# ---- block 1 ----
block_1/wires.png
The bar under the picture is 50 um long.
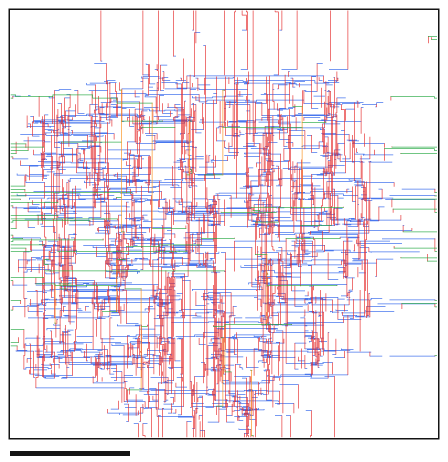

## config.mk

```make
export PLATFORM = sky130hd
export DESIGN_NAME = axi4lite_slave_regs
export DESIGN_NICKNAME = d
export VERILOG_FILES = /design/src/rtl/axi4lite_slave_regs.sv
export SDC_FILE = /design/constraint.sdc
export NUM_CORES = 1
export LEC_CHECK = 0
export ABC_CLOCK_PERIOD_IN_PS = 2600
export CORE_MARGIN = 2
export CORE_UTILIZATION = 30
export DETAILED_ROUTE_END_ITERATION = 12
export PLACE_DENSITY_LB_ADDON = 0.25
export SLEW_MARGIN = 0
export SYNTH_ARGS = -nofsm -noshare
export SYNTH_HDL_FRONTEND = slang
export SYNTH_SLANG_ARGS = --single-unit
```

## constraint.sdc

```tcl
create_clock -name aclk -period 2.6 [get_ports aclk]
set_clock_uncertainty 0.15 [all_clocks]
set_input_delay 0.52 -clock aclk [delete_from_list [all_inputs] [get_ports aclk]]
set_output_delay 0.52 -clock aclk [all_outputs]
set_load 0.005 [all_outputs]
```

## src/rtl/axi4lite_slave_regs.sv

```systemverilog
// AXI4-Lite slave exposing REG_COUNT 32-bit byte-writable registers.
// Independent write (AW/W/B) and read (AR/R) state machines; out-of-range indices answer SLVERR.
module axi4lite_slave_regs #(
  parameter int unsigned ADDR_WIDTH = 4,
  parameter int unsigned DATA_WIDTH = 32,
  parameter int unsigned REG_COUNT  = 4
) (
  input  logic                      aclk,
  input  logic                      rst_n,
  input  logic [ADDR_WIDTH-1:0]     AWADDR,
  input  logic                      AWVALID,
  output logic                      AWREADY,
  input  logic [DATA_WIDTH-1:0]     WDATA,
  input  logic [DATA_WIDTH/8-1:0]   WSTRB,
  input  logic                      WVALID,
  output logic                      WREADY,
  output logic [1:0]                BRESP,
  output logic                      BVALID,
  input  logic                      BREADY,
  input  logic [ADDR_WIDTH-1:0]     ARADDR,
  input  logic                      ARVALID,
  output logic                      ARREADY,
  output logic [DATA_WIDTH-1:0]     RDATA,
  output logic [1:0]                RRESP,
  output logic                      RVALID,
  input  logic                      RREADY
);

  localparam int unsigned STRB_W = DATA_WIDTH / 8;
  localparam int unsigned IDX_W  = ADDR_WIDTH - 2;
  localparam logic [1:0]  RESP_OKAY   = 2'b00;
  localparam logic [1:0]  RESP_SLVERR = 2'b10;

  if (DATA_WIDTH != 32) begin : g_bad_data_width
    $error("axi4lite_slave_regs supports DATA_WIDTH = 32 only");
  end

  typedef enum logic {W_IDLE, W_RESP} w_state_e;
  typedef enum logic {R_IDLE, R_DATA} r_state_e;

  // Register file
  logic [DATA_WIDTH-1:0] regs_q [REG_COUNT];
  logic [DATA_WIDTH-1:0] regs_d [REG_COUNT];

  // Write channel state
  w_state_e              w_state_q, w_state_d;
  logic                  aw_done_q, aw_done_d;
  logic                  w_done_q,  w_done_d;
  logic [IDX_W-1:0]      aw_idx_q,  aw_idx_d;
  logic [DATA_WIDTH-1:0] wdata_q,   wdata_d;
  logic [STRB_W-1:0]     wstrb_q,   wstrb_d;
  logic                  awready_q, awready_d;
  logic                  wready_q,  wready_d;
  logic                  bvalid_q,  bvalid_d;
  logic [1:0]            bresp_q,   bresp_d;

  // Read channel state
  r_state_e              r_state_q, r_state_d;
  logic                  arready_q, arready_d;
  logic                  rvalid_q,  rvalid_d;
  logic [DATA_WIDTH-1:0] rdata_q,   rdata_d;
  logic [1:0]            rresp_q,   rresp_d;

  logic                  aw_hs;
  logic                  w_hs;
  logic                  ar_hs;
  logic [IDX_W-1:0]      ar_idx;

  // Byte offset bits carry no meaning for word registers.
  logic unused_addr_lsbs;
  assign unused_addr_lsbs = ^{AWADDR[1:0], ARADDR[1:0]};

  function automatic logic idx_in_range(input logic [IDX_W-1:0] idx);
    return 32'(idx) < REG_COUNT;
  endfunction

  assign aw_hs  = AWVALID && awready_q;
  assign w_hs   = WVALID && wready_q;
  assign ar_hs  = ARVALID && arready_q;
  assign ar_idx = ARADDR[ADDR_WIDTH-1:2];

  // Write FSM: capture AW and W independently, commit once both are held.
  always_comb begin
    w_state_d = w_state_q;
    aw_done_d = aw_done_q;
    w_done_d  = w_done_q;
    aw_idx_d  = aw_idx_q;
    wdata_d   = wdata_q;
    wstrb_d   = wstrb_q;
    awready_d = awready_q;
    wready_d  = wready_q;
    bvalid_d  = bvalid_q;
    bresp_d   = bresp_q;
    regs_d    = regs_q;

    unique case (w_state_q)
      W_IDLE: begin
        if (aw_hs) begin
          aw_done_d = 1'b1;
          aw_idx_d  = AWADDR[ADDR_WIDTH-1:2];
        end
        if (w_hs) begin
          w_done_d = 1'b1;
          wdata_d  = WDATA;
          wstrb_d  = WSTRB;
        end
        if (aw_done_d && w_done_d) begin
          for (int unsigned i = 0; i < REG_COUNT; i++) begin
            if (32'(aw_idx_d) == i) begin
              for (int unsigned b = 0; b < STRB_W; b++) begin
                if (wstrb_d[b]) begin
                  regs_d[i][8*b +: 8] = wdata_d[8*b +: 8];
                end
              end
            end
          end
          bresp_d   = idx_in_range(aw_idx_d) ? RESP_OKAY : RESP_SLVERR;
          bvalid_d  = 1'b1;
          awready_d = 1'b0;
          wready_d  = 1'b0;
          w_state_d = W_RESP;
        end else begin
          awready_d = !aw_done_d;
          wready_d  = !w_done_d;
        end
      end
      W_RESP: begin
        if (BREADY) begin
          bvalid_d  = 1'b0;
          aw_done_d = 1'b0;
          w_done_d  = 1'b0;
          awready_d = 1'b1;
          wready_d  = 1'b1;
          w_state_d = W_IDLE;
        end
      end
      default: w_state_d = W_IDLE;
    endcase
  end

  // Read FSM: sample the register file as it stands before this edge's write.
  always_comb begin
    r_state_d = r_state_q;
    arready_d = arready_q;
    rvalid_d  = rvalid_q;
    rdata_d   = rdata_q;
    rresp_d   = rresp_q;

    unique case (r_state_q)
      R_IDLE: begin
        arready_d = 1'b1;
        if (ar_hs) begin
          rdata_d = '0;
          for (int unsigned i = 0; i < REG_COUNT; i++) begin
            if (32'(ar_idx) == i) begin
              rdata_d = regs_q[i];
            end
          end
          rresp_d   = idx_in_range(ar_idx) ? RESP_OKAY : RESP_SLVERR;
          rvalid_d  = 1'b1;
          arready_d = 1'b0;
          r_state_d = R_DATA;
        end
      end
      R_DATA: begin
        if (RREADY) begin
          rvalid_d  = 1'b0;
          arready_d = 1'b1;
          r_state_d = R_IDLE;
        end
      end
      default: r_state_d = R_IDLE;
    endcase
  end

  always_ff @(posedge aclk or negedge rst_n) begin
    if (!rst_n) begin
      for (int unsigned i = 0; i < REG_COUNT; i++) begin
        regs_q[i] <= '0;
      end
      w_state_q <= W_IDLE;
      aw_done_q <= 1'b0;
      w_done_q  <= 1'b0;
      aw_idx_q  <= '0;
      wdata_q   <= '0;
      wstrb_q   <= '0;
      awready_q <= 1'b0;
      wready_q  <= 1'b0;
      bvalid_q  <= 1'b0;
      bresp_q   <= RESP_OKAY;
      r_state_q <= R_IDLE;
      arready_q <= 1'b0;
      rvalid_q  <= 1'b0;
      rdata_q   <= '0;
      rresp_q   <= RESP_OKAY;
    end else begin
      regs_q    <= regs_d;
      w_state_q <= w_state_d;
      aw_done_q <= aw_done_d;
      w_done_q  <= w_done_d;
      aw_idx_q  <= aw_idx_d;
      wdata_q   <= wdata_d;
      wstrb_q   <= wstrb_d;
      awready_q <= awready_d;
      wready_q  <= wready_d;
      bvalid_q  <= bvalid_d;
      bresp_q   <= bresp_d;
      r_state_q <= r_state_d;
      arready_q <= arready_d;
      rvalid_q  <= rvalid_d;
      rdata_q   <= rdata_d;
      rresp_q   <= rresp_d;
    end
  end

  assign AWREADY = awready_q;
  assign WREADY  = wready_q;
  assign BVALID  = bvalid_q;
  assign BRESP   = bresp_q;
  assign ARREADY = arready_q;
  assign RVALID  = rvalid_q;
  assign RDATA   = rdata_q;
  assign RRESP   = rresp_q;

endmodule

```

# ---- block 2 ----
`src/rtl/mem_arb_pkg.sv`:
```
// Shared types for the memory-port arbiter: FSM states and requester ids.
package mem_arb_pkg;

    typedef enum logic [1:0] {
        IDLE   = 2'd0,
        ACCESS = 2'd1,
        RDATA  = 2'd2
    } arb_state_e;

    localparam logic REQ_CORE = 1'b0;
    localparam logic REQ_HOST = 1'b1;

endpackage

```
`src/rtl/arb_pick2.sv`:
```
// Combinational two-way picker: bit 0 of elig/req is the core, bit 1 the host.
module arb_pick2
    import mem_arb_pkg::*;
#(
    parameter int HOST_PRIO = 0
) (
    input  logic [1:0] elig,
    input  logic [1:0] req,
    input  logic       last_grant,
    output logic       winner,
    output logic       valid
);

    logic [1:0] cand_s;

    // Pick among eligible requesters; a conflict follows the priority policy.
    always_comb begin
        cand_s = elig & req;
        valid  = |cand_s;
        winner = REQ_CORE;
        case (cand_s)
            2'b01:   winner = REQ_CORE;
            2'b10:   winner = REQ_HOST;
            2'b11:   winner = (HOST_PRIO != 0) ? REQ_HOST : ~last_grant;
            default: winner = REQ_CORE;
        endcase
    end

endmodule

```
`src/rtl/mem_port_arbiter.sv`:
```
// Shares one single-beat memory port between the core and the host loader,
// with round-robin or host-priority arbitration and an optional bus lock.
module mem_port_arbiter
    import mem_arb_pkg::*;
#(
    parameter int ADDR_W    = 8,
    parameter int DATA_W    = 8,
    parameter int HOST_PRIO = 0
) (
    input  logic              clock,
    input  logic              reset,
    input  logic              c_req,
    input  logic              c_we,
    input  logic [ADDR_W-1:0] c_addr,
    input  logic [DATA_W-1:0] c_wdata,
    input  logic              c_lock,
    output logic              c_gnt,
    output logic              c_rvalid,
    output logic [DATA_W-1:0] c_rdata,
    input  logic              h_req,
    input  logic              h_we,
    input  logic [ADDR_W-1:0] h_addr,
    input  logic [DATA_W-1:0] h_wdata,
    input  logic              h_lock,
    output logic              h_gnt,
    output logic              h_rvalid,
    output logic [DATA_W-1:0] h_rdata,
    output logic [ADDR_W-1:0] mem_addr,
    output logic [DATA_W-1:0] mem_wdata,
    output logic              mem_we,
    input  logic [DATA_W-1:0] mem_rdata,
    output logic              busy
);

    arb_state_e        state_q, state_d;
    logic              winner_q, winner_d;
    logic              we_q, we_d;
    logic [ADDR_W-1:0] addr_q, addr_d;
    logic [DATA_W-1:0] wdata_q, wdata_d;
    logic              lock_owner_valid_q, lock_owner_valid_d;
    logic              lock_owner_q, lock_owner_d;
    logic              last_grant_q, last_grant_d;

    logic [1:0]        elig_s;
    logic              pick_winner_s;
    logic              pick_valid_s;
    logic              win_lock_s;

    // While a lock is held only its owner may be considered.
    always_comb begin
        if (lock_owner_valid_q) begin
            elig_s = (lock_owner_q == REQ_HOST) ? 2'b10 : 2'b01;
        end else begin
            elig_s = 2'b11;
        end
    end

    arb_pick2 #(
        .HOST_PRIO (HOST_PRIO)
    ) u_pick (
        .elig       (elig_s),
        .req        ({h_req, c_req}),
        .last_grant (last_grant_q),
        .winner     (pick_winner_s),
        .valid      (pick_valid_s)
    );

    // Next-state logic: latch the winning transaction and update lock/fairness.
    always_comb begin
        state_d            = state_q;
        winner_d           = winner_q;
        we_d               = we_q;
        addr_d             = addr_q;
        wdata_d            = wdata_q;
        lock_owner_valid_d = lock_owner_valid_q;
        lock_owner_d       = lock_owner_q;
        last_grant_d       = last_grant_q;
        win_lock_s         = (pick_winner_s == REQ_HOST) ? h_lock : c_lock;
        case (state_q)
            IDLE: begin
                if (pick_valid_s) begin
                    winner_d     = pick_winner_s;
                    we_d         = (pick_winner_s == REQ_HOST) ? h_we    : c_we;
                    addr_d       = (pick_winner_s == REQ_HOST) ? h_addr  : c_addr;
                    wdata_d      = (pick_winner_s == REQ_HOST) ? h_wdata : c_wdata;
                    last_grant_d = pick_winner_s;
                    state_d      = ACCESS;
                    if (win_lock_s) begin
                        lock_owner_valid_d = 1'b1;
                        lock_owner_d       = pick_winner_s;
                    end else if (lock_owner_valid_q && (lock_owner_q == pick_winner_s)) begin
                        lock_owner_valid_d = 1'b0;
                    end else begin
                        lock_owner_valid_d = lock_owner_valid_q;
                    end
                end else begin
                    state_d = IDLE;
                end
            end
            ACCESS: begin
                state_d = we_q ? IDLE : RDATA;
            end
            RDATA: begin
                state_d = IDLE;
            end
            default: begin
                state_d = IDLE;
            end
        endcase
    end

    // State and transaction registers.
    always_ff @(posedge clock) begin
        if (reset) begin
            state_q            <= IDLE;
            winner_q           <= REQ_CORE;
            we_q               <= 1'b0;
            addr_q             <= {ADDR_W{1'b0}};
            wdata_q            <= {DATA_W{1'b0}};
            lock_owner_valid_q <= 1'b0;
            lock_owner_q       <= REQ_CORE;
            last_grant_q       <= REQ_HOST;
        end else begin
            state_q            <= state_d;
            winner_q           <= winner_d;
            we_q               <= we_d;
            addr_q             <= addr_d;
            wdata_q            <= wdata_d;
            lock_owner_valid_q <= lock_owner_valid_d;
            lock_owner_q       <= lock_owner_d;
            last_grant_q       <= last_grant_d;
        end
    end

    // Output decode from state; read data passes straight through in RDATA.
    always_comb begin
        mem_addr  = {ADDR_W{1'b0}};
        mem_wdata = {DATA_W{1'b0}};
        mem_we    = 1'b0;
        c_gnt     = 1'b0;
        h_gnt     = 1'b0;
        c_rvalid  = 1'b0;
        h_rvalid  = 1'b0;
        c_rdata   = {DATA_W{1'b0}};
        h_rdata   = {DATA_W{1'b0}};
        busy      = (state_q != IDLE);
        case (state_q)
            ACCESS: begin
                mem_addr  = addr_q;
                mem_we    = we_q;
                mem_wdata = wdata_q;
                c_gnt     = (winner_q == REQ_CORE);
                h_gnt     = (winner_q == REQ_HOST);
            end
            RDATA: begin
                mem_addr = addr_q;
                if (winner_q == REQ_HOST) begin
                    h_rvalid = 1'b1;
                    h_rdata  = mem_rdata;
                end else begin
                    c_rvalid = 1'b1;
                    c_rdata  = mem_rdata;
                end
            end
            IDLE: begin
                busy = 1'b0;
            end
            default: begin
                busy = 1'b0;
            end
        endcase
    end

endmodule
```
`config.mk`:
```
export PLATFORM = sky130hd
export DESIGN_NAME = mem_port_arbiter
export DESIGN_NICKNAME = d
export VERILOG_FILES = /design/src/rtl/mem_arb_pkg.sv /design/src/rtl/arb_pick2.sv /design/src/rtl/mem_port_arbiter.sv
export SDC_FILE = /design/constraint.sdc
export NUM_CORES = 1
export LEC_CHECK = 0
export ABC_AREA = 1
export CAP_MARGIN = 20
export CELL_PAD_IN_SITES_DETAIL_PLACEMENT = 0
export CELL_PAD_IN_SITES_GLOBAL_PLACEMENT = 1
export CORE_ASPECT_RATIO = 1.5
export CORE_MARGIN = 2
export CORE_UTILIZATION = 21
export DETAILED_ROUTE_END_ITERATION = 16
export HOLD_SLACK_MARGIN = 0.1
export PLACE_DENSITY = 0.8
export SKIP_CTS_REPAIR_TIMING = 1
export SYNTH_ARGS = -nofsm -noshare
export SYNTH_HDL_FRONTEND = slang
export SYNTH_SLANG_ARGS = --single-unit
```
`constraint.sdc`:
```
create_clock -name clock -period 1.2 [get_ports clock]
set_input_delay 0.24 -clock clock [delete_from_list [all_inputs] [get_ports clock]]
set_output_delay 0.24 -clock clock [all_outputs]
set_load 0.02 [all_outputs]
```
# ---- block 3 ----
$ cat config.mk
export PLATFORM = sky130hd
export DESIGN_NAME = seq_scan_arbiter
export DESIGN_NICKNAME = d
export VERILOG_FILES = /design/src/rtl/seq_scan_pkg.sv /design/src/rtl/det_1101_core.sv /design/src/rtl/seq_scan_arbiter.sv
export SDC_FILE = /design/constraint.sdc
export NUM_CORES = 1
export LEC_CHECK = 0
export CAP_MARGIN = 15
export CORE_MARGIN = 8
export CORE_UTILIZATION = 30
export DETAILED_ROUTE_END_ITERATION = 8
export GPL_TIMING_DRIVEN = 0
export HOLD_SLACK_MARGIN = 0.08
export PLACE_DENSITY = 0.61
export SLEW_MARGIN = 20
export SYNTH_ARGS = -nofsm -noshare
export SYNTH_HDL_FRONTEND = slang
export SYNTH_SLANG_ARGS = --single-unit
$ cat constraint.sdc
create_clock -name clk -period 1.85 [get_ports clk]
set_clock_uncertainty 0.15 [all_clocks]
set_input_delay 0.2775 -clock clk [delete_from_list [all_inputs] [get_ports clk]]
set_output_delay 0.2775 -clock clk [all_outputs]
set_load 0.1 [all_outputs]
$ cat src/rtl/seq_scan_pkg.sv
// Shared types and constants for the round-robin bit-serial 1101 scanner.
// Latency: n/a (types only).
// Backpressure: n/a (types only).
// Contents: sequencer state encoding, detector state encoding, pattern constant.
package seq_scan_pkg;

  // Sequencer states: one job in flight, walked IDLE -> CLR -> SHIFT -> DRAIN -> RESP.
  typedef enum logic [2:0] {
    ST_IDLE  = 3'd0,
    ST_CLR   = 3'd1,
    ST_SHIFT = 3'd2,
    ST_DRAIN = 3'd3,
    ST_RESP  = 3'd4
  } scan_state_t;

  // Detector states are named by the longest pattern prefix seen so far.
  typedef enum logic [1:0] {
    DET_S0   = 2'd0,
    DET_S1   = 2'd1,
    DET_S11  = 2'd2,
    DET_S110 = 2'd3
  } det_state_t;

  localparam logic [3:0] PATTERN     = 4'b1101;
  localparam int         PATTERN_LEN = 4;

endpackage

$ cat src/rtl/det_1101_core.sv
// Overlapping Mealy detector for the serial pattern 1101.
// Latency: y is a registered pulse in the cycle after the bit that completes the pattern.
// Backpressure: none; consumes one bit per cycle unconditionally.
// Ports: clk, rst (synchronous, active-high), din (serial bit), y (match pulse).
module det_1101_core
  import seq_scan_pkg::*;
(
  input  logic clk,
  input  logic rst,
  input  logic din,
  output logic y
);

  det_state_t state;

  always_ff @(posedge clk) begin
    if (rst) begin
      state <= DET_S0;
      y     <= 1'b0;
    end else begin
      y <= 1'b0;
      case (state)
        DET_S0:  state <= din ? DET_S1  : DET_S0;
        DET_S1:  state <= din ? DET_S11 : DET_S0;
        // A run of 1s keeps "11" as the live prefix.
        DET_S11: state <= din ? DET_S11 : DET_S110;
        DET_S110: begin
          if (din == PATTERN[0]) begin
            // Match; the closing 1 is reused as the first 1 of the next pattern.
            y     <= 1'b1;
            state <= DET_S1;
          end else begin
            state <= DET_S0;
          end
        end
        default: state <= DET_S0;
      endcase
    end
  end

endmodule

$ cat src/rtl/seq_scan_arbiter.sv
// Round-robin arbiter that feeds requester words MSB-first through one shared 1101 detector.
// Latency: rsp_valid rises WIDTH+2 cycles after the accept edge; next accept one cycle after rsp handshake.
// Backpressure: req_ready only in IDLE (one job in flight); RESP holds outputs until rsp_ready.
// Ports:
//   clk, rst                 clock, synchronous active-high reset
//   req_valid/req_ready      per-requester handshake, req_ready one-hot
//   req_data                 packed words, requester i at [i*WIDTH +: WIDTH]
//   rsp_valid/rsp_ready      result handshake
//   rsp_id/rsp_count/rsp_hit scanned requester, saturating match count, count != 0
module seq_scan_arbiter
  import seq_scan_pkg::*;
#(
  parameter int NREQ  = 4,
  parameter int WIDTH = 8,
  parameter int CNTW  = 4,
  parameter int IDW   = 2
) (
  input  logic                  clk,
  input  logic                  rst,
  input  logic [NREQ-1:0]       req_valid,
  input  logic [NREQ*WIDTH-1:0] req_data,
  output logic [NREQ-1:0]       req_ready,
  output logic                  rsp_valid,
  input  logic                  rsp_ready,
  output logic [IDW-1:0]        rsp_id,
  output logic [CNTW-1:0]       rsp_count,
  output logic                  rsp_hit
);

  localparam int              BCW      = $clog2(WIDTH + 1);
  localparam logic [BCW-1:0]  LAST_BIT = BCW'(WIDTH - 1);
  localparam logic [CNTW-1:0] CNT_MAX  = '1;

  // Returns {found, index}: first valid requester at or above ptr, wrapping.
  function automatic logic [IDW:0] rr_pick(input logic [NREQ-1:0] v,
                                           input logic [IDW-1:0]  ptr);
    logic [IDW:0]   res;
    logic [IDW-1:0] cand;
    logic           found;
    res   = '0;
    found = 1'b0;
    for (int k = 0; k < NREQ; k++) begin
      cand = IDW'((int'(ptr) + k) % NREQ);
      if (!found && v[cand]) begin
        found = 1'b1;
        res   = {1'b1, cand};
      end
    end
    return res;
  endfunction

  scan_state_t       state;
  logic [IDW-1:0]    rr_ptr;
  logic [WIDTH-1:0]  sreg;
  logic [BCW-1:0]    bitcnt;

  logic [IDW:0]      pick;
  logic              grant_vld;
  logic [IDW-1:0]    win;
  logic [IDW-1:0]    win_next;

  logic              det_rst;
  logic              det_din;
  logic              det_y;
  logic              cnt_inc;

  assign pick      = rr_pick(req_valid, rr_ptr);
  assign grant_vld = pick[IDW];
  assign win       = pick[IDW-1:0];
  assign win_next  = IDW'((int'(win) + 1) % NREQ);

  // The grant is re-evaluated every IDLE cycle, so a requester that drops
  // req_valid before being accepted simply loses its turn.
  always_comb begin
    req_ready = '0;
    if (!rst && (state == ST_IDLE) && grant_vld) begin
      req_ready[win] = 1'b1;
    end
  end

  // Detector is cleared during CLR so a match can never span two words.
  assign det_rst = rst || (state == ST_CLR);
  assign det_din = (state == ST_SHIFT) && sreg[WIDTH-1];

  // y lags its bit by one cycle: the first SHIFT cycle sees the CLR reset
  // value, and DRAIN catches the pulse belonging to the last bit.
  assign cnt_inc = det_y && ((state == ST_SHIFT) || (state == ST_DRAIN));

  det_1101_core u_det (
    .clk (clk),
    .rst (det_rst),
    .din (det_din),
    .y   (det_y)
  );

  always_ff @(posedge clk) begin
    if (rst) begin
      state     <= ST_IDLE;
      rr_ptr    <= '0;
      sreg      <= '0;
      bitcnt    <= '0;
      rsp_valid <= 1'b0;
      rsp_id    <= '0;
      rsp_count <= '0;
      rsp_hit   <= 1'b0;
    end else begin
      if (cnt_inc) begin
        rsp_hit <= 1'b1;
        if (rsp_count != CNT_MAX) begin
          rsp_count <= rsp_count + CNTW'(1);
        end
      end

      case (state)
        ST_IDLE: begin
          if (grant_vld) begin
            sreg      <= req_data[int'(win)*WIDTH +: WIDTH];
            rsp_id    <= win;
            rr_ptr    <= win_next;
            rsp_count <= '0;
            rsp_hit   <= 1'b0;
            bitcnt    <= '0;
            state     <= ST_CLR;
          end
        end

        ST_CLR: begin
          state <= ST_SHIFT;
        end

        ST_SHIFT: begin
          sreg   <= {sreg[WIDTH-2:0], 1'b0};
          bitcnt <= bitcnt + BCW'(1);
          if (bitcnt == LAST_BIT) begin
            bitcnt <= '0;
            state  <= ST_DRAIN;
          end
        end

        ST_DRAIN: begin
          rsp_valid <= 1'b1;
          state     <= ST_RESP;
        end

        ST_RESP: begin
          if (rsp_ready) begin
            rsp_valid <= 1'b0;
            state     <= ST_IDLE;
          end
        end

        default: begin
          rsp_valid <= 1'b0;
          state     <= ST_IDLE;
        end
      endcase
    end
  end

endmodule

block_3/clk_routes.png
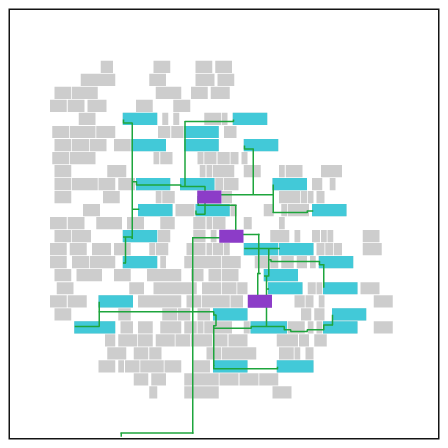
[green] clock wires | length: 360 um
[cyan] flip-flops | count: 28
[purple] clock drivers | count: 3
routed clock nets: 4
clock network fraction of design power: 13.9%
clock insertion delay at the later pin of the skew report: 270 ps

==> flow_summary.json, block 3 <==
{
  "final_layout_size_suffix_gt1_share_pct": 29.6,
  "violations": "negative setup slack",
  "sum_of_internal_switching_and_leakage_power_uw": 2340,
  "internal_power_uw": 1460,
  "floorplan.io_pins": 51,
  "p_comb_uw": 1210,
  "wire_per_inst_um": 13.2,
  "run_status": "complete, but fails checks",
  "layout.cells.most_common": "sky130_fd_sc_hd__clkdlybuf4s50_1",
  "timing.setup.tns_ps": -2940,
  "cts_tree": "done",
  "timing.critical_path.slowest_stage_cell": "sky130_fd_sc_hd__dfxtp_4",
  "registers.top_by_ff_count": "sreg",
  "h-tree-depth": 1,
  "final_period_minus_worst_setup_slack_ps": 2190,
  "edf_count": 0,
  "synth_top_cell_by_area": "sky130_fd_sc_hd__dfxtp_1",
  "min-delay-start": "rsp_id[1]",
  "synth_chip_area_sq_um": 1620,
  "critical_path_required_ps": 1420,
  "clock-sinks": 28,
  "worst_slew_pin_slew_ps": 551,
  "place_ws_ps": -1540,
  "post-route-worst-setup-slack_ps": -339,
  "path_cells": "mux2i_1 -> o22a_1 -> and2_4 -> inv_8 -> buf_12 -> ha_4 -> and2_4 -> buf_12",
  "power_spent_charging_and_discharging_nets_uw": 883,
  "whs_endpoint": "rsp_id[1]",
  "met2_length_um": 1840,
  "antenna_found_initial": 0,
  "area.share.sequential_pct": 22.9,
  "finalSetupViolations": 12
}
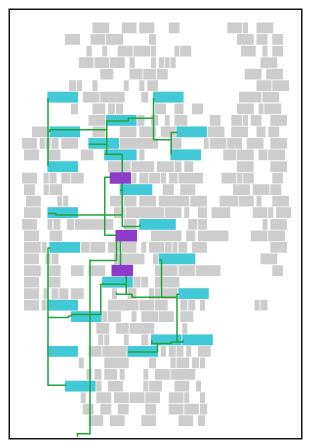
block_2/clk_routes.png
[cyan] flip-flops | count: 23
[green] clock wires | length: 329 um
[purple] clock drivers | count: 3
routed clock nets: 4
power of the clock network: 487 uW
Clock Skew: 2.02 ps

==> flow_summary.json, block 2 <==
{
  "io_buffers": 85,
  "violations": "negative setup slack",
  "finalSetupViolations": 39,
  "r2r-end": "lock_owner_valid_q",
  "hold_vio_cnt_final": 0,
  "critical_path.max_stage_delay_ps": 340,
  "cts.root.buffer_cell": "sky130_fd_sc_hd__clkbuf_8",
  "critical_path_buf_inv_count": 4,
  "post-route-worst-setup-slack_ps": -368,
  "globalplace.congestion": 0.760,
  "grt_setup_unrepaired": "yes",
  "internal_power_uw": 1760,
  "power_spent_charging_and_discharging_nets_uw": 1040,
  "die_height_um": 101,
  "antenna_found_initial": 0,
  "run_status": "complete, but fails checks",
  "place_ws_ps": -559,
  "most-common-layout-cells": "sky130_fd_sc_hd__clkdlybuf4s50_1 (45), sky130_fd_sc_hd__nand2_1 (29), sky130_fd_sc_hd__buf_4 (26)",
  "crit_path_start": "state_q[0]",
  "biggestCellCategory": "buffers",
  "n_sequential_cell": 23
}
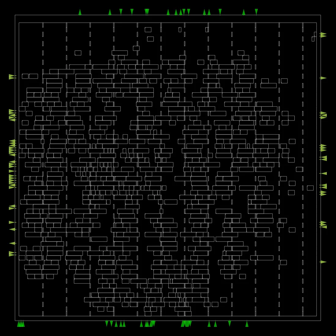
block_1/placement.png
flop share of the area: 45.1%
placeable core region: 29800 sq um
Filler Cell Count: 2741
Non-Filler Instances: 1081
tap cells: 390

## Picture notes: block_1/wires.png
| color | layer | wire length |
|---|---|---|
| orange | metal 4 | 395 um |
| red | metal 2 | 10100 um |
| green | metal 3 | 1140 um |
| blue | metal 1 | 8860 um |
routed length per placed instance: 19.0 um
GR Util All Layers: 13.3%
total via count after detailed routing: 5207
sum of routed wire length over all layers: 20500 um

==> flow_summary.json, block 1 <==
{
  "run_status": "finished, final reports clean",
  "p_comb_uw": 4570,
  "logic_area_sq_um": 3840,
  "grt_start_max_net_pins": 81,
  "tool_warnings": 30,
  "registers.top_by_ff_count": "regs_q",
  "power.share.switching_pct": 28.9,
  "sum_of_internal_switching_and_leakage_power_uw": 13500,
  "whs_ps": 321,
  "detail_route.drc_violations": 0,
  "nonClockBufferCount": 110,
  "maxUsedRoutingLayer": "met4",
  "most_frequent_cells_after_synthesis": "sky130_fd_sc_hd__mux2_2 (222), sky130_fd_sc_hd__dfrtp_1 (207), sky130_fd_sc_hd__mux4_2 (32)",
  "power_leader": "registers",
  "area_delta_synth_final_pct": 25.8,
  "timing.critical_path.slowest_stage_cell": "sky130_fd_sc_hd__clkdlybuf4s50_1",
  "die_height_um": 179,
  "cts_setup_buffers": 0,
  "post_synth_instance_area_sq_um": 9140,
  "whs_path_depth": 1,
  "whs_endpoint": "wstrb_q[1]",
  "finalSetupViolations": 0,
  "flop_area_sq_um": 5180
}

==> layout pictures side by side <==
Wires at chosen ports, followed through buffers.
panel A
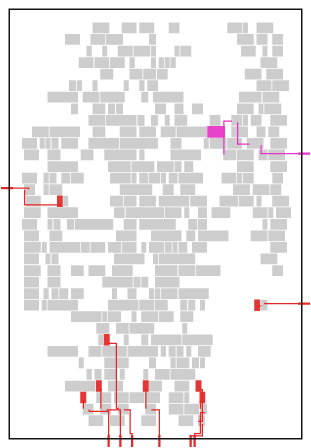
panel B
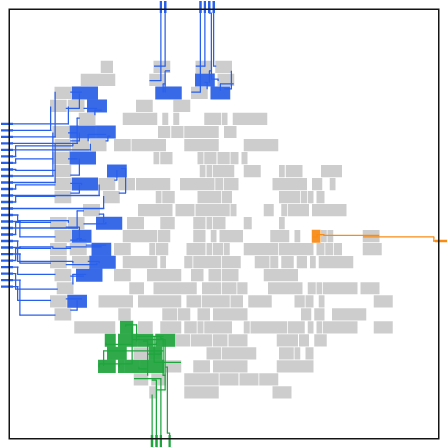
panel C
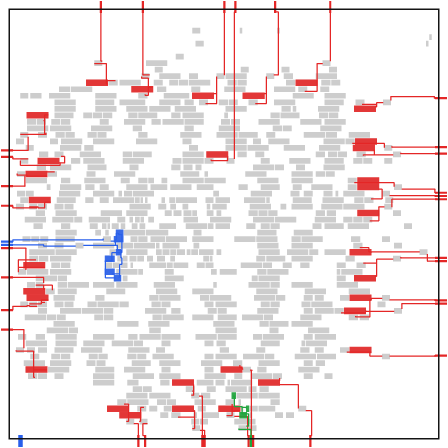
For block 2, see panel A.
For block 3, see panel B.
For block 1, see panel C.
The one with the fewest cells is panel B.
The one with the most cells is panel C.

Key to panel C:
| color | port | bits | direction | end cells | wire |
|---|---|---|---|---|---|
| blue | `AWADDR` | 4 | input | 6 | 143 um |
| red | `RDATA` | 32 | output | 32 | 1080 um |
| green | `RREADY` | 1 | input | 3 | 30.8 um |


# ---- block 4 ----
block_4/io_placement.png
Pins as bars across the die edge, other pins in gray.
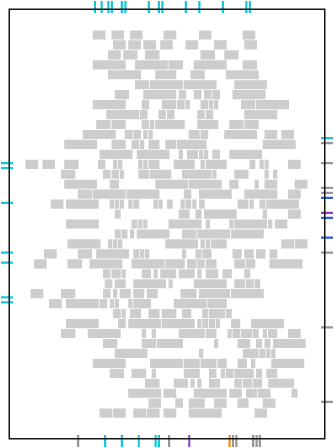

[src/rtl/param_def.sv]
// param_def: shared limits, config encodings and FSM states for the punctured convolutional encoder
package param_def;
  localparam int MAX_K = 9;
  localparam int MAX_RATE = 3;
  typedef enum logic {RATE_1_2 = 1'b0, RATE_1_3 = 1'b1} rate_t;
  typedef enum logic [1:0] {K3 = 2'd0, K5 = 2'd1, K7 = 2'd2, K9 = 2'd3} constr_t;
  typedef enum logic [1:0] {IDLE, DATA, TAIL, DONE} state_t;
  function automatic int k_of(input logic [1:0] cl);
    return 3 + 2 * int'(cl);
  endfunction
endpackage

[src/rtl/conv_parity.sv]
// conv_parity: XOR of the shift-register bits selected by one generator polynomial
module conv_parity #(
  parameter int MAX_K = 9
) (
  input  logic [MAX_K-1:0] poly,
  input  logic [MAX_K-1:0] sreg,
  output logic             parity
);
  always_comb parity = ^(poly & sreg);
endmodule

[src/rtl/punct_conv_encoder.sv]
// punct_conv_encoder: framed rate 1/2 or 1/3 convolutional encoder with optional 2/3 puncturing and zero-tail flush
module punct_conv_encoder #(
  parameter int MAX_K     = param_def::MAX_K,
  parameter int MAX_RATE  = param_def::MAX_RATE,
  parameter int FRAME_LEN = 16
) (
  input  logic                      sys_clk,
  input  logic                      rst,
  input  logic                      en,
  input  logic                      i_code_rate,
  input  logic [1:0]                i_constr_len,
  input  logic [MAX_RATE*MAX_K-1:0] i_gen_poly,
  input  logic                      i_punct_en,
  input  logic                      i_bit,
  input  logic                      i_valid,
  output logic                      o_ready,
  output logic [MAX_RATE-1:0]       o_symbol,
  output logic [MAX_RATE-1:0]       o_sym_mask,
  output logic                      o_valid,
  input  logic                      i_ready,
  output logic                      o_last,
  output logic                      o_done
);
  import param_def::*;
  localparam int CW = $clog2(FRAME_LEN + MAX_K);
  state_t state;
  logic rate, punct, adv, load, shift_in;
  logic [1:0] cl;
  logic [MAX_RATE*MAX_K-1:0] poly;
  logic [MAX_K-2:0] sreg;
  logic [MAX_K-1:0] nxt, taps;
  logic [MAX_RATE-1:0] par, rmask, mask;
  logic [CW-1:0] sidx;
  int k;
  always_comb begin
    k = k_of(cl);
    for (int i = 0; i < MAX_K; i++) taps[i] = i < k;
    for (int i = 0; i < MAX_RATE; i++) rmask[i] = i < (rate ? 3 : 2);
    mask = (!rate && punct && sidx[0]) ? MAX_RATE'(1) : rmask;
    adv = en && (!o_valid || i_ready);
    o_ready = adv && state == DATA;
    shift_in = state == DATA && i_bit;
    nxt = {sreg, shift_in};
    load = (o_ready && i_valid) || (state == TAIL && adv && !o_last);
  end
  // parity is taken on the register as it will be after this shift
  for (genvar j = 0; j < MAX_RATE; j++) begin : g_par
    conv_parity #(.MAX_K(MAX_K)) u_par (
      .poly(poly[j*MAX_K +: MAX_K] & taps),
      .sreg(nxt),
      .parity(par[j])
    );
  end
  always_ff @(posedge sys_clk or negedge rst) begin
    if (!rst) begin
      state <= IDLE;
      {rate, punct, cl, poly, sreg, sidx} <= '0;
      {o_symbol, o_sym_mask, o_valid, o_last, o_done} <= '0;
    end else if (en) begin
      o_done <= 1'b0;
      if (o_valid && i_ready) {o_valid, o_last} <= 2'b00;
      case (state)
        IDLE: begin
          {rate, cl, poly, punct} <= {i_code_rate, i_constr_len, i_gen_poly, i_punct_en};
          state <= DATA;
        end
        DATA: if (load && int'(sidx) == FRAME_LEN - 1) state <= TAIL;
        TAIL: if (o_valid && o_last && i_ready) {state, o_done} <= {DONE, 1'b1};
        DONE: {state, sreg, sidx} <= {IDLE, {(MAX_K-1){1'b0}}, {CW{1'b0}}};
      endcase
      if (load) begin
        sreg <= nxt[MAX_K-2:0];
        o_symbol <= par & rmask;
        o_sym_mask <= mask;
        o_valid <= 1'b1;
        o_last <= state == TAIL && int'(sidx) == FRAME_LEN + k - 2;
        sidx <= sidx + 1'b1;
      end
    end
  end
endmodule

[config.mk]
export PLATFORM = sky130hd
export DESIGN_NAME = punct_conv_encoder
export DESIGN_NICKNAME = d
export VERILOG_FILES = /design/src/rtl/param_def.sv /design/src/rtl/conv_parity.sv /design/src/rtl/punct_conv_encoder.sv
export SDC_FILE = /design/constraint.sdc
export NUM_CORES = 1
export LEC_CHECK = 0
export CORE_ASPECT_RATIO = 1.4
export CORE_MARGIN = 4
export CORE_UTILIZATION = 35
export DETAILED_ROUTE_END_ITERATION = 12
export PLACE_DENSITY = 0.6
export SETUP_SLACK_MARGIN = 0.1
export SLEW_MARGIN = 10
export SYNTH_ARGS = -nofsm -noshare
export SYNTH_HDL_FRONTEND = slang
export SYNTH_HIERARCHICAL = 1
export SYNTH_SLANG_ARGS = --single-unit
[constraint.sdc]
create_clock -name sys_clk -period 2.3 [get_ports sys_clk]
set_clock_uncertainty 0.05 [all_clocks]
set_input_delay 0.46 -clock sys_clk [delete_from_list [all_inputs] [get_ports sys_clk]]
set_output_delay 0.46 -clock sys_clk [all_outputs]
set_load 0.01 [all_outputs]
# ---- block 5 ----
--- config.mk ---
export PLATFORM = sky130hd
export DESIGN_NAME = pong_game_ctrl_flat
export DESIGN_NICKNAME = d
export VERILOG_FILES = /design/src/rtl/pong_pkg.sv /design/src/rtl/pong_game_ctrl_if.sv /design/src/rtl/pong_frame_tick.sv /design/src/rtl/pong_game_ctrl.sv /design/src/flat_wrapper.sv
export SDC_FILE = /design/constraint.sdc
export NUM_CORES = 1
export LEC_CHECK = 0
export CORE_MARGIN = 5
export CORE_UTILIZATION = 60
export CTS_CLUSTER_DIAMETER = 150
export DETAILED_ROUTE_END_ITERATION = 10
export PLACE_DENSITY = 0.82
export SLEW_MARGIN = 10
export SYNTH_ARGS = -nofsm -noshare
export SYNTH_HDL_FRONTEND = slang
export SYNTH_SLANG_ARGS = --single-unit
--- constraint.sdc ---
create_clock -name clk -period 4.4 [get_ports clk]
set_input_delay 0.88 -clock clk [delete_from_list [all_inputs] [get_ports clk]]
set_output_delay 0.88 -clock clk [all_outputs]
set_load 0.03 [all_outputs]
--- src/rtl/pong_pkg.sv ---
`default_nettype none
// ============================================================================
//  Module      : pong_pkg
//  Description : Shared constants for the Pong game controller: FSM state
//                encodings, colour codes, screen geometry and serve position.
//  Revision    : 1.0 - initial release
// ============================================================================
package pong_pkg;

    // FSM state encodings (also driven out on the state port)
    localparam logic [1:0] c_ST_IDLE  = 2'b00;
    localparam logic [1:0] c_ST_PLAY  = 2'b01;
    localparam logic [1:0] c_ST_SERVE = 2'b10;
    localparam logic [1:0] c_ST_OVER  = 2'b11;

    // Pixel colours, {r,g,b}
    localparam logic [2:0] c_BLACK = 3'b000;
    localparam logic [2:0] c_RED   = 3'b100;
    localparam logic [2:0] c_GREEN = 3'b010;
    localparam logic [2:0] c_BLUE  = 3'b001;

    // Screen geometry
    localparam int c_H_VIS    = 640;
    localparam int c_V_VIS    = 480;
    localparam int c_TICK_ROW = 481;

    // Serve / reset positions
    localparam logic [9:0] c_BALL_X0 = 10'd320;
    localparam logic [9:0] c_BALL_Y0 = 10'd240;
    localparam logic [9:0] c_PAD_Y0  = 10'd204;

endpackage
`default_nettype wire

--- src/rtl/pong_game_ctrl_if.sv ---
`default_nettype none
// ============================================================================
//  Module      : pong_game_ctrl_if
//  Description : Video timing, button and game-status bundle between the
//                environment (master) and the Pong game controller (slave).
//  Revision    : 1.0 - initial release
// ============================================================================
interface pong_game_ctrl_if;
    logic [9:0] pixel_x;
    logic [9:0] pixel_y;
    logic       video_on;
    logic       btn_up;
    logic       btn_down;
    logic       btn_start;
    logic [2:0] rgb;
    logic [1:0] state;
    logic [1:0] lives;
    logic       hit;
    logic       miss;

    modport master (
        output pixel_x, pixel_y, video_on, btn_up, btn_down, btn_start,
        input  rgb, state, lives, hit, miss
    );

    modport slave (
        input  pixel_x, pixel_y, video_on, btn_up, btn_down, btn_start,
        output rgb, state, lives, hit, miss
    );
endinterface
`default_nettype wire

--- src/rtl/pong_frame_tick.sv ---
`default_nettype none
// ============================================================================
//  Module      : pong_frame_tick
//  Description : One-cycle frame tick on the first clock where the scan
//                position reaches column 0 of the tick row. The scan position
//                may dwell for several clocks, so the match is edge-detected.
//  Revision    : 1.0 - initial release
// ============================================================================
module pong_frame_tick
    import pong_pkg::*;
(
    input  wire logic       clk,
    input  wire logic       reset,
    input  wire logic [9:0] pixel_x,
    input  wire logic [9:0] pixel_y,
    output logic            tick
);

    logic w_match;
    logic r_match_q;

    assign w_match = (pixel_x == 10'd0) && (pixel_y == 10'(c_TICK_ROW));

    // Remember the previous match so a dwelling position ticks only once
    always_ff @(posedge clk or negedge reset) begin
        if (!reset) r_match_q <= 1'b0;
        else        r_match_q <= w_match;
    end

    assign tick = w_match && !r_match_q;

endmodule
`default_nettype wire

--- src/rtl/pong_game_ctrl.sv ---
`default_nettype none
// ============================================================================
//  Module      : pong_game_ctrl
//  Description : Frame-rate Pong controller. Moves ball and paddle once per
//                frame, resolves collisions, tracks lives through an
//                IDLE/PLAY/SERVE/OVER FSM and arbitrates the pixel colour.
//  Revision    : 1.0 - initial release
// ============================================================================
module pong_game_ctrl
    import pong_pkg::*;
#(
    parameter int BALL_SIZE = 8,
    parameter int BALL_V    = 2,
    parameter int PAD_H     = 72,
    parameter int PAD_V     = 4,
    parameter int PAD_X_L   = 600,
    parameter int PAD_X_R   = 603,
    parameter int WALL_X_L  = 32,
    parameter int WALL_X_R  = 35,
    parameter int LIVES     = 3
) (
    input  wire logic        clk,
    input  wire logic        reset,
    pong_game_ctrl_if.slave  bus
);

    // 10-bit forms of the geometry so every comparison is width-matched
    localparam logic [9:0] c_BV       = 10'(BALL_V);
    localparam logic [9:0] c_BS_M1    = 10'(BALL_SIZE - 1);
    localparam logic [9:0] c_BS       = 10'(BALL_SIZE);
    localparam logic [9:0] c_BOT_LIM  = 10'(c_V_VIS - BALL_V);
    localparam logic [9:0] c_WALL_LIM = 10'(WALL_X_R + BALL_V);
    localparam logic [9:0] c_MISS_X   = 10'(c_H_VIS - BALL_SIZE);
    localparam logic [9:0] c_PV       = 10'(PAD_V);
    localparam logic [9:0] c_PH_M1    = 10'(PAD_H - 1);
    localparam logic [9:0] c_PAD_SPAN = 10'(PAD_H + PAD_V);
    localparam logic [9:0] c_V_VIS10  = 10'(c_V_VIS);
    localparam logic [9:0] c_PXL      = 10'(PAD_X_L);
    localparam logic [9:0] c_PXR      = 10'(PAD_X_R);
    localparam logic [9:0] c_WXL      = 10'(WALL_X_L);
    localparam logic [9:0] c_WXR      = 10'(WALL_X_R);
    localparam logic [1:0] c_LIVES    = 2'(LIVES);

    logic [1:0] r_state, w_state_nxt;
    logic [1:0] r_lives;
    logic [9:0] r_ball_x, r_ball_y, r_pad_y;
    logic       r_dx_pos, r_dy_pos;
    logic       r_start_q;
    logic [2:0] r_rgb;
    logic       r_hit, r_miss;

    logic       w_tick, w_start_re;
    logic       w_top, w_bot, w_wall, w_pad_hit, w_miss;
    logic       w_dx_nxt, w_dy_nxt;
    logic       w_recentre, w_ball_step, w_lose, w_reload, w_pad_en, w_ball_show;
    logic       w_in_ball, w_in_pad, w_in_wall;

    pong_frame_tick u_tick (
        .clk     (clk),
        .reset   (reset),
        .pixel_x (bus.pixel_x),
        .pixel_y (bus.pixel_y),
        .tick    (w_tick)
    );

    assign w_start_re = bus.btn_start && !r_start_q;

    // Collisions against pre-update positions; sums only on the larger side
    assign w_top     = r_ball_y <= c_BV;
    assign w_bot     = (r_ball_y + c_BS) >= c_BOT_LIM;
    assign w_wall    = r_ball_x <= c_WALL_LIM;
    assign w_pad_hit = r_dx_pos
                    && ((r_ball_x + c_BS_M1) >= c_PXL)
                    && ((r_ball_x + c_BS_M1) <= c_PXR)
                    && ((r_ball_y + c_BS_M1) >= r_pad_y)
                    && (r_ball_y <= (r_pad_y + c_PH_M1));
    assign w_miss    = (r_ball_x >= c_MISS_X) && !w_pad_hit;

    // Paddle bounce overrides the wall; top/bottom combine independently
    assign w_dx_nxt = w_pad_hit ? 1'b0 : (w_wall ? 1'b1 : r_dx_pos);
    assign w_dy_nxt = w_top ? 1'b1 : (w_bot ? 1'b0 : r_dy_pos);

    // FSM state register
    always_ff @(posedge clk or negedge reset) begin
        if (!reset) r_state <= c_ST_IDLE;
        else        r_state <= w_state_nxt;
    end

    // FSM next-state logic
    always_comb begin
        w_state_nxt = r_state;
        case (r_state)
            c_ST_IDLE:  if (w_start_re) w_state_nxt = c_ST_PLAY;
            c_ST_PLAY:  if (w_tick && w_miss)
                            w_state_nxt = (r_lives == 2'd1) ? c_ST_OVER : c_ST_SERVE;
            c_ST_SERVE: if (w_start_re) w_state_nxt = c_ST_PLAY;
            default:    if (w_start_re) w_state_nxt = c_ST_IDLE;
        endcase
    end

    // FSM output strobes steering the datapath
    always_comb begin
        w_recentre  = 1'b0;
        w_ball_step = 1'b0;
        w_lose      = 1'b0;
        w_reload    = 1'b0;
        w_pad_en    = w_tick && (r_state != c_ST_OVER);
        w_ball_show = (r_state == c_ST_PLAY);
        case (r_state)
            c_ST_IDLE, c_ST_SERVE: w_recentre = w_start_re;
            c_ST_PLAY: begin
                w_ball_step = w_tick && !w_miss;
                w_lose      = w_tick && w_miss;
            end
            default:    w_reload = w_start_re;
        endcase
    end

    // Start button edge detector
    always_ff @(posedge clk or negedge reset) begin
        if (!reset) r_start_q <= 1'b0;
        else        r_start_q <= bus.btn_start;
    end

    // Paddle motion: one button alone moves it, clamped at both limits
    always_ff @(posedge clk or negedge reset) begin
        if (!reset) begin
            r_pad_y <= c_PAD_Y0;
        end else if (w_pad_en) begin
            if (bus.btn_up && !bus.btn_down && (r_pad_y >= c_PV))
                r_pad_y <= r_pad_y - c_PV;
            else if (bus.btn_down && !bus.btn_up && ((r_pad_y + c_PAD_SPAN) <= c_V_VIS10))
                r_pad_y <= r_pad_y + c_PV;
        end
    end

    // Ball position and direction: re-centre on serve, step on play ticks
    always_ff @(posedge clk or negedge reset) begin
        if (!reset) begin
            r_ball_x <= c_BALL_X0;
            r_ball_y <= c_BALL_Y0;
            r_dx_pos <= 1'b1;
            r_dy_pos <= 1'b1;
        end else if (w_recentre) begin
            r_ball_x <= c_BALL_X0;
            r_ball_y <= c_BALL_Y0;
            r_dx_pos <= 1'b1;
            r_dy_pos <= 1'b1;
        end else if (w_ball_step) begin
            r_dx_pos <= w_dx_nxt;
            r_dy_pos <= w_dy_nxt;
            r_ball_x <= w_dx_nxt ? (r_ball_x + c_BV) : (r_ball_x - c_BV);
            r_ball_y <= w_dy_nxt ? (r_ball_y + c_BV) : (r_ball_y - c_BV);
        end
    end

    // Lives counter and one-cycle hit/miss pulses
    always_ff @(posedge clk or negedge reset) begin
        if (!reset) begin
            r_lives <= c_LIVES;
            r_hit   <= 1'b0;
            r_miss  <= 1'b0;
        end else begin
            r_hit  <= w_ball_step && w_pad_hit;
            r_miss <= w_lose;
            if (w_lose)        r_lives <= r_lives - 2'd1;
            else if (w_reload) r_lives <= c_LIVES;
        end
    end

    assign w_in_ball = w_ball_show
                    && (bus.pixel_x >= r_ball_x) && (bus.pixel_x <= (r_ball_x + c_BS_M1))
                    && (bus.pixel_y >= r_ball_y) && (bus.pixel_y <= (r_ball_y + c_BS_M1));
    assign w_in_pad  = (bus.pixel_x >= c_PXL) && (bus.pixel_x <= c_PXR)
                    && (bus.pixel_y >= r_pad_y) && (bus.pixel_y <= (r_pad_y + c_PH_M1));
    assign w_in_wall = (bus.pixel_x >= c_WXL) && (bus.pixel_x <= c_WXR);

    // Registered pixel colour, ball over paddle over wall
    always_ff @(posedge clk or negedge reset) begin
        if (!reset)              r_rgb <= c_BLACK;
        else if (!bus.video_on)  r_rgb <= c_BLACK;
        else if (w_in_ball)      r_rgb <= c_RED;
        else if (w_in_pad)       r_rgb <= c_GREEN;
        else if (w_in_wall)      r_rgb <= c_BLUE;
        else                     r_rgb <= c_BLACK;
    end

    assign bus.rgb   = r_rgb;
    assign bus.state = r_state;
    assign bus.lives = r_lives;
    assign bus.hit   = r_hit;
    assign bus.miss  = r_miss;

endmodule
`default_nettype wire
--- src/flat_wrapper.sv ---
// flat-port wrapper written by rule: the top's interface ports become plain ports
module pong_game_ctrl_flat import pong_pkg::*;
#(
    parameter int BALL_SIZE = 8,
    parameter int BALL_V    = 2,
    parameter int PAD_H     = 72,
    parameter int PAD_V     = 4,
    parameter int PAD_X_L   = 600,
    parameter int PAD_X_R   = 603,
    parameter int WALL_X_L  = 32,
    parameter int WALL_X_R  = 35,
    parameter int LIVES     = 3
)
  (clk, reset, bus_pixel_x, bus_pixel_y, bus_video_on, bus_btn_up, bus_btn_down, bus_btn_start, bus_rgb, bus_state, bus_lives, bus_hit, bus_miss);
  pong_game_ctrl_if bus_i ();
  input  wire logic clk;
  input  wire logic reset;
  input wire logic [$bits(bus_i.pixel_x)-1:0] bus_pixel_x;
  input wire logic [$bits(bus_i.pixel_y)-1:0] bus_pixel_y;
  input wire logic [$bits(bus_i.video_on)-1:0] bus_video_on;
  input wire logic [$bits(bus_i.btn_up)-1:0] bus_btn_up;
  input wire logic [$bits(bus_i.btn_down)-1:0] bus_btn_down;
  input wire logic [$bits(bus_i.btn_start)-1:0] bus_btn_start;
  output wire logic [$bits(bus_i.rgb)-1:0] bus_rgb;
  output wire logic [$bits(bus_i.state)-1:0] bus_state;
  output wire logic [$bits(bus_i.lives)-1:0] bus_lives;
  output wire logic [$bits(bus_i.hit)-1:0] bus_hit;
  output wire logic [$bits(bus_i.miss)-1:0] bus_miss;
  assign bus_i.pixel_x = bus_pixel_x;
  assign bus_i.pixel_y = bus_pixel_y;
  assign bus_i.video_on = bus_video_on;
  assign bus_i.btn_up = bus_btn_up;
  assign bus_i.btn_down = bus_btn_down;
  assign bus_i.btn_start = bus_btn_start;
  assign bus_rgb = bus_i.rgb;
  assign bus_state = bus_i.state;
  assign bus_lives = bus_i.lives;
  assign bus_hit = bus_i.hit;
  assign bus_miss = bus_i.miss;
  pong_game_ctrl #(.BALL_SIZE(BALL_SIZE), .BALL_V(BALL_V), .PAD_H(PAD_H), .PAD_V(PAD_V), .PAD_X_L(PAD_X_L), .PAD_X_R(PAD_X_R), .WALL_X_L(WALL_X_L), .WALL_X_R(WALL_X_R), .LIVES(LIVES)) u_core (.clk(clk), .reset(reset), .bus(bus_i));
endmodule
block_4/clk_routes.png
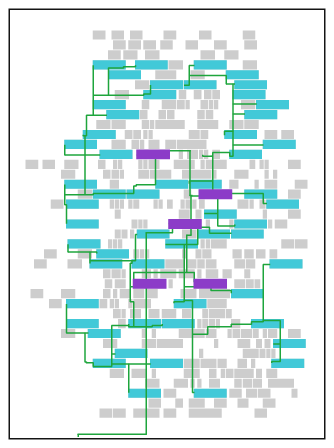
[green] clock wires | length: 706 um
[cyan] flip-flops | count: 55
[purple] clock drivers | count: 5
routed clock nets: 6

## Picture notes: block_4/io_placement.png
| color | port | pins | direction | edge |
|---|---|---|---|---|
| orange | `i_valid` | 1 | input | bottom |
| blue | `o_sym_mask` | 3 | output | right |
| purple | `i_constr_len` | 2 | input | 1 right, 1 bottom |
| cyan | `i_gen_poly` | 27 | input | 14 top, 7 left, 5 bottom, 1 right |

==> flow_summary.json, block 4 <==
{
  "detail_route.drc_violations": 0,
  "wire_per_inst_um": 14.0,
  "synthTopLogicFamily": "simple AND/OR/NAND/NOR gates",
  "cp-start-kind": "flip-flop",
  "path_class": "flip-flop to flip-flop",
  "p_comb_uw": 1760,
  "power.combinational.fraction_pct": 42.3,
  "run_status": "finished, final reports clean",
  "power_leader": "combinational logic",
  "path_cells": "inv_1 -> ha_1 -> nor2b_2 -> o211ai_1 -> a221oi_2 -> mux2_1",
  "h-tree-depth": 2,
  "biggestCellCategory": "logic gates",
  "synth_top_cell_by_area": "sky130_fd_sc_hd__dfrtp_1",
  "largest_register_ffs": 27,
  "ys_top_cells_by_area": "sky130_fd_sc_hd__dfrtp_1 (46%), sky130_fd_sc_hd__nand2_1 (7.7%), sky130_fd_sc_hd__mux2_2 (6.4%), sky130_fd_sc_hd__mux2_1 (5.7%), sky130_fd_sc_hd__ha_1 (4.6%)",
  "n_fill_cell": 767,
  "share_clk_of_total_power_pct": 18.6,
  "globalplace.congestion": 0.766,
  "clock_buffer_count": 7,
  "worst-r2r-setup-slack_ps": 240,
  "synth.most_common_cell": "sky130_fd_sc_hd__nand2_1",
  "leakagePower_uw": 0.00172,
  "timing.final.crit_share_pct": 89.7
}
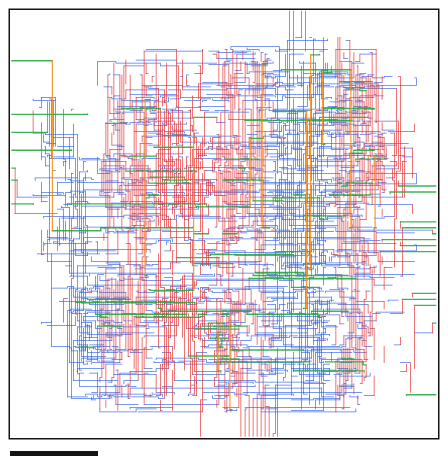
block_5/wires.png
The bar under the picture is 20 um long.
| color | layer | wire length |
|---|---|---|
| green | metal 3 | 867 um |
| red | metal 2 | 6160 um |
| orange | metal 4 | 365 um |
| blue | metal 1 | 5330 um |

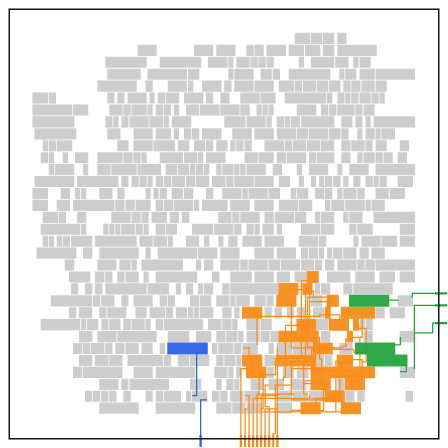
block_5/io_fan.png
| color | port | bits | direction | end cells | wire |
|---|---|---|---|---|---|
| orange | `bus_pixel_x` | 10 | input | 29 | 567 um |
| green | `bus_rgb` | 3 | output | 3 | 41.3 um |
| blue | `bus_hit` | 1 | output | 1 | 22.8 um |

==> flow_summary.json, block 5 <==
{
  "num_antenna_cells": 0,
  "r2r-end": "u_core.r_ball_x[9]",
  "finalSetupViolations": 0,
  "synth_xor_xnor_area_share_pct": 7.80,
  "tapCellCount": 102,
  "crit_path_start": "u_core.r_pad_y[2]",
  "postCtsResizedCells": 0,
  "post_synthesis_simple_gate_area_fraction_pct": 22.7,
  "placed_cells": 668,
  "placement_rows": 32,
  "grt.met2_usage_pct": 42.3,
  "tool_warnings": 42,
  "place_area_sq_um": 5060,
  "h-tree-depth": 2,
  "crit_path_max_fanout": 7,
  "timing.hold.worst.class": "flip-flop to flip-flop",
  "power_leader": "registers",
  "clkTransAtPathRegs_ps": 90,
  "peak_clock_frequency_supported_by_timing_ghz": 0.240,
  "drtPass1Iterations": 5,
  "most_frequent_cells_after_synthesis": "sky130_fd_sc_hd__ha_1 (89), sky130_fd_sc_hd__o21ai_0 (44), sky130_fd_sc_hd__inv_1 (41), sky130_fd_sc_hd__xnor2_1 (37), sky130_fd_sc_hd__nand2_1 (34)",
  "run_status": "finished, final reports clean",
  "ctsHoldBuffers": 0,
  "ir_worst_vdd_mv": 0.154,
  "met1_usage_pct": 32.5,
  "grtUsageTotal_pct": 25.3,
  "critical_path_buf_inv_count": 1,
  "drtAntennaViolNets": 0,
  "wire_per_inst_um": 18.5,
  "non_clock_buffer_area_share_pct": 9.60,
  "numSynthFlops": 39,
  "power_clock_uw": 321,
  "synthesis.instances": 540,
  "fa_ha_area_share_pct": 24.6
}

# ---- block 6 ----
File: config.mk
export PLATFORM = sky130hd
export DESIGN_NAME = multicycle_controller
export DESIGN_NICKNAME = d
export VERILOG_FILES = /design/src/rtl/multicycle_controller.sv
export SDC_FILE = /design/constraint.sdc
export NUM_CORES = 1
export LEC_CHECK = 0
export CAP_MARGIN = 20
export CORE_ASPECT_RATIO = 0.75
export CORE_MARGIN = 2
export CORE_UTILIZATION = 45
export CTS_CLUSTER_SIZE = 40
export DETAILED_ROUTE_END_ITERATION = 8
export PLACE_DENSITY = 0.84
export SYNTH_ARGS = -nofsm -noshare
export SYNTH_HDL_FRONTEND = slang
export SYNTH_SLANG_ARGS = --single-unit
File: constraint.sdc
create_clock -name clk -period 4.8 [get_ports clk]
set_input_delay 1.2 -clock clk [delete_from_list [all_inputs] [get_ports clk]]
set_output_delay 1.2 -clock clk [all_outputs]
set_load 0.005 [all_outputs]
File: src/rtl/multicycle_controller.sv
// Multicycle MIPS-subset control FSM: FETCH/DECODE/EXEC/MEM/WB/HALT with memory wait timeout.
// Optional macro ADDI_OVF_TRAP_EN: addi overflow writes constant 1 to $30 instead of the ALU result.
module multicycle_controller #(
  parameter int unsigned TIMEOUT = 15,
  parameter int unsigned CNT_W   = 4
) (
  input  logic       clk,
  input  logic       rst,
  input  logic [5:0] opcode,
  input  logic [5:0] funct,
  input  logic       zero,
  input  logic       overflow,
  input  logic       positive,
  input  logic       mem_ready,
  output logic [1:0] alu_ctl,
  output logic       ext_op,
  output logic       alu_src,
  output logic [2:0] reg_src,
  output logic [1:0] reg_dst,
  output logic       npc_sel,
  output logic       j_ctl,
  output logic       jr_ctl,
  output logic       pc_write,
  output logic       ir_write,
  output logic       mem_read,
  output logic       mem_write,
  output logic       reg_write,
  output logic [2:0] state,
  output logic       err
);

  localparam logic [2:0] S_FETCH  = 3'd0;
  localparam logic [2:0] S_DECODE = 3'd1;
  localparam logic [2:0] S_EXEC   = 3'd2;
  localparam logic [2:0] S_MEM    = 3'd3;
  localparam logic [2:0] S_WB     = 3'd4;
  localparam logic [2:0] S_HALT   = 3'd5;

  logic [2:0]       state_q, state_d;
  logic [CNT_W-1:0] cnt_q, cnt_d;
  logic             err_q, err_d;

  logic rtype, is_addu, is_subu, is_slt, is_jr, is_ori, is_beq, is_j, is_jal;
  logic is_lw, is_sw, is_lui, is_addi, is_addiu, is_alu, illegal, addi_trap;
  logic timed_out, waiting;
  logic pc_write_c, ir_write_c, mem_read_c, mem_write_c, reg_write_c;

  assign rtype    = (opcode == 6'h00);
  assign is_addu  = rtype && (funct == 6'h21);
  assign is_subu  = rtype && (funct == 6'h23);
  assign is_slt   = rtype && (funct == 6'h2A);
  assign is_jr    = rtype && (funct == 6'h08);
  assign is_ori   = (opcode == 6'h0D);
  assign is_beq   = (opcode == 6'h04);
  assign is_j     = (opcode == 6'h02);
  assign is_jal   = (opcode == 6'h03);
  assign is_lw    = (opcode == 6'h23);
  assign is_sw    = (opcode == 6'h2B);
  assign is_lui   = (opcode == 6'h0F);
  assign is_addi  = (opcode == 6'h08);
  assign is_addiu = (opcode == 6'h09);
  assign is_alu   = is_addu | is_subu | is_slt | is_ori | is_lui | is_addi | is_addiu;
  assign illegal  = ~(is_alu | is_jr | is_beq | is_j | is_jal | is_lw | is_sw);

`ifdef ADDI_OVF_TRAP_EN
  assign addi_trap = is_addi & overflow;
`else
  logic unused_overflow;
  assign unused_overflow = overflow;
  assign addi_trap       = 1'b0;
`endif

  // Datapath selects follow the instruction fields in every state; next-PC selects
  // are held off in FETCH so the PC+4 update is never redirected.
  always_comb begin
    alu_ctl = 2'b00;
    if (is_subu || is_slt || is_beq) alu_ctl = 2'b01;
    else if (is_ori)                 alu_ctl = 2'b10;
    else if (is_lui)                 alu_ctl = 2'b11;
    ext_op  = is_addi | is_addiu | is_lw | is_sw | is_beq;
    alu_src = is_ori | is_lui | is_addi | is_addiu | is_lw | is_sw;
    reg_src = 3'b000;
    if (is_lw)          reg_src = 3'b001;
    else if (is_slt)    reg_src = positive ? 3'b010 : 3'b011;
    else if (is_jal)    reg_src = 3'b100;
    else if (addi_trap) reg_src = 3'b011;
    reg_dst = 2'b00;
    if (is_addu || is_subu || is_slt) reg_dst = 2'b01;
    else if (is_jal)                  reg_dst = 2'b11;
    else if (addi_trap)               reg_dst = 2'b10;
    npc_sel = (state_q != S_FETCH) && is_beq;
    j_ctl   = (state_q != S_FETCH) && (is_j || is_jal);
    jr_ctl  = (state_q != S_FETCH) && is_jr;
  end

  assign timed_out = (TIMEOUT != 0) && (cnt_q == CNT_W'(TIMEOUT));
  assign waiting   = ((state_q == S_FETCH) || (state_q == S_MEM)) && !mem_ready;

  always_comb begin
    state_d     = state_q;
    err_d       = err_q;
    pc_write_c  = 1'b0;
    ir_write_c  = 1'b0;
    mem_read_c  = 1'b0;
    mem_write_c = 1'b0;
    reg_write_c = 1'b0;
    case (state_q)
      S_FETCH: begin
        mem_read_c = 1'b1;
        if (mem_ready) begin
          ir_write_c = 1'b1;
          pc_write_c = 1'b1;
          state_d    = S_DECODE;
        end else if (timed_out) begin
          state_d = S_HALT;
          err_d   = 1'b1;
        end
      end
      S_DECODE: begin
        if (illegal) begin
          state_d = S_HALT;
          err_d   = 1'b1;
        end else begin
          state_d = S_EXEC;
        end
      end
      S_EXEC: begin
        state_d = S_FETCH;
        if (is_alu)                state_d = S_WB;
        else if (is_lw || is_sw)   state_d = S_MEM;
        else if (is_beq)           pc_write_c = zero;
        else if (is_j || is_jr)    pc_write_c = 1'b1;
        else if (is_jal) begin
          pc_write_c  = 1'b1;
          reg_write_c = 1'b1;
        end
      end
      S_MEM: begin
        mem_read_c  = is_lw;
        mem_write_c = ~is_lw;
        if (mem_ready) begin
          state_d = is_lw ? S_WB : S_FETCH;
        end else if (timed_out) begin
          state_d = S_HALT;
          err_d   = 1'b1;
        end
      end
      S_WB: begin
        reg_write_c = 1'b1;
        state_d     = S_FETCH;
      end
      S_HALT: err_d = 1'b1;
      default: begin
        state_d = S_HALT;
        err_d   = 1'b1;
      end
    endcase
    // Any state change clears the counter, which covers every entry into FETCH/MEM.
    if (state_d != state_q) cnt_d = '0;
    else if (waiting)       cnt_d = cnt_q + 1'b1;
    else                    cnt_d = cnt_q;
  end

  always_ff @(posedge clk) begin
    if (rst) begin
      state_q <= S_FETCH;
      cnt_q   <= '0;
      err_q   <= 1'b0;
    end else begin
      state_q <= state_d;
      cnt_q   <= cnt_d;
      err_q   <= err_d;
    end
  end

  assign pc_write  = pc_write_c  & ~rst;
  assign ir_write  = ir_write_c  & ~rst;
  assign mem_read  = mem_read_c  & ~rst;
  assign mem_write = mem_write_c & ~rst;
  assign reg_write = reg_write_c & ~rst;
  assign state     = state_q;
  assign err       = err_q;

endmodule

# ---- block 7 ----
## config.mk

```make
export PLATFORM = sky130hd
export DESIGN_NAME = led_scan_reader
export DESIGN_NICKNAME = d
export VERILOG_FILES = /design/src/rtl/led_scan_reader.sv
export SDC_FILE = /design/constraint.sdc
export NUM_CORES = 1
export LEC_CHECK = 0
export CORE_MARGIN = 10
export CORE_UTILIZATION = 50
export DETAILED_ROUTE_END_ITERATION = 8
export GPL_ROUTABILITY_DRIVEN = 0
export PLACE_DENSITY = 0.78
export REMOVE_ABC_BUFFERS = 1
export SLEW_MARGIN = 30
export SYNTH_ARGS = -nofsm -noshare
export SYNTH_HDL_FRONTEND = slang
export SYNTH_SLANG_ARGS = --single-unit
```

## constraint.sdc

```tcl
create_clock -name clk -period 3.3 [get_ports clk]
set_input_delay 0.825 -clock clk [delete_from_list [all_inputs] [get_ports clk]]
set_output_delay 0.825 -clock clk [all_outputs]
set_load 0.03 [all_outputs]
```

## src/rtl/led_scan_reader.sv

```systemverilog
// Readback monitor for a multiplexed 4-digit seven-segment display: recovers the hex
// character on each digit once its anode/segment pattern has settled.
module led_scan_reader #(
    parameter int STABLE_CYCLES = 8,
    parameter int CNT_W         = 8
) (
    input  logic        clk,
    input  logic        reset,
    input  logic [3:0]  an,
    input  logic [6:0]  LED,
    output logic [15:0] chars,
    output logic [3:0]  valid,
    output logic [3:0]  bad,
    output logic        update,
    output logic [1:0]  upd_digit
);

    typedef enum logic [1:0] {
        IDLE   = 2'd0,
        SETTLE = 2'd1,
        HELD   = 2'd2
    } state_t;

    localparam logic [CNT_W-1:0] LAST_CNT = CNT_W'(STABLE_CYCLES - 1);

    state_t           state;
    state_t           state_nxt;
    logic [CNT_W-1:0] cnt;
    logic [CNT_W-1:0] cnt_nxt;
    logic [10:0]      sample;
    logic             changed;
    logic             one_hot;
    logic [1:0]       digit;
    logic             capture;
    logic             legal;
    logic             blank;
    logic [3:0]       code;

    // Returns {legal, code}; segments are active-low {a,b,c,d,e,f,g}.
    function automatic logic [4:0] decode_glyph(input logic [6:0] seg);
        logic [4:0] res;
        case (seg)
            7'b0000001: res = 5'h10;
            7'b1001111: res = 5'h11;
            7'b0010010: res = 5'h12;
            7'b0000110: res = 5'h13;
            7'b1001100: res = 5'h14;
            7'b0100100: res = 5'h15;
            7'b0100000: res = 5'h16;
            7'b0001111: res = 5'h17;
            7'b0000000: res = 5'h18;
            7'b0000100: res = 5'h19;
            7'b0001000: res = 5'h1A;
            7'b1100000: res = 5'h1B;
            7'b0110001: res = 5'h1C;
            7'b1000010: res = 5'h1D;
            7'b0110000: res = 5'h1E;
            7'b0111000: res = 5'h1F;
            default:    res = 5'h00;
        endcase
        return res;
    endfunction

    // Returns {one_hot_low, digit index}.
    function automatic logic [2:0] select_digit(input logic [3:0] anodes);
        logic [2:0] res;
        case (anodes)
            4'b1110: res = 3'b100;
            4'b1101: res = 3'b101;
            4'b1011: res = 3'b110;
            4'b0111: res = 3'b111;
            default: res = 3'b000;
        endcase
        return res;
    endfunction

    assign changed           = ({an, LED} != sample);
    assign {one_hot, digit}  = select_digit(an);
    assign {legal, code}     = decode_glyph(LED);
    assign blank             = (LED == 7'h7F);

    always_ff @(posedge clk or negedge reset) begin
        if (!reset) begin
            state  <= IDLE;
            cnt    <= '0;
            sample <= 11'h7FF;
        end else begin
            state  <= state_nxt;
            cnt    <= cnt_nxt;
            sample <= {an, LED};
        end
    end

    always_comb begin
        state_nxt = state;
        cnt_nxt   = cnt;
        if (changed) begin
            cnt_nxt   = '0;
            state_nxt = one_hot ? SETTLE : IDLE;
        end else if (state == SETTLE) begin
            if (cnt == LAST_CNT) begin
                state_nxt = HELD;
                cnt_nxt   = '0;
            end else begin
                cnt_nxt = cnt + 1'b1;
            end
        end
    end

    // SETTLE is only entered on a one-hot anode, so digit is meaningful here.
    always_comb begin
        capture = 1'b0;
        if (state == SETTLE && !changed && cnt == LAST_CNT) begin
            capture = 1'b1;
        end
    end

    always_ff @(posedge clk or negedge reset) begin
        if (!reset) begin
            chars     <= '0;
            valid     <= '0;
            bad       <= '0;
            update    <= 1'b0;
            upd_digit <= '0;
        end else begin
            update <= capture;
            if (capture) begin
                upd_digit <= digit;
                if (legal) begin
                    chars[{digit, 2'b00} +: 4] <= code;
                    valid[digit]               <= 1'b1;
                    bad[digit]                 <= 1'b0;
                end else begin
                    valid[digit] <= 1'b0;
                    bad[digit]   <= !blank;
                end
            end
        end
    end

endmodule

```

block_7/clk_routes.png
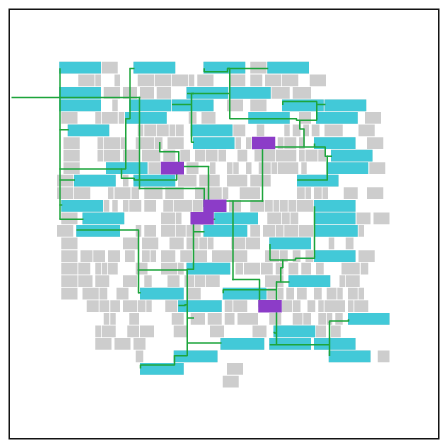
[green] clock wires | length: 558 um
[purple] clock drivers | count: 5
[cyan] flip-flops | count: 48
routed clock nets: 6
clock network fraction of design power: 32.0%
power of the clock network: 345 uW
Clock Skew: 6.51 ps
clock insertion delay at the later pin of the skew report: 300 ps

==> flow_summary.json, block 7 <==
{
  "run_status": "finished, final reports clean",
  "global_route_wire_length_before_repair_um": 10200,
  "synthesis.instances": 259,
  "min-delay-start": "upd_digit[1]",
  "cts_setup_buffers": 0,
  "timing.critical_path.slowest_stage_cell": "sky130_fd_sc_hd__clkdlybuf4s50_1",
  "synth_xor_xnor_area_share_pct": 6.62,
  "gr-max-usage-layer": "met2",
  "power.combinational.fraction_pct": 12.0,
  "tapCellCount": 70,
  "die_height_um": 92.8,
  "place_area_sq_um": 3180,
  "yosys_cells": 259,
  "timing.final.crit_share_pct": 87.4,
  "critical_path.max_stage_delay_ps": 650,
  "registers.top_by_ff_count": "chars",
  "edf_count": 0,
  "worst-r2r-setup-slack_ps": 740,
  "final_cells": 382,
  "wire_per_inst_um": 15.5,
  "grtUsageTotal_pct": 14.1,
  "most-common-layout-cells": "sky130_fd_sc_hd__clkdlybuf4s50_1 (38), sky130_fd_sc_hd__dfrtp_1 (37), sky130_fd_sc_hd__nand2_1 (22)",
  "post_synth_instance_area_sq_um": 2650,
  "power_spent_charging_and_discharging_nets_uw": 278,
  "synthTopLogicFamily": "simple AND/OR/NAND/NOR gates",
  "cts_tree": "done",
  "whs_endpoint": "upd_digit[1]",
  "critical_path_buf_inv_count": 1,
  "largest_register_ffs": 16,
  "final_period_minus_worst_setup_slack_ps": 2880
}
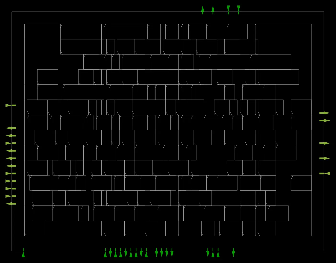
block_6/placement.png
tap cells: 24
Filler Cell Count: 172
flop share of the area: 11.6%
fin util: 70.1%
sequential cell count: 8

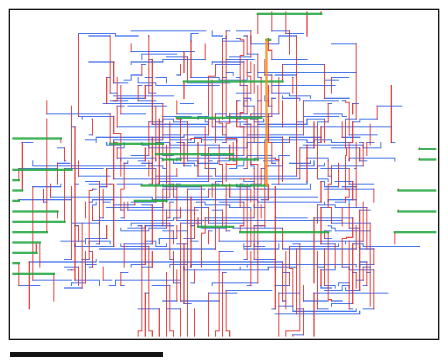
block_6/wires.png
The bar under the picture is 20 um long.
| color | layer | wire length |
|---|---|---|
| blue | metal 1 | 1310 um |
| green | metal 3 | 157 um |
| orange | metal 4 | 19.0 um |
| red | metal 2 | 1220 um |

==> flow_summary.json, block 6 <==
{
  "ys_top_cells_by_area": "sky130_fd_sc_hd__dfxtp_1 (18%), sky130_fd_sc_hd__nor2_1 (5.8%), sky130_fd_sc_hd__a21oi_1 (4.9%), sky130_fd_sc_hd__nand2b_1 (4.8%), sky130_fd_sc_hd__a211oi_1 (4.1%)",
  "cp-end-kind": "output pin",
  "grt_pass1_vias": 981,
  "cpMostUsedCell": "sky130_fd_sc_hd__clkdlybuf4s50_1",
  "cp_top_family": "simple AND/OR/NAND/NOR gates",
  "ctsLongestPathBuffers": 2,
  "synth_top_cell_by_area": "sky130_fd_sc_hd__dfxtp_1",
  "synth.net_count": 149,
  "hold_vio_cnt_final": 0,
  "whs_path_depth": 1,
  "synthTopLogicFamily": "simple AND/OR/NAND/NOR gates",
  "fa_ha_area_share_pct": 1.37,
  "most_frequent_cells_after_synthesis": "sky130_fd_sc_hd__nor2_1 (14), sky130_fd_sc_hd__nand2_1 (10), sky130_fd_sc_hd__a21oi_1 (9), sky130_fd_sc_hd__dfxtp_1 (8)",
  "detail_route.vias_per_cell": 6.03,
  "wire_per_inst_um": 13.9,
  "clkTransAtPathRegs_ps": 50,
  "global_route.usage.met3_pct": 4.88,
  "critical_path_required_ps": 3600,
  "crit_path_max_fanout": 4,
  "clock_buffer_count": 3,
  "biggestCellCategory": "logic gates",
  "chipArea_sq_um": 2410,
  "run_status": "finished, final reports clean",
  "place_area_sq_um": 1340,
  "power_spent_charging_and_discharging_nets_uw": 73.3,
  "num_antenna_cells": 0,
  "detail_route.drc_violations": 0
}

==> gallery <==
Pin placement.
Pins as bars across the die edge, other pins in gray.
Plate I
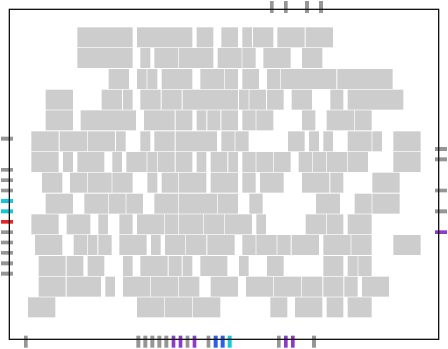
Plate II
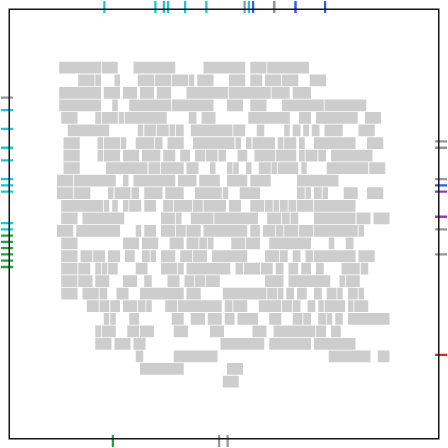
| picture | from |
|---|---|
| Plate I | block 6 |
| Plate II | block 7 |

Key to Plate I:
| color | port | pins | direction | edge |
|---|---|---|---|---|
| purple | `opcode` | 6 | input | 5 bottom, 1 right |
| red | `jr_ctl` | 1 | output | left |
| blue | `reg_dst` | 2 | output | bottom |
| cyan | `reg_src` | 3 | output | 2 left, 1 bottom |


# ---- block 8 ----
block_8/io_fan.png
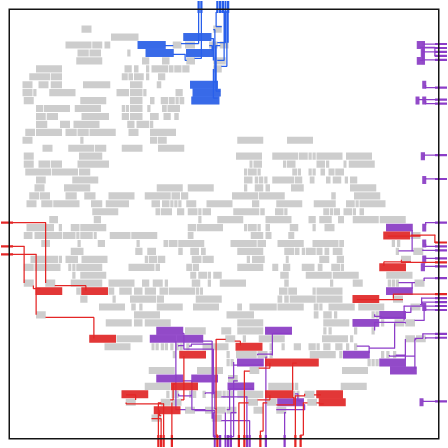

$ cat config.mk
export PLATFORM = sky130hd
export DESIGN_NAME = unidade_entrada_saida
export DESIGN_NICKNAME = d
export VERILOG_FILES = /design/src/rtl/io_pkg.sv /design/src/rtl/debounce_botao.sv /design/src/rtl/unidade_entrada_saida.sv
export SDC_FILE = /design/constraint.sdc
export NUM_CORES = 1
export LEC_CHECK = 0
export ABC_CLOCK_PERIOD_IN_PS = 2100
export CAP_MARGIN = 0
export CORE_MARGIN = 4
export CORE_UTILIZATION = 26
export DETAILED_ROUTE_END_ITERATION = 6
export PLACE_DENSITY = 0.44
export SYNTH_ARGS = -nofsm -noshare
export SYNTH_HDL_FRONTEND = slang
export SYNTH_HIERARCHICAL = 1
export SYNTH_SLANG_ARGS = --single-unit
$ cat constraint.sdc
create_clock -name clock -period 2.1 [get_ports clock]
set_input_delay 0.63 -clock clock [delete_from_list [all_inputs] [get_ports clock]]
set_output_delay 0.63 -clock clock [all_outputs]
set_load 0.01 [all_outputs]
$ cat src/rtl/io_pkg.sv
// Shared types and constants for unidade_entrada_saida: input FSM states and
// the hex to active-low 7-segment table ({g..a}).
package io_pkg;

  typedef enum logic [1:0] {
    OCIOSO   = 2'd0,
    ESPERA   = 2'd1,
    CONFIRMA = 2'd2,
    SOLTA    = 2'd3
  } estado_e;

  localparam logic [6:0] SEG_APAGADO = 7'h7F;

  function automatic logic [6:0] hex_para_seg(input logic [3:0] nib);
    logic [6:0] s;
    case (nib)
      4'h0:    s = 7'h40;
      4'h1:    s = 7'h79;
      4'h2:    s = 7'h24;
      4'h3:    s = 7'h30;
      4'h4:    s = 7'h19;
      4'h5:    s = 7'h12;
      4'h6:    s = 7'h02;
      4'h7:    s = 7'h78;
      4'h8:    s = 7'h00;
      4'h9:    s = 7'h10;
      4'hA:    s = 7'h08;
      4'hB:    s = 7'h03;
      4'hC:    s = 7'h46;
      4'hD:    s = 7'h21;
      4'hE:    s = 7'h06;
      default: s = 7'h0E;
    endcase
    return s;
  endfunction

endpackage

$ cat src/rtl/debounce_botao.sv
// Confirm-button conditioning: 2-FF synchronizer, consecutive-sample debounce
// and a one-cycle pulse on each press (0->1 of the debounced level).
module debounce_botao #(
  parameter int unsigned DEBOUNCE_CYCLES = 500000
) (
  input  logic clock,
  input  logic reset_n,
  input  logic botao_raw,
  output logic pressionado,
  output logic borda
);

  localparam int unsigned CNT_W = (DEBOUNCE_CYCLES > 1) ? $clog2(DEBOUNCE_CYCLES) : 1;
  localparam logic [CNT_W-1:0] CNT_MAX = CNT_W'(DEBOUNCE_CYCLES - 1);

  logic [1:0]       sync_q;
  logic [CNT_W-1:0] cnt_q, cnt_d;
  logic             pres_q, pres_d;
  logic             borda_q;
  logic             nivel_c;

  // button is active-low; the synchronizer resets to the released level
  assign nivel_c = ~sync_q[1];

  always_comb begin
    cnt_d  = '0;
    pres_d = pres_q;
    if (nivel_c != pres_q) begin
      if (cnt_q == CNT_MAX) begin
        pres_d = nivel_c;
      end else begin
        cnt_d = cnt_q + CNT_W'(1);
      end
    end
  end

  always_ff @(posedge clock or negedge reset_n) begin
    if (!reset_n) begin
      sync_q  <= 2'b11;
      cnt_q   <= '0;
      pres_q  <= 1'b0;
      borda_q <= 1'b0;
    end else begin
      sync_q  <= {sync_q[0], botao_raw};
      cnt_q   <= cnt_d;
      pres_q  <= pres_d;
      borda_q <= pres_d & ~pres_q;
    end
  end

  assign pressionado = pres_q;
  assign borda       = borda_q;

endmodule

$ cat src/rtl/unidade_entrada_saida.sv
// I/O responder for the multicycle control unit: debounced IN handshake and
// hex 7-segment OUT display. Build option IO_SIGN_EXTEND_EN sign-extends the switch word.
module unidade_entrada_saida #(
  parameter int unsigned DATA_W          = 32,
  parameter int unsigned SW_W            = 16,
  parameter int unsigned DEBOUNCE_CYCLES = 500000,
  parameter int unsigned DIGITS          = 4,
  parameter int unsigned SCAN_CYCLES     = 50000
) (
  input  logic              clock,
  input  logic              reset_n,
  input  logic              botao_raw,
  input  logic [SW_W-1:0]   chaves,
  input  logic              sinalIn,
  input  logic              sinalOut,
  input  logic              sinalDisplay,
  input  logic [DATA_W-1:0] dadoSaida,
  output logic              confirmaEntrada,
  output logic [DATA_W-1:0] dadoEntrada,
  output logic              displayValido,
  output logic [6:0]        seg,
  output logic [DIGITS-1:0] anodo
);
  import io_pkg::*;

  localparam int unsigned SCAN_W = (SCAN_CYCLES > 1) ? $clog2(SCAN_CYCLES) : 1;
  localparam int unsigned DIG_W  = (DIGITS > 1) ? $clog2(DIGITS) : 1;
  localparam logic [SCAN_W-1:0] SCAN_LAST = SCAN_W'(SCAN_CYCLES - 1);
  localparam logic [DIG_W-1:0]  DIG_LAST  = DIG_W'(DIGITS - 1);
  localparam logic [DIGITS-1:0] ANODO_UM  = DIGITS'(1);

  logic              pressionado, borda;
  logic [SW_W-1:0]   chaves_m_q, chaves_s_q;
  logic [DATA_W-1:0] entrada_ext_c;
  estado_e           estado_q;
  logic              confirma_q;
  logic [DATA_W-1:0] dado_q;
  logic [DATA_W-1:0] display_q;
  logic              valido_q;
  logic [SCAN_W-1:0] scan_q;
  logic [DIG_W-1:0]  digito_q;
  logic [6:0]        seg_q;
  logic [DIGITS-1:0] anodo_q;
  logic [3:0]        nibble_c;

  debounce_botao #(
    .DEBOUNCE_CYCLES(DEBOUNCE_CYCLES)
  ) u_debounce (
    .clock      (clock),
    .reset_n    (reset_n),
    .botao_raw  (botao_raw),
    .pressionado(pressionado),
    .borda      (borda)
  );

`ifdef IO_SIGN_EXTEND_EN
  assign entrada_ext_c = DATA_W'($signed(chaves_s_q));
`else
  assign entrada_ext_c = DATA_W'(chaves_s_q);
`endif

  always_ff @(posedge clock or negedge reset_n) begin
    if (!reset_n) begin
      chaves_m_q <= '0;
      chaves_s_q <= '0;
    end else begin
      chaves_m_q <= chaves;
      chaves_s_q <= chaves_m_q;
    end
  end

  // IN handshake: one press while a request is pending yields one capture and one pulse
  always_ff @(posedge clock or negedge reset_n) begin
    if (!reset_n) begin
      estado_q   <= OCIOSO;
      confirma_q <= 1'b0;
      dado_q     <= '0;
    end else begin
      confirma_q <= 1'b0;
      case (estado_q)
        OCIOSO: begin
          if (sinalIn) estado_q <= ESPERA;
        end
        ESPERA: begin
          if (!sinalIn) begin
            estado_q <= OCIOSO;
          end else if (borda) begin
            estado_q   <= CONFIRMA;
            confirma_q <= 1'b1;
            dado_q     <= entrada_ext_c;
          end
        end
        CONFIRMA: estado_q <= SOLTA;
        SOLTA: begin
          if (!pressionado) estado_q <= OCIOSO;
        end
        default: estado_q <= OCIOSO;
      endcase
    end
  end

  always_ff @(posedge clock or negedge reset_n) begin
    if (!reset_n) begin
      display_q <= '0;
      valido_q  <= 1'b0;
    end else if (sinalOut && sinalDisplay) begin
      display_q <= dadoSaida;
      valido_q  <= 1'b1;
    end
  end

  assign nibble_c = 4'(display_q >> {digito_q, 2'b00});

  // digit scan; seg and anodo are registered together from the current digit index
  always_ff @(posedge clock or negedge reset_n) begin
    if (!reset_n) begin
      scan_q   <= '0;
      digito_q <= '0;
      seg_q    <= SEG_APAGADO;
      anodo_q  <= ~ANODO_UM;
    end else begin
      if (scan_q == SCAN_LAST) begin
        scan_q   <= '0;
        digito_q <= (digito_q == DIG_LAST) ? '0 : digito_q + DIG_W'(1);
      end else begin
        scan_q <= scan_q + SCAN_W'(1);
      end
      seg_q   <= valido_q ? hex_para_seg(nibble_c) : SEG_APAGADO;
      anodo_q <= ~(ANODO_UM << digito_q);
    end
  end

  assign confirmaEntrada = confirma_q;
  assign dadoEntrada     = dado_q;
  assign displayValido   = valido_q;
  assign seg             = seg_q;
  assign anodo           = anodo_q;

endmodule

# ---- block 9 ----
## config.mk

```make
export PLATFORM = sky130hd
export DESIGN_NAME = led_word_capture
export DESIGN_NICKNAME = d
export VERILOG_FILES = /design/src/rtl/led_word_capture.sv
export SDC_FILE = /design/constraint.sdc
export NUM_CORES = 1
export LEC_CHECK = 0
export ABC_AREA = 1
export CORE_UTILIZATION = 55
export CTS_CLUSTER_SIZE = 12
export DETAILED_ROUTE_END_ITERATION = 8
export PLACE_DENSITY_LB_ADDON = 0.12
export SLEW_MARGIN = 20
export SYNTH_ARGS = -nofsm -noshare
export SYNTH_HDL_FRONTEND = slang
export SYNTH_SLANG_ARGS = --single-unit
```

## constraint.sdc

```tcl
create_clock -name i_clk -period 4.04 [get_ports i_clk]
set_clock_uncertainty 0.05 [all_clocks]
set_input_delay 0.808 -clock i_clk [delete_from_list [all_inputs] [get_ports i_clk]]
set_output_delay 0.808 -clock i_clk [all_outputs]
set_load 0.02 [all_outputs]
```

## src/rtl/led_word_capture.sv

```systemverilog
// led_word_capture: per-pixel WS2812 word capture with tap offset, passthrough, short-frame and forwarded-bit count
module led_word_capture #(
  parameter int DATA_W = 24,
  parameter int TAP_INDEX = 0,
  parameter int CNT_W = 16
) (
  input  logic              i_clk,
  input  logic              i_reset_n,
  input  logic              i_bit_valid,
  input  logic              i_bit,
  input  logic              i_treset,
  output logic [DATA_W-1:0] o_led_data,
  output logic              o_led_valid,
  output logic              o_passthru_en,
  output logic              o_short_frame,
  output logic [CNT_W-1:0]  o_fwd_cnt
);
  localparam int BW = $clog2(DATA_W);
  localparam int WW = (TAP_INDEX > 0) ? $clog2(TAP_INDEX + 1) : 1;
  typedef enum logic [1:0] {SKIP, CAPTURE, PASSTHRU} state_t;
  localparam state_t INIT = (TAP_INDEX > 0) ? SKIP : CAPTURE;
  state_t state, state_nx;
  logic [DATA_W-1:0] sr;
  logic [BW-1:0] bit_cnt;
  logic [WW-1:0] word_cnt, word_inc;
  logic take, last_bit;
  assign take = i_bit_valid && !i_treset;
  assign last_bit = bit_cnt == BW'(DATA_W - 1);
  assign word_inc = word_cnt + 1'b1;
  assign o_passthru_en = state != CAPTURE;
  always_comb begin
    state_nx = state;
    if (i_treset)
      state_nx = INIT;
    else if (take && last_bit)
      state_nx = (state == SKIP && word_inc == WW'(TAP_INDEX)) ? CAPTURE :
                 (state == CAPTURE) ? PASSTHRU : state;
  end
  always_ff @(posedge i_clk or negedge i_reset_n)
    if (!i_reset_n) state <= INIT;
    else state <= state_nx;
  // a treset landing on the final bit of a complete word is not a truncated frame
  always_ff @(posedge i_clk or negedge i_reset_n) begin
    if (!i_reset_n) begin
      sr <= '0;
      bit_cnt <= '0;
      word_cnt <= '0;
      o_led_data <= '0;
      o_led_valid <= 1'b0;
      o_short_frame <= 1'b0;
      o_fwd_cnt <= '0;
    end else begin
      o_led_valid <= take && state == CAPTURE && last_bit;
      o_short_frame <= i_treset && state == CAPTURE && bit_cnt != '0 && !(i_bit_valid && last_bit);
      if (i_treset) begin
        sr <= '0;
        bit_cnt <= '0;
        word_cnt <= '0;
        o_fwd_cnt <= '0;
      end else if (i_bit_valid) begin
        if (state != PASSTHRU) bit_cnt <= last_bit ? '0 : bit_cnt + 1'b1;
        if (state == SKIP && last_bit) word_cnt <= word_inc;
        if (state == CAPTURE) sr <= {sr[DATA_W-2:0], i_bit};
        if (state == CAPTURE && last_bit) o_led_data <= {sr[DATA_W-2:0], i_bit};
        if (state != CAPTURE && o_fwd_cnt != '1) o_fwd_cnt <= o_fwd_cnt + 1'b1;
      end
    end
  end
endmodule

```

block_8/io_placement.png
Pins as bars across the die edge, other pins in gray.
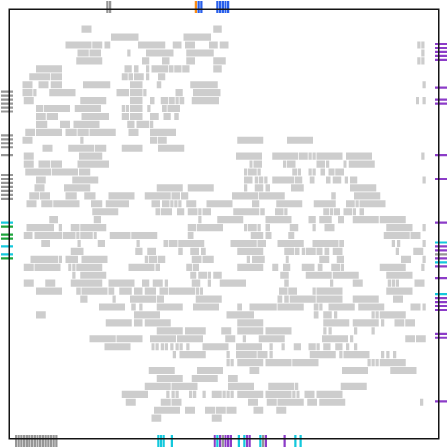
| color | port | pins | direction | edge |
|---|---|---|---|---|
| cyan | `chaves` | 16 | input | 10 bottom, 3 left, 3 right |
| green | `anodo` | 4 | output | left |
| blue | `seg` | 7 | output | top |
| orange | `displayValido` | 1 | output | top |
| purple | `dadoEntrada` | 32 | output | 23 right, 9 bottom |

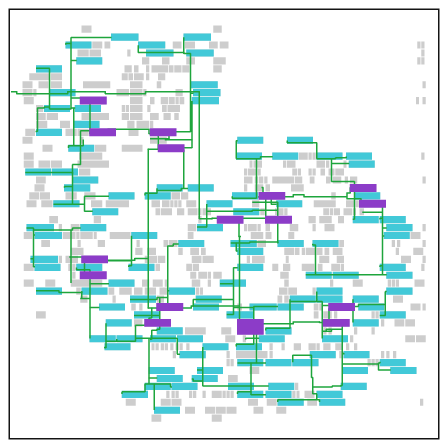
block_8/clk_routes.png
[green] clock wires | length: 1690 um
[cyan] flip-flops | count: 120
[purple] clock drivers | count: 17
flops lie: all over the die

Notes on block_8/io_fan.png above:
| color | port | bits | direction | end cells | wire |
|---|---|---|---|---|---|
| red | `chaves` | 16 | input | 16 | 449 um |
| blue | `seg` | 7 | output | 7 | 180 um |
| purple | `dadoEntrada` | 32 | output | 32 | 597 um |
count of buffers from port buffering: 66
number of top-level pins: 99

==> flow_summary.json, block 8 <==
{
  "run_status": "finished, final reports clean",
  "finalWirelength_um": 9500,
  "synthArstFlopShare_pct": 100,
  "largest_register_ffs": 19,
  "wire_per_inst_um": 12.2,
  "most_frequent_cells_after_synthesis": "sky130_fd_sc_hd__dfrtp_1 (108), sky130_fd_sc_hd__nand2_1 (64), sky130_fd_sc_hd__nor2_1 (33), sky130_fd_sc_hd__xnor2_1 (18), sky130_fd_sc_hd__buf_4 (17)",
  "grt_pass1_vias": 3243,
  "peak_clock_frequency_supported_by_timing_ghz": 0.503,
  "power.sequential.total_uw": 2500,
  "met1_usage_pct": 12.3,
  "worst_r2r_startpoint": "digito_q[0]",
  "synth_largest_type_area_fraction_pct": 54.1,
  "worst-r2r-setup-slack_ps": 240,
  "whs_ps": 163,
  "power.combinational.fraction_pct": 7.9,
  "capturing_instance_or_port_of_the_critical_path": "displayValido",
  "p_comb_uw": 456
}
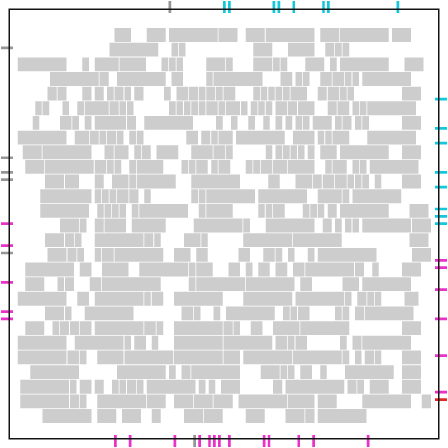
block_9/io_placement.png
Pins as bars across the die edge, other pins in gray.
| color | port | pins | direction | edge |
|---|---|---|---|---|
| magenta | `o_led_data` | 24 | output | 13 bottom, 6 right, 5 left |
| red | `i_reset_n` | 1 | input | right |
| cyan | `o_fwd_cnt` | 16 | output | 8 right, 8 top |

==> flow_summary.json, block 9 <==
{
  "synth.most_common_cell": "sky130_fd_sc_hd__nand2_1",
  "post-route-util_pct": 71.6,
  "most-common-layout-cells": "sky130_fd_sc_hd__nand2_1 (94), sky130_fd_sc_hd__dfrtp_1 (72), sky130_fd_sc_hd__inv_1 (48)",
  "internal_power_uw": 1190,
  "tool_warnings": 27,
  "finalSetupViolations": 0,
  "synthesis.instances": 366,
  "cts_setup_buffers": 0,
  "grt_pass1_vias": 2562,
  "layout.cells.most_common": "sky130_fd_sc_hd__nand2_1",
  "ys_top_cells_by_area": "sky130_fd_sc_hd__dfrtp_1 (55%), sky130_fd_sc_hd__nand2_1 (11%), sky130_fd_sc_hd__inv_1 (5.5%), sky130_fd_sc_hd__o22ai_1 (4.6%), sky130_fd_sc_hd__o21ai_0 (3.6%)",
  "syn_area_per_cell_sq_um": 9.01,
  "final_layout_size_suffix_gt1_share_pct": 9.81,
  "cp-start-kind": "primary input",
  "crit_path_max_fanout": 49,
  "wire_per_inst_um": 13.9,
  "clock-sinks": 73,
  "path_class": "primary input to flip-flop",
  "cp_top_family": "buffers and inverters",
  "run_status": "finished, final reports clean",
  "ctsLongestPathBuffers": 2,
  "gr-max-usage-layer": "met2",
  "met1_usage_pct": 30.8,
  "non_clk_invs": 52,
  "power.share.switching_pct": 23.4,
  "ir_worst_vdd_mv": 0.293,
  "hold_vio_cnt_final": 0,
  "nonClockBufferCount": 49,
  "numSynthFlops": 73,
  "timing.final.crit_share_pct": 68.8,
  "power.sequential.total_uw": 752,
  "worst-r2r-setup-slack_ps": 2050,
  "power_clock_uw": 713,
  "worst_r2r_startpoint": "state[0]",
  "detail_route.drc_violations": 0,
  "whs_ps": 423,
  "h-tree-depth": 3,
  "clock_insertion_delay_worst_skew_ps": 350,
  "synth.net_count": 374,
  "critical_path_required_ps": 4260,
  "synth_xor_xnor_area_share_pct": 0.797,
  "biggestCellCategory": "flip-flops and latches",
  "cts.root.buffer_cell": "sky130_fd_sc_hd__clkbuf_8"
}

==> notes/layouts.md <==
Pictures saved along the way, in no particular order.

Metal layers overlaid.
picture 1
The bar under the picture is 20 um long.
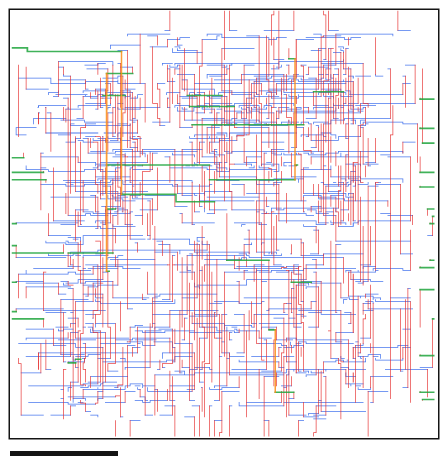
picture 2
The bar under the picture is 50 um long.
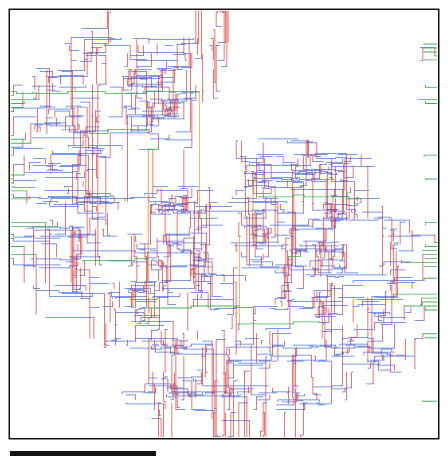
The one with the largest die is picture 2.
- block 8 = picture 2
- block 9 = picture 1

Key to picture 1:
| color | layer | wire length |
|---|---|---|
| blue | metal 1 | 3080 um |
| green | metal 3 | 213 um |
| red | metal 2 | 3430 um |
| orange | metal 4 | 97.2 um |


# ---- block 10 ----
block_10/clk_routes.png
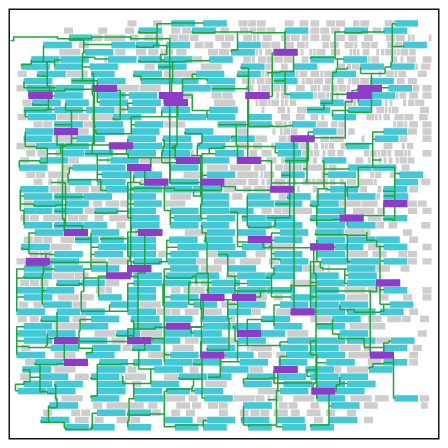

[src/rtl/logic_unit_ctrl_pkg.sv]
// Shared definitions for the logic-unit controller: opcodes, FSM encoding,
// the queued command layout and a reference evaluation of the logic unit.
package logic_unit_pkg;

  localparam int DATA_W = 32;
  localparam int CMD_W  = 2 + 2 * DATA_W;  // {op, a, b} = 66 bits

  localparam logic [1:0] OP_ILLEGAL = 2'b00;
  localparam logic [1:0] OP_AND     = 2'b01;
  localparam logic [1:0] OP_OR      = 2'b10;
  localparam logic [1:0] OP_XOR     = 2'b11;

  typedef enum logic [1:0] {
    ST_IDLE = 2'd0,
    ST_WAIT = 2'd1,
    ST_RESP = 2'd2
  } state_e;

  typedef struct packed {
    logic [1:0]        op;
    logic [DATA_W-1:0] a;
    logic [DATA_W-1:0] b;
  } cmd_t;

  // What a healthy logic unit produces for a given select and operands.
  function automatic logic [DATA_W-1:0] logic_eval(input logic [1:0]        op,
                                                   input logic [DATA_W-1:0] a,
                                                   input logic [DATA_W-1:0] b);
    logic [DATA_W-1:0] r;
    case (op)
      OP_AND:  r = a & b;
      OP_OR:   r = a | b;
      OP_XOR:  r = a ^ b;
      default: r = '0;
    endcase
    return r;
  endfunction

endpackage

[src/rtl/logic_unit_ctrl_if.sv]
// Command and response channels of the logic-unit controller.
// master: the requester (drives commands, accepts responses).
// slave:  the controller.
interface logic_unit_ctrl_if;
  import logic_unit_pkg::*;

  logic              cmd_valid;
  logic              cmd_ready;
  logic [1:0]        cmd_op;
  logic [DATA_W-1:0] cmd_a;
  logic [DATA_W-1:0] cmd_b;

  logic              rsp_valid;
  logic              rsp_ready;
  logic [DATA_W-1:0] rsp_data;
  logic              rsp_err;

  modport master (
    output cmd_valid, cmd_op, cmd_a, cmd_b, rsp_ready,
    input  cmd_ready, rsp_valid, rsp_data, rsp_err
  );

  modport slave (
    input  cmd_valid, cmd_op, cmd_a, cmd_b, rsp_ready,
    output cmd_ready, rsp_valid, rsp_data, rsp_err
  );

endinterface

[src/rtl/logic_unit_ctrl_fifo.sv]
// logic_cmd_fifo: synchronous FIFO holding queued commands. The head entry
// is read combinationally; a push becomes visible at the head one cycle
// later (no write-to-read bypass). Pointers wrap modulo DEPTH (power of 2).
module logic_cmd_fifo #(
  parameter int DEPTH = 4,
  parameter int WIDTH = 66,
  localparam int PTR_W = $clog2(DEPTH),
  localparam int CNT_W = $clog2(DEPTH) + 1
) (
  input  logic             clk,
  input  logic             rst_n,
  input  logic             push,
  input  logic             pop,
  input  logic [WIDTH-1:0] din,
  output logic [WIDTH-1:0] dout,
  output logic             full,
  output logic             empty,
  output logic [CNT_W-1:0] count
);

  logic [WIDTH-1:0] mem_q [DEPTH];
  logic [PTR_W-1:0] wr_ptr_q, wr_ptr_d;
  logic [PTR_W-1:0] rd_ptr_q, rd_ptr_d;
  logic [CNT_W-1:0] count_q, count_d;
  logic             push_ok, pop_ok;

  assign full    = (count_q == CNT_W'(DEPTH));
  assign empty   = (count_q == '0);
  assign count   = count_q;
  assign dout    = mem_q[rd_ptr_q];
  assign push_ok = push && !full;
  assign pop_ok  = pop && !empty;

  // Pointer and occupancy update; simultaneous push and pop leave count alone.
  always_comb begin
    wr_ptr_d = wr_ptr_q;
    rd_ptr_d = rd_ptr_q;
    count_d  = count_q;
    if (push_ok) wr_ptr_d = wr_ptr_q + PTR_W'(1);
    if (pop_ok)  rd_ptr_d = rd_ptr_q + PTR_W'(1);
    case ({push_ok, pop_ok})
      2'b10:   count_d = count_q + CNT_W'(1);
      2'b01:   count_d = count_q - CNT_W'(1);
      default: count_d = count_q;
    endcase
  end

  // Control state: pointers and count.
  always_ff @(posedge clk or negedge rst_n) begin
    if (!rst_n) begin
      wr_ptr_q <= '0;
      rd_ptr_q <= '0;
      count_q  <= '0;
    end else begin
      wr_ptr_q <= wr_ptr_d;
      rd_ptr_q <= rd_ptr_d;
      count_q  <= count_d;
    end
  end

  // Entry storage; contents are don't-care until written, so no reset.
  always_ff @(posedge clk) begin
    if (push_ok) mem_q[wr_ptr_q] <= din;
  end

endmodule

[src/rtl/logic_unit_ctrl.sv]
// logic_unit_ctrl: queued front-end for the 32-bit AND/OR/XOR logic unit.
// Commands are queued, presented to the unit on registered l_* outputs,
// held for SETTLE_CYCLES, and the captured result is returned on the
// response channel. Select 2'b00 is never presented; such requests are
// answered with rsp_err=1, rsp_data=0.
// Optional: define LOGIC_UNIT_CTRL_SELFCHECK_EN to compare l_out against
// an internal recomputation at capture time (flags rsp_err and sticky
// chk_fail on mismatch). Without it chk_fail is tied low.
module logic_unit_ctrl
  import logic_unit_pkg::*;
#(
  parameter int FIFO_DEPTH    = 4,
  parameter int SETTLE_CYCLES = 1
) (
  input  logic              clk,
  input  logic              rst_n,
  logic_unit_ctrl_if.slave  bus,
  output logic [1:0]        l_f1f0,
  output logic [DATA_W-1:0] l_a,
  output logic [DATA_W-1:0] l_b,
  input  logic [DATA_W-1:0] l_out,
  output logic              busy,
  output logic              chk_fail
);

  localparam int         CNT_W       = $clog2(FIFO_DEPTH) + 1;
  localparam logic [3:0] SETTLE_LOAD = 4'(SETTLE_CYCLES - 1);

  state_e            state_q, state_d;
  logic [3:0]        cnt_q, cnt_d;
  logic [1:0]        l_f1f0_q, l_f1f0_d;
  logic [DATA_W-1:0] l_a_q, l_a_d;
  logic [DATA_W-1:0] l_b_q, l_b_d;
  logic              rsp_valid_q, rsp_valid_d;
  logic [DATA_W-1:0] rsp_data_q, rsp_data_d;
  logic              rsp_err_q, rsp_err_d;

  logic              fifo_push, fifo_pop, fifo_full, fifo_empty;
  logic [CNT_W-1:0]  fifo_count;
  logic [CMD_W-1:0]  fifo_dout;
  cmd_t              head;
  logic              capture;
  logic              chk_mis;

  assign fifo_push = bus.cmd_valid && !fifo_full;
  assign head      = cmd_t'(fifo_dout);
  assign capture   = (state_q == ST_WAIT) && (cnt_q == '0);

  logic_cmd_fifo #(
    .DEPTH (FIFO_DEPTH),
    .WIDTH (CMD_W)
  ) u_fifo (
    .clk   (clk),
    .rst_n (rst_n),
    .push  (fifo_push),
    .pop   (fifo_pop),
    .din   ({bus.cmd_op, bus.cmd_a, bus.cmd_b}),
    .dout  (fifo_dout),
    .full  (fifo_full),
    .empty (fifo_empty),
    .count (fifo_count)
  );

  // Next-state and register-input logic for the IDLE/WAIT/RESP sequencer.
  always_comb begin
    state_d     = state_q;
    cnt_d       = cnt_q;
    l_f1f0_d    = l_f1f0_q;
    l_a_d       = l_a_q;
    l_b_d       = l_b_q;
    rsp_valid_d = rsp_valid_q;
    rsp_data_d  = rsp_data_q;
    rsp_err_d   = rsp_err_q;
    fifo_pop    = 1'b0;
    case (state_q)
      ST_IDLE: begin
        if (!fifo_empty) begin
          fifo_pop = 1'b1;
          if (head.op != OP_ILLEGAL) begin
            l_f1f0_d = head.op;
            l_a_d    = head.a;
            l_b_d    = head.b;
            cnt_d    = SETTLE_LOAD;
            state_d  = ST_WAIT;
          end else begin
            // l_* keep the last legal command so the unit never sees 00.
            rsp_data_d  = '0;
            rsp_err_d   = 1'b1;
            rsp_valid_d = 1'b1;
            state_d     = ST_RESP;
          end
        end
      end
      ST_WAIT: begin
        if (capture) begin
          rsp_data_d  = l_out;
          rsp_err_d   = chk_mis;
          rsp_valid_d = 1'b1;
          state_d     = ST_RESP;
        end else begin
          cnt_d = cnt_q - 4'd1;
        end
      end
      ST_RESP: begin
        if (bus.rsp_ready) begin
          rsp_valid_d = 1'b0;
          state_d     = ST_IDLE;
        end
      end
      default: state_d = ST_IDLE;
    endcase
  end

  // State, operand and response registers.
  always_ff @(posedge clk or negedge rst_n) begin
    if (!rst_n) begin
      state_q     <= ST_IDLE;
      cnt_q       <= '0;
      l_f1f0_q    <= OP_AND;
      l_a_q       <= '0;
      l_b_q       <= '0;
      rsp_valid_q <= 1'b0;
      rsp_data_q  <= '0;
      rsp_err_q   <= 1'b0;
    end else begin
      state_q     <= state_d;
      cnt_q       <= cnt_d;
      l_f1f0_q    <= l_f1f0_d;
      l_a_q       <= l_a_d;
      l_b_q       <= l_b_d;
      rsp_valid_q <= rsp_valid_d;
      rsp_data_q  <= rsp_data_d;
      rsp_err_q   <= rsp_err_d;
    end
  end

`ifdef LOGIC_UNIT_CTRL_SELFCHECK_EN
  logic chk_fail_q, chk_fail_d;

  assign chk_mis = (l_out != logic_eval(l_f1f0_q, l_a_q, l_b_q));

  // chk_fail latches on the first mismatching capture and holds until reset.
  always_comb begin
    chk_fail_d = chk_fail_q;
    if (capture && chk_mis) chk_fail_d = 1'b1;
  end

  // Sticky failure flag register.
  always_ff @(posedge clk or negedge rst_n) begin
    if (!rst_n) chk_fail_q <= 1'b0;
    else        chk_fail_q <= chk_fail_d;
  end

  assign chk_fail = chk_fail_q;
`else
  assign chk_mis  = 1'b0;
  assign chk_fail = 1'b0;
`endif

  assign l_f1f0        = l_f1f0_q;
  assign l_a           = l_a_q;
  assign l_b           = l_b_q;
  assign bus.cmd_ready = !fifo_full;
  assign bus.rsp_valid = rsp_valid_q;
  assign bus.rsp_data  = rsp_data_q;
  assign bus.rsp_err   = rsp_err_q;
  assign busy          = (state_q != ST_IDLE) || (fifo_count != '0);

endmodule
[src/flat_wrapper.sv]
// flat-port wrapper written by rule: the top's interface ports become plain ports
module logic_unit_ctrl_flat import logic_unit_pkg::*;
#(
  parameter int FIFO_DEPTH    = 4,
  parameter int SETTLE_CYCLES = 1
)
  (clk, rst_n, l_f1f0, l_a, l_b, l_out, busy, chk_fail, bus_cmd_valid, bus_cmd_op, bus_cmd_a, bus_cmd_b, bus_rsp_ready, bus_cmd_ready, bus_rsp_valid, bus_rsp_data, bus_rsp_err);
  logic_unit_ctrl_if bus_i ();
  input  logic clk;
  input  logic rst_n;
  output logic [1:0] l_f1f0;
  output logic [DATA_W-1:0] l_a;
  output logic [DATA_W-1:0] l_b;
  input  logic [DATA_W-1:0] l_out;
  output logic busy;
  output logic chk_fail;
  input wire logic [$bits(bus_i.cmd_valid)-1:0] bus_cmd_valid;
  input wire logic [$bits(bus_i.cmd_op)-1:0] bus_cmd_op;
  input wire logic [$bits(bus_i.cmd_a)-1:0] bus_cmd_a;
  input wire logic [$bits(bus_i.cmd_b)-1:0] bus_cmd_b;
  input wire logic [$bits(bus_i.rsp_ready)-1:0] bus_rsp_ready;
  output wire logic [$bits(bus_i.cmd_ready)-1:0] bus_cmd_ready;
  output wire logic [$bits(bus_i.rsp_valid)-1:0] bus_rsp_valid;
  output wire logic [$bits(bus_i.rsp_data)-1:0] bus_rsp_data;
  output wire logic [$bits(bus_i.rsp_err)-1:0] bus_rsp_err;
  assign bus_i.cmd_valid = bus_cmd_valid;
  assign bus_i.cmd_op = bus_cmd_op;
  assign bus_i.cmd_a = bus_cmd_a;
  assign bus_i.cmd_b = bus_cmd_b;
  assign bus_i.rsp_ready = bus_rsp_ready;
  assign bus_cmd_ready = bus_i.cmd_ready;
  assign bus_rsp_valid = bus_i.rsp_valid;
  assign bus_rsp_data = bus_i.rsp_data;
  assign bus_rsp_err = bus_i.rsp_err;
  logic_unit_ctrl #(.FIFO_DEPTH(FIFO_DEPTH), .SETTLE_CYCLES(SETTLE_CYCLES)) u_core (.clk(clk), .rst_n(rst_n), .bus(bus_i), .l_f1f0(l_f1f0), .l_a(l_a), .l_b(l_b), .l_out(l_out), .busy(busy), .chk_fail(chk_fail));
endmodule
[config.mk]
export PLATFORM = sky130hd
export DESIGN_NAME = logic_unit_ctrl_flat
export DESIGN_NICKNAME = d
export VERILOG_FILES = /design/src/rtl/logic_unit_ctrl_pkg.sv /design/src/rtl/logic_unit_ctrl_if.sv /design/src/rtl/logic_unit_ctrl_fifo.sv /design/src/rtl/logic_unit_ctrl.sv /design/src/flat_wrapper.sv
export SDC_FILE = /design/constraint.sdc
export NUM_CORES = 1
export LEC_CHECK = 0
export CORE_MARGIN = 2
export CORE_UTILIZATION = 59
export CTS_CLUSTER_DIAMETER = 60
export DETAILED_ROUTE_END_ITERATION = 8
export PLACE_DENSITY_LB_ADDON = 0.12
export RECOVER_POWER = 25
export SYNTH_ARGS = -nofsm -noshare
export SYNTH_HDL_FRONTEND = slang
export SYNTH_SLANG_ARGS = --single-unit
export TNS_END_PERCENT = 50
[constraint.sdc]
create_clock -name clk -period 5.4 [get_ports clk]
set_clock_uncertainty 0.05 [all_clocks]
set_input_delay 1.08 -clock clk [delete_from_list [all_inputs] [get_ports clk]]
set_output_delay 1.08 -clock clk [all_outputs]
set_load 0.02 [all_outputs]
# ---- block 11 ----
## config.mk

```make
export PLATFORM = sky130hd
export DESIGN_NAME = switch_module_flat
export DESIGN_NICKNAME = d
export VERILOG_FILES = /design/src/rtl/switch_if.sv /design/src/rtl/switch_module.sv /design/src/flat_wrapper.sv
export SDC_FILE = /design/constraint.sdc
export NUM_CORES = 1
export LEC_CHECK = 0
export ABC_AREA = 1
export CORE_MARGIN = 4
export CORE_UTILIZATION = 44
export DETAILED_ROUTE_END_ITERATION = 7
export PLACE_DENSITY_LB_ADDON = 0.25
export SLEW_MARGIN = 15
export SYNTH_ARGS = -nofsm -noshare
export SYNTH_HDL_FRONTEND = slang
export SYNTH_SLANG_ARGS = --single-unit
```

## constraint.sdc

```tcl
create_clock -name clk -period 2.8 [get_ports clk]
set_input_delay 0.7 -clock clk [delete_from_list [all_inputs] [get_ports clk]]
set_output_delay 0.7 -clock clk [all_outputs]
set_load 0.01 [all_outputs]
```

## src/rtl/switch_if.sv

```systemverilog
// Switch core bus: tagged ingress words, per-output read control and VOQ status.
interface switch_if #(
    parameter int PORT_NUB   = 4,
    parameter int DATA_WIDTH = 8
);
    localparam int WIDTH_SEL = $clog2(PORT_NUB);
    localparam int W_IN      = 1 + 2*WIDTH_SEL + DATA_WIDTH;

    logic [PORT_NUB*W_IN-1:0]       port_in;
    logic [PORT_NUB*DATA_WIDTH-1:0] port_out;
    logic [PORT_NUB*WIDTH_SEL-1:0]  rd_sel;
    logic [PORT_NUB-1:0]            rd_en;
    logic [PORT_NUB*PORT_NUB-1:0]   empty;
    logic                           full;

    modport master (
        output port_in, rd_sel, rd_en,
        input  port_out, empty, full
    );

    modport slave (
        input  port_in, rd_sel, rd_en,
        output port_out, empty, full
    );
endinterface

```

## src/rtl/switch_module.sv

```systemverilog
// Shared-buffer packet switch: one FIFO per (destination, source) pair, drained
// by each output through rd_sel/rd_en with a registered read port.
module switch_module #(
    parameter int PORT_NUB    = 4,
    parameter int DATA_WIDTH  = 8,
    parameter int QUEUE_DEPTH = 8
) (
    input  logic     clk,
    input  logic     rst_n,
    switch_if.slave  bus
);
    localparam int WIDTH_SEL = $clog2(PORT_NUB);
    localparam int W_IN      = 1 + 2*WIDTH_SEL + DATA_WIDTH;
    localparam int NQ        = PORT_NUB*PORT_NUB;
    localparam int AW        = $clog2(QUEUE_DEPTH);
    localparam int CW        = AW + 1;

    localparam logic [AW-1:0] PTR_ONE  = {{(AW-1){1'b0}}, 1'b1};
    localparam logic [CW-1:0] CNT_ONE  = {{AW{1'b0}}, 1'b1};
    localparam logic [CW-1:0] CNT_ZERO = {CW{1'b0}};
    localparam logic [CW-1:0] CNT_MAX  = CW'(QUEUE_DEPTH);
    localparam logic [CW-1:0] CNT_HWM  = CW'(QUEUE_DEPTH - 1);

    // Queue q = dest*PORT_NUB + source, which is also its bit in empty.
    logic [DATA_WIDTH-1:0] mem_r [NQ][QUEUE_DEPTH];
    logic [AW-1:0]         wr_ptr_r [NQ];
    logic [AW-1:0]         rd_ptr_r [NQ];
    logic [CW-1:0]         cnt_r [NQ];
    logic [DATA_WIDTH-1:0] port_out_r [PORT_NUB];

    logic [NQ-1:0]         push_s;
    logic [NQ-1:0]         pop_s;
    logic [DATA_WIDTH-1:0] in_data_s [PORT_NUB];
    logic [WIDTH_SEL-1:0]  in_rx_s [PORT_NUB];
    logic [PORT_NUB-1:0]   in_valid_s;
    logic [PORT_NUB-1:0]   tx_unused_s;
    logic                  full_s;

    // Split each ingress slice into its fields; tx_port plays no part in switching.
    always_comb begin
        for (int i = 0; i < PORT_NUB; i++) begin
            in_data_s[i]   = bus.port_in[i*W_IN +: DATA_WIDTH];
            tx_unused_s[i] = ^bus.port_in[i*W_IN + DATA_WIDTH +: WIDTH_SEL];
            in_rx_s[i]     = bus.port_in[i*W_IN + DATA_WIDTH + WIDTH_SEL +: WIDTH_SEL];
            in_valid_s[i]  = bus.port_in[i*W_IN + W_IN - 1];
        end
    end

    // Pop decode: an out-of-range rd_sel matches no queue, so it never pops.
    always_comb begin
        pop_s = {NQ{1'b0}};
        for (int o = 0; o < PORT_NUB; o++) begin
            for (int s = 0; s < PORT_NUB; s++) begin
                pop_s[o*PORT_NUB + s] = bus.rd_en[o]
                    && (int'(bus.rd_sel[o*WIDTH_SEL +: WIDTH_SEL]) == s)
                    && (cnt_r[o*PORT_NUB + s] != CNT_ZERO);
            end
        end
    end

    // Push decode: a full queue still accepts when it is popped in the same cycle.
    always_comb begin
        push_s = {NQ{1'b0}};
        for (int d = 0; d < PORT_NUB; d++) begin
            for (int i = 0; i < PORT_NUB; i++) begin
                push_s[d*PORT_NUB + i] = in_valid_s[i]
                    && (int'(in_rx_s[i]) == d)
                    && ((cnt_r[d*PORT_NUB + i] != CNT_MAX) || pop_s[d*PORT_NUB + i]);
            end
        end
    end

    // Queue storage; contents are don't-care after reset.
    always_ff @(posedge clk) begin
        for (int q = 0; q < NQ; q++) begin
            if (push_s[q]) begin
                mem_r[q][wr_ptr_r[q]] <= in_data_s[q % PORT_NUB];
            end
        end
    end

    // Queue pointers, occupancy counts and the registered read ports.
    always_ff @(posedge clk) begin
        if (!rst_n) begin
            for (int q = 0; q < NQ; q++) begin
                wr_ptr_r[q] <= {AW{1'b0}};
                rd_ptr_r[q] <= {AW{1'b0}};
                cnt_r[q]    <= CNT_ZERO;
            end
            for (int o = 0; o < PORT_NUB; o++) begin
                port_out_r[o] <= {DATA_WIDTH{1'b0}};
            end
        end else begin
            for (int q = 0; q < NQ; q++) begin
                if (push_s[q]) begin
                    wr_ptr_r[q] <= wr_ptr_r[q] + PTR_ONE;
                end
                if (pop_s[q]) begin
                    rd_ptr_r[q] <= rd_ptr_r[q] + PTR_ONE;
                end
                case ({push_s[q], pop_s[q]})
                    2'b10:   cnt_r[q] <= cnt_r[q] + CNT_ONE;
                    2'b01:   cnt_r[q] <= cnt_r[q] - CNT_ONE;
                    default: cnt_r[q] <= cnt_r[q];
                endcase
            end
            for (int o = 0; o < PORT_NUB; o++) begin
                for (int s = 0; s < PORT_NUB; s++) begin
                    if (pop_s[o*PORT_NUB + s]) begin
                        port_out_r[o] <= mem_r[o*PORT_NUB + s][rd_ptr_r[o*PORT_NUB + s]];
                    end
                end
            end
        end
    end

    // Status flags follow the counts directly so sources see them the same cycle.
    always_comb begin
        full_s    = 1'b0;
        bus.empty = {NQ{1'b0}};
        for (int q = 0; q < NQ; q++) begin
            bus.empty[q] = (cnt_r[q] == CNT_ZERO);
            full_s       = full_s | (cnt_r[q] >= CNT_HWM);
        end
        bus.full = full_s;
    end

    // Flatten the read registers onto the output bus.
    always_comb begin
        bus.port_out = {(PORT_NUB*DATA_WIDTH){1'b0}};
        for (int o = 0; o < PORT_NUB; o++) begin
            bus.port_out[o*DATA_WIDTH +: DATA_WIDTH] = port_out_r[o];
        end
    end
endmodule

```

## src/flat_wrapper.sv

```systemverilog
// flat-port wrapper written by rule: the top's interface ports become plain ports
module switch_module_flat 
#(
    parameter int PORT_NUB    = 4,
    parameter int DATA_WIDTH  = 8,
    parameter int QUEUE_DEPTH = 8
)
  (clk, rst_n, bus_port_in, bus_rd_sel, bus_rd_en, bus_port_out, bus_empty, bus_full);
  switch_if #(.PORT_NUB(PORT_NUB), .DATA_WIDTH(DATA_WIDTH)) bus_i ();
  input  logic clk;
  input  logic rst_n;
  input wire logic [$bits(bus_i.port_in)-1:0] bus_port_in;
  input wire logic [$bits(bus_i.rd_sel)-1:0] bus_rd_sel;
  input wire logic [$bits(bus_i.rd_en)-1:0] bus_rd_en;
  output wire logic [$bits(bus_i.port_out)-1:0] bus_port_out;
  output wire logic [$bits(bus_i.empty)-1:0] bus_empty;
  output wire logic [$bits(bus_i.full)-1:0] bus_full;
  assign bus_i.port_in = bus_port_in;
  assign bus_i.rd_sel = bus_rd_sel;
  assign bus_i.rd_en = bus_rd_en;
  assign bus_port_out = bus_i.port_out;
  assign bus_empty = bus_i.empty;
  assign bus_full = bus_i.full;
  switch_module #(.PORT_NUB(PORT_NUB), .DATA_WIDTH(DATA_WIDTH), .QUEUE_DEPTH(QUEUE_DEPTH)) u_core (.clk(clk), .rst_n(rst_n), .bus(bus_i));
endmodule
```

# ---- block 12 ----
**config.mk**
```make
export PLATFORM = sky130hd
export DESIGN_NAME = movement_executor
export DESIGN_NICKNAME = d
export VERILOG_FILES = /design/src/rtl/movement_executor.sv
export SDC_FILE = /design/constraint.sdc
export NUM_CORES = 1
export LEC_CHECK = 0
export CORE_MARGIN = 2
export CORE_UTILIZATION = 50
export DETAILED_ROUTE_END_ITERATION = 7
export GPL_ROUTABILITY_DRIVEN = 0
export HOLD_SLACK_MARGIN = 0.05
export PLACE_DENSITY_LB_ADDON = 0.1
export SETUP_SLACK_MARGIN = 0.15
export SLEW_MARGIN = 25
export SYNTH_ARGS = -nofsm -noshare
export SYNTH_HDL_FRONTEND = slang
export SYNTH_SLANG_ARGS = --single-unit
```
**constraint.sdc**
```tcl
create_clock -name clk -period 3.9 [get_ports clk]
set_clock_uncertainty 0.1 [all_clocks]
set_input_delay 0.78 -clock clk [delete_from_list [all_inputs] [get_ports clk]]
set_output_delay 0.78 -clock clk [all_outputs]
set_load 0.05 [all_outputs]
```
**src/rtl/movement_executor.sv**
```systemverilog
`default_nettype none
// +--------------------------------------------------------------------------+
// | Module   : movement_executor                                             |
// | Function : Executes STOP/FORWARD/TURN opcodes as timed motor drive,      |
// |            tracks heading; optional EXEC_MOVE_CNT_EN adds move_count.    |
// | Revision : 1.0                                                           |
// +--------------------------------------------------------------------------+
module movement_executor #(
  parameter int FWD_CYCLES  = 8,
  parameter int TURN_CYCLES = 4
) (
  input  logic       clk,
  input  logic       rst,
  input  logic       cmd_valid,
  output logic       cmd_ready,
  input  logic [3:0] movement_sel,
  input  logic [1:0] state_control,
  output logic       motor_l_en,
  output logic       motor_r_en,
  output logic       motor_l_dir,
  output logic       motor_r_dir,
  output logic       busy,
  output logic       done,
  output logic       err,
  output logic [1:0] heading
`ifdef EXEC_MOVE_CNT_EN
  ,
  output logic [15:0] move_count
`endif
);

  localparam logic [3:0] c_OP_STOP  = 4'd0;
  localparam logic [3:0] c_OP_RIGHT = 4'd1;
  localparam logic [3:0] c_OP_LEFT  = 4'd2;
  localparam logic [3:0] c_OP_FWD   = 4'd4;
  localparam logic [3:0] c_OP_AROUND = 4'd8;

  typedef enum logic [1:0] {S_IDLE, S_FWD, S_TURN, S_DONE} state_t;

  state_t      r_state;
  logic [15:0] r_cnt;
  logic [3:0]  r_op;
  logic        r_illegal;
  logic [1:0]  r_heading;

  logic        w_pause;
  logic        w_last;
  logic [15:0] w_base;
  logic [15:0] w_dur;

  assign w_pause = (state_control == 2'b10);
  assign w_last  = !w_pause && (r_cnt == 16'd0);

  // Duration is resolved from the live inputs, so it only matters at the accept edge.
  always_comb begin
    w_base = 16'd1;
    case (movement_sel)
      c_OP_FWD:              w_base = 16'(FWD_CYCLES);
      c_OP_RIGHT, c_OP_LEFT: w_base = 16'(TURN_CYCLES);
      c_OP_AROUND:           w_base = 16'(2 * TURN_CYCLES);
      default:               w_base = 16'd1;
    endcase
    w_dur = (state_control == 2'b01) ? {w_base[14:0], 1'b0} : w_base;
  end

  always_ff @(posedge clk) begin
    if (rst) begin
      r_state   <= S_IDLE;
      r_cnt     <= 16'd0;
      r_op      <= c_OP_STOP;
      r_illegal <= 1'b0;
      r_heading <= 2'b00;
    end else begin
      case (r_state)
        S_IDLE: begin
          if (cmd_valid) begin
            r_op      <= movement_sel;
            r_illegal <= 1'b0;
            case (movement_sel)
              c_OP_FWD: begin
                r_state <= S_FWD;
                r_cnt   <= w_dur - 16'd1;
              end
              c_OP_RIGHT, c_OP_LEFT, c_OP_AROUND: begin
                r_state <= S_TURN;
                r_cnt   <= w_dur - 16'd1;
              end
              c_OP_STOP: r_state <= S_DONE;
              default: begin
                r_state   <= S_DONE;
                r_illegal <= 1'b1;
              end
            endcase
          end
        end
        S_FWD, S_TURN: begin
          if (w_last) begin
            r_state <= S_DONE;
            if (r_state == S_TURN) begin
              case (r_op)
                c_OP_RIGHT:  r_heading <= r_heading + 2'd1;
                c_OP_LEFT:   r_heading <= r_heading - 2'd1;
                c_OP_AROUND: r_heading <= r_heading + 2'd2;
                default:     r_heading <= r_heading;
              endcase
            end
          end else if (!w_pause) begin
            r_cnt <= r_cnt - 16'd1;
          end
        end
        S_DONE: begin
          r_state   <= S_IDLE;
          r_illegal <= 1'b0;
        end
        default: r_state <= S_IDLE;
      endcase
    end
  end

  // Motor drive follows the live pause input, not a registered copy of it.
  always_comb begin
    motor_l_en  = 1'b0;
    motor_r_en  = 1'b0;
    motor_l_dir = 1'b0;
    motor_r_dir = 1'b0;
    if (((r_state == S_FWD) || (r_state == S_TURN)) && !w_pause) begin
      motor_l_en = 1'b1;
      motor_r_en = 1'b1;
      case (r_op)
        c_OP_FWD: begin
          motor_l_dir = 1'b1;
          motor_r_dir = 1'b1;
        end
        c_OP_LEFT:  motor_r_dir = 1'b1;
        default:    motor_l_dir = 1'b1;
      endcase
    end
  end

  assign cmd_ready = (r_state == S_IDLE);
  assign busy      = (r_state != S_IDLE);
  assign done      = (r_state == S_DONE);
  assign err       = (r_state == S_DONE) && r_illegal;
  assign heading   = r_heading;

`ifdef EXEC_MOVE_CNT_EN
  logic [15:0] r_move_cnt;

  always_ff @(posedge clk) begin
    if (rst) begin
      r_move_cnt <= 16'd0;
    end else if ((r_state == S_FWD) && w_last) begin
      r_move_cnt <= r_move_cnt + 16'd1;
    end
  end

  assign move_count = r_move_cnt;
`else
  // No move counter in this build.
`endif

endmodule
`default_nettype wire

```
# ---- block 13 ----
### src/rtl/fetch_sequencer_if.sv
// Fetch-side bundle: redirect/stall controls, instruction memory handshake and delivered instruction.
// The master modport is the sequencer; the slave modport is its environment.
interface fetch_sequencer_if;
    logic        stall;
    logic        is_call;
    logic        is_auipc;
    logic        should_branch;
    logic [31:0] branch_address;
    logic        imem_req;
    logic [31:0] imem_addr;
    logic        imem_ack;
    logic [31:0] imem_rdata;
    logic        instr_valid;
    logic [31:0] instr;
    logic [31:0] instr_pc;
    logic [31:0] pc;

    modport master (
        input  stall, is_call, is_auipc, should_branch, branch_address, imem_ack, imem_rdata,
        output imem_req, imem_addr, instr_valid, instr, instr_pc, pc
    );

    modport slave (
        output stall, is_call, is_auipc, should_branch, branch_address, imem_ack, imem_rdata,
        input  imem_req, imem_addr, instr_valid, instr, instr_pc, pc
    );
endinterface

### src/rtl/fetch_sequencer.sv
// Instruction fetch sequencer: issues one memory request at a time, delivers or holds the
// returned word, and steers the PC on redirects (including ones that arrive mid-request).
module fetch_sequencer #(
    parameter logic [31:0] RESET_PC = 32'h0000_0000
) (
    input  logic               clk,
    input  logic               rst,
    fetch_sequencer_if.master  bus
);

    localparam logic [1:0] ST_IDLE = 2'd0;
    localparam logic [1:0] ST_REQ  = 2'd1;
    localparam logic [1:0] ST_HOLD = 2'd2;

    logic [1:0]  state_q, state_d;
    logic [31:0] pc_q, pc_d;
    logic        drop_q, drop_d;
    logic [31:0] pend_addr_q, pend_addr_d;
    logic [31:0] hold_instr_q, hold_instr_d;
    logic [31:0] hold_pc_q, hold_pc_d;

    logic        redirect;
    logic [31:0] pc_inc;
    logic        imem_req;
    logic        instr_valid;
    logic [31:0] instr;
    logic [31:0] instr_pc;

    assign redirect = bus.is_call | bus.is_auipc | bus.should_branch;
    assign pc_inc   = pc_q + 32'd4;

    always_comb begin
        state_d      = state_q;
        pc_d         = pc_q;
        drop_d       = drop_q;
        pend_addr_d  = pend_addr_q;
        hold_instr_d = hold_instr_q;
        hold_pc_d    = hold_pc_q;
        imem_req     = 1'b0;
        instr_valid  = 1'b0;
        instr        = hold_instr_q;
        instr_pc     = hold_pc_q;

        case (state_q)
            ST_IDLE: begin
                state_d = ST_REQ;
                if (redirect) pc_d = bus.branch_address;
            end
            ST_REQ: begin
                imem_req = 1'b1;
                instr    = bus.imem_rdata;
                instr_pc = pc_q;
                if (bus.imem_ack) begin
                    if (drop_q || redirect) begin
                        // Returned word belongs to the abandoned path.
                        pc_d   = redirect ? bus.branch_address : pend_addr_q;
                        drop_d = 1'b0;
                    end else if (!bus.stall) begin
                        instr_valid = 1'b1;
                        pc_d        = pc_inc;
                    end else begin
                        hold_instr_d = bus.imem_rdata;
                        hold_pc_d    = pc_q;
                        state_d      = ST_HOLD;
                    end
                end else if (redirect) begin
                    // Request cannot be withdrawn; remember where to go once it completes.
                    drop_d      = 1'b1;
                    pend_addr_d = bus.branch_address;
                end
            end
            ST_HOLD: begin
                if (redirect) begin
                    pc_d    = bus.branch_address;
                    state_d = ST_REQ;
                end else begin
                    instr_valid = 1'b1;
                    if (!bus.stall) begin
                        pc_d    = pc_inc;
                        state_d = ST_REQ;
                    end
                end
            end
            default: state_d = ST_IDLE;
        endcase
    end

    always_ff @(posedge clk or posedge rst) begin
        if (rst) begin
            state_q      <= ST_IDLE;
            pc_q         <= RESET_PC;
            drop_q       <= 1'b0;
            pend_addr_q  <= 32'h0;
            hold_instr_q <= 32'h0;
            hold_pc_q    <= 32'h0;
        end else begin
            state_q      <= state_d;
            pc_q         <= pc_d;
            drop_q       <= drop_d;
            pend_addr_q  <= pend_addr_d;
            hold_instr_q <= hold_instr_d;
            hold_pc_q    <= hold_pc_d;
        end
    end

    assign bus.imem_req    = imem_req;
    assign bus.imem_addr   = pc_q;
    assign bus.instr_valid = instr_valid;
    assign bus.instr       = instr;
    assign bus.instr_pc    = instr_pc;
    assign bus.pc          = pc_q;

endmodule

### src/flat_wrapper.sv
// flat-port wrapper written by rule: the top's interface ports become plain ports
module fetch_sequencer_flat 
#(
    parameter logic [31:0] RESET_PC = 32'h0000_0000
)
  (clk, rst, bus_stall, bus_is_call, bus_is_auipc, bus_should_branch, bus_branch_address, bus_imem_ack, bus_imem_rdata, bus_imem_req, bus_imem_addr, bus_instr_valid, bus_instr, bus_instr_pc, bus_pc);
  fetch_sequencer_if bus_i ();
  input  logic clk;
  input  logic rst;
  input wire logic [$bits(bus_i.stall)-1:0] bus_stall;
  input wire logic [$bits(bus_i.is_call)-1:0] bus_is_call;
  input wire logic [$bits(bus_i.is_auipc)-1:0] bus_is_auipc;
  input wire logic [$bits(bus_i.should_branch)-1:0] bus_should_branch;
  input wire logic [$bits(bus_i.branch_address)-1:0] bus_branch_address;
  input wire logic [$bits(bus_i.imem_ack)-1:0] bus_imem_ack;
  input wire logic [$bits(bus_i.imem_rdata)-1:0] bus_imem_rdata;
  output wire logic [$bits(bus_i.imem_req)-1:0] bus_imem_req;
  output wire logic [$bits(bus_i.imem_addr)-1:0] bus_imem_addr;
  output wire logic [$bits(bus_i.instr_valid)-1:0] bus_instr_valid;
  output wire logic [$bits(bus_i.instr)-1:0] bus_instr;
  output wire logic [$bits(bus_i.instr_pc)-1:0] bus_instr_pc;
  output wire logic [$bits(bus_i.pc)-1:0] bus_pc;
  assign bus_i.stall = bus_stall;
  assign bus_i.is_call = bus_is_call;
  assign bus_i.is_auipc = bus_is_auipc;
  assign bus_i.should_branch = bus_should_branch;
  assign bus_i.branch_address = bus_branch_address;
  assign bus_i.imem_ack = bus_imem_ack;
  assign bus_i.imem_rdata = bus_imem_rdata;
  assign bus_imem_req = bus_i.imem_req;
  assign bus_imem_addr = bus_i.imem_addr;
  assign bus_instr_valid = bus_i.instr_valid;
  assign bus_instr = bus_i.instr;
  assign bus_instr_pc = bus_i.instr_pc;
  assign bus_pc = bus_i.pc;
  fetch_sequencer #(.RESET_PC(RESET_PC)) u_core (.clk(clk), .rst(rst), .bus(bus_i));
endmodule
### config.mk
export PLATFORM = sky130hd
export DESIGN_NAME = fetch_sequencer_flat
export DESIGN_NICKNAME = d
export VERILOG_FILES = /design/src/rtl/fetch_sequencer_if.sv /design/src/rtl/fetch_sequencer.sv /design/src/flat_wrapper.sv
export SDC_FILE = /design/constraint.sdc
export NUM_CORES = 1
export LEC_CHECK = 0
export ABC_AREA = 1
export CAP_MARGIN = 20
export CORE_MARGIN = 2
export CORE_UTILIZATION = 40
export CTS_CLUSTER_DIAMETER = 120
export CTS_CLUSTER_SIZE = 10
export DETAILED_ROUTE_END_ITERATION = 10
export PLACE_DENSITY = 0.67
export SLEW_MARGIN = 10
export SYNTH_ARGS = -nofsm -noshare
export SYNTH_HDL_FRONTEND = slang
export SYNTH_SLANG_ARGS = --single-unit
export TNS_END_PERCENT = 100
### constraint.sdc
create_clock -name clk -period 7 [get_ports clk]
set_input_delay 0.7 -clock clk [delete_from_list [all_inputs] [get_ports clk]]
set_output_delay 0.7 -clock clk [all_outputs]
set_load 0.05 [all_outputs]
block_13/io_placement.png
Pins as bars across the die edge, other pins in gray.
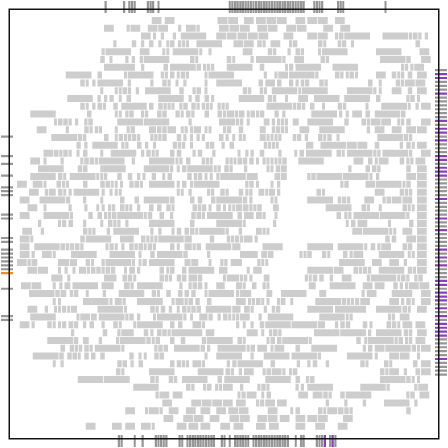
| color | port | pins | direction | edge |
|---|---|---|---|---|
| purple | `bus_instr` | 32 | output | 30 right, 2 bottom |
| orange | `bus_imem_req` | 1 | output | left |

==> flow_summary.json, block 13 <==
{
  "run_status": "finished, final reports clean",
  "crit_path_max_fanout": 18,
  "final_cells": 1661,
  "finalSetupViolations": 0,
  "finish.net_count": 1451,
  "hold_vio_cnt_final": 0,
  "wire_per_inst_um": 15.1,
  "post_synth_instance_area_sq_um": 8430,
  "biggestCellCategory": "logic gates",
  "chipArea_sq_um": 22300,
  "capturing_instance_or_port_of_the_critical_path": "bus_instr_valid",
  "whs_path_depth": 2,
  "detail_route.drc_violations": 0,
  "crit_path_start": "u_core.state_q[0]",
  "floorplan.io_pins": 201,
  "clock-sinks": 131,
  "placed_cells": 1629,
  "cp-end-kind": "output pin",
  "flop_area_sq_um": 3280,
  "grt_start_max_net_pins": 129,
  "peak_clock_frequency_supported_by_timing_ghz": 0.223,
  "layout.cell_area.non_filler_sq_um": 10900,
  "synth_top_cell_by_area": "sky130_fd_sc_hd__dfrtp_1",
  "critical_path_buf_inv_count": 3,
  "worst-r2r-setup-slack_ps": 3460,
  "path_cells": "inv_1 -> ha_1 -> clkinv_1 -> nor2_1 -> a31oi_1 -> nor2_1 -> clkdlybuf4s50_1",
  "yosysWarnings": 0,
  "grt_setup_unrepaired": "no",
  "placeable_core_region_sq_um": 20800,
  "die_height_um": 149,
  "most_frequent_cells_after_synthesis": "sky130_fd_sc_hd__nand2_1 (388), sky130_fd_sc_hd__o21ai_0 (209), sky130_fd_sc_hd__inv_1 (145), sky130_fd_sc_hd__dfrtp_1 (131), sky130_fd_sc_hd__nor2_1 (62)",
  "drt_first_iter_violations": 571,
  "synth.net_count": 1326,
  "final_layout_size_suffix_gt1_share_pct": 5.27,
  "synthMuxAreaShare_pct": 0,
  "r2r-end": "u_core.bus.imem_addr[3]",
  "drtPass1Iterations": 5,
  "post-route-worst-setup-slack_ps": 2520,
  "tool_warnings": 30,
  "most-common-layout-cells": "sky130_fd_sc_hd__nand2_1 (387), sky130_fd_sc_hd__o21ai_0 (209), sky130_fd_sc_hd__clkdlybuf4s50_1 (200)"
}
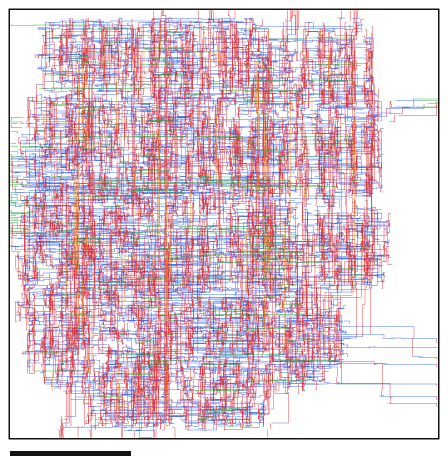
block_11/wires.png
The bar under the picture is 100 um long.
| color | layer | wire length |
|---|---|---|
| blue | metal 1 | 59.4 mm |
| orange | metal 4 | 3950 um |
| red | metal 2 | 62.4 mm |
| green | metal 3 | 7690 um |

==> flow_summary.json, block 11 <==
{
  "num_antenna_cells": 3,
  "antenna_found_initial": 4,
  "worst_slew_pin_slew_ps": 794,
  "timing.setup.tns_ps": -47.9,
  "whs_endpoint": "u_core.cnt_r[1][24]",
  "die_height_um": 354,
  "synth.most_common_cell": "sky130_fd_sc_hd__edfxtp_1",
  "detail_route.vias_per_cell": 5.25,
  "tool_warnings": 53,
  "post-route-worst-setup-slack_ps": -47.9,
  "met2_length_um": 62400,
  "yosysWarnings": 0,
  "path_cells": "ha_1 -> a2111oi_4 -> nand4_1 -> buf_2",
  "timing.final.crit_share_pct": 102,
  "final_cells": 6710,
  "clock_buffer_count": 141,
  "violations": "negative setup slack",
  "num-multi-input-gates": 2743,
  "chipArea_sq_um": 125000,
  "drtPass1Iterations": 5,
  "fa_ha_area_share_pct": 2.80,
  "finish.net_count": 5180,
  "synth_sequential_area_ratio_pct": 69.3,
  "place_ws_ps": -595,
  "detail_route.drc_violations": 0,
  "synth_largest_type_area_fraction_pct": 69.3,
  "hold_vio_cnt_final": 0,
  "final_period_minus_worst_setup_slack_ps": 2850,
  "cp_top_family": "flip-flops",
  "n_sequential_cell": 1216,
  "timing.final.max_slew_violations": 0,
  "run_status": "complete, but fails checks",
  "numSynthFlops": 1216,
  "post_synthesis_simple_gate_area_fraction_pct": 15.2,
  "portion_of_the_layout_cell_area_used_by_clock_cells_pct": 6.16,
  "peak_clock_frequency_supported_by_timing_ghz": 0.351,
  "finalSetupViolations": 1,
  "vias": 35200,
  "critical_path.max_stage_delay_ps": 400
}
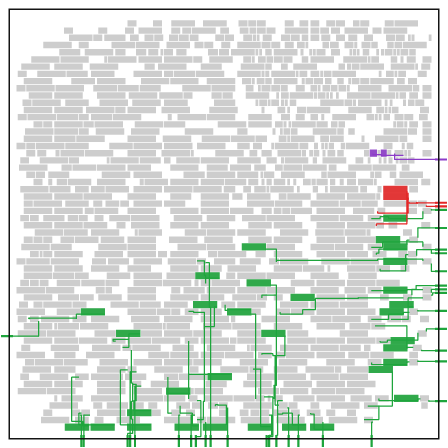
block_10/io_fan.png
| color | port | bits | direction | end cells | wire |
|---|---|---|---|---|---|
| green | `l_b` | 32 | output | 32 | 1270 um |
| purple | `bus_rsp_ready` | 1 | input | 2 | 30.3 um |
| red | `l_f1f0` | 2 | output | 2 | 58.6 um |
count of buffers from port buffering: 203
number of top-level pins: 205

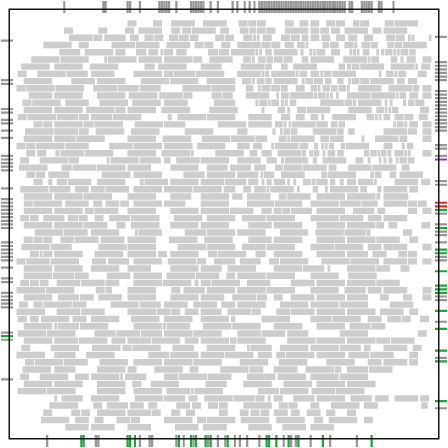
block_10/io_placement.png
Pins as bars across the die edge, other pins in gray.
| color | port | pins | direction | edge |
|---|---|---|---|---|
| green | `l_b` | 32 | output | 18 bottom, 13 right, 1 left |
| purple | `bus_rsp_ready` | 1 | input | right |
| red | `l_f1f0` | 2 | output | right |

## Picture notes: block_10/clk_routes.png
[green] clock wires | length: 4050 um
[purple] clock drivers | count: 39
[cyan] flip-flops | count: 377
flops lie: all over the die
clock insertion delay at the later pin of the skew report: 510 ps

==> flow_summary.json, block 10 <==
{
  "finalWirelength_um": 29200,
  "yosysWarnings": 0,
  "largest_register_ffs": 264,
  "grt_pass1_vias": 8108,
  "worstSetupPathDepth": 3,
  "drt_first_iter_violations": 623,
  "n_fill_cell": 1415,
  "tool_warnings": 30,
  "comb_area_share_pct": 20.1,
  "chipArea_sq_um": 26100,
  "nonClockBufferCount": 209,
  "worst_slew_pin_slew_ps": 1290,
  "place_area_sq_um": 16900,
  "detail_route.drc_violations": 0,
  "layout.cell_area.non_filler_sq_um": 18100,
  "biggestCellCategory": "flip-flops and latches",
  "synthMuxAreaShare_pct": 16.1,
  "path_class": "flip-flop to output pin",
  "whs_path_depth": 1,
  "logic_area_sq_um": 3650,
  "worst_slew_margin_pct": 14.0,
  "clock_buffer_count": 52,
  "synth_sequential_area_ratio_pct": 73.5,
  "whs_ps": 456,
  "worst-r2r-cell-count": 4,
  "placement_rows": 57,
  "core_util_floorplan_pct": 60.1,
  "timing.setup.tns_ps": 0,
  "wirelength_met1_um": 11800,
  "placeable_core_region_sq_um": 24300,
  "die_width_um": 161,
  "cp-start-kind": "flip-flop",
  "whs_endpoint": "u_core.u_fifo.count[2]",
  "synth_largest_type_area_fraction_pct": 54.2,
  "run_status": "finished, final reports clean",
  "grt_start_max_net_pins": 82,
  "max_cap_violations": 0,
  "grt.met2_usage_pct": 37.8,
  "post-route-util_pct": 74.6,
  "cp_top_family": "flip-flops",
  "die_height_um": 161
}
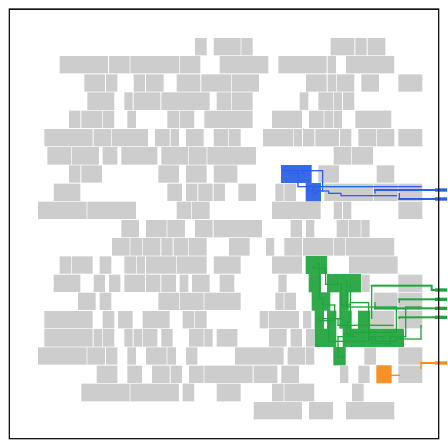
block_12/io_fan.png
| color | port | bits | direction | end cells | wire |
|---|---|---|---|---|---|
| orange | `err` | 1 | output | 1 | 4.40 um |
| blue | `state_control` | 2 | input | 3 | 62.4 um |
| green | `movement_sel` | 4 | input | 16 | 160 um |
count of buffers from port buffering: 18
number of top-level pins: 19

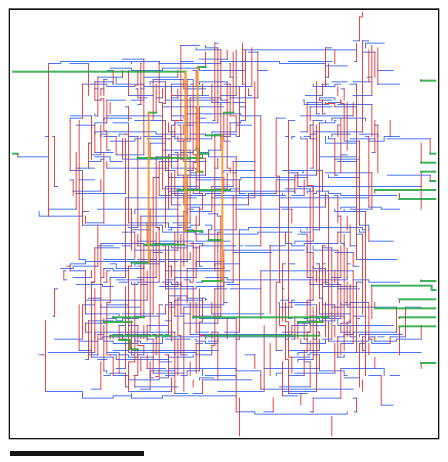
block_12/wires.png
The bar under the picture is 20 um long.
| color | layer | wire length |
|---|---|---|
| red | metal 2 | 2040 um |
| orange | metal 4 | 83.6 um |
| green | metal 3 | 195 um |
| blue | metal 1 | 1950 um |

==> flow_summary.json, block 12 <==
{
  "die_height_um": 63.9,
  "grt_overflow": 0,
  "run_status": "finished, final reports clean",
  "synthTopLogicFamily": "simple AND/OR/NAND/NOR gates",
  "synth_largest_type_area_fraction_pct": 27.9,
  "comb_area_share_pct": 59.6,
  "wl_met3_um": 194,
  "met2_length_um": 2040,
  "grt.met2_usage_pct": 35.4,
  "clock-sinks": 25,
  "num_antenna_cells": 0,
  "postCtsResizedCells": 0,
  "final_cells": 275,
  "final_layout_size_suffix_gt1_share_pct": 10.5,
  "synth-compound-area-share_pct": 25.7,
  "critical_path_buf_inv_count": 2,
  "gr-max-usage-layer": "met2",
  "post_synth_instance_area_sq_um": 1800,
  "detail_route.vias_per_cell": 6.28,
  "chipArea_sq_um": 4090,
  "synthFlopType": "sky130_fd_sc_hd__dfxtp_1",
  "global_route.usage.met3_pct": 3.17,
  "registers.top_by_ff_count": "r_cnt",
  "whs_path_depth": 1,
  "synth.net_count": 235,
  "grt_setup_unrepaired": "no",
  "drtAntennaViolNets": 0,
  "tapCellCount": 46,
  "synth_chip_area_sq_um": 1800,
  "timing.final.max_slew_violations": 0
}

# ---- block 14 ----
block_14/io_fan.png
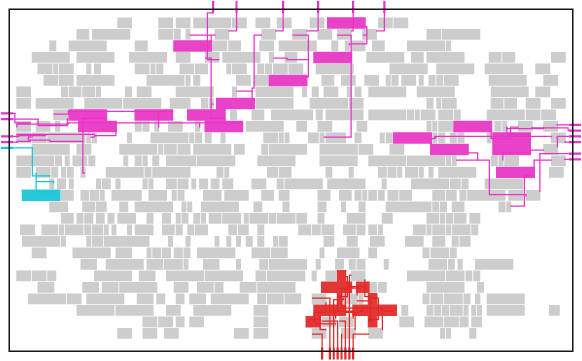

--- config.mk ---
export PLATFORM = sky130hd
export DESIGN_NAME = divisor_datapath
export DESIGN_NICKNAME = d
export VERILOG_FILES = /design/src/rtl/divisor_datapath.sv
export SDC_FILE = /design/constraint.sdc
export NUM_CORES = 1
export LEC_CHECK = 0
export ABC_CLOCK_PERIOD_IN_PS = 3240
export CAP_MARGIN = 25
export CORE_ASPECT_RATIO = 0.6
export CORE_UTILIZATION = 45
export CTS_CLUSTER_DIAMETER = 40
export DETAILED_ROUTE_END_ITERATION = 8
export PLACE_DENSITY = 0.69
export SLEW_MARGIN = 20
export SYNTH_ARGS = -nofsm -noshare
export SYNTH_HDL_FRONTEND = slang
export SYNTH_SLANG_ARGS = --single-unit
export TNS_END_PERCENT = 30
--- constraint.sdc ---
create_clock -name reloj -period 3.24 [get_ports reloj]
set_input_delay 0.648 -clock reloj [delete_from_list [all_inputs] [get_ports reloj]]
set_output_delay 0.648 -clock reloj [all_outputs]
set_load 0.02 [all_outputs]
--- src/rtl/divisor_datapath.sv ---
// Datapath for a 16-bit restoring shift-subtract divider, steered by a one-hot
// controller state vector and reporting loop/zero status back to the controller.
module divisor_datapath #(
    parameter int unsigned N  = 16,
    parameter int unsigned CW = 5
) (
    input  logic         reloj,
    input  logic         reset,
    input  logic [7:0]   Est,
    input  logic [N-1:0] dividendo,
    input  logic [N-1:0] divisor,
    output logic         Cont16NoCero,
    output logic         divisorNoCero,
    output logic [N-1:0] cociente,
    output logic [N-1:0] residuo,
    output logic         error_div0
);

    localparam logic [7:0] S1 = 8'b0000_0010;
    localparam logic [7:0] S2 = 8'b0000_0100;
    localparam logic [7:0] S3 = 8'b0000_1000;
    localparam logic [7:0] S4 = 8'b0001_0000;
    localparam logic [7:0] S6 = 8'b0100_0000;

    logic [N-1:0]  quo_q, quo_d;
    logic [N-1:0]  dvs_q, dvs_d;
    logic [N-1:0]  rem_q, rem_d;
    logic [CW-1:0] cnt_q, cnt_d;
    logic [N-1:0]  coc_q, coc_d;
    logic [N-1:0]  res_q, res_d;
    logic          err_q, err_d;
    logic [N:0]    diff;

    // Extra MSB of the trial difference acts as the borrow.
    assign diff = {1'b0, rem_q} - {1'b0, dvs_q};

    always_comb begin
        quo_d = quo_q;
        dvs_d = dvs_q;
        rem_d = rem_q;
        cnt_d = cnt_q;
        coc_d = coc_q;
        res_d = res_q;
        err_d = err_q;
        // S0, S5, S7 and any non-one-hot vector hold everything.
        unique case (Est)
            S1: begin
                quo_d = dividendo;
                dvs_d = divisor;
                if (divisor == '0) begin
                    err_d = 1'b1;
                    coc_d = '1;
                    res_d = dividendo;
                end else begin
                    err_d = 1'b0;
                end
            end
            S2: begin
                rem_d = '0;
                cnt_d = CW'(N);
            end
            S3: begin
                {rem_d, quo_d} = {rem_q, quo_q} << 1;
            end
            S4: begin
                if (!diff[N]) begin
                    rem_d    = diff[N-1:0];
                    quo_d[0] = 1'b1;
                end
                if (cnt_q != '0) begin
                    cnt_d = cnt_q - CW'(1);
                end
            end
            S6: begin
                coc_d = quo_q;
                res_d = rem_q;
            end
            default: ;
        endcase
    end

    always_ff @(posedge reloj or negedge reset) begin
        if (!reset) begin
            quo_q <= '0;
            dvs_q <= '0;
            rem_q <= '0;
            cnt_q <= '0;
            coc_q <= '0;
            res_q <= '0;
            err_q <= 1'b0;
        end else begin
            quo_q <= quo_d;
            dvs_q <= dvs_d;
            rem_q <= rem_d;
            cnt_q <= cnt_d;
            coc_q <= coc_d;
            res_q <= res_d;
            err_q <= err_d;
        end
    end

    assign Cont16NoCero  = (cnt_q != '0);
    assign divisorNoCero = (dvs_q != '0);
    assign cociente      = coc_q;
    assign residuo       = res_q;
    assign error_div0    = err_q;

endmodule

# ---- block 15 ----
File: src/rtl/frogger_kb_pkg.sv
// rtl/frogger_kb_pkg.sv - HID/scan-code constants, decoder state type and key maps
// Build macro: PS2_WASD_EN adds W/A/S/D (1D/1C/1B/23) to the plain (non-E0) map.
package frogger_kb_pkg;

   localparam logic [7:0] KC_NONE  = 8'h00;
   localparam logic [7:0] KC_LEFT  = 8'h50;
   localparam logic [7:0] KC_UP    = 8'h52;
   localparam logic [7:0] KC_RIGHT = 8'h4F;
   localparam logic [7:0] KC_DOWN  = 8'h51;

   localparam logic [7:0] SC_EXT   = 8'hE0;
   localparam logic [7:0] SC_BRK   = 8'hF0;
   localparam logic [7:0] SC_LEFT  = 8'h6B;
   localparam logic [7:0] SC_UP    = 8'h75;
   localparam logic [7:0] SC_RIGHT = 8'h74;
   localparam logic [7:0] SC_DOWN  = 8'h72;
   localparam logic [7:0] SC_W     = 8'h1D;
   localparam logic [7:0] SC_A     = 8'h1C;
   localparam logic [7:0] SC_S     = 8'h1B;
   localparam logic [7:0] SC_D     = 8'h23;

`ifdef PS2_WASD_EN
   localparam bit WASD_EN = 1'b1;
`else
   localparam bit WASD_EN = 1'b0;
`endif

   typedef enum logic [1:0] {
      ST_IDLE,
      ST_EXT,
      ST_BRK,
      ST_EXT_BRK
   } kb_state_t;

   // E0-prefixed arrow codes; KC_NONE means "not a movement key".
   function automatic logic [7:0] map_ext(input logic [7:0] sc);
      logic [7:0] kc;
      case (sc)
         SC_LEFT:  kc = KC_LEFT;
         SC_UP:    kc = KC_UP;
         SC_RIGHT: kc = KC_RIGHT;
         SC_DOWN:  kc = KC_DOWN;
         default:  kc = KC_NONE;
      endcase
      return kc;
   endfunction

   // Plain codes; empty unless the WASD option is built in.
   function automatic logic [7:0] map_plain(input logic [7:0] sc);
      logic [7:0] kc;
      case (sc)
         SC_W:    kc = WASD_EN ? KC_UP    : KC_NONE;
         SC_A:    kc = WASD_EN ? KC_LEFT  : KC_NONE;
         SC_S:    kc = WASD_EN ? KC_DOWN  : KC_NONE;
         SC_D:    kc = WASD_EN ? KC_RIGHT : KC_NONE;
         default: kc = KC_NONE;
      endcase
      return kc;
   endfunction

endpackage

File: src/rtl/ps2_frame_rx.sv
// rtl/ps2_frame_rx.sv - PS/2 pin synchroniser, 11-bit frame shifter, frame checks and timeout
// Ports: Clk, Reset (sync, active-high); ps2_clk/ps2_data raw pins;
//        rx_byte[7:0] last accepted byte, byte_valid 1-cycle pulse, err 1-cycle reject/timeout pulse.
module ps2_frame_rx #(
   parameter int TIMEOUT_CYCLES = 50000,
   parameter int SYNC_STAGES    = 2
) (
   input  logic       Clk,
   input  logic       Reset,
   input  logic       ps2_clk,
   input  logic       ps2_data,
   output logic [7:0] rx_byte,
   output logic       byte_valid,
   output logic       err
);

   localparam int TW = $clog2(TIMEOUT_CYCLES + 1);

   logic [SYNC_STAGES-1:0] clk_sync_q, clk_sync_d;
   logic [SYNC_STAGES-1:0] data_sync_q, data_sync_d;
   logic                   clk_prev_q, clk_prev_d;
   logic [3:0]             bit_cnt_q, bit_cnt_d;
   logic [9:0]             shift_q, shift_d;
   logic [TW-1:0]          to_cnt_q, to_cnt_d;
   logic [7:0]             byte_q, byte_d;
   logic                   byte_valid_q, byte_valid_d;
   logic                   err_q, err_d;

   logic                   clk_s, data_s, fall;
   logic [10:0]            frame;
   logic                   frame_ok;

   assign clk_s  = clk_sync_q[SYNC_STAGES-1];
   assign data_s = data_sync_q[SYNC_STAGES-1];
   assign fall   = clk_prev_q & ~clk_s;

   // Complete frame as it stands on the 11th edge: [0]=start .. [10]=stop.
   assign frame    = {data_s, shift_q};
   assign frame_ok = ~frame[0] & (^frame[9:1]) & frame[10];

   always_comb begin
      clk_sync_d   = {clk_sync_q[SYNC_STAGES-2:0], ps2_clk};
      data_sync_d  = {data_sync_q[SYNC_STAGES-2:0], ps2_data};
      clk_prev_d   = clk_s;
      bit_cnt_d    = bit_cnt_q;
      shift_d      = shift_q;
      to_cnt_d     = to_cnt_q;
      byte_d       = byte_q;
      byte_valid_d = 1'b0;
      err_d        = 1'b0;

      // An edge takes priority over a timeout expiring in the same cycle.
      if (fall) begin
         to_cnt_d = '0;
         if (bit_cnt_q == 4'd10) begin
            bit_cnt_d = 4'd0;
            if (frame_ok) begin
               byte_d       = frame[8:1];
               byte_valid_d = 1'b1;
            end else begin
               err_d = 1'b1;
            end
         end else begin
            shift_d   = {data_s, shift_q[9:1]};
            bit_cnt_d = bit_cnt_q + 4'd1;
         end
      end else if (bit_cnt_q != 4'd0) begin
         if (to_cnt_q == TW'(TIMEOUT_CYCLES - 1)) begin
            to_cnt_d  = '0;
            bit_cnt_d = 4'd0;
            err_d     = 1'b1;
         end else begin
            to_cnt_d = to_cnt_q + TW'(1);
         end
      end else begin
         to_cnt_d = '0;
      end
   end

   always_ff @(posedge Clk) begin
      if (Reset) begin
         clk_sync_q   <= '1;
         data_sync_q  <= '1;
         clk_prev_q   <= 1'b1;
         bit_cnt_q    <= 4'd0;
         shift_q      <= '0;
         to_cnt_q     <= '0;
         byte_q       <= 8'h00;
         byte_valid_q <= 1'b0;
         err_q        <= 1'b0;
      end else begin
         clk_sync_q   <= clk_sync_d;
         data_sync_q  <= data_sync_d;
         clk_prev_q   <= clk_prev_d;
         bit_cnt_q    <= bit_cnt_d;
         shift_q      <= shift_d;
         to_cnt_q     <= to_cnt_d;
         byte_q       <= byte_d;
         byte_valid_q <= byte_valid_d;
         err_q        <= err_d;
      end
   end

   assign rx_byte    = byte_q;
   assign byte_valid = byte_valid_q;
   assign err        = err_q;

endmodule

File: src/rtl/ps2_keycode_rx.sv
// rtl/ps2_keycode_rx.sv - PS/2 Set-2 make/break/E0 decoder producing a held HID arrow keycode
// Ports: Clk, Reset (sync, active-high); ps2_clk/ps2_data raw pins;
//        keycode[7:0] held key (0x00 none), key_valid make pulse, frame_err reject/timeout pulse.
// Build macro: PS2_WASD_EN (see frogger_kb_pkg) enables W/A/S/D as plain movement codes.
module ps2_keycode_rx
   import frogger_kb_pkg::*;
#(
   parameter int TIMEOUT_CYCLES = 50000,
   parameter int SYNC_STAGES    = 2
) (
   input  logic       Clk,
   input  logic       Reset,
   input  logic       ps2_clk,
   input  logic       ps2_data,
   output logic [7:0] keycode,
   output logic       key_valid,
   output logic       frame_err
);

   logic [7:0] rx_byte;
   logic       byte_valid;
   logic       err;
   logic [7:0] plain_kc, ext_kc;

   kb_state_t  state_q;
   logic [7:0] keycode_q;
   logic       key_valid_q;

   ps2_frame_rx #(
      .TIMEOUT_CYCLES(TIMEOUT_CYCLES),
      .SYNC_STAGES   (SYNC_STAGES)
   ) u_frame_rx (
      .Clk       (Clk),
      .Reset     (Reset),
      .ps2_clk   (ps2_clk),
      .ps2_data  (ps2_data),
      .rx_byte   (rx_byte),
      .byte_valid(byte_valid),
      .err       (err)
   );

   assign plain_kc = map_plain(rx_byte);
   assign ext_kc   = map_ext(rx_byte);

   always_ff @(posedge Clk) begin
      if (Reset) begin
         state_q     <= ST_IDLE;
         keycode_q   <= KC_NONE;
         key_valid_q <= 1'b0;
      end else begin
         key_valid_q <= 1'b0;
         if (err) begin
            // A rejected frame also abandons any pending E0/F0 prefix.
            state_q <= ST_IDLE;
         end else if (byte_valid) begin
            case (state_q)
               ST_IDLE: begin
                  if (rx_byte == SC_EXT) begin
                     state_q <= ST_EXT;
                  end else if (rx_byte == SC_BRK) begin
                     state_q <= ST_BRK;
                  end else if (plain_kc != KC_NONE) begin
                     keycode_q   <= plain_kc;
                     key_valid_q <= 1'b1;
                  end
               end
               ST_EXT: begin
                  if (rx_byte == SC_BRK) begin
                     state_q <= ST_EXT_BRK;
                  end else begin
                     state_q <= ST_IDLE;
                     if (ext_kc != KC_NONE) begin
                        keycode_q   <= ext_kc;
                        key_valid_q <= 1'b1;
                     end
                  end
               end
               ST_BRK: begin
                  // Only releasing the key currently held clears the output.
                  state_q <= ST_IDLE;
                  if (plain_kc != KC_NONE && plain_kc == keycode_q) begin
                     keycode_q <= KC_NONE;
                  end
               end
               default: begin
                  state_q <= ST_IDLE;
                  if (ext_kc != KC_NONE && ext_kc == keycode_q) begin
                     keycode_q <= KC_NONE;
                  end
               end
            endcase
         end
      end
   end

   assign keycode   = keycode_q;
   assign key_valid = key_valid_q;
   assign frame_err = err;

endmodule
File: config.mk
export PLATFORM = sky130hd
export DESIGN_NAME = ps2_keycode_rx
export DESIGN_NICKNAME = d
export VERILOG_FILES = /design/src/rtl/frogger_kb_pkg.sv /design/src/rtl/ps2_frame_rx.sv /design/src/rtl/ps2_keycode_rx.sv
export SDC_FILE = /design/constraint.sdc
export NUM_CORES = 1
export LEC_CHECK = 0
export CAP_MARGIN = 20
export CORE_MARGIN = 3
export CORE_UTILIZATION = 40
export DETAILED_ROUTE_END_ITERATION = 12
export GPL_TIMING_DRIVEN = 0
export SYNTH_ARGS = -nofsm -noshare
export SYNTH_HDL_FRONTEND = slang
export SYNTH_SLANG_ARGS = --single-unit
File: constraint.sdc
create_clock -name Clk -period 5.9 [get_ports Clk]
set_input_delay 0.59 -clock Clk [delete_from_list [all_inputs] [get_ports Clk]]
set_output_delay 0.59 -clock Clk [all_outputs]
set_load 0.03 [all_outputs]

==> gallery <==
Pin placement.
Pins as bars across the die edge, other pins in gray.
(a)
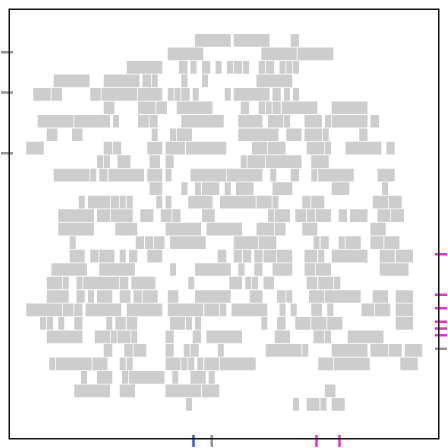
(b)
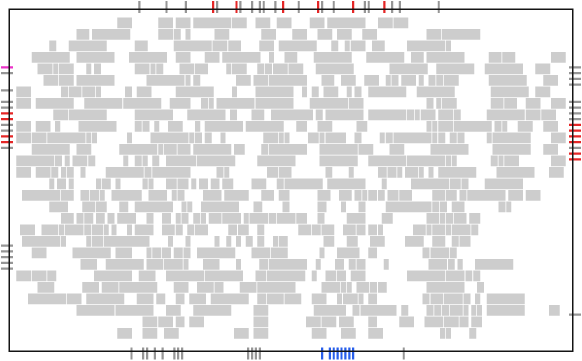
The one with the most pins is (b).
(a) comes from block 15.
(b) comes from block 14.

block_15/wires.png
The bar under the picture is 20 um long.
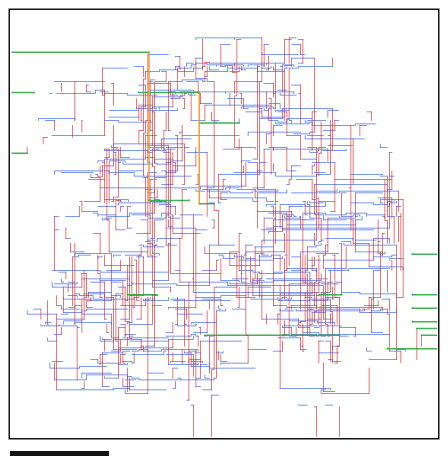
| color | layer | wire length |
|---|---|---|
| green | metal 3 | 140 um |
| orange | metal 4 | 52.4 um |
| blue | metal 1 | 2490 um |
| red | metal 2 | 2220 um |

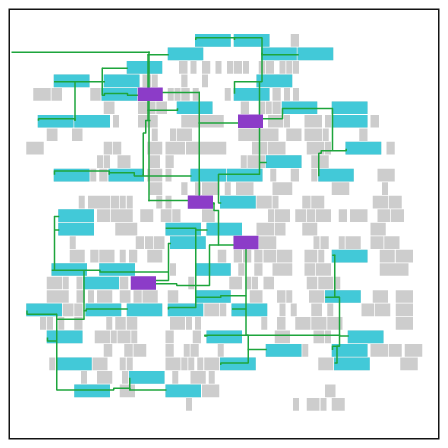
block_15/clk_routes.png
[cyan] flip-flops | count: 53
[green] clock wires | length: 635 um
[purple] clock drivers | count: 5
routed clock nets: 6
clock insertion delay at the later pin of the skew report: 300 ps
power of the clock network: 188 uW
clock network fraction of design power: 32.8%
Clock Skew: 4.80 ps

==> flow_summary.json, block 15 <==
{
  "power.share.switching_pct": 22.0,
  "post_synthesis_simple_gate_area_fraction_pct": 26.8,
  "area.share.sequential_pct": 37.2,
  "power_spent_charging_and_discharging_nets_uw": 126,
  "run_status": "finished, final reports clean",
  "fa_ha_area_share_pct": 1.94,
  "grt_start_max_net_pins": 15,
  "finalSetupViolations": 0,
  "drtPass1Iterations": 4,
  "grt_setup_unrepaired": "no",
  "leakagePower_uw": 0.000948,
  "drt_first_iter_violations": 99,
  "finalWirelength_um": 4900,
  "whs_ps": 414,
  "tapCellCount": 75,
  "core_util_floorplan_pct": 42.4,
  "grtUsageTotal_pct": 14.2,
  "dp.final_hpwl_um": 3510,
  "registers.top_by_ff_count": "u_frame_rx.to_cnt_q",
  "critical_path_required_ps": 6040,
  "worst-r2r-setup-slack_ps": 3650,
  "synth-compound-area-share_pct": 12.4,
  "most-common-layout-cells": "sky130_fd_sc_hd__dfxtp_1 (53), sky130_fd_sc_hd__nor2_1 (37), sky130_fd_sc_hd__nand2_1 (29)",
  "clock_buffer_count": 5,
  "cts_tree": "done",
  "n_sequential_cell": 53,
  "internal_power_uw": 447,
  "worst_r2r_startpoint": "u_frame_rx.to_cnt_q[0]",
  "cp-end-kind": "flip-flop",
  "placed_cells": 382,
  "power.combinational.fraction_pct": 4.0,
  "synth.most_common_cell": "sky130_fd_sc_hd__dfxtp_1",
  "chipArea_sq_um": 7460,
  "yosys_cells": 296,
  "cp_top_family": "AND-OR/OR-AND gates",
  "whs_path_depth": 1,
  "largest_register_ffs": 16,
  "cts_setup_buffers": 0,
  "tool_warnings": 28,
  "max_cap_violations": 0
}
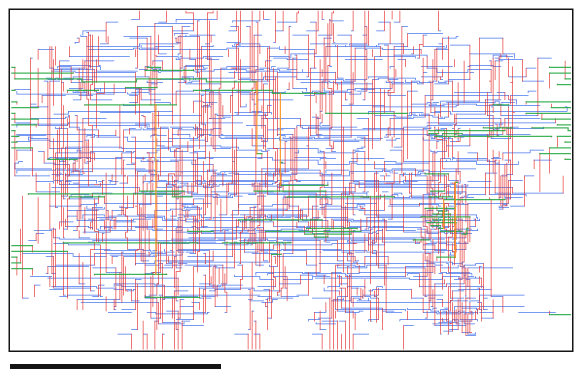
block_14/wires.png
The bar under the picture is 50 um long.
| color | layer | wire length |
|---|---|---|
| green | metal 3 | 737 um |
| red | metal 2 | 5090 um |
| orange | metal 4 | 103 um |
| blue | metal 1 | 5990 um |

## Picture notes: block_14/io_fan.png
| color | port | bits | direction | end cells | wire |
|---|---|---|---|---|---|
| red | `Est` | 8 | input | 12 | 193 um |
| magenta | `residuo` | 16 | output | 16 | 504 um |
| cyan | `error_div0` | 1 | output | 1 | 30.0 um |
number of top-level pins: 77
count of buffers from port buffering: 76

==> flow_summary.json, block 14 <==
{
  "post-route-util_pct": 59.4,
  "path_cells": "inv_1 -> ha_1 -> or4b_2 -> clkdlybuf4s50_1",
  "edf_count": 0,
  "synthTopLogicFamily": "AND-OR/OR-AND gates",
  "ys_top_cells_by_area": "sky130_fd_sc_hd__dfrtp_1 (46%), sky130_fd_sc_hd__mux2i_1 (6.3%), sky130_fd_sc_hd__a21oi_1 (5.1%), sky130_fd_sc_hd__ha_1 (4.9%), sky130_fd_sc_hd__mux2_2 (3.9%)",
  "grt.met2_usage_pct": 34.3,
  "vias": 3839,
  "power_spent_charging_and_discharging_nets_uw": 1180,
  "drtPass1Iterations": 5,
  "grt_pass1_vias": 3592,
  "leakagePower_uw": 0.00270,
  "logic_area_sq_um": 2290,
  "post_synthesis_simple_gate_area_fraction_pct": 14.1,
  "layout.cell_area.non_filler_sq_um": 5890,
  "run_status": "finished, final reports clean",
  "ctsHoldBuffers": 0,
  "dp.final_hpwl_um": 8740,
  "place_ws_ps": 210,
  "sum_of_internal_switching_and_leakage_power_uw": 3650,
  "crit_path_max_fanout": 4,
  "cp_top_family": "buffers and inverters",
  "non_clock_buffer_area_share_pct": 14.7
}

# ---- block 16 ----
block_16/wires.png
The bar under the picture is 20 um long.
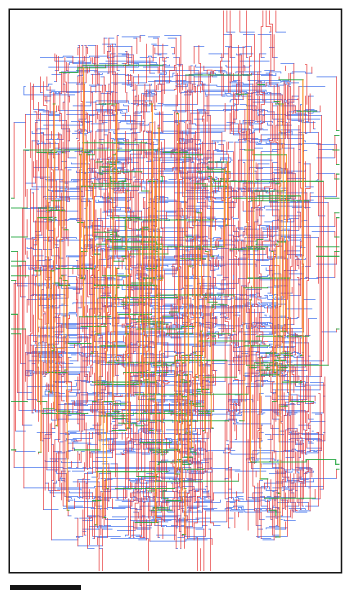

$ cat src/rtl/alu_seq_if.sv
// alu_seq_if: operand/opcode request and result bundle for alu_seq.
//   master: drives IN_VALID, A, B, ALU_FUN; observes IN_READY and results.
//   slave : the ALU; drives IN_READY, ALU_OUT, OUT_VALID and the flags.
// Handshake: an operation transfers on a rising edge where IN_VALID && IN_READY.
// While IN_READY is low the master keeps IN_VALID/A/B/ALU_FUN stable. Results
// have no backpressure: ALU_OUT and the flags must be sampled while OUT_VALID is high.
interface alu_seq_if #(
  parameter int DATA_WIDTH = 8,
  parameter int FUNC_WIDTH = 4
);
  logic                      IN_VALID;
  logic                      IN_READY;
  logic [DATA_WIDTH-1:0]     A;
  logic [DATA_WIDTH-1:0]     B;
  logic [FUNC_WIDTH-1:0]     ALU_FUN;
  logic [2*DATA_WIDTH-1:0]   ALU_OUT;
  logic                      OUT_VALID;
  logic                      ZERO_FLAG;
  logic                      CARRY_FLAG;
  logic                      DIV0_FLAG;

  modport master (
    output IN_VALID, A, B, ALU_FUN,
    input  IN_READY, ALU_OUT, OUT_VALID, ZERO_FLAG, CARRY_FLAG, DIV0_FLAG
  );

  modport slave (
    input  IN_VALID, A, B, ALU_FUN,
    output IN_READY, ALU_OUT, OUT_VALID, ZERO_FLAG, CARRY_FLAG, DIV0_FLAG
  );
endinterface

$ cat src/rtl/alu_seq.sv
// alu_seq: sequential ALU. Single-cycle ops register their result on the
// accept edge; DIV with a non-zero divisor runs a restoring divider, one
// quotient bit per clock, holding IN_READY low until it finishes.
// Ports:
//   CLK          rising-edge clock
//   RST          asynchronous active-low reset
//   bus          alu_seq_if slave (request in, registered result + flags out)
//   dbg_state_o  1 while the divider is running (FSM state DIV)
module alu_seq #(
  parameter int DATA_WIDTH = 8,
  parameter int FUNC_WIDTH = 4
) (
  input  logic       CLK,
  input  logic       RST,
  alu_seq_if.slave   bus,
  output logic       dbg_state_o
);
  localparam int W  = DATA_WIDTH;
  localparam int RW = 2 * DATA_WIDTH;
  localparam int SW = $clog2(DATA_WIDTH);

  typedef enum logic {S_IDLE = 1'b0, S_DIV = 1'b1} state_t;

  state_t          state_q, state_d;
  logic [SW-1:0]   cnt_q, cnt_d;
  logic [W-1:0]    dvd_q, dvd_d;   // dividend shifting out, quotient shifting in
  logic [W-1:0]    dvs_q, dvs_d;
  logic [W-1:0]    rem_q, rem_d;
  logic [RW-1:0]   out_q, out_d;
  logic            vld_q, vld_d;
  logic            zero_q, zero_d;
  logic            carry_q, carry_d;
  logic            div0_q, div0_d;

  logic [3:0]      op;
  assign op = bus.ALU_FUN[3:0];

  // Single-cycle result. Narrow results are built in a W-bit temporary so that
  // inversion/subtraction never leaks ones into the upper half.
  logic [RW-1:0]   op_res;
  logic            op_carry;
  logic [W:0]      sum;
  logic [W-1:0]    lo;
  logic            use_lo;
  logic [SW-1:0]   sh;

  always_comb begin
    op_res   = '0;
    op_carry = 1'b0;
    lo       = '0;
    use_lo   = 1'b0;
    sum      = {1'b0, bus.A} + {1'b0, bus.B};
    sh       = bus.B[SW-1:0];
    case (op)
      4'd0:  begin op_res = RW'(sum); op_carry = sum[W]; end
      4'd1:  begin lo = bus.A - bus.B; use_lo = 1'b1; op_carry = (bus.A < bus.B); end
      4'd2:  op_res = RW'(bus.A) * RW'(bus.B);
      4'd4:  begin lo = bus.A & bus.B;    use_lo = 1'b1; end
      4'd5:  begin lo = bus.A | bus.B;    use_lo = 1'b1; end
      4'd6:  begin lo = ~(bus.A & bus.B); use_lo = 1'b1; end
      4'd7:  begin lo = ~(bus.A | bus.B); use_lo = 1'b1; end
      4'd8:  begin lo = bus.A ^ bus.B;    use_lo = 1'b1; end
      4'd9:  begin lo = ~(bus.A ^ bus.B); use_lo = 1'b1; end
      4'd10: op_res = (bus.A == bus.B) ? RW'(1) : '0;
      4'd11: op_res = (bus.A >  bus.B) ? RW'(2) : '0;
      4'd12: op_res = (bus.A <  bus.B) ? RW'(3) : '0;
      4'd13: begin lo = bus.A >> sh; use_lo = 1'b1; end
      4'd14: op_res = RW'(bus.A) << sh;
      default: op_res = '0;  // DIV (only reaches here when B==0) and reserved
    endcase
    if (use_lo) op_res = {{W{1'b0}}, lo};
  end

  // One restoring step. The shifted remainder needs W+1 bits because it can
  // reach 2*B-1 before the trial subtraction.
  logic [W:0]      rem_sh, rem_sub;
  logic            q_bit;
  logic [W-1:0]    rem_nx, dvd_nx;

  always_comb begin
    rem_sh  = {rem_q, dvd_q[W-1]};
    rem_sub = rem_sh - {1'b0, dvs_q};
    q_bit   = (rem_sh >= {1'b0, dvs_q});
    rem_nx  = q_bit ? rem_sub[W-1:0] : rem_sh[W-1:0];
    dvd_nx  = {dvd_q[W-2:0], q_bit};
  end

  always_comb begin
    state_d = state_q;
    cnt_d   = cnt_q;
    dvd_d   = dvd_q;
    dvs_d   = dvs_q;
    rem_d   = rem_q;
    out_d   = out_q;
    vld_d   = 1'b0;
    zero_d  = zero_q;
    carry_d = carry_q;
    div0_d  = div0_q;
    case (state_q)
      S_IDLE: begin
        if (bus.IN_VALID) begin
          if (op == 4'd3 && bus.B != '0) begin
            dvd_d   = bus.A;
            dvs_d   = bus.B;
            rem_d   = '0;
            cnt_d   = SW'(W - 1);
            state_d = S_DIV;
          end else begin
            out_d   = op_res;
            vld_d   = 1'b1;
            zero_d  = (op_res == '0);
            carry_d = op_carry;
            div0_d  = (op == 4'd3);
          end
        end
      end
      S_DIV: begin
        rem_d = rem_nx;
        dvd_d = dvd_nx;
        cnt_d = cnt_q - 1'b1;
        if (cnt_q == '0) begin
          out_d   = {rem_nx, dvd_nx};
          vld_d   = 1'b1;
          zero_d  = ({rem_nx, dvd_nx} == '0);
          carry_d = 1'b0;
          div0_d  = 1'b0;
          state_d = S_IDLE;
        end
      end
      default: state_d = S_IDLE;
    endcase
  end

  always_ff @(posedge CLK or negedge RST) begin
    if (!RST) begin
      state_q <= S_IDLE;
      cnt_q   <= '0;
      dvd_q   <= '0;
      dvs_q   <= '0;
      rem_q   <= '0;
      out_q   <= '0;
      vld_q   <= 1'b0;
      zero_q  <= 1'b0;
      carry_q <= 1'b0;
      div0_q  <= 1'b0;
    end else begin
      state_q <= state_d;
      cnt_q   <= cnt_d;
      dvd_q   <= dvd_d;
      dvs_q   <= dvs_d;
      rem_q   <= rem_d;
      out_q   <= out_d;
      vld_q   <= vld_d;
      zero_q  <= zero_d;
      carry_q <= carry_d;
      div0_q  <= div0_d;
    end
  end

  assign bus.IN_READY   = (state_q == S_IDLE);
  assign bus.ALU_OUT    = out_q;
  assign bus.OUT_VALID  = vld_q;
  assign bus.ZERO_FLAG  = zero_q;
  assign bus.CARRY_FLAG = carry_q;
  assign bus.DIV0_FLAG  = div0_q;
  assign dbg_state_o    = (state_q == S_DIV);
endmodule
$ cat src/flat_wrapper.sv
// flat-port wrapper written by rule: the top's interface ports become plain ports
module alu_seq_flat 
#(
  parameter int DATA_WIDTH = 8,
  parameter int FUNC_WIDTH = 4
)
  (CLK, RST, dbg_state_o, bus_IN_VALID, bus_A, bus_B, bus_ALU_FUN, bus_IN_READY, bus_ALU_OUT, bus_OUT_VALID, bus_ZERO_FLAG, bus_CARRY_FLAG, bus_DIV0_FLAG);
  alu_seq_if #(.DATA_WIDTH(DATA_WIDTH), .FUNC_WIDTH(FUNC_WIDTH)) bus_i ();
  input  logic CLK;
  input  logic RST;
  output logic dbg_state_o;
  input wire logic [$bits(bus_i.IN_VALID)-1:0] bus_IN_VALID;
  input wire logic [$bits(bus_i.A)-1:0] bus_A;
  input wire logic [$bits(bus_i.B)-1:0] bus_B;
  input wire logic [$bits(bus_i.ALU_FUN)-1:0] bus_ALU_FUN;
  output wire logic [$bits(bus_i.IN_READY)-1:0] bus_IN_READY;
  output wire logic [$bits(bus_i.ALU_OUT)-1:0] bus_ALU_OUT;
  output wire logic [$bits(bus_i.OUT_VALID)-1:0] bus_OUT_VALID;
  output wire logic [$bits(bus_i.ZERO_FLAG)-1:0] bus_ZERO_FLAG;
  output wire logic [$bits(bus_i.CARRY_FLAG)-1:0] bus_CARRY_FLAG;
  output wire logic [$bits(bus_i.DIV0_FLAG)-1:0] bus_DIV0_FLAG;
  assign bus_i.IN_VALID = bus_IN_VALID;
  assign bus_i.A = bus_A;
  assign bus_i.B = bus_B;
  assign bus_i.ALU_FUN = bus_ALU_FUN;
  assign bus_IN_READY = bus_i.IN_READY;
  assign bus_ALU_OUT = bus_i.ALU_OUT;
  assign bus_OUT_VALID = bus_i.OUT_VALID;
  assign bus_ZERO_FLAG = bus_i.ZERO_FLAG;
  assign bus_CARRY_FLAG = bus_i.CARRY_FLAG;
  assign bus_DIV0_FLAG = bus_i.DIV0_FLAG;
  alu_seq #(.DATA_WIDTH(DATA_WIDTH), .FUNC_WIDTH(FUNC_WIDTH)) u_core (.CLK(CLK), .RST(RST), .bus(bus_i), .dbg_state_o(dbg_state_o));
endmodule
$ cat config.mk
export PLATFORM = sky130hd
export DESIGN_NAME = alu_seq_flat
export DESIGN_NICKNAME = d
export VERILOG_FILES = /design/src/rtl/alu_seq_if.sv /design/src/rtl/alu_seq.sv /design/src/flat_wrapper.sv
export SDC_FILE = /design/constraint.sdc
export NUM_CORES = 1
export LEC_CHECK = 0
export CAP_MARGIN = 30
export CORE_AREA = 4 4 89 154
export CTS_CLUSTER_SIZE = 28
export DETAILED_ROUTE_END_ITERATION = 16
export DIE_AREA = 0 0 93 158
export PLACE_DENSITY = 0.74
export SYNTH_ARGS = -nofsm -noshare
export SYNTH_HDL_FRONTEND = slang
export SYNTH_SLANG_ARGS = --single-unit
export TNS_END_PERCENT = 100
$ cat constraint.sdc
create_clock -name CLK -period 5.02 [get_ports CLK]
set_input_delay 1.004 -clock CLK [delete_from_list [all_inputs] [get_ports CLK]]
set_output_delay 1.004 -clock CLK [all_outputs]
set_load 0.05 [all_outputs]
# ---- block 17 ----
`src/rtl/toggle_event_decoder_if.sv`:
```
// Event handshake between toggle_event_decoder (master) and its consumer (slave).
// The master presents the pending-event count and a valid flag. The slave
// takes one event on every cycle where it holds evt_ready high while
// evt_valid is high.
interface toggle_event_decoder_if #(
    parameter int CNT_W = 4
);
    logic             evt_valid;
    logic             evt_ready;
    logic [CNT_W-1:0] pending;

    modport master (
        output evt_valid,
        output pending,
        input  evt_ready
    );

    modport slave (
        input  evt_valid,
        input  pending,
        output evt_ready
    );
endinterface

```
`src/rtl/toggle_event_decoder.sv`:
```
// toggle_event_decoder: receive side of a toggle-signalling link.
// The incoming toggle level is synchronised, and each level change becomes a
// one-cycle event pulse. Events are buffered in a saturating pending counter
// and presented through a valid/ready handshake. One ack toggle is returned
// for each consumed event.
//
// Optional build macro TOGGLE_DEBOUNCE_EN: a new level must persist for
// FILTER_CYCLES consecutive cycles before it is accepted. Without the macro,
// a level change is accepted on the first cycle it is seen.
//
// state      | meaning
// -----------+---------------------------------------------------------------
// ST_ARMING  | after reset; tog_prev shadows tog_sync, no events generated
// ST_ARMED   | normal operation; level changes are decoded into events
module toggle_event_decoder #(
    parameter int SYNC_STAGES   = 2,
    parameter int CNT_W         = 4,
    parameter int FILTER_CYCLES = 3
) (
    input  logic                           clk,
    input  logic                           clear_n,
    input  logic                           tog_in,
    output logic                           evt_pulse,
    output logic                           overflow,
    input  logic                           overflow_clr,
    output logic                           ack_tog,
    toggle_event_decoder_if.master         evt_if
);

    // The chain needs SYNC_STAGES edges to flush the reset value.
    // tog_prev needs one more edge to capture the settled level, so the arm
    // counter stops when it reaches SYNC_STAGES.
    localparam logic [2:0]       ARM_LAST = 3'(SYNC_STAGES);
    localparam logic [CNT_W-1:0] PEND_MAX = '1;

    if (SYNC_STAGES < 2 || SYNC_STAGES > 4) begin : g_bad_sync
        $error("toggle_event_decoder: SYNC_STAGES must be 2..4");
    end
    if (FILTER_CYCLES < 2 || FILTER_CYCLES > 15) begin : g_bad_filter
        $error("toggle_event_decoder: FILTER_CYCLES must be 2..15");
    end

    typedef enum logic {
        ST_ARMING = 1'b0,
        ST_ARMED  = 1'b1
    } state_t;

    state_t                 state_q;
    state_t                 state_d;
    logic                   armed;
    logic [2:0]             arm_cnt_q;
    logic [SYNC_STAGES-1:0] sync_q;
    logic                   tog_sync;
    logic                   tog_prev;
    logic                   change;
    logic                   accept;
    logic [CNT_W-1:0]       pending_q;
    logic                   inc;
    logic                   dec;
    logic                   ovf_set;

    assign tog_sync = sync_q[SYNC_STAGES-1];

    // Synchroniser chain on the asynchronous toggle line.
    always_ff @(posedge clk or negedge clear_n) begin
        if (!clear_n) begin
            sync_q <= '0;
        end else begin
            sync_q <= {sync_q[SYNC_STAGES-2:0], tog_in};
        end
    end

    // Arming FSM state register.
    always_ff @(posedge clk or negedge clear_n) begin
        if (!clear_n) begin
            state_q <= ST_ARMING;
        end else begin
            state_q <= state_d;
        end
    end

    // Arming FSM next state and the armed qualifier.
    always_comb begin
        state_d = state_q;
        armed   = 1'b0;
        case (state_q)
            ST_ARMING: begin
                if (arm_cnt_q == ARM_LAST) begin
                    state_d = ST_ARMED;
                end
            end
            ST_ARMED: begin
                armed = 1'b1;
            end
            default: begin
                state_d = ST_ARMING;
            end
        endcase
    end

    // Arm counter: counts the edges after reset release while arming, then holds.
    always_ff @(posedge clk or negedge clear_n) begin
        if (!clear_n) begin
            arm_cnt_q <= '0;
        end else if (state_q == ST_ARMING && arm_cnt_q != ARM_LAST) begin
            arm_cnt_q <= arm_cnt_q + 3'd1;
        end
    end

    assign change = armed && (tog_sync != tog_prev);

`ifdef TOGGLE_DEBOUNCE_EN
    localparam logic [3:0] FILTER_LAST = 4'(FILTER_CYCLES - 1);

    logic [3:0] stab_cnt_q;

    // A change is accepted only on its FILTER_CYCLES-th consecutive cycle.
    assign accept = change && (stab_cnt_q == FILTER_LAST);

    // Stability counter: counts consecutive cycles of change and restarts after acceptance.
    always_ff @(posedge clk or negedge clear_n) begin
        if (!clear_n) begin
            stab_cnt_q <= '0;
        end else if (!change || accept) begin
            stab_cnt_q <= '0;
        end else begin
            stab_cnt_q <= stab_cnt_q + 4'd1;
        end
    end
`else
    assign accept = change;
`endif

    // Reference level: shadows the sync output until armed, then follows accepted changes.
    always_ff @(posedge clk or negedge clear_n) begin
        if (!clear_n) begin
            tog_prev <= 1'b0;
        end else if (!armed || accept) begin
            tog_prev <= tog_sync;
        end
    end

    // One-cycle registered event pulse.
    always_ff @(posedge clk or negedge clear_n) begin
        if (!clear_n) begin
            evt_pulse <= 1'b0;
        end else begin
            evt_pulse <= accept;
        end
    end

    assign evt_if.pending   = pending_q;
    assign evt_if.evt_valid = (pending_q != '0);

    assign inc     = evt_pulse;
    assign dec     = evt_if.evt_valid && evt_if.evt_ready;
    assign ovf_set = inc && !dec && (pending_q == PEND_MAX);

    // Pending counter: saturates at its maximum and drops the extra event.
    always_ff @(posedge clk or negedge clear_n) begin
        if (!clear_n) begin
            pending_q <= '0;
        end else if (inc && !dec && pending_q != PEND_MAX) begin
            pending_q <= pending_q + 1'b1;
        end else if (dec && !inc) begin
            pending_q <= pending_q - 1'b1;
        end
    end

    // Sticky overflow flag: a set in the same cycle as a clear takes priority.
    always_ff @(posedge clk or negedge clear_n) begin
        if (!clear_n) begin
            overflow <= 1'b0;
        end else if (ovf_set) begin
            overflow <= 1'b1;
        end else if (overflow_clr) begin
            overflow <= 1'b0;
        end
    end

    // Acknowledge toggle: flips once per consumed event.
    always_ff @(posedge clk or negedge clear_n) begin
        if (!clear_n) begin
            ack_tog <= 1'b0;
        end else if (dec) begin
            ack_tog <= ~ack_tog;
        end
    end

endmodule

```
`src/flat_wrapper.sv`:
```
// flat-port wrapper written by rule: the top's interface ports become plain ports
module toggle_event_decoder_flat 
#(
    parameter int SYNC_STAGES   = 2,
    parameter int CNT_W         = 4,
    parameter int FILTER_CYCLES = 3
)
  (clk, clear_n, tog_in, evt_pulse, overflow, overflow_clr, ack_tog, evt_if_evt_valid, evt_if_pending, evt_if_evt_ready);
  toggle_event_decoder_if #(.CNT_W(CNT_W)) evt_if_i ();
  input  logic clk;
  input  logic clear_n;
  input  logic tog_in;
  output logic evt_pulse;
  output logic overflow;
  input  logic overflow_clr;
  output logic ack_tog;
  output wire logic [$bits(evt_if_i.evt_valid)-1:0] evt_if_evt_valid;
  output wire logic [$bits(evt_if_i.pending)-1:0] evt_if_pending;
  input wire logic [$bits(evt_if_i.evt_ready)-1:0] evt_if_evt_ready;
  assign evt_if_evt_valid = evt_if_i.evt_valid;
  assign evt_if_pending = evt_if_i.pending;
  assign evt_if_i.evt_ready = evt_if_evt_ready;
  toggle_event_decoder #(.SYNC_STAGES(SYNC_STAGES), .CNT_W(CNT_W), .FILTER_CYCLES(FILTER_CYCLES)) u_core (.clk(clk), .clear_n(clear_n), .tog_in(tog_in), .evt_pulse(evt_pulse), .overflow(overflow), .overflow_clr(overflow_clr), .ack_tog(ack_tog), .evt_if(evt_if_i));
endmodule
```
`config.mk`:
```
export PLATFORM = sky130hd
export DESIGN_NAME = toggle_event_decoder_flat
export DESIGN_NICKNAME = d
export VERILOG_FILES = /design/src/rtl/toggle_event_decoder_if.sv /design/src/rtl/toggle_event_decoder.sv /design/src/flat_wrapper.sv
export SDC_FILE = /design/constraint.sdc
export NUM_CORES = 1
export LEC_CHECK = 0
export ABC_AREA = 1
export CORE_MARGIN = 1
export CORE_UTILIZATION = 35
export CTS_CLUSTER_SIZE = 20
export DETAILED_ROUTE_END_ITERATION = 10
export PLACE_DENSITY_LB_ADDON = 0.2
export RECOVER_POWER = 25
export SYNTH_ARGS = -nofsm -noshare
export SYNTH_HDL_FRONTEND = slang
export SYNTH_SLANG_ARGS = --single-unit
```
`constraint.sdc`:
```
create_clock -name clk -period 1.51 [get_ports clk]
set_input_delay 0.453 -clock clk [delete_from_list [all_inputs] [get_ports clk]]
set_output_delay 0.453 -clock clk [all_outputs]
set_load 0.02 [all_outputs]
```
block_16/io_fan.png
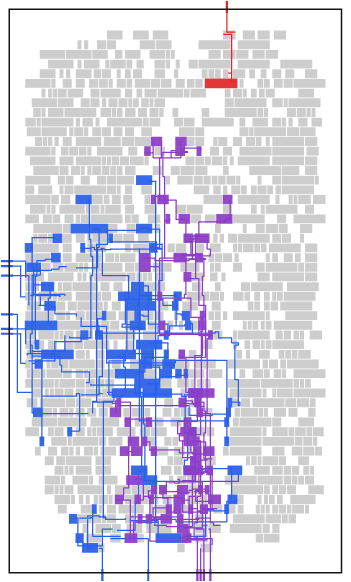
| color | port | bits | direction | end cells | wire |
|---|---|---|---|---|---|
| red | `bus_CARRY_FLAG` | 1 | output | 1 | 26.1 um |
| purple | `bus_ALU_FUN` | 4 | input | 77 | 1040 um |
| blue | `bus_B` | 8 | input | 70 | 1620 um |

## Picture notes: block_16/wires.png
| color | layer | wire length |
|---|---|---|
| orange | metal 4 | 2720 um |
| red | metal 2 | 13700 um |
| blue | metal 1 | 8510 um |
| green | metal 3 | 1460 um |
GR Util All Layers: 36.2%
sum of routed wire length over all layers: 26400 um

==> flow_summary.json, block 16 <==
{
  "run_status": "complete, but fails checks",
  "violations": "negative setup slack",
  "num-multi-input-gates": 633,
  "timing.final.max_slew_violations": 0,
  "hold_vio_cnt_final": 0,
  "tool_warnings": 47,
  "synth_top_cell_by_area": "sky130_fd_sc_hd__dfrtp_1",
  "drtPass1Iterations": 5,
  "numSynthFlops": 48,
  "place_area_sq_um": 8100,
  "post-route-worst-setup-slack_ps": -137,
  "whs_path_depth": 1,
  "power.sequential.total_uw": 695,
  "most_frequent_cells_after_synthesis": "sky130_fd_sc_hd__inv_1 (89), sky130_fd_sc_hd__nor2_1 (88), sky130_fd_sc_hd__ha_1 (71), sky130_fd_sc_hd__nand2_1 (59), sky130_fd_sc_hd__o21ai_0 (55)",
  "finalSetupViolations": 3,
  "area.share.sequential_pct": 13.6,
  "h-tree-depth": 2,
  "grt_setup_unrepaired": "yes",
  "capturing_instance_or_port_of_the_critical_path": "u_core.bus.ZERO_FLAG",
  "yosys_cells": 819,
  "n_fill_cell": 986,
  "ys_top_cells_by_area": "sky130_fd_sc_hd__dfrtp_1 (18%), sky130_fd_sc_hd__ha_1 (13%), sky130_fd_sc_hd__fa_1 (12%), sky130_fd_sc_hd__inv_1 (5.0%), sky130_fd_sc_hd__nor2_1 (4.9%)",
  "path_cells": "clkdlybuf4s15_2 -> clkinv_2 -> buf_4 -> nor2_1 -> ha_1 -> inv_1 -> fa_1 -> inv_1 -> fa_1 -> inv_1 -> fa_1 -> inv_2 -> ha_4 -> buf_6 -> buf_4 -> a21oi_2 -> nor2_1 -> a21oi_1 -> a21oi_2 -> nor3_2 -> nand4_1 -> nor4_2 -> nand4_1 -> o31ai_2",
  "clock-sinks": 48,
  "ir_worst_vdd_mv": 0.384,
  "whs_ps": 473,
  "dp.final_hpwl_um": 20600,
  "antenna_found_initial": 0,
  "synth.net_count": 952,
  "power.share.switching_pct": 49.0,
  "placeable_core_region_sq_um": 12400
}
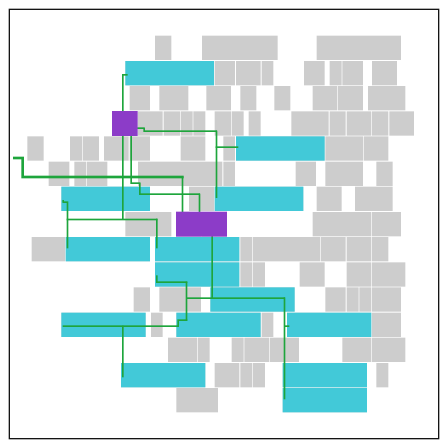
block_17/clk_routes.png
[purple] clock drivers | count: 3
[cyan] flip-flops | count: 14
[green] clock wires | length: 156 um
routed clock nets: 4
Clock Skew: 1.93 ps
clock network fraction of design power: 13.6%
clock insertion delay at the later pin of the skew report: 270 ps

==> flow_summary.json, block 17 <==
{
  "gr-max-usage-layer": "met2",
  "most-common-layout-cells": "sky130_fd_sc_hd__buf_4 (17), sky130_fd_sc_hd__nand2_1 (11), sky130_fd_sc_hd__dfrtp_1 (10)",
  "post-route-worst-setup-slack_ps": -156,
  "grt_pass1_vias": 527,
  "run_status": "complete, but fails checks",
  "ctsHoldBuffers": 0,
  "cts_setup_buffers": 3,
  "synth_largest_type_area_fraction_pct": 51.1,
  "ctsLongestPathBuffers": 2,
  "synth.net_count": 78,
  "grtUsageTotal_pct": 14.0,
  "final_layout_size_suffix_gt1_share_pct": 47.1,
  "post_synthesis_simple_gate_area_fraction_pct": 24.6,
  "finalSetupViolations": 4,
  "portion_of_the_layout_cell_area_used_by_clock_cells_pct": 3.46,
  "worst-endpoint-arrival_ps": 1830,
  "violations": "negative setup slack",
  "drtPass1Iterations": 2,
  "r2r-end": "u_core.evt_if.pending[3]",
  "comb_area_share_pct": 34.4,
  "share_seq_of_total_power_pct": 29.1,
  "wirelength_met1_um": 613,
  "crit_path_start": "u_core.evt_if.pending[3]",
  "whs_endpoint": "u_core.sync_q[1]",
  "internal_power_uw": 1150,
  "syn_area_per_cell_sq_um": 10.1,
  "biggestCellCategory": "logic gates",
  "capturing_instance_or_port_of_the_critical_path": "u_core.evt_if.pending[3]",
  "layout.cell_area.non_filler_sq_um": 1050,
  "synth_sequential_area_ratio_pct": 51.1,
  "hold_vio_cnt_final": 0,
  "cts.root.buffer_cell": "sky130_fd_sc_hd__clkbuf_4",
  "cp-start-kind": "flip-flop",
  "worstSetupPathDepth": 10,
  "critical_path_required_ps": 1680,
  "timing.final.crit_share_pct": 110,
  "area.share.sequential_pct": 33.9
}

# ---- block 18 ----
block_18/clk_routes.png
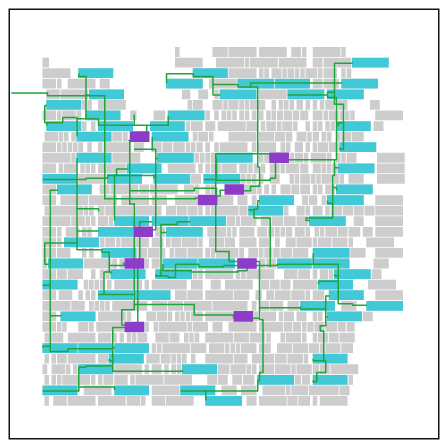

[config.mk]
export PLATFORM = sky130hd
export DESIGN_NAME = fetch_request_unit
export DESIGN_NICKNAME = d
export VERILOG_FILES = /design/src/rtl/fetch_request_unit_pkg.sv /design/src/rtl/req_timeout_ctr.sv /design/src/rtl/fetch_request_unit.sv
export SDC_FILE = /design/constraint.sdc
export NUM_CORES = 1
export LEC_CHECK = 0
export ABC_AREA = 1
export CAP_MARGIN = 15
export CORE_MARGIN = 8
export CORE_UTILIZATION = 40
export DETAILED_ROUTE_END_ITERATION = 8
export PLACE_DENSITY = 0.84
export SLEW_MARGIN = 20
export SYNTH_ARGS = -nofsm -noshare
export SYNTH_HDL_FRONTEND = slang
export SYNTH_SLANG_ARGS = --single-unit
[constraint.sdc]
create_clock -name CLK -period 1.5 [get_ports CLK]
set_clock_uncertainty 0.15 [all_clocks]
set_input_delay 0.45 -clock CLK [delete_from_list [all_inputs] [get_ports CLK]]
set_output_delay 0.45 -clock CLK [all_outputs]
set_load 0.05 [all_outputs]
[src/rtl/fetch_request_unit_pkg.sv]
// Shared types for the fetch/memory request sequencer.
package fetch_request_unit_pkg;

    typedef enum logic [1:0] {REQ_FETCH, REQ_DATA, REQ_HALT} req_state_t;

    typedef logic [31:0] word_t;

    // Wait counter only has to reach TIMEOUT-1.
    function automatic int tmo_width(input int timeout);
        return (timeout < 2) ? 1 : $clog2(timeout);
    endfunction

endpackage

[src/rtl/req_timeout_ctr.sv]
// Saturating wait counter; flags the cycle in which the wait reaches TIMEOUT.
module req_timeout_ctr #(
    parameter int W       = 6,
    parameter int TIMEOUT = 64
) (
    input  logic CLK,
    input  logic nRST,
    input  logic clr,
    input  logic inc,
    output logic expired
);
    logic [W-1:0] cnt;

    always_ff @(posedge CLK or negedge nRST) begin
        if (!nRST)                   cnt <= '0;
        else if (clr)                cnt <= '0;
        else if (inc && cnt != '1)   cnt <= cnt + 1'b1;
    end

    assign expired = (TIMEOUT != 0) && inc && (cnt == W'(TIMEOUT - 1));

endmodule

[src/rtl/fetch_request_unit.sv]
// PC register and imem/dmem request sequencer with retire strobe, sticky halt,
// retired-instruction counter and data-wait timeout monitor.
module fetch_request_unit
    import fetch_request_unit_pkg::*;
#(
    parameter int              PC_W    = 32,
    parameter logic [PC_W-1:0] PC_INIT = '0,
    parameter int              CNT_W   = 32,
    parameter int              TIMEOUT = 64
) (
    input  logic             CLK,
    input  logic             nRST,
    input  logic             ihit,
    input  logic             dhit,
    input  logic [PC_W-1:0]  npc,
    input  logic             cu_dREN,
    input  logic             cu_dWEN,
    input  logic             cu_rWEN,
    input  logic             cu_halt,
    output logic [PC_W-1:0]  PC,
    output logic             imemREN,
    output logic             dmemREN,
    output logic             dmemWEN,
    output logic             rWEN,
    output logic             retire,
    output logic             halt,
    output logic [CNT_W-1:0] instr_cnt,
    output logic             timeout_err
);
    localparam int TW = tmo_width(TIMEOUT);

    req_state_t state, nstate;
    logic       dren_q, dwen_q, rwen_q;
    logic       latch_mem, tmo_exp;

    always_comb begin
        nstate    = state;
        imemREN   = 1'b0;
        dmemREN   = 1'b0;
        dmemWEN   = 1'b0;
        rWEN      = 1'b0;
        retire    = 1'b0;
        latch_mem = 1'b0;
        case (state)
            REQ_FETCH: begin
                imemREN = 1'b1;
                if (ihit) begin
                    if (cu_halt) begin
                        nstate = REQ_HALT;
                    end else if (cu_dREN || cu_dWEN) begin
                        nstate    = REQ_DATA;
                        latch_mem = 1'b1;
                    end else begin
                        rWEN   = cu_rWEN;
                        retire = 1'b1;
                    end
                end
            end
            REQ_DATA: begin
                // Read wins if both were decoded; stores never write the regfile.
                dmemREN = dren_q;
                dmemWEN = dwen_q & ~dren_q;
                if (dhit) begin
                    rWEN   = rwen_q & dren_q;
                    retire = 1'b1;
                    nstate = REQ_FETCH;
                end
            end
            default: ;
        endcase
    end

    assign halt = (state == REQ_HALT);

    always_ff @(posedge CLK or negedge nRST) begin
        if (!nRST) begin
            state       <= REQ_FETCH;
            PC          <= PC_INIT;
            instr_cnt   <= '0;
            dren_q      <= 1'b0;
            dwen_q      <= 1'b0;
            rwen_q      <= 1'b0;
            timeout_err <= 1'b0;
        end else begin
            state <= nstate;
            if (latch_mem) begin
                dren_q <= cu_dREN;
                dwen_q <= cu_dWEN;
                rwen_q <= cu_rWEN;
            end
            if (retire) begin
                PC        <= {npc[PC_W-1:2], 2'b00};
                instr_cnt <= instr_cnt + 1'b1;
            end
            if (tmo_exp) timeout_err <= 1'b1;
        end
    end

    req_timeout_ctr #(.W(TW), .TIMEOUT(TIMEOUT)) u_wait_ctr (
        .CLK     (CLK),
        .nRST    (nRST),
        .clr     (latch_mem),
        .inc     (state == REQ_DATA && !dhit),
        .expired (tmo_exp)
    );

endmodule
# ---- block 19 ----
==> src/rtl/rr_dec_arbiter.sv <==
// rr_dec_arbiter: 4-requester round-robin arbiter with a 2-to-4 grant decoder.
// Each owner keeps the resource until it drops its request. Handoff to the next
// requester happens on the same edge, so there is no idle cycle between owners.
// Optional feature macro: ARB_TIMEOUT_EN. When it is defined, an owner that holds
// the grant for MAX_HOLD cycles while others wait is revoked and a one-cycle
// timeout pulse is raised. When it is undefined, there is no hold counter and
// timeout is tied low.
module rr_dec_arbiter #(
  parameter int MAX_HOLD = 16,
  parameter int CNT_W    = 5
) (
  input  logic       clk,
  input  logic       rst,
  input  logic [3:0] req,
  output logic [3:0] gnt,
  output logic [1:0] gnt_idx,
  output logic       gnt_vld,
  output logic       timeout
);

  typedef enum logic {
    IDLE  = 1'b0,
    GRANT = 1'b1
  } state_t;

  state_t     state;
  state_t     state_nxt;
  logic [1:0] ptr;
  logic [1:0] ptr_nxt;
  logic [1:0] idx_nxt;
  logic       vld_nxt;
  logic       timeout_nxt;
  logic       new_grant;
  logic [3:0] excl;
  logic [3:0] cand;
  logic [1:0] pos;
  logic [1:0] win_idx;
  logic       win_found;

  // The hold counter must be able to count up to MAX_HOLD-1, and a limit
  // below 2 would make the owner time out before holding at all.
  if (MAX_HOLD < 2 || (2 ** CNT_W) <= MAX_HOLD) begin : g_bad_params
    $error("rr_dec_arbiter: MAX_HOLD must be >= 2 and below 2**CNT_W");
  end

  // Index to one-hot conversion that forms the grant vector.
  function automatic logic [3:0] decode(input logic [1:0] idx);
    logic [3:0] onehot;
    onehot      = 4'b0000;
    onehot[idx] = 1'b1;
    return onehot;
  endfunction

`ifdef ARB_TIMEOUT_EN
  logic [CNT_W-1:0] hold_cnt;
  logic [CNT_W-1:0] hold_nxt;
  logic             at_limit;

  // The owner has used up its slot once the counter reaches MAX_HOLD-1
  // while it is still requesting.
  assign at_limit = (state == GRANT) && req[gnt_idx] &&
                    (hold_cnt >= CNT_W'(MAX_HOLD - 1));

  // An owner whose slot expired is left out of the search so that the
  // winner, if any, is always a different requester.
  assign excl = at_limit ? decode(gnt_idx) : 4'b0000;
`else
  // Without the timeout feature nobody is ever excluded from the search.
  assign excl = 4'b0000;
`endif

  assign cand = req & ~excl;

  // Round-robin search starting at ptr and wrapping mod 4; the first
  // candidate found in that order wins.
  always_comb begin
    win_found = 1'b0;
    win_idx   = ptr;
    pos       = ptr;
    for (int i = 0; i < 4; i++) begin
      pos = ptr + 2'(i);
      if (!win_found && cand[pos]) begin
        win_found = 1'b1;
        win_idx   = pos;
      end
    end
  end

  // Next-state and next-output logic. A new grant always moves ptr just past
  // the winner, so a released owner ranks last at the next search.
  always_comb begin
    state_nxt   = state;
    ptr_nxt     = ptr;
    idx_nxt     = gnt_idx;
    vld_nxt     = gnt_vld;
    timeout_nxt = 1'b0;
    new_grant   = 1'b0;
`ifdef ARB_TIMEOUT_EN
    hold_nxt    = hold_cnt;
`endif

    case (state)
      IDLE: begin
        if (win_found) begin
          new_grant = 1'b1;
        end
      end
      GRANT: begin
        if (req[gnt_idx]) begin
`ifdef ARB_TIMEOUT_EN
          if (at_limit) begin
            if (win_found) begin
              new_grant   = 1'b1;
              timeout_nxt = 1'b1;
            end else begin
              hold_nxt = '0;
            end
          end else begin
            hold_nxt = hold_cnt + 1'b1;
          end
`endif
        end else if (win_found) begin
          new_grant = 1'b1;
        end else begin
          state_nxt = IDLE;
          vld_nxt   = 1'b0;
        end
      end
      default: begin
        state_nxt = IDLE;
        vld_nxt   = 1'b0;
      end
    endcase

    if (new_grant) begin
      state_nxt = GRANT;
      ptr_nxt   = win_idx + 2'd1;
      idx_nxt   = win_idx;
      vld_nxt   = 1'b1;
`ifdef ARB_TIMEOUT_EN
      hold_nxt  = '0;
`endif
    end
  end

  // State, pointer and registered outputs; the grant vector is decoded from
  // the next owner index so it is never out of step with gnt_idx.
  always_ff @(posedge clk or posedge rst) begin
    if (rst) begin
      state   <= IDLE;
      ptr     <= 2'd0;
      gnt_idx <= 2'd0;
      gnt_vld <= 1'b0;
      gnt     <= 4'b0000;
      timeout <= 1'b0;
    end else begin
      state   <= state_nxt;
      ptr     <= ptr_nxt;
      gnt_idx <= idx_nxt;
      gnt_vld <= vld_nxt;
      gnt     <= vld_nxt ? decode(idx_nxt) : 4'b0000;
      timeout <= timeout_nxt;
    end
  end

`ifdef ARB_TIMEOUT_EN
  // Consecutive-cycle counter for the current owner.
  always_ff @(posedge clk or posedge rst) begin
    if (rst) begin
      hold_cnt <= '0;
    end else begin
      hold_cnt <= hold_nxt;
    end
  end
`endif

endmodule

==> config.mk <==
export PLATFORM = sky130hd
export DESIGN_NAME = rr_dec_arbiter
export DESIGN_NICKNAME = d
export VERILOG_FILES = /design/src/rtl/rr_dec_arbiter.sv
export SDC_FILE = /design/constraint.sdc
export NUM_CORES = 1
export LEC_CHECK = 0
export CAP_MARGIN = 40
export CELL_PAD_IN_SITES_DETAIL_PLACEMENT = 1
export CELL_PAD_IN_SITES_GLOBAL_PLACEMENT = 1
export CORE_AREA = 3 3 40 42
export CTS_CLUSTER_SIZE = 12
export DETAILED_ROUTE_END_ITERATION = 10
export DIE_AREA = 0 0 43 45
export DONT_BUFFER_PORTS = 1
export PLACE_DENSITY = 0.79
export SLEW_MARGIN = 15
export SYNTH_ARGS = -nofsm -noshare
export SYNTH_HDL_FRONTEND = slang
export SYNTH_SLANG_ARGS = --single-unit
==> constraint.sdc <==
create_clock -name clk -period 3.01 [get_ports clk]
set_input_delay 0.602 -clock clk [delete_from_list [all_inputs] [get_ports clk]]
set_output_delay 0.602 -clock clk [all_outputs]
set_load 0.01 [all_outputs]
# ---- block 20 ----
**config.mk**
```make
export PLATFORM = sky130hd
export DESIGN_NAME = note_sequencer
export DESIGN_NICKNAME = d
export VERILOG_FILES = /design/src/rtl/note_sequencer.sv
export SDC_FILE = /design/constraint.sdc
export NUM_CORES = 1
export LEC_CHECK = 0
export ABC_AREA = 0
export CAP_MARGIN = 40
export CORE_MARGIN = 3
export CORE_UTILIZATION = 40
export DETAILED_ROUTE_END_ITERATION = 10
export PLACE_DENSITY_LB_ADDON = 0.2
export SYNTH_ARGS = -nofsm -noshare
export SYNTH_HDL_FRONTEND = slang
export SYNTH_SLANG_ARGS = --single-unit
```
**constraint.sdc**
```tcl
create_clock -name clk_i -period 2.48 [get_ports clk_i]
set_clock_uncertainty 0.05 [all_clocks]
set_input_delay 0.62 -clock clk_i [delete_from_list [all_inputs] [get_ports clk_i]]
set_output_delay 0.62 -clock clk_i [all_outputs]
set_load 0.02 [all_outputs]
```
**src/rtl/note_sequencer.sv**
```systemverilog
// note_sequencer: table-driven melody player feeding one audio_channel.
// Define SEQ_GAP_EN to silence the final GAP_CYCLES clocks of every note.
module note_sequencer #(
   parameter int DEPTH = 32,
   parameter int TICK_DIV = 3125000,
   parameter int GAP_CYCLES = 62500,
   localparam int AW = $clog2(DEPTH),
   localparam int CW = $clog2(TICK_DIV)
) (
   input  logic          clk_i,
   input  logic          rstn_i,
   input  logic          wr_en_i,
   input  logic [AW-1:0] wr_addr_i,
   input  logic [31:0]   wr_data_i,
   input  logic          start_i,
   input  logic          stop_i,
   input  logic          loop_i,
   output logic          ch_en_o,
   output logic [2:0]    ch_gen_sel_o,
   output logic [15:0]   ch_freq_o,
   output logic [7:0]    ch_volume_o,
   output logic          busy_o,
   output logic          done_o,
   output logic [AW-1:0] note_idx_o
);
`ifdef SEQ_GAP_EN
   localparam int GAP = GAP_CYCLES;
`else
   localparam int GAP = 0;
`endif
   localparam logic [2:0] IDLE = 3'd0, FETCH = 3'd1, LOAD = 3'd2, PLAY = 3'd3, DONE = 3'd4;
   logic [31:0]   mem [DEPTH];
   logic [31:0]   rd_data;
   logic [2:0]    state;
   logic [AW-1:0] ptr;
   logic [3:0]    tick, dur;
   logic [CW-1:0] cyc;
   logic          last_cyc, last_tick, gap_start;
   assign last_cyc  = cyc == CW'(TICK_DIV - 1);
   assign last_tick = tick == dur - 4'd1;
   // the gap is latched into ch_en_o so it also covers the FETCH/LOAD hold
   assign gap_start = GAP > 0 && last_tick && cyc == CW'(TICK_DIV - GAP - 1);
   assign busy_o    = state != IDLE;
   assign done_o    = state == DONE;
   always_ff @(posedge clk_i) begin
      if (wr_en_i) mem[wr_addr_i] <= wr_data_i;
      rd_data <= mem[ptr];
   end
   always_ff @(posedge clk_i or negedge rstn_i) begin
      if (!rstn_i) begin
         state        <= IDLE;
         ptr          <= '0;
         tick         <= '0;
         dur          <= '0;
         cyc          <= '0;
         ch_en_o      <= 1'b0;
         ch_gen_sel_o <= '0;
         ch_freq_o    <= '0;
         ch_volume_o  <= '0;
         note_idx_o   <= '0;
      end else if (stop_i) begin
         state   <= IDLE;
         ch_en_o <= 1'b0;
      end else begin
         case (state)
            IDLE: if (start_i) begin
               state <= FETCH;
               ptr   <= '0;
            end
            FETCH: state <= LOAD;
            LOAD: if (rd_data[11:8] == 4'd0) begin
               // a marker at entry 0 always ends, so an empty table cannot spin
               if (loop_i && ptr != '0) begin
                  ptr   <= '0;
                  state <= FETCH;
               end else begin
                  ch_en_o <= 1'b0;
                  state   <= DONE;
               end
            end else begin
               ch_freq_o    <= rd_data[31:16];
               ch_gen_sel_o <= rd_data[15:13];
               ch_en_o      <= ~rd_data[12];
               dur          <= rd_data[11:8];
               ch_volume_o  <= rd_data[7:0];
               note_idx_o   <= ptr;
               tick         <= '0;
               cyc          <= '0;
               state        <= PLAY;
            end
            PLAY: begin
               if (gap_start) ch_en_o <= 1'b0;
               if (last_cyc) begin
                  cyc  <= '0;
                  tick <= tick + 4'd1;
                  if (last_tick) begin
                     ptr   <= ptr + AW'(1);
                     state <= FETCH;
                  end
               end else begin
                  cyc <= cyc + CW'(1);
               end
            end
            DONE: state <= IDLE;
            default: state <= IDLE;
         endcase
      end
   end
endmodule

```
# ---- block 21 ----
### config.mk
export PLATFORM = sky130hd
export DESIGN_NAME = piso_tx_ctrl
export DESIGN_NICKNAME = d
export VERILOG_FILES = /design/src/rtl/piso_tx_ctrl.sv
export SDC_FILE = /design/constraint.sdc
export NUM_CORES = 1
export LEC_CHECK = 0
export CAP_MARGIN = 10
export CORE_AREA = 5 5 42 44
export CTS_BUF_LIST = sky130_fd_sc_hd__clkbuf_8
export DETAILED_ROUTE_END_ITERATION = 16
export DIE_AREA = 0 0 47 49
export HOLD_SLACK_MARGIN = 0.08
export PLACE_DENSITY_LB_ADDON = 0.08
export SKIP_CTS_REPAIR_TIMING = 1
export SYNTH_ARGS = -nofsm -noshare
export SYNTH_HDL_FRONTEND = slang
export SYNTH_SLANG_ARGS = --single-unit
export TNS_END_PERCENT = 5
### constraint.sdc
create_clock -name clk -period 1.7 [get_ports clk]
set_input_delay 0.17 -clock clk [delete_from_list [all_inputs] [get_ports clk]]
set_output_delay 0.17 -clock clk [all_outputs]
set_load 0.1 [all_outputs]
### src/rtl/piso_tx_ctrl.sv
// piso_tx_ctrl: valid/ready sequencer driving PISO load/shift strobes and framing start/data/[parity]/stop on tx.
// Define PISO_PARITY_EN to insert an even-parity bit period between DATA and STOP.
module piso_tx_ctrl #(
    parameter int WIDTH        = 3,
    parameter int CLKS_PER_BIT = 4
) (
    input  logic             clk,
    input  logic             rst,
    input  logic [WIDTH-1:0] in_data,
    input  logic             in_valid,
    output logic             in_ready,
    output logic [WIDTH-1:0] piso_par,
    output logic             piso_load,
    output logic             piso_shift,
    input  logic             piso_o,
    output logic             tx,
    output logic             busy,
    output logic             done
);
    localparam int TW = $clog2(CLKS_PER_BIT);
    localparam int BW = $clog2(WIDTH);
    localparam logic [TW-1:0] TLAST = TW'(CLKS_PER_BIT - 1);
    localparam logic [TW-1:0] TPRE  = TW'(CLKS_PER_BIT - 2);
    localparam logic [BW-1:0] BLAST = BW'(WIDTH - 1);

    typedef enum logic [2:0] {
        IDLE,
        START,
        DATA,
`ifdef PISO_PARITY_EN
        PARITY,
`endif
        STOP
    } state_t;

    state_t        state;
    logic [TW-1:0] tick;
    logic [BW-1:0] bit_cnt;

    assign in_ready = state == IDLE;

    always_comb begin
`ifdef PISO_PARITY_EN
        tx = (state == START) ? 1'b0 : (state == DATA) ? piso_o : (state == PARITY) ? ^piso_par : 1'b1;
`else
        tx = (state == START) ? 1'b0 : (state == DATA) ? piso_o : 1'b1;
`endif
    end

    // strobes are registered one cycle early so they land on the last cycle of a bit period
    always_ff @(posedge clk) begin
        if (rst) begin
            state      <= IDLE;
            tick       <= '0;
            bit_cnt    <= '0;
            busy       <= 1'b0;
            done       <= 1'b0;
            piso_load  <= 1'b0;
            piso_shift <= 1'b0;
            piso_par   <= '0;
        end else begin
            piso_load  <= in_valid && in_ready;
            piso_shift <= state == DATA && tick == TPRE && bit_cnt != BLAST;
            done       <= state == STOP && tick == TPRE;
            if (state == IDLE) begin
                tick <= '0;
                if (in_valid) begin
                    piso_par <= in_data;
                    state    <= START;
                    busy     <= 1'b1;
                end
            end else if (tick != TLAST) begin
                tick <= tick + 1'b1;
            end else begin
                tick <= '0;
                case (state)
                    START: begin
                        state   <= DATA;
                        bit_cnt <= '0;
                    end
                    DATA: begin
                        if (bit_cnt != BLAST) bit_cnt <= bit_cnt + 1'b1;
`ifdef PISO_PARITY_EN
                        else state <= PARITY;
                    end
                    PARITY: state <= STOP;
`else
                        else state <= STOP;
                    end
`endif
                    STOP: begin
                        state <= IDLE;
                        busy  <= 1'b0;
                    end
                    default: state <= IDLE;
                endcase
            end
        end
    end
endmodule
block_20/clk_routes.png
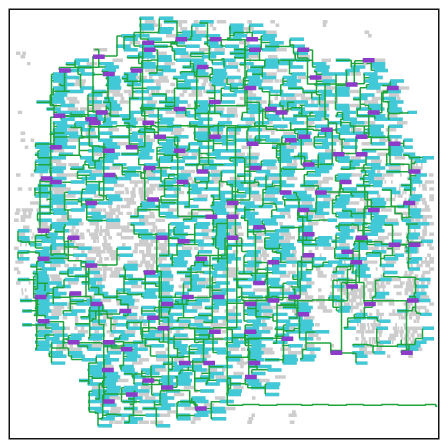
[cyan] flip-flops | count: 1127
[green] clock wires | length: 12800 um
[purple] clock drivers | count: 115
flops lie: all over the die
routed clock nets: 116

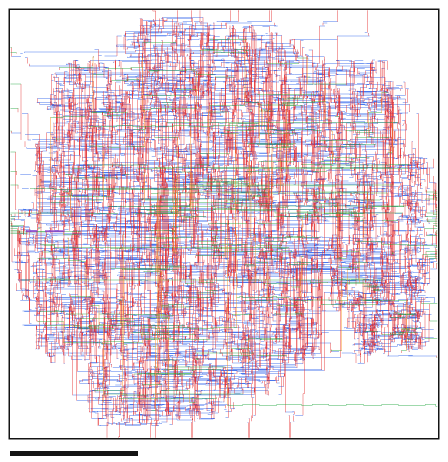
block_20/wires.png
The bar under the picture is 100 um long.
| color | layer | wire length |
|---|---|---|
| purple | metal 5 | 21.2 um |
| orange | metal 4 | 2680 um |
| green | metal 3 | 8230 um |
| red | metal 2 | 50.6 mm |
| blue | metal 1 | 45.9 mm |
routed length per placed instance: 28.4 um
total via count after detailed routing: 21200
sum of routed wire length over all layers: 107000 um

==> flow_summary.json, block 20 <==
{
  "chipArea_sq_um": 112000,
  "post-route-util_pct": 48.5,
  "postCtsResizedCells": 11,
  "clock-sinks": 1127,
  "timing.hold.worst.class": "flip-flop to flip-flop",
  "non_clock_buffer_area_share_pct": 6.18,
  "grt_setup_unrepaired": "no",
  "synth_chip_area_sq_um": 43100,
  "power.share.switching_pct": 21.2,
  "layout.cell_area.non_filler_sq_um": 51500,
  "cp-end-kind": "flip-flop",
  "timing.setup.tns_ps": 0,
  "yosys_cells": 1988,
  "globalplace.congestion": 0.772,
  "floorplan.io_pins": 78,
  "share_seq_of_total_power_pct": 53.0,
  "power_leader": "registers",
  "flop_area_sq_um": 33200,
  "drt_first_iter_violations": 2129,
  "grt.met2_usage_pct": 30.4,
  "final_layout_size_suffix_gt1_share_pct": 30.0,
  "ir_worst_vdd_mv": 0.631,
  "critical_path_buf_inv_count": 2,
  "cts_buffers": 115,
  "capturing_instance_or_port_of_the_critical_path": "ptr[0]",
  "wl_met3_um": 8230,
  "grtUsageTotal_pct": 19.5,
  "tapCellCount": 1391,
  "synthFlopType": "sky130_fd_sc_hd__edfxtp_1",
  "ctsHoldBuffers": 1,
  "numSynthFlops": 1127,
  "finalSetupViolations": 0,
  "core_util_floorplan_pct": 40.6,
  "ys_top_cells_by_area": "sky130_fd_sc_hd__edfxtp_1 (71%), sky130_fd_sc_hd__mux4_2 (15%), sky130_fd_sc_hd__dfrtp_1 (4.1%), sky130_fd_sc_hd__mux2i_1 (1.5%), sky130_fd_sc_hd__dfxtp_1 (1.5%)",
  "crit_path_start": "ptr[0]",
  "sum_of_internal_switching_and_leakage_power_uw": 40500,
  "run_status": "finished, final reports clean",
  "share_clk_of_total_power_pct": 41.9
}
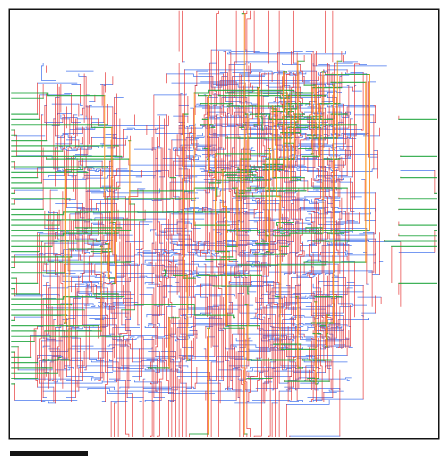
block_18/wires.png
The bar under the picture is 20 um long.
| color | layer | wire length |
|---|---|---|
| orange | metal 4 | 1070 um |
| red | metal 2 | 8300 um |
| green | metal 3 | 1750 um |
| blue | metal 1 | 5370 um |
total via count after detailed routing: 4277
routed length per placed instance: 20.9 um
GR Util All Layers: 22.1%
sum of routed wire length over all layers: 16500 um

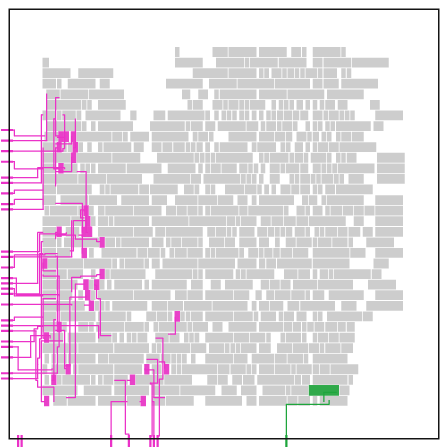
block_18/io_fan.png
| color | port | bits | direction | end cells | wire |
|---|---|---|---|---|---|
| magenta | `npc` | 32 | input | 30 | 908 um |
| green | `dmemWEN` | 1 | output | 1 | 26.0 um |

## Picture notes: block_18/clk_routes.png
[green] clock wires | length: 1150 um
[cyan] flip-flops | count: 74
[purple] clock drivers | count: 9
routed clock nets: 10

==> flow_summary.json, block 18 <==
{
  "run_status": "complete, but fails checks",
  "violations": "negative setup slack",
  "floorplan.io_pins": 111,
  "tapCellCount": 108,
  "detail_route.vias_per_cell": 5.41,
  "synthFlopType": "sky130_fd_sc_hd__dfrtp_1",
  "final_layout_size_suffix_gt1_share_pct": 45.0,
  "post-route-worst-setup-slack_ps": -580,
  "edf_count": 0,
  "num_antenna_cells": 0,
  "critical_path.max_stage_delay_ps": 490,
  "synth_xor_xnor_area_share_pct": 4.20,
  "registers.top_by_ff_count": "instr_cnt",
  "h-tree-depth": 3,
  "worst-r2r-setup-slack_ps": -460,
  "placeable_core_region_sq_um": 8640,
  "worstSetupPathDepth": 3,
  "timing.final.crit_share_pct": 139,
  "power_spent_charging_and_discharging_nets_uw": 5110,
  "finalSetupViolations": 137,
  "yosys_cells": 453
}
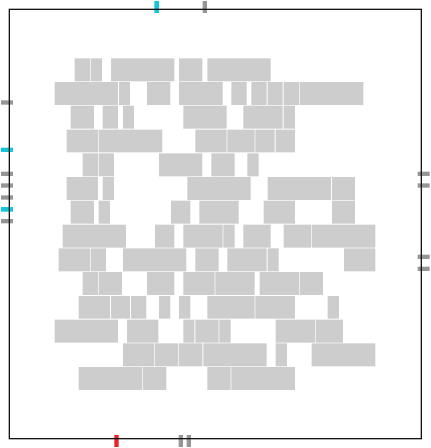
block_21/io_placement.png
Pins as bars across the die edge, other pins in gray.
| color | port | pins | direction | edge |
|---|---|---|---|---|
| cyan | `piso_par` | 3 | output | 2 left, 1 top |
| red | `in_ready` | 1 | output | bottom |
all pins by edge: 7 left, 4 right, 3 bottom, 2 top
count of buffers from port buffering: 15
Chip Height: 49 um
horizontal die dimension: 47 um

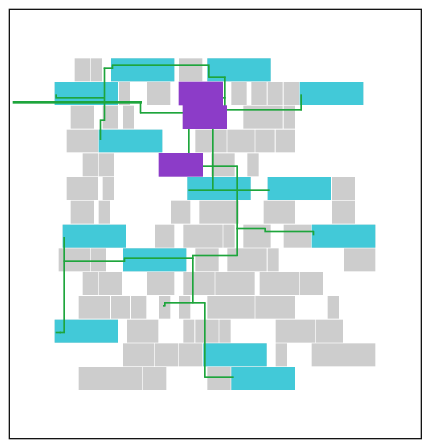
block_21/clk_routes.png
[green] clock wires | length: 180 um
[cyan] flip-flops | count: 13
[purple] clock drivers | count: 3
routed clock nets: 4
clock network fraction of design power: 16.2%
power of the clock network: 267 uW
Clock Skew: 2.63 ps
clock insertion delay at the later pin of the skew report: 240 ps

==> flow_summary.json, block 21 <==
{
  "run_status": "finished, final reports clean",
  "ys_top_cells_by_area": "sky130_fd_sc_hd__dfxtp_1 (41%), sky130_fd_sc_hd__ha_1 (18%), sky130_fd_sc_hd__a21oi_1 (4.7%), sky130_fd_sc_hd__inv_1 (3.6%), sky130_fd_sc_hd__nand2_1 (3.0%)",
  "layout.cells.most_common": "sky130_fd_sc_hd__dfxtp_1",
  "n_fill_cell": 133,
  "clkTransAtPathRegs_ps": 60,
  "synth_xor_xnor_area_share_pct": 0,
  "path_class": "flip-flop to flip-flop",
  "whs_ps": 459,
  "path_cells": "inv_1 -> ha_1 -> mux2i_1 -> or4_1 -> o31ai_1",
  "worstSetupPathDepth": 5,
  "edf_count": 0,
  "clock-sinks": 13,
  "share_seq_of_total_power_pct": 24.1,
  "critical_path_buf_inv_count": 1,
  "num-multi-input-gates": 46,
  "dp.final_hpwl_um": 947,
  "layout.cell_area.non_filler_sq_um": 876,
  "whs_endpoint": "piso_par[1]",
  "worst_r2r_startpoint": "state[0]",
  "globalplace.congestion": 0.749,
  "peak_clock_frequency_supported_by_timing_ghz": 0.634,
  "vias": 530,
  "drt_first_iter_violations": 7,
  "most_frequent_cells_after_synthesis": "sky130_fd_sc_hd__dfxtp_1 (13), sky130_fd_sc_hd__ha_1 (9), sky130_fd_sc_hd__a21oi_1 (6), sky130_fd_sc_hd__inv_1 (6), sky130_fd_sc_hd__nand2_1 (5)",
  "registers.top_by_ff_count": "piso_par",
  "detail_route.vias_per_cell": 5.10,
  "detail_route.drc_violations": 0,
  "met2_length_um": 548,
  "timing.critical_path.slowest_stage_cell": "sky130_fd_sc_hd__or4_1",
  "power_spent_charging_and_discharging_nets_uw": 799,
  "ys_types": 24,
  "critical_path_required_ps": 1860,
  "synth-compound-area-share_pct": 10.9,
  "synthArstFlopShare_pct": 0,
  "timing.final.max_slew_violations": 0,
  "area.share.sequential_pct": 29.7,
  "post-route-worst-setup-slack_ps": 123,
  "synth.most_common_cell": "sky130_fd_sc_hd__dfxtp_1",
  "cts_tree": "done"
}
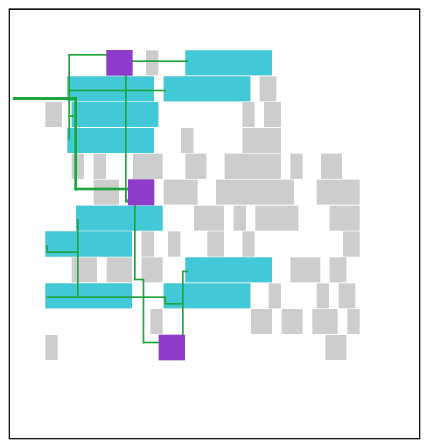
block_19/clk_routes.png
[green] clock wires | length: 125 um
[cyan] flip-flops | count: 10
[purple] clock drivers | count: 3
routed clock nets: 4

==> flow_summary.json, block 19 <==
{
  "run_status": "finished, final reports clean",
  "comb_area_share_pct": 44.1,
  "biggestCellCategory": "logic gates",
  "ys_top_cells_by_area": "sky130_fd_sc_hd__dfrtp_1 (47%), sky130_fd_sc_hd__mux4_2 (4.2%), sky130_fd_sc_hd__nor2_1 (4.2%), sky130_fd_sc_hd__inv_1 (3.5%), sky130_fd_sc_hd__a21oi_4 (3.0%)",
  "cp_top_family": "multiplexers",
  "dp.final_hpwl_um": 795,
  "peak_clock_frequency_supported_by_timing_ghz": 0.485,
  "place_ws_ps": 885,
  "grt_pass1_vias": 406,
  "whs_ps": 196,
  "met2_length_um": 450,
  "synth.most_common_cell": "sky130_fd_sc_hd__dfrtp_1",
  "num_antenna_cells": 0,
  "largest_register_ffs": 4,
  "path_class": "flip-flop to flip-flop",
  "top_regs": "gnt: 4 flops, gnt_idx: 2 flops, ptr: 2 flops",
  "synthFlopType": "sky130_fd_sc_hd__dfrtp_1",
  "ctsHoldBuffers": 0,
  "detail_route.vias_per_cell": 5.49,
  "n_fill_cell": 156,
  "finish.net_count": 63,
  "clock_insertion_delay_worst_skew_ps": 250,
  "gr-max-usage-layer": "met2",
  "postCtsResizedCells": 0,
  "worst_r2r_startpoint": "gnt_idx[0]",
  "finalWirelength_um": 993,
  "share_seq_of_total_power_pct": 44.6,
  "post-route-worst-setup-slack_ps": 948,
  "syn_area_per_cell_sq_um": 10.1,
  "leakagePower_uw": 0.000255,
  "synth.net_count": 59,
  "ir_worst_vdd_mv": 0.406,
  "final_period_minus_worst_setup_slack_ps": 2060,
  "final_cells": 70,
  "met1_usage_pct": 14.5,
  "synth_xor_xnor_area_share_pct": 1.63,
  "placed_cells": 67,
  "n_sequential_cell": 10,
  "power_leader": "registers",
  "tool_warnings": 26,
  "power.sequential.total_uw": 250,
  "global_route_wire_length_before_repair_um": 1700,
  "clock-sinks": 10,
  "worst-r2r-cell-count": 5,
  "non_clock_buffer_area_share_pct": 0
}

# ---- block 22 ----
block_22/io_fan.png
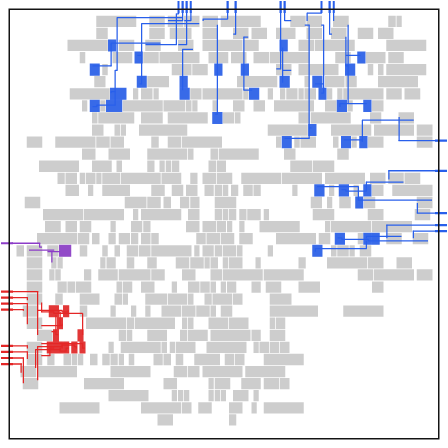

--- src/rtl/fifo_pkg.sv ---
// Shared constants and state encoding for the PE input-FIFO read controller.
// Latency: n/a (package only).
// Backpressure: n/a (package only).
// Contents: DATA_W stream/FIFO width, SKID_DEPTH capture-buffer size, state_e encoding.
package fifo_pkg;

    localparam int DATA_W     = 16;
    // Two entries absorb the one-cycle FIFO read latency without bubbles.
    localparam int SKID_DEPTH = 2;

    typedef enum logic [1:0] {
        IDLE = 2'd0,
        RUN  = 2'd1,
        DONE = 2'd2
    } state_e;

endpackage

--- src/rtl/skid_buf2.sv ---
// Two-entry register FIFO capturing FIFO dataOut words ahead of the output stream.
// Latency: a word pushed on an edge is at the head the following cycle.
// Backpressure: caller guarantees no push when full; pop on empty is ignored.
// Ports: Clk/Rst clock and async active-low reset; clr_i synchronous clear;
//        push_i/push_dat_i write side; pop_i removes head; count_o occupancy; head_o oldest word.
module skid_buf2
    import fifo_pkg::*;
(
    input  logic              Clk,
    input  logic              Rst,
    input  logic              clr_i,
    input  logic              push_i,
    input  logic [DATA_W-1:0] push_dat_i,
    input  logic              pop_i,
    output logic [1:0]        count_o,
    output logic [DATA_W-1:0] head_o
);

    logic [DATA_W-1:0] mem_q [2];
    logic [DATA_W-1:0] mem_d [2];
    logic [1:0]        count_q;
    logic [1:0]        count_d;
    logic              pop_ok;

    always_comb begin
        mem_d[0] = mem_q[0];
        mem_d[1] = mem_q[1];
        count_d  = count_q;
        pop_ok   = pop_i && (count_q != 2'd0);
        if (clr_i) begin
            mem_d[0] = '0;
            mem_d[1] = '0;
            count_d  = 2'd0;
        end else begin
            // Pop first, then push into the first free slot, so a
            // simultaneous push/pop keeps occupancy unchanged.
            if (pop_ok) begin
                mem_d[0] = mem_q[1];
                mem_d[1] = '0;
                count_d  = count_q - 2'd1;
            end
            if (push_i && (count_d != 2'd2)) begin
                mem_d[count_d[0]] = push_dat_i;
                count_d           = count_d + 2'd1;
            end
        end
    end

    always_ff @(posedge Clk or negedge Rst) begin
        if (!Rst) begin
            mem_q[0] <= '0;
            mem_q[1] <= '0;
            count_q  <= 2'd0;
        end else begin
            mem_q[0] <= mem_d[0];
            mem_q[1] <= mem_d[1];
            count_q  <= count_d;
        end
    end

    assign count_o = count_q;
    assign head_o  = mem_q[0];

endmodule

--- src/rtl/fifo_reader_16b.sv ---
// Read-side controller: strobes FIFO RD, captures dataOut a cycle later, streams words out.
// Latency: fifo_rd one cycle after start; word reaches out_data one cycle after its capture edge.
// Backpressure: out_ready low stops RD once the skid plus in-flight word would fill it.
// Ports: Clk, Rst (async active-low), EN enable, start/len burst request, flush abort,
//        fifo_empty/fifo_data/fifo_rd FIFO side, out_data/out_valid/out_ready stream,
//        busy (not IDLE), done (one-cycle end-of-burst pulse).
module fifo_reader_16b
    import fifo_pkg::*;
#(
    parameter int LEN_W = 8
) (
    input  logic              Clk,
    input  logic              Rst,
    input  logic              EN,
    input  logic              start,
    input  logic [LEN_W-1:0]  len,
    input  logic              flush,
    input  logic              fifo_empty,
    input  logic [DATA_W-1:0] fifo_data,
    output logic              fifo_rd,
    output logic [DATA_W-1:0] out_data,
    output logic              out_valid,
    input  logic              out_ready,
    output logic              busy,
    output logic              done
);

    state_e            state_q, state_d;
    logic [LEN_W-1:0]  issued_q, issued_d;
    logic [LEN_W-1:0]  delivered_q, delivered_d;
    logic [LEN_W-1:0]  len_q, len_d;
    logic              rd_q, rd_d;
    logic [1:0]        skid_cnt;
    logic [DATA_W-1:0] skid_head;
    logic              hs;
    logic [2:0]        occ;

    skid_buf2 u_skid (
        .Clk        (Clk),
        .Rst        (Rst),
        .clr_i      (flush),
        .push_i     (rd_q),
        .push_dat_i (fifo_data),
        .pop_i      (hs),
        .count_o    (skid_cnt),
        .head_o     (skid_head)
    );

    assign out_valid = (skid_cnt != 2'd0) && EN;
    assign out_data  = skid_head;
    assign hs        = out_valid && out_ready;

    // Occupancy the skid will have after this edge, counting the word already
    // in flight and crediting the head leaving now; this is what lets RD run
    // every cycle while the stream drains.
    assign occ = {1'b0, skid_cnt} + {2'b00, rd_q} - {2'b00, hs};

    assign fifo_rd = EN && (state_q == RUN) && !fifo_empty
                     && (issued_q < len_q) && (occ < 3'(SKID_DEPTH));

    always_ff @(posedge Clk or negedge Rst) begin
        if (!Rst) begin
            state_q     <= IDLE;
            issued_q    <= '0;
            delivered_q <= '0;
            len_q       <= '0;
            rd_q        <= 1'b0;
        end else begin
            state_q     <= state_d;
            issued_q    <= issued_d;
            delivered_q <= delivered_d;
            len_q       <= len_d;
            rd_q        <= rd_d;
        end
    end

    always_comb begin
        state_d     = state_q;
        issued_d    = issued_q;
        delivered_d = delivered_q;
        len_d       = len_q;
        rd_d        = 1'b0;
        if (flush) begin
            state_d     = IDLE;
            issued_d    = '0;
            delivered_d = '0;
            len_d       = '0;
        end else begin
            // fifo_rd and hs are already gated by EN, so counters freeze with it.
            rd_d = fifo_rd;
            if (fifo_rd) issued_d = issued_q + LEN_W'(1);
            if (hs)      delivered_d = delivered_q + LEN_W'(1);
            unique case (state_q)
                IDLE: begin
                    if (start && EN) begin
                        len_d       = len;
                        issued_d    = '0;
                        delivered_d = '0;
                        state_d     = (len == '0) ? DONE : RUN;
                    end
                end
                RUN: begin
                    if (hs && (delivered_q + LEN_W'(1) == len_q)) state_d = DONE;
                end
                DONE: begin
                    if (EN) begin
                        state_d     = IDLE;
                        issued_d    = '0;
                        delivered_d = '0;
                    end
                end
                default: state_d = IDLE;
            endcase
        end
    end

    always_comb begin
        busy = (state_q != IDLE);
        done = (state_q == DONE);
    end

endmodule

--- config.mk ---
export PLATFORM = sky130hd
export DESIGN_NAME = fifo_reader_16b
export DESIGN_NICKNAME = d
export VERILOG_FILES = /design/src/rtl/fifo_pkg.sv /design/src/rtl/skid_buf2.sv /design/src/rtl/fifo_reader_16b.sv
export SDC_FILE = /design/constraint.sdc
export NUM_CORES = 1
export LEC_CHECK = 0
export CELL_PAD_IN_SITES_DETAIL_PLACEMENT = 0
export CELL_PAD_IN_SITES_GLOBAL_PLACEMENT = 1
export CORE_MARGIN = 1
export CORE_UTILIZATION = 43
export DETAILED_ROUTE_END_ITERATION = 16
export PLACE_DENSITY = 0.87
export RECOVER_POWER = 100
export SYNTH_ARGS = -nofsm -noshare
export SYNTH_HDL_FRONTEND = slang
export SYNTH_HIERARCHICAL = 1
export SYNTH_SLANG_ARGS = --single-unit
export TNS_END_PERCENT = 5
--- constraint.sdc ---
create_clock -name Clk -period 4.7 [get_ports Clk]
set_clock_uncertainty 0.05 [all_clocks]
set_input_delay 0.94 -clock Clk [delete_from_list [all_inputs] [get_ports Clk]]
set_output_delay 0.94 -clock Clk [all_outputs]
set_load 0.02 [all_outputs]
# ---- block 23 ----
--- src/rtl/dac_seq_pkg.sv ---
// Shared definitions for the DAC load sequencer.
// Provides the sequencer state encoding, the channel address width and the
// serial frame length helper (address bits followed by the data word).
package dac_seq_pkg;

  // Channel address field width in every serial frame (eight channels).
  localparam int unsigned ADDR_W = 3;

  typedef enum logic [1:0] {
    ST_IDLE  = 2'd0,
    ST_SETUP = 2'd1,
    ST_SHIFT = 2'd2,
    ST_GAP   = 2'd3
  } seq_state_e;

  // Number of serial bits per frame: address field plus data word.
  function automatic int unsigned frame_bits(input int unsigned dac_width);
    return ADDR_W + dac_width;
  endfunction

endpackage

--- src/rtl/dac_load_seq_rr_arbiter.sv ---
// Round-robin arbiter used to pick the next channel to load.
// Ports:
//   req_i   - one request bit per channel
//   last_i  - index of the previous grant; the search starts at last_i+1
//   gnt_o   - one-hot grant (all zero when nothing is requested)
//   idx_o   - index of the granted channel
//   valid_o - high when any request is set
// Purely combinational.
module rr_arbiter #(
  parameter int unsigned N     = 8,
  parameter int unsigned IDX_W = 3
) (
  input  logic [N-1:0]     req_i,
  input  logic [IDX_W-1:0] last_i,
  output logic [N-1:0]     gnt_o,
  output logic [IDX_W-1:0] idx_o,
  output logic             valid_o
);

  localparam int unsigned CW = IDX_W + 1;
  localparam logic [N-1:0] ONE_HOT0 = N'(1);

  // Wider than the index so last_i + k never overflows before the wrap.
  logic [CW-1:0] sum_s;
  logic [CW-1:0] cand_s;
  logic          hit_s;

  // Scan offsets 1..N from the last grant and keep the first requester found.
  always_comb begin
    idx_o   = '0;
    valid_o = 1'b0;
    sum_s   = '0;
    cand_s  = '0;
    hit_s   = 1'b0;
    for (int k = 1; k <= int'(N); k++) begin
      sum_s   = {1'b0, last_i} + CW'(k);
      cand_s  = (sum_s >= CW'(N)) ? (sum_s - CW'(N)) : sum_s;
      hit_s   = !valid_o && req_i[cand_s[IDX_W-1:0]];
      idx_o   = hit_s ? cand_s[IDX_W-1:0] : idx_o;
      valid_o = valid_o | hit_s;
    end
    gnt_o = valid_o ? (ONE_HOT0 << idx_o) : '0;
  end

endmodule

--- src/rtl/dac_load_seq.sv ---
// DAC load sequencer: keeps a shadow copy of every channel word last sent on
// a shared serial DAC bus and sends a frame whenever a channel word changes
// (or on force_load). Each frame is sync_n low, a setup hold, then the 3-bit
// channel address and the data word MSB first, followed by an idle gap.
// Ports:
//   clk, rst_n   - clock (rising edge) and asynchronous active-low reset
//   enable       - allows new frames to start; a running frame always completes
//   force_load   - one-cycle pulse marking every channel pending
//   dac_config   - packed channel words, channel i at [i*DAC_WIDTH +: DAC_WIDTH]
//   dac_sclk     - serial clock, idles low
//   dac_sdata    - serial data, MSB first
//   dac_sync_n   - low for the whole frame
//   busy         - high whenever the sequencer is not idle
//   active_ch    - channel of the current or most recent frame
module dac_load_seq
  import dac_seq_pkg::*;
#(
  parameter int unsigned NUM_DACS  = 8,
  parameter int unsigned DAC_WIDTH = 8,
  parameter int unsigned CLK_DIV   = 2
) (
  input  logic                          clk,
  input  logic                          rst_n,
  input  logic                          enable,
  input  logic                          force_load,
  input  logic [NUM_DACS*DAC_WIDTH-1:0] dac_config,
  output logic                          dac_sclk,
  output logic                          dac_sdata,
  output logic                          dac_sync_n,
  output logic                          busy,
  output logic [ADDR_W-1:0]             active_ch
);

  localparam int unsigned FRAME_BITS = frame_bits(DAC_WIDTH);
  localparam int unsigned DIV_W      = $clog2(2 * CLK_DIV);
  localparam int unsigned BIT_W      = $clog2(FRAME_BITS);

  localparam logic [DIV_W-1:0]  DIV_HALF_LAST = DIV_W'(CLK_DIV - 1);
  localparam logic [DIV_W-1:0]  DIV_GAP_LAST  = DIV_W'(2 * CLK_DIV - 1);
  localparam logic [BIT_W-1:0]  BIT_LAST      = BIT_W'(FRAME_BITS - 1);
  localparam logic [ADDR_W-1:0] CH_LAST       = ADDR_W'(NUM_DACS - 1);

  seq_state_e               state_q, state_d;
  logic [DIV_W-1:0]         div_q, div_d;
  logic [BIT_W-1:0]         bit_q, bit_d;
  logic                     phase_q, phase_d;
  logic [FRAME_BITS-1:0]    frame_q, frame_d;
  logic [DAC_WIDTH-1:0]     snap_q, snap_d;
  logic [ADDR_W-1:0]        active_ch_q, active_ch_d;
  logic [NUM_DACS-1:0]      pending_q, pending_d;
  logic [DAC_WIDTH-1:0]     shadow_q [NUM_DACS];
  logic                     sclk_q, sclk_d;
  logic                     sdata_q, sdata_d;
  logic                     sync_n_q, sync_n_d;
  logic                     busy_q, busy_d;
  logic                     shadow_we_s;

  logic [DAC_WIDTH-1:0]     cfg_word_s [NUM_DACS];
  logic [DAC_WIDTH-1:0]     ref_word_s [NUM_DACS];
  logic [NUM_DACS-1:0]      cfg_diff_s;
  logic [NUM_DACS-1:0]      gnt_s;
  logic [NUM_DACS-1:0]      gnt_take_s;
  logic [ADDR_W-1:0]        gnt_idx_s;
  logic                     gnt_valid_s;
  logic                     grant_fire_s;

  rr_arbiter #(
    .N     (NUM_DACS),
    .IDX_W (ADDR_W)
  ) u_arb (
    .req_i   (pending_q),
    .last_i  (active_ch_q),
    .gnt_o   (gnt_s),
    .idx_o   (gnt_idx_s),
    .valid_o (gnt_valid_s)
  );

  assign grant_fire_s = (state_q == ST_IDLE) && enable && gnt_valid_s;
  assign gnt_take_s   = grant_fire_s ? gnt_s : '0;

  // Unpack channel words and pick what each one is compared against.
  // The channel in flight compares against its snapshot, since that is what
  // the shadow will hold once the frame finishes; a change during the frame
  // therefore re-arms pending without being masked by the stale shadow.
  always_comb begin
    for (int i = 0; i < int'(NUM_DACS); i++) begin
      cfg_word_s[i] = dac_config[i*DAC_WIDTH +: DAC_WIDTH];
      ref_word_s[i] = ((state_q != ST_IDLE) && (active_ch_q == ADDR_W'(i)))
                      ? snap_q : shadow_q[i];
      // The granted channel is being snapshotted this cycle, so it matches.
      cfg_diff_s[i] = (cfg_word_s[i] != ref_word_s[i]) && !gnt_take_s[i];
    end
  end

  // Pending update: set (change or force_load) wins over clear-on-grant.
  always_comb begin
    pending_d = pending_q;
    for (int i = 0; i < int'(NUM_DACS); i++) begin
      pending_d[i] = (force_load || cfg_diff_s[i]) ? 1'b1 :
                     (gnt_take_s[i] ? 1'b0 : pending_q[i]);
    end
  end

  // Sequencer next-state and next-output logic.
  always_comb begin
    state_d     = state_q;
    div_d       = div_q;
    bit_d       = bit_q;
    phase_d     = phase_q;
    frame_d     = frame_q;
    snap_d      = snap_q;
    active_ch_d = active_ch_q;
    shadow_we_s = 1'b0;

    case (state_q)
      ST_IDLE: begin
        if (grant_fire_s) begin
          state_d     = ST_SETUP;
          div_d       = '0;
          bit_d       = '0;
          phase_d     = 1'b0;
          snap_d      = cfg_word_s[gnt_idx_s];
          frame_d     = {gnt_idx_s, cfg_word_s[gnt_idx_s]};
          active_ch_d = gnt_idx_s;
        end else begin
          state_d = ST_IDLE;
        end
      end

      ST_SETUP: begin
        if (div_q == DIV_HALF_LAST) begin
          state_d = ST_SHIFT;
          div_d   = '0;
          phase_d = 1'b0;
        end else begin
          div_d = div_q + DIV_W'(1);
        end
      end

      // Each bit: CLK_DIV cycles with sclk low, then CLK_DIV with sclk high.
      ST_SHIFT: begin
        if (div_q == DIV_HALF_LAST) begin
          div_d = '0;
          if (!phase_q) begin
            phase_d = 1'b1;
          end else begin
            phase_d = 1'b0;
            if (bit_q == BIT_LAST) begin
              state_d     = ST_GAP;
              bit_d       = '0;
              shadow_we_s = 1'b1;
            end else begin
              bit_d   = bit_q + BIT_W'(1);
              frame_d = {frame_q[FRAME_BITS-2:0], 1'b0};
            end
          end
        end else begin
          div_d = div_q + DIV_W'(1);
        end
      end

      ST_GAP: begin
        if (div_q == DIV_GAP_LAST) begin
          state_d = ST_IDLE;
          div_d   = '0;
        end else begin
          div_d = div_q + DIV_W'(1);
        end
      end

      default: begin
        state_d = ST_IDLE;
        div_d   = '0;
        bit_d   = '0;
        phase_d = 1'b0;
      end
    endcase

    // Outputs are registered from the next state so they align with it.
    sync_n_d = !((state_d == ST_SETUP) || (state_d == ST_SHIFT));
    sclk_d   = (state_d == ST_SHIFT) && phase_d;
    sdata_d  = sync_n_d ? 1'b0 : frame_d[FRAME_BITS-1];
    busy_d   = (state_d != ST_IDLE);
  end

  // Sequencer state, counters, frame data and registered outputs.
  always_ff @(posedge clk or negedge rst_n) begin
    if (!rst_n) begin
      state_q     <= ST_IDLE;
      div_q       <= '0;
      bit_q       <= '0;
      phase_q     <= 1'b0;
      frame_q     <= '0;
      snap_q      <= '0;
      active_ch_q <= CH_LAST;
      pending_q   <= '1;
      sclk_q      <= 1'b0;
      sdata_q     <= 1'b0;
      sync_n_q    <= 1'b1;
      busy_q      <= 1'b0;
    end else begin
      state_q     <= state_d;
      div_q       <= div_d;
      bit_q       <= bit_d;
      phase_q     <= phase_d;
      frame_q     <= frame_d;
      snap_q      <= snap_d;
      active_ch_q <= active_ch_d;
      pending_q   <= pending_d;
      sclk_q      <= sclk_d;
      sdata_q     <= sdata_d;
      sync_n_q    <= sync_n_d;
      busy_q      <= busy_d;
    end
  end

  // Shadow words: written only when a frame fully completes.
  always_ff @(posedge clk or negedge rst_n) begin
    if (!rst_n) begin
      for (int i = 0; i < int'(NUM_DACS); i++) begin
        shadow_q[i] <= '0;
      end
    end else if (shadow_we_s) begin
      shadow_q[active_ch_q] <= snap_q;
    end
  end

  assign dac_sclk   = sclk_q;
  assign dac_sdata  = sdata_q;
  assign dac_sync_n = sync_n_q;
  assign busy       = busy_q;
  assign active_ch  = active_ch_q;

endmodule
--- config.mk ---
export PLATFORM = sky130hd
export DESIGN_NAME = dac_load_seq
export DESIGN_NICKNAME = d
export VERILOG_FILES = /design/src/rtl/dac_seq_pkg.sv /design/src/rtl/dac_load_seq_rr_arbiter.sv /design/src/rtl/dac_load_seq.sv
export SDC_FILE = /design/constraint.sdc
export NUM_CORES = 1
export LEC_CHECK = 0
export CAP_MARGIN = 20
export CORE_MARGIN = 2
export CORE_UTILIZATION = 52
export CTS_CLUSTER_DIAMETER = 50
export CTS_CLUSTER_SIZE = 8
export DETAILED_ROUTE_END_ITERATION = 10
export PLACE_DENSITY = 0.74
export SYNTH_ARGS = -nofsm -noshare
export SYNTH_HDL_FRONTEND = slang
export SYNTH_HIERARCHICAL = 1
export SYNTH_SLANG_ARGS = --single-unit
--- constraint.sdc ---
create_clock -name clk -period 6.55 [get_ports clk]
set_input_delay 1.31 -clock clk [delete_from_list [all_inputs] [get_ports clk]]
set_output_delay 1.31 -clock clk [all_outputs]
set_load 0.01 [all_outputs]

==> screenshots <==
Metal layers overlaid.
image #1
The bar under the picture is 20 um long.
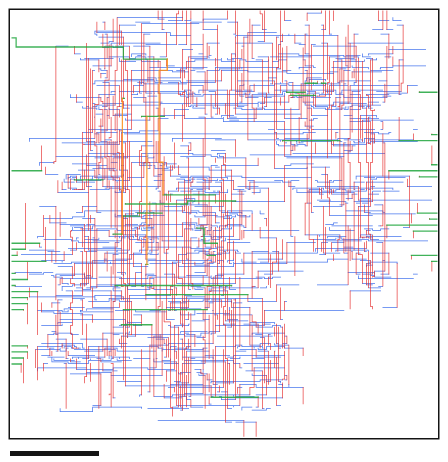
image #2
The bar under the picture is 50 um long.
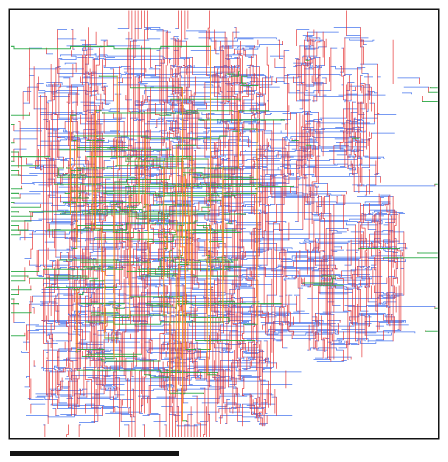
- image #1 = block 22
- image #2 = block 23

Key to image #1:
| color | layer | wire length |
|---|---|---|
| orange | metal 4 | 97.3 um |
| green | metal 3 | 337 um |
| blue | metal 1 | 4290 um |
| red | metal 2 | 4210 um |

block_23/io_placement.png
Pins as bars across the die edge, other pins in gray.
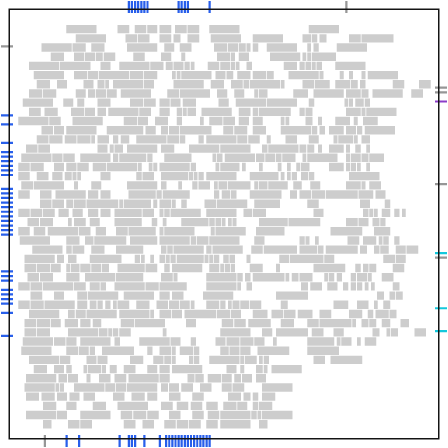
| color | port | pins | direction | edge |
|---|---|---|---|---|
| cyan | `active_ch` | 3 | output | right |
| purple | `dac_sclk` | 1 | output | right |
| blue | `dac_config` | 64 | input | 29 left, 23 bottom, 12 top |
all pins by edge: 30 left, 24 bottom, 13 top, 8 right
horizontal die dimension: 127 um
Chip Height: 127 um
count of buffers from port buffering: 74

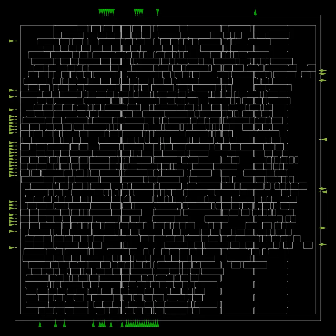
block_23/placement.png
sequential cell count: 107
Non-Filler Instances: 971

==> flow_summary.json, block 23 <==
{
  "power.combinational.fraction_pct": 45.2,
  "worst-r2r-setup-slack_ps": 1210,
  "cp-end-kind": "flip-flop",
  "grt_start_max_net_pins": 64,
  "synthMuxAreaShare_pct": 22.9,
  "p_comb_uw": 1340,
  "clkTransAtPathRegs_ps": 70,
  "most-common-layout-cells": "sky130_fd_sc_hd__dfrtp_1 (95), sky130_fd_sc_hd__clkdlybuf4s50_1 (73), sky130_fd_sc_hd__mux2_2 (63)",
  "n_fill_cell": 1187,
  "non_clk_invs": 33,
  "vias": 6381,
  "syn_area_per_cell_sq_um": 10.6,
  "flop_area_sq_um": 2690,
  "worst_slew_pin_slew_ps": 1100,
  "crit_path_start": "active_ch[0]",
  "synth_sequential_area_ratio_pct": 34.4,
  "whs_endpoint": "frame_q[9]",
  "most_frequent_cells_after_synthesis": "sky130_fd_sc_hd__dfrtp_1 (95), sky130_fd_sc_hd__mux2_2 (63), sky130_fd_sc_hd__xor2_1 (51), sky130_fd_sc_hd__mux2i_1 (45), sky130_fd_sc_hd__nor2_1 (45)",
  "run_status": "finished, final reports clean",
  "synth_largest_type_area_fraction_pct": 30.4,
  "leakagePower_uw": 0.00373,
  "detail_route.vias_per_cell": 6.57,
  "share_seq_of_total_power_pct": 35.6,
  "worst_r2r_startpoint": "active_ch[0]",
  "maxUsedRoutingLayer": "met4",
  "synth.net_count": 826,
  "timing.final.crit_share_pct": 81.5,
  "place_area_sq_um": 8570,
  "placed_cells": 955,
  "synth_top_cell_by_area": "sky130_fd_sc_hd__dfrtp_1",
  "chipArea_sq_um": 16100,
  "dp.final_hpwl_um": 16800,
  "ir_worst_vdd_mv": 0.243,
  "biggestCellCategory": "logic gates",
  "synth.most_common_cell": "sky130_fd_sc_hd__dfrtp_1",
  "h-tree-depth": 3,
  "post-route-worst-setup-slack_ps": 1210,
  "gr-max-usage-layer": "met2",
  "path_class": "flip-flop to flip-flop",
  "synth_chip_area_sq_um": 7830,
  "registers.top_by_ff_count": "shadow_q",
  "globalplace.congestion": 0.959,
  "synthTopLogicFamily": "multiplexers",
  "met2_length_um": 11000,
  "synthFlopType": "sky130_fd_sc_hd__dfrtp_1"
}
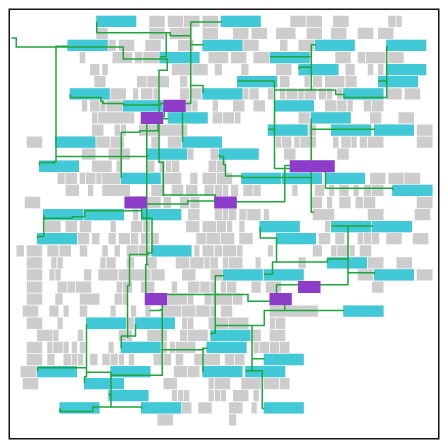
block_22/clk_routes.png
[purple] clock drivers | count: 9
[cyan] flip-flops | count: 61
[green] clock wires | length: 925 um
routed clock nets: 10
clock insertion delay at the later pin of the skew report: 330 ps
power of the clock network: 537 uW
clock network fraction of design power: 45.4%

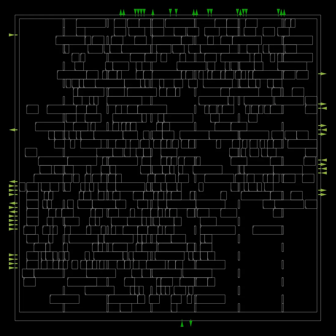
block_22/placement.png
Non-Filler Instances: 554
flop share of the area: 34.3%

## Picture notes: block_22/io_fan.png
| color | port | bits | direction | end cells | wire |
|---|---|---|---|---|---|
| blue | `fifo_data` | 16 | input | 33 | 472 um |
| purple | `out_valid` | 1 | output | 1 | 18.2 um |
| red | `len` | 8 | input | 10 | 136 um |

==> flow_summary.json, block 22 <==
{
  "run_status": "complete, but fails checks",
  "violations": "max-capacitance violations, max-slew violations",
  "drtPass1Iterations": 4,
  "crit_path_max_fanout": 2,
  "wl_met3_um": 336,
  "num-multi-input-gates": 274,
  "synth_chip_area_sq_um": 3830,
  "comb_area_share_pct": 42.6,
  "most-common-layout-cells": "sky130_fd_sc_hd__dfrtp_1 (61), sky130_fd_sc_hd__inv_1 (35), sky130_fd_sc_hd__nand2_1 (32)",
  "grt_pass1_vias": 3072,
  "synthTopLogicFamily": "AND-OR/OR-AND gates",
  "synth_largest_type_area_fraction_pct": 39.8,
  "power.sequential.total_uw": 539,
  "wire_per_inst_um": 16.1,
  "globalplace.congestion": 0.831,
  "worst-r2r-setup-slack_ps": 970,
  "power_density_nw_per_um2": 266,
  "n_sequential_cell": 61,
  "h-tree-depth": 3,
  "post_synthesis_simple_gate_area_fraction_pct": 16.1,
  "timing.final.crit_share_pct": 92.9,
  "worst-r2r-cell-count": 8,
  "sum_of_internal_switching_and_leakage_power_uw": 1180,
  "io_buffers": 50,
  "power_leader": "registers",
  "logic_area_sq_um": 1890,
  "timing.final.max_slew_violations": 116,
  "synth_top_cell_by_area": "sky130_fd_sc_hd__dfrtp_1",
  "place_ws_ps": -106,
  "ys_types": 56,
  "worst-endpoint-arrival_ps": 3380,
  "synth.most_common_cell": "sky130_fd_sc_hd__dfrtp_1",
  "critical_path_buf_inv_count": 3,
  "chipArea_sq_um": 9290,
  "crit_path_start": "EN",
  "placed_cells": 538,
  "grt_setup_unrepaired": "no",
  "max_cap_violations": 3,
  "postCtsResizedCells": 1,
  "numSynthFlops": 61,
  "n_fill_cell": 832,
  "cp_top_family": "buffers and inverters",
  "drtAntennaViolNets": 0,
  "p_comb_uw": 108,
  "timing.critical_path.slowest_stage_cell": "sky130_fd_sc_hd__fa_1"
}

# ---- block 24 ----
File: src/rtl/wb_regfile_if.sv
// wb_regfile_if: bundle of the MEM/WB write-back, ID read and debug signals of wb_regfile.
//   master : pipeline side; drives write-back data/controls, read and debug indices.
//   slave  : register file side; returns read data, debug data, selected write-back
//            value and the committed-write count.
interface wb_regfile_if #(
    parameter int unsigned DATA_WIDTH     = 32,
    parameter int unsigned REG_ADDR_WIDTH = 5
);
    logic [DATA_WIDTH-1:0]     alu_result_in;
    logic [DATA_WIDTH-1:0]     read_data_in;
    logic [REG_ADDR_WIDTH-1:0] write_register_in;
    logic                      reg_write_in;
    logic                      mem_to_reg_in;
    logic [DATA_WIDTH-1:0]     pc_plus_4_in;
    logic                      is_jal_in;
    logic [REG_ADDR_WIDTH-1:0] read_register_1;
    logic [REG_ADDR_WIDTH-1:0] read_register_2;
    logic [REG_ADDR_WIDTH-1:0] debug_addr;
    logic [DATA_WIDTH-1:0]     read_data_1;
    logic [DATA_WIDTH-1:0]     read_data_2;
    logic [DATA_WIDTH-1:0]     debug_data;
    logic [DATA_WIDTH-1:0]     wb_data_out;
    logic [31:0]               wb_write_count;

    modport master (
        output alu_result_in, read_data_in, write_register_in, reg_write_in, mem_to_reg_in,
               pc_plus_4_in, is_jal_in, read_register_1, read_register_2, debug_addr,
        input  read_data_1, read_data_2, debug_data, wb_data_out, wb_write_count
    );

    modport slave (
        input  alu_result_in, read_data_in, write_register_in, reg_write_in, mem_to_reg_in,
               pc_plus_4_in, is_jal_in, read_register_1, read_register_2, debug_addr,
        output read_data_1, read_data_2, debug_data, wb_data_out, wb_write_count
    );
endinterface

File: src/rtl/wb_regfile.sv
// wb_regfile: write-back stage plus general-purpose register file.
//   clk   : single clock, rising-edge state updates.
//   reset : synchronous active-high; clears all entries and the write counter.
//   bus   : wb_regfile_if slave port
//           - write-back select (jal link > load data > ALU result) -> wb_data_out
//           - two combinational read ports with write-before-read bypass
//           - debug read port showing stored contents only
//           - wb_write_count: number of committed writes, wraps silently
module wb_regfile #(
    parameter int unsigned DATA_WIDTH     = 32,
    parameter int unsigned REG_ADDR_WIDTH = 5
) (
    input  logic         clk,
    input  logic         reset,
    wb_regfile_if.slave  bus
);
    localparam int unsigned NumRegs = 2 ** REG_ADDR_WIDTH;

    logic [DATA_WIDTH-1:0] regs_q [NumRegs];
    logic [DATA_WIDTH-1:0] regs_d [NumRegs];
    logic [31:0]           write_count_q;
    logic [31:0]           write_count_d;
    logic [DATA_WIDTH-1:0] wb_data;
    logic                  commit;

    always_comb begin
        if (bus.is_jal_in) begin
            wb_data = bus.pc_plus_4_in;
        end else if (bus.mem_to_reg_in) begin
            wb_data = bus.read_data_in;
        end else begin
            wb_data = bus.alu_result_in;
        end
    end

    // Writes to r0 are dropped here, so r0 never leaves its reset value.
    assign commit = !reset && bus.reg_write_in && (bus.write_register_in != '0);

    always_comb begin
        regs_d        = regs_q;
        write_count_d = write_count_q;
        if (commit) begin
            regs_d[bus.write_register_in] = wb_data;
            write_count_d                 = write_count_q + 32'd1;
        end
    end

    always_ff @(posedge clk) begin
        if (reset) begin
            regs_q        <= '{default: '0};
            write_count_q <= '0;
        end else begin
            regs_q        <= regs_d;
            write_count_q <= write_count_d;
        end
    end

    // Read ports: r0 is hard zero; otherwise a same-cycle commit to the index wins.
    always_comb begin
        bus.read_data_1 = regs_q[bus.read_register_1];
        if (commit && (bus.read_register_1 == bus.write_register_in)) begin
            bus.read_data_1 = wb_data;
        end
        if (bus.read_register_1 == '0) begin
            bus.read_data_1 = '0;
        end

        bus.read_data_2 = regs_q[bus.read_register_2];
        if (commit && (bus.read_register_2 == bus.write_register_in)) begin
            bus.read_data_2 = wb_data;
        end
        if (bus.read_register_2 == '0) begin
            bus.read_data_2 = '0;
        end

        bus.debug_data = (bus.debug_addr == '0) ? '0 : regs_q[bus.debug_addr];
    end

    assign bus.wb_data_out    = wb_data;
    assign bus.wb_write_count = write_count_q;
endmodule

File: src/flat_wrapper.sv
// flat-port wrapper written by rule: the top's interface ports become plain ports
module wb_regfile_flat 
#(
    parameter int unsigned DATA_WIDTH     = 32,
    parameter int unsigned REG_ADDR_WIDTH = 5
)
  (clk, reset, bus_alu_result_in, bus_read_data_in, bus_write_register_in, bus_reg_write_in, bus_mem_to_reg_in, bus_pc_plus_4_in, bus_is_jal_in, bus_read_register_1, bus_read_register_2, bus_debug_addr, bus_read_data_1, bus_read_data_2, bus_debug_data, bus_wb_data_out, bus_wb_write_count);
  wb_regfile_if #(.DATA_WIDTH(DATA_WIDTH), .REG_ADDR_WIDTH(REG_ADDR_WIDTH)) bus_i ();
  input  logic clk;
  input  logic reset;
  input wire logic [$bits(bus_i.alu_result_in)-1:0] bus_alu_result_in;
  input wire logic [$bits(bus_i.read_data_in)-1:0] bus_read_data_in;
  input wire logic [$bits(bus_i.write_register_in)-1:0] bus_write_register_in;
  input wire logic [$bits(bus_i.reg_write_in)-1:0] bus_reg_write_in;
  input wire logic [$bits(bus_i.mem_to_reg_in)-1:0] bus_mem_to_reg_in;
  input wire logic [$bits(bus_i.pc_plus_4_in)-1:0] bus_pc_plus_4_in;
  input wire logic [$bits(bus_i.is_jal_in)-1:0] bus_is_jal_in;
  input wire logic [$bits(bus_i.read_register_1)-1:0] bus_read_register_1;
  input wire logic [$bits(bus_i.read_register_2)-1:0] bus_read_register_2;
  input wire logic [$bits(bus_i.debug_addr)-1:0] bus_debug_addr;
  output wire logic [$bits(bus_i.read_data_1)-1:0] bus_read_data_1;
  output wire logic [$bits(bus_i.read_data_2)-1:0] bus_read_data_2;
  output wire logic [$bits(bus_i.debug_data)-1:0] bus_debug_data;
  output wire logic [$bits(bus_i.wb_data_out)-1:0] bus_wb_data_out;
  output wire logic [$bits(bus_i.wb_write_count)-1:0] bus_wb_write_count;
  assign bus_i.alu_result_in = bus_alu_result_in;
  assign bus_i.read_data_in = bus_read_data_in;
  assign bus_i.write_register_in = bus_write_register_in;
  assign bus_i.reg_write_in = bus_reg_write_in;
  assign bus_i.mem_to_reg_in = bus_mem_to_reg_in;
  assign bus_i.pc_plus_4_in = bus_pc_plus_4_in;
  assign bus_i.is_jal_in = bus_is_jal_in;
  assign bus_i.read_register_1 = bus_read_register_1;
  assign bus_i.read_register_2 = bus_read_register_2;
  assign bus_i.debug_addr = bus_debug_addr;
  assign bus_read_data_1 = bus_i.read_data_1;
  assign bus_read_data_2 = bus_i.read_data_2;
  assign bus_debug_data = bus_i.debug_data;
  assign bus_wb_data_out = bus_i.wb_data_out;
  assign bus_wb_write_count = bus_i.wb_write_count;
  wb_regfile #(.DATA_WIDTH(DATA_WIDTH), .REG_ADDR_WIDTH(REG_ADDR_WIDTH)) u_core (.clk(clk), .reset(reset), .bus(bus_i));
endmodule
File: config.mk
export PLATFORM = sky130hd
export DESIGN_NAME = wb_regfile_flat
export DESIGN_NICKNAME = d
export VERILOG_FILES = /design/src/rtl/wb_regfile_if.sv /design/src/rtl/wb_regfile.sv /design/src/flat_wrapper.sv
export SDC_FILE = /design/constraint.sdc
export NUM_CORES = 2
export LEC_CHECK = 0
export CORE_MARGIN = 8
export CORE_UTILIZATION = 40
export CTS_CLUSTER_SIZE = 24
export DETAILED_ROUTE_END_ITERATION = 8
export GPL_TIMING_DRIVEN = 0
export PLACE_DENSITY = 0.55
export RECOVER_POWER = 100
export SLEW_MARGIN = 20
export SYNTH_ARGS = -nofsm -noshare
export SYNTH_HDL_FRONTEND = slang
export SYNTH_SLANG_ARGS = --single-unit
File: constraint.sdc
create_clock -name clk -period 5.5 [get_ports clk]
set_input_delay 1.65 -clock clk [delete_from_list [all_inputs] [get_ports clk]]
set_output_delay 1.65 -clock clk [all_outputs]
set_load 0.1 [all_outputs]
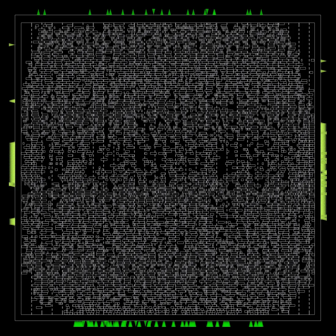
block_24/placement.png
Filler Cell Count: 13900
Non-Filler Instances: 9317
row cnt: 144
fin util: 53.1%

==> flow_summary.json <==
{
  "run_status": "complete, but fails checks",
  "violations": "max-capacitance violations, max-slew violations, negative setup slack",
  "timing.final.max_slew_violations": 27,
  "synthesis.instances": 6539,
  "grt_start_max_net_pins": 17,
  "clock_insertion_delay_worst_skew_ps": 780,
  "placed_cells": 8866,
  "cts_tree": "done",
  "vias": 63500,
  "yosysWarnings": 0,
  "wl_met3_um": 53700,
  "min-delay-start": "u_core.regs_q[995]",
  "power_spent_charging_and_discharging_nets_uw": 6420,
  "num-multi-input-gates": 4733,
  "whs_path_depth": 1,
  "max_cap_violations": 4,
  "post-route-worst-setup-slack_ps": -258,
  "drtPass1Iterations": 8,
  "yosys_cells": 6539,
  "wirelength_met1_um": 137000,
  "finalSetupViolations": 97,
  "crit_path_start": "bus_read_register_2[4]",
  "cts_setup_buffers": 117,
  "place_ws_ps": -3160,
  "tool_warnings": 30,
  "die_height_um": 410,
  "timing.hold.worst.class": "flip-flop to flip-flop",
  "synthTopLogicFamily": "multiplexers",
  "die_width_um": 410,
  "clock_buffer_count": 191,
  "place_area_sq_um": 68400,
  "share_seq_of_total_power_pct": 37.6,
  "final_layout_size_suffix_gt1_share_pct": 29.1,
  "synth_xor_xnor_area_share_pct": 0.563,
  "finalWirelength_um": 395000,
  "n_sequential_cell": 1056
}


==> screenshots <==
Wires at chosen ports, followed through buffers.
shot_01.png
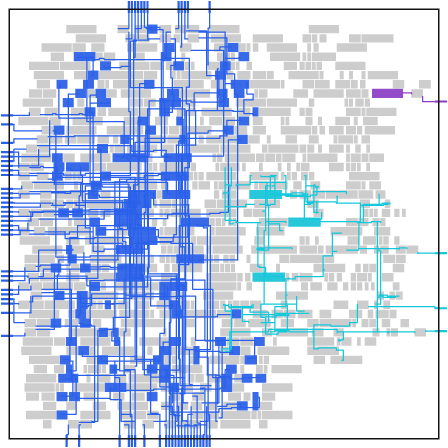
shot_02.png
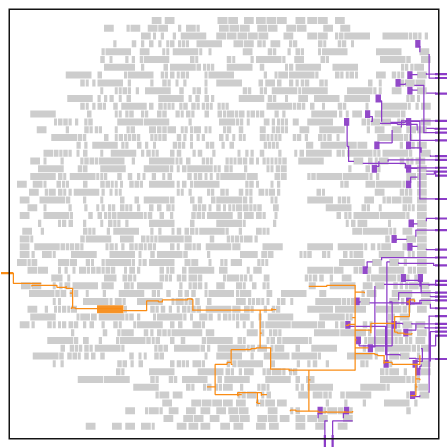
shot_03.png
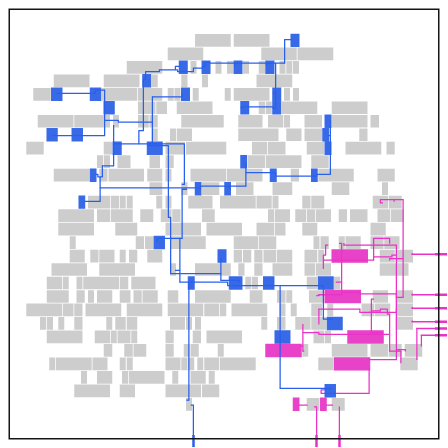
shot_04.png
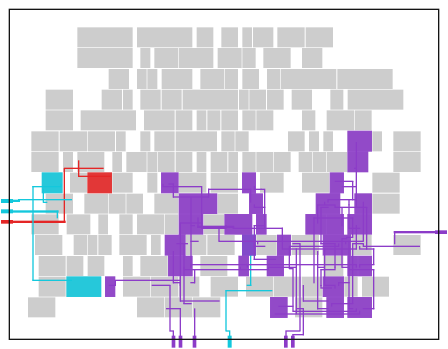
shot_05.png
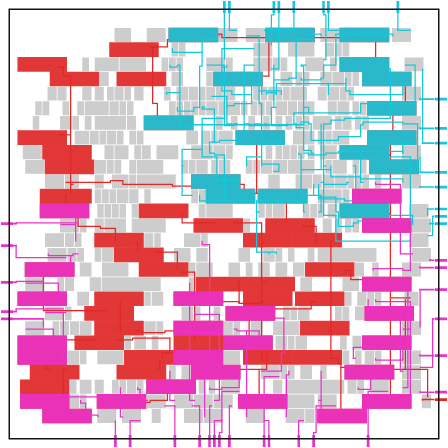
shot_06.png
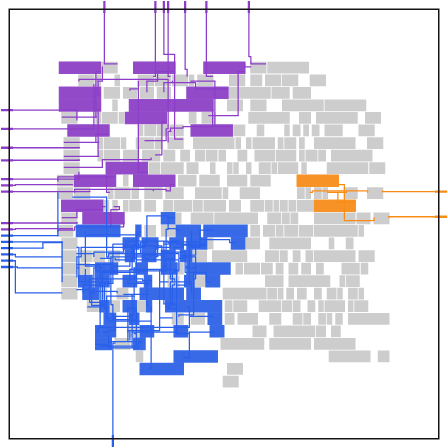
- shot_03.png = block 15
- shot_02.png = block 13
- shot_05.png = block 9
- shot_06.png = block 7
- shot_01.png = block 23
- shot_04.png = block 6
Of these, most cells: shot_02.png
Of these, fewest cells: shot_04.png

Key to shot_02.png:
| color | port | bits | direction | end cells | wire |
|---|---|---|---|---|---|
| orange | `bus_imem_req` | 1 | output | 1 | 424 um |
| purple | `bus_instr` | 32 | output | 32 | 629 um |


==> screenshots <==
Wires at chosen ports, followed through buffers.
(a)
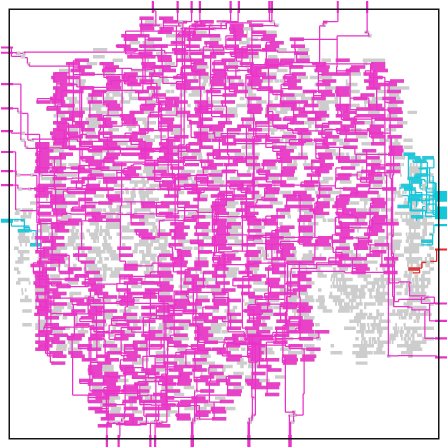
(b)
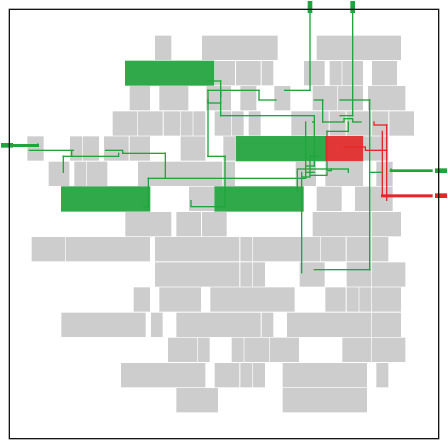
(c)
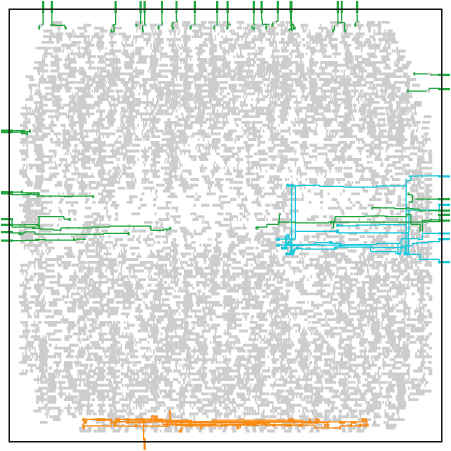
(d)
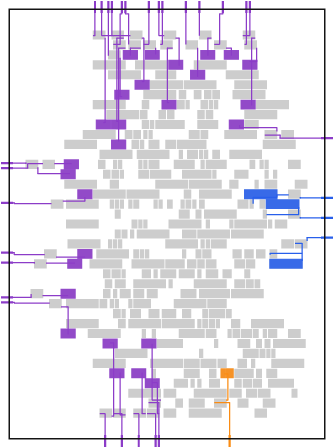
(e)
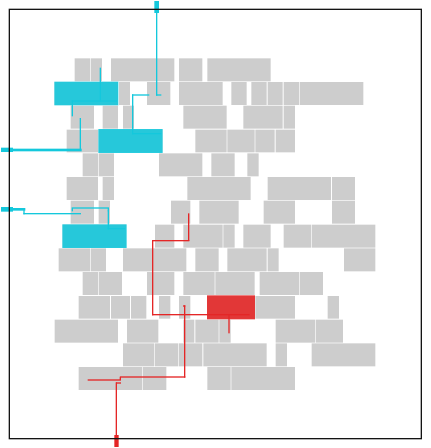
(f)
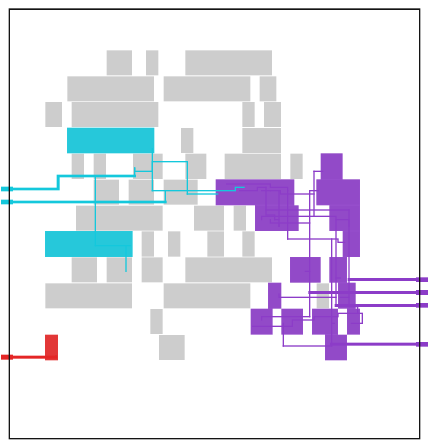
The one with the most cells is (c).
The one with the fewest cells is (f).
block 21: (e)
block 24: (c)
block 17: (b)
block 20: (a)
block 4: (d)
block 19: (f)

No activity file was given, so power comes from the tool's default toggle rates.
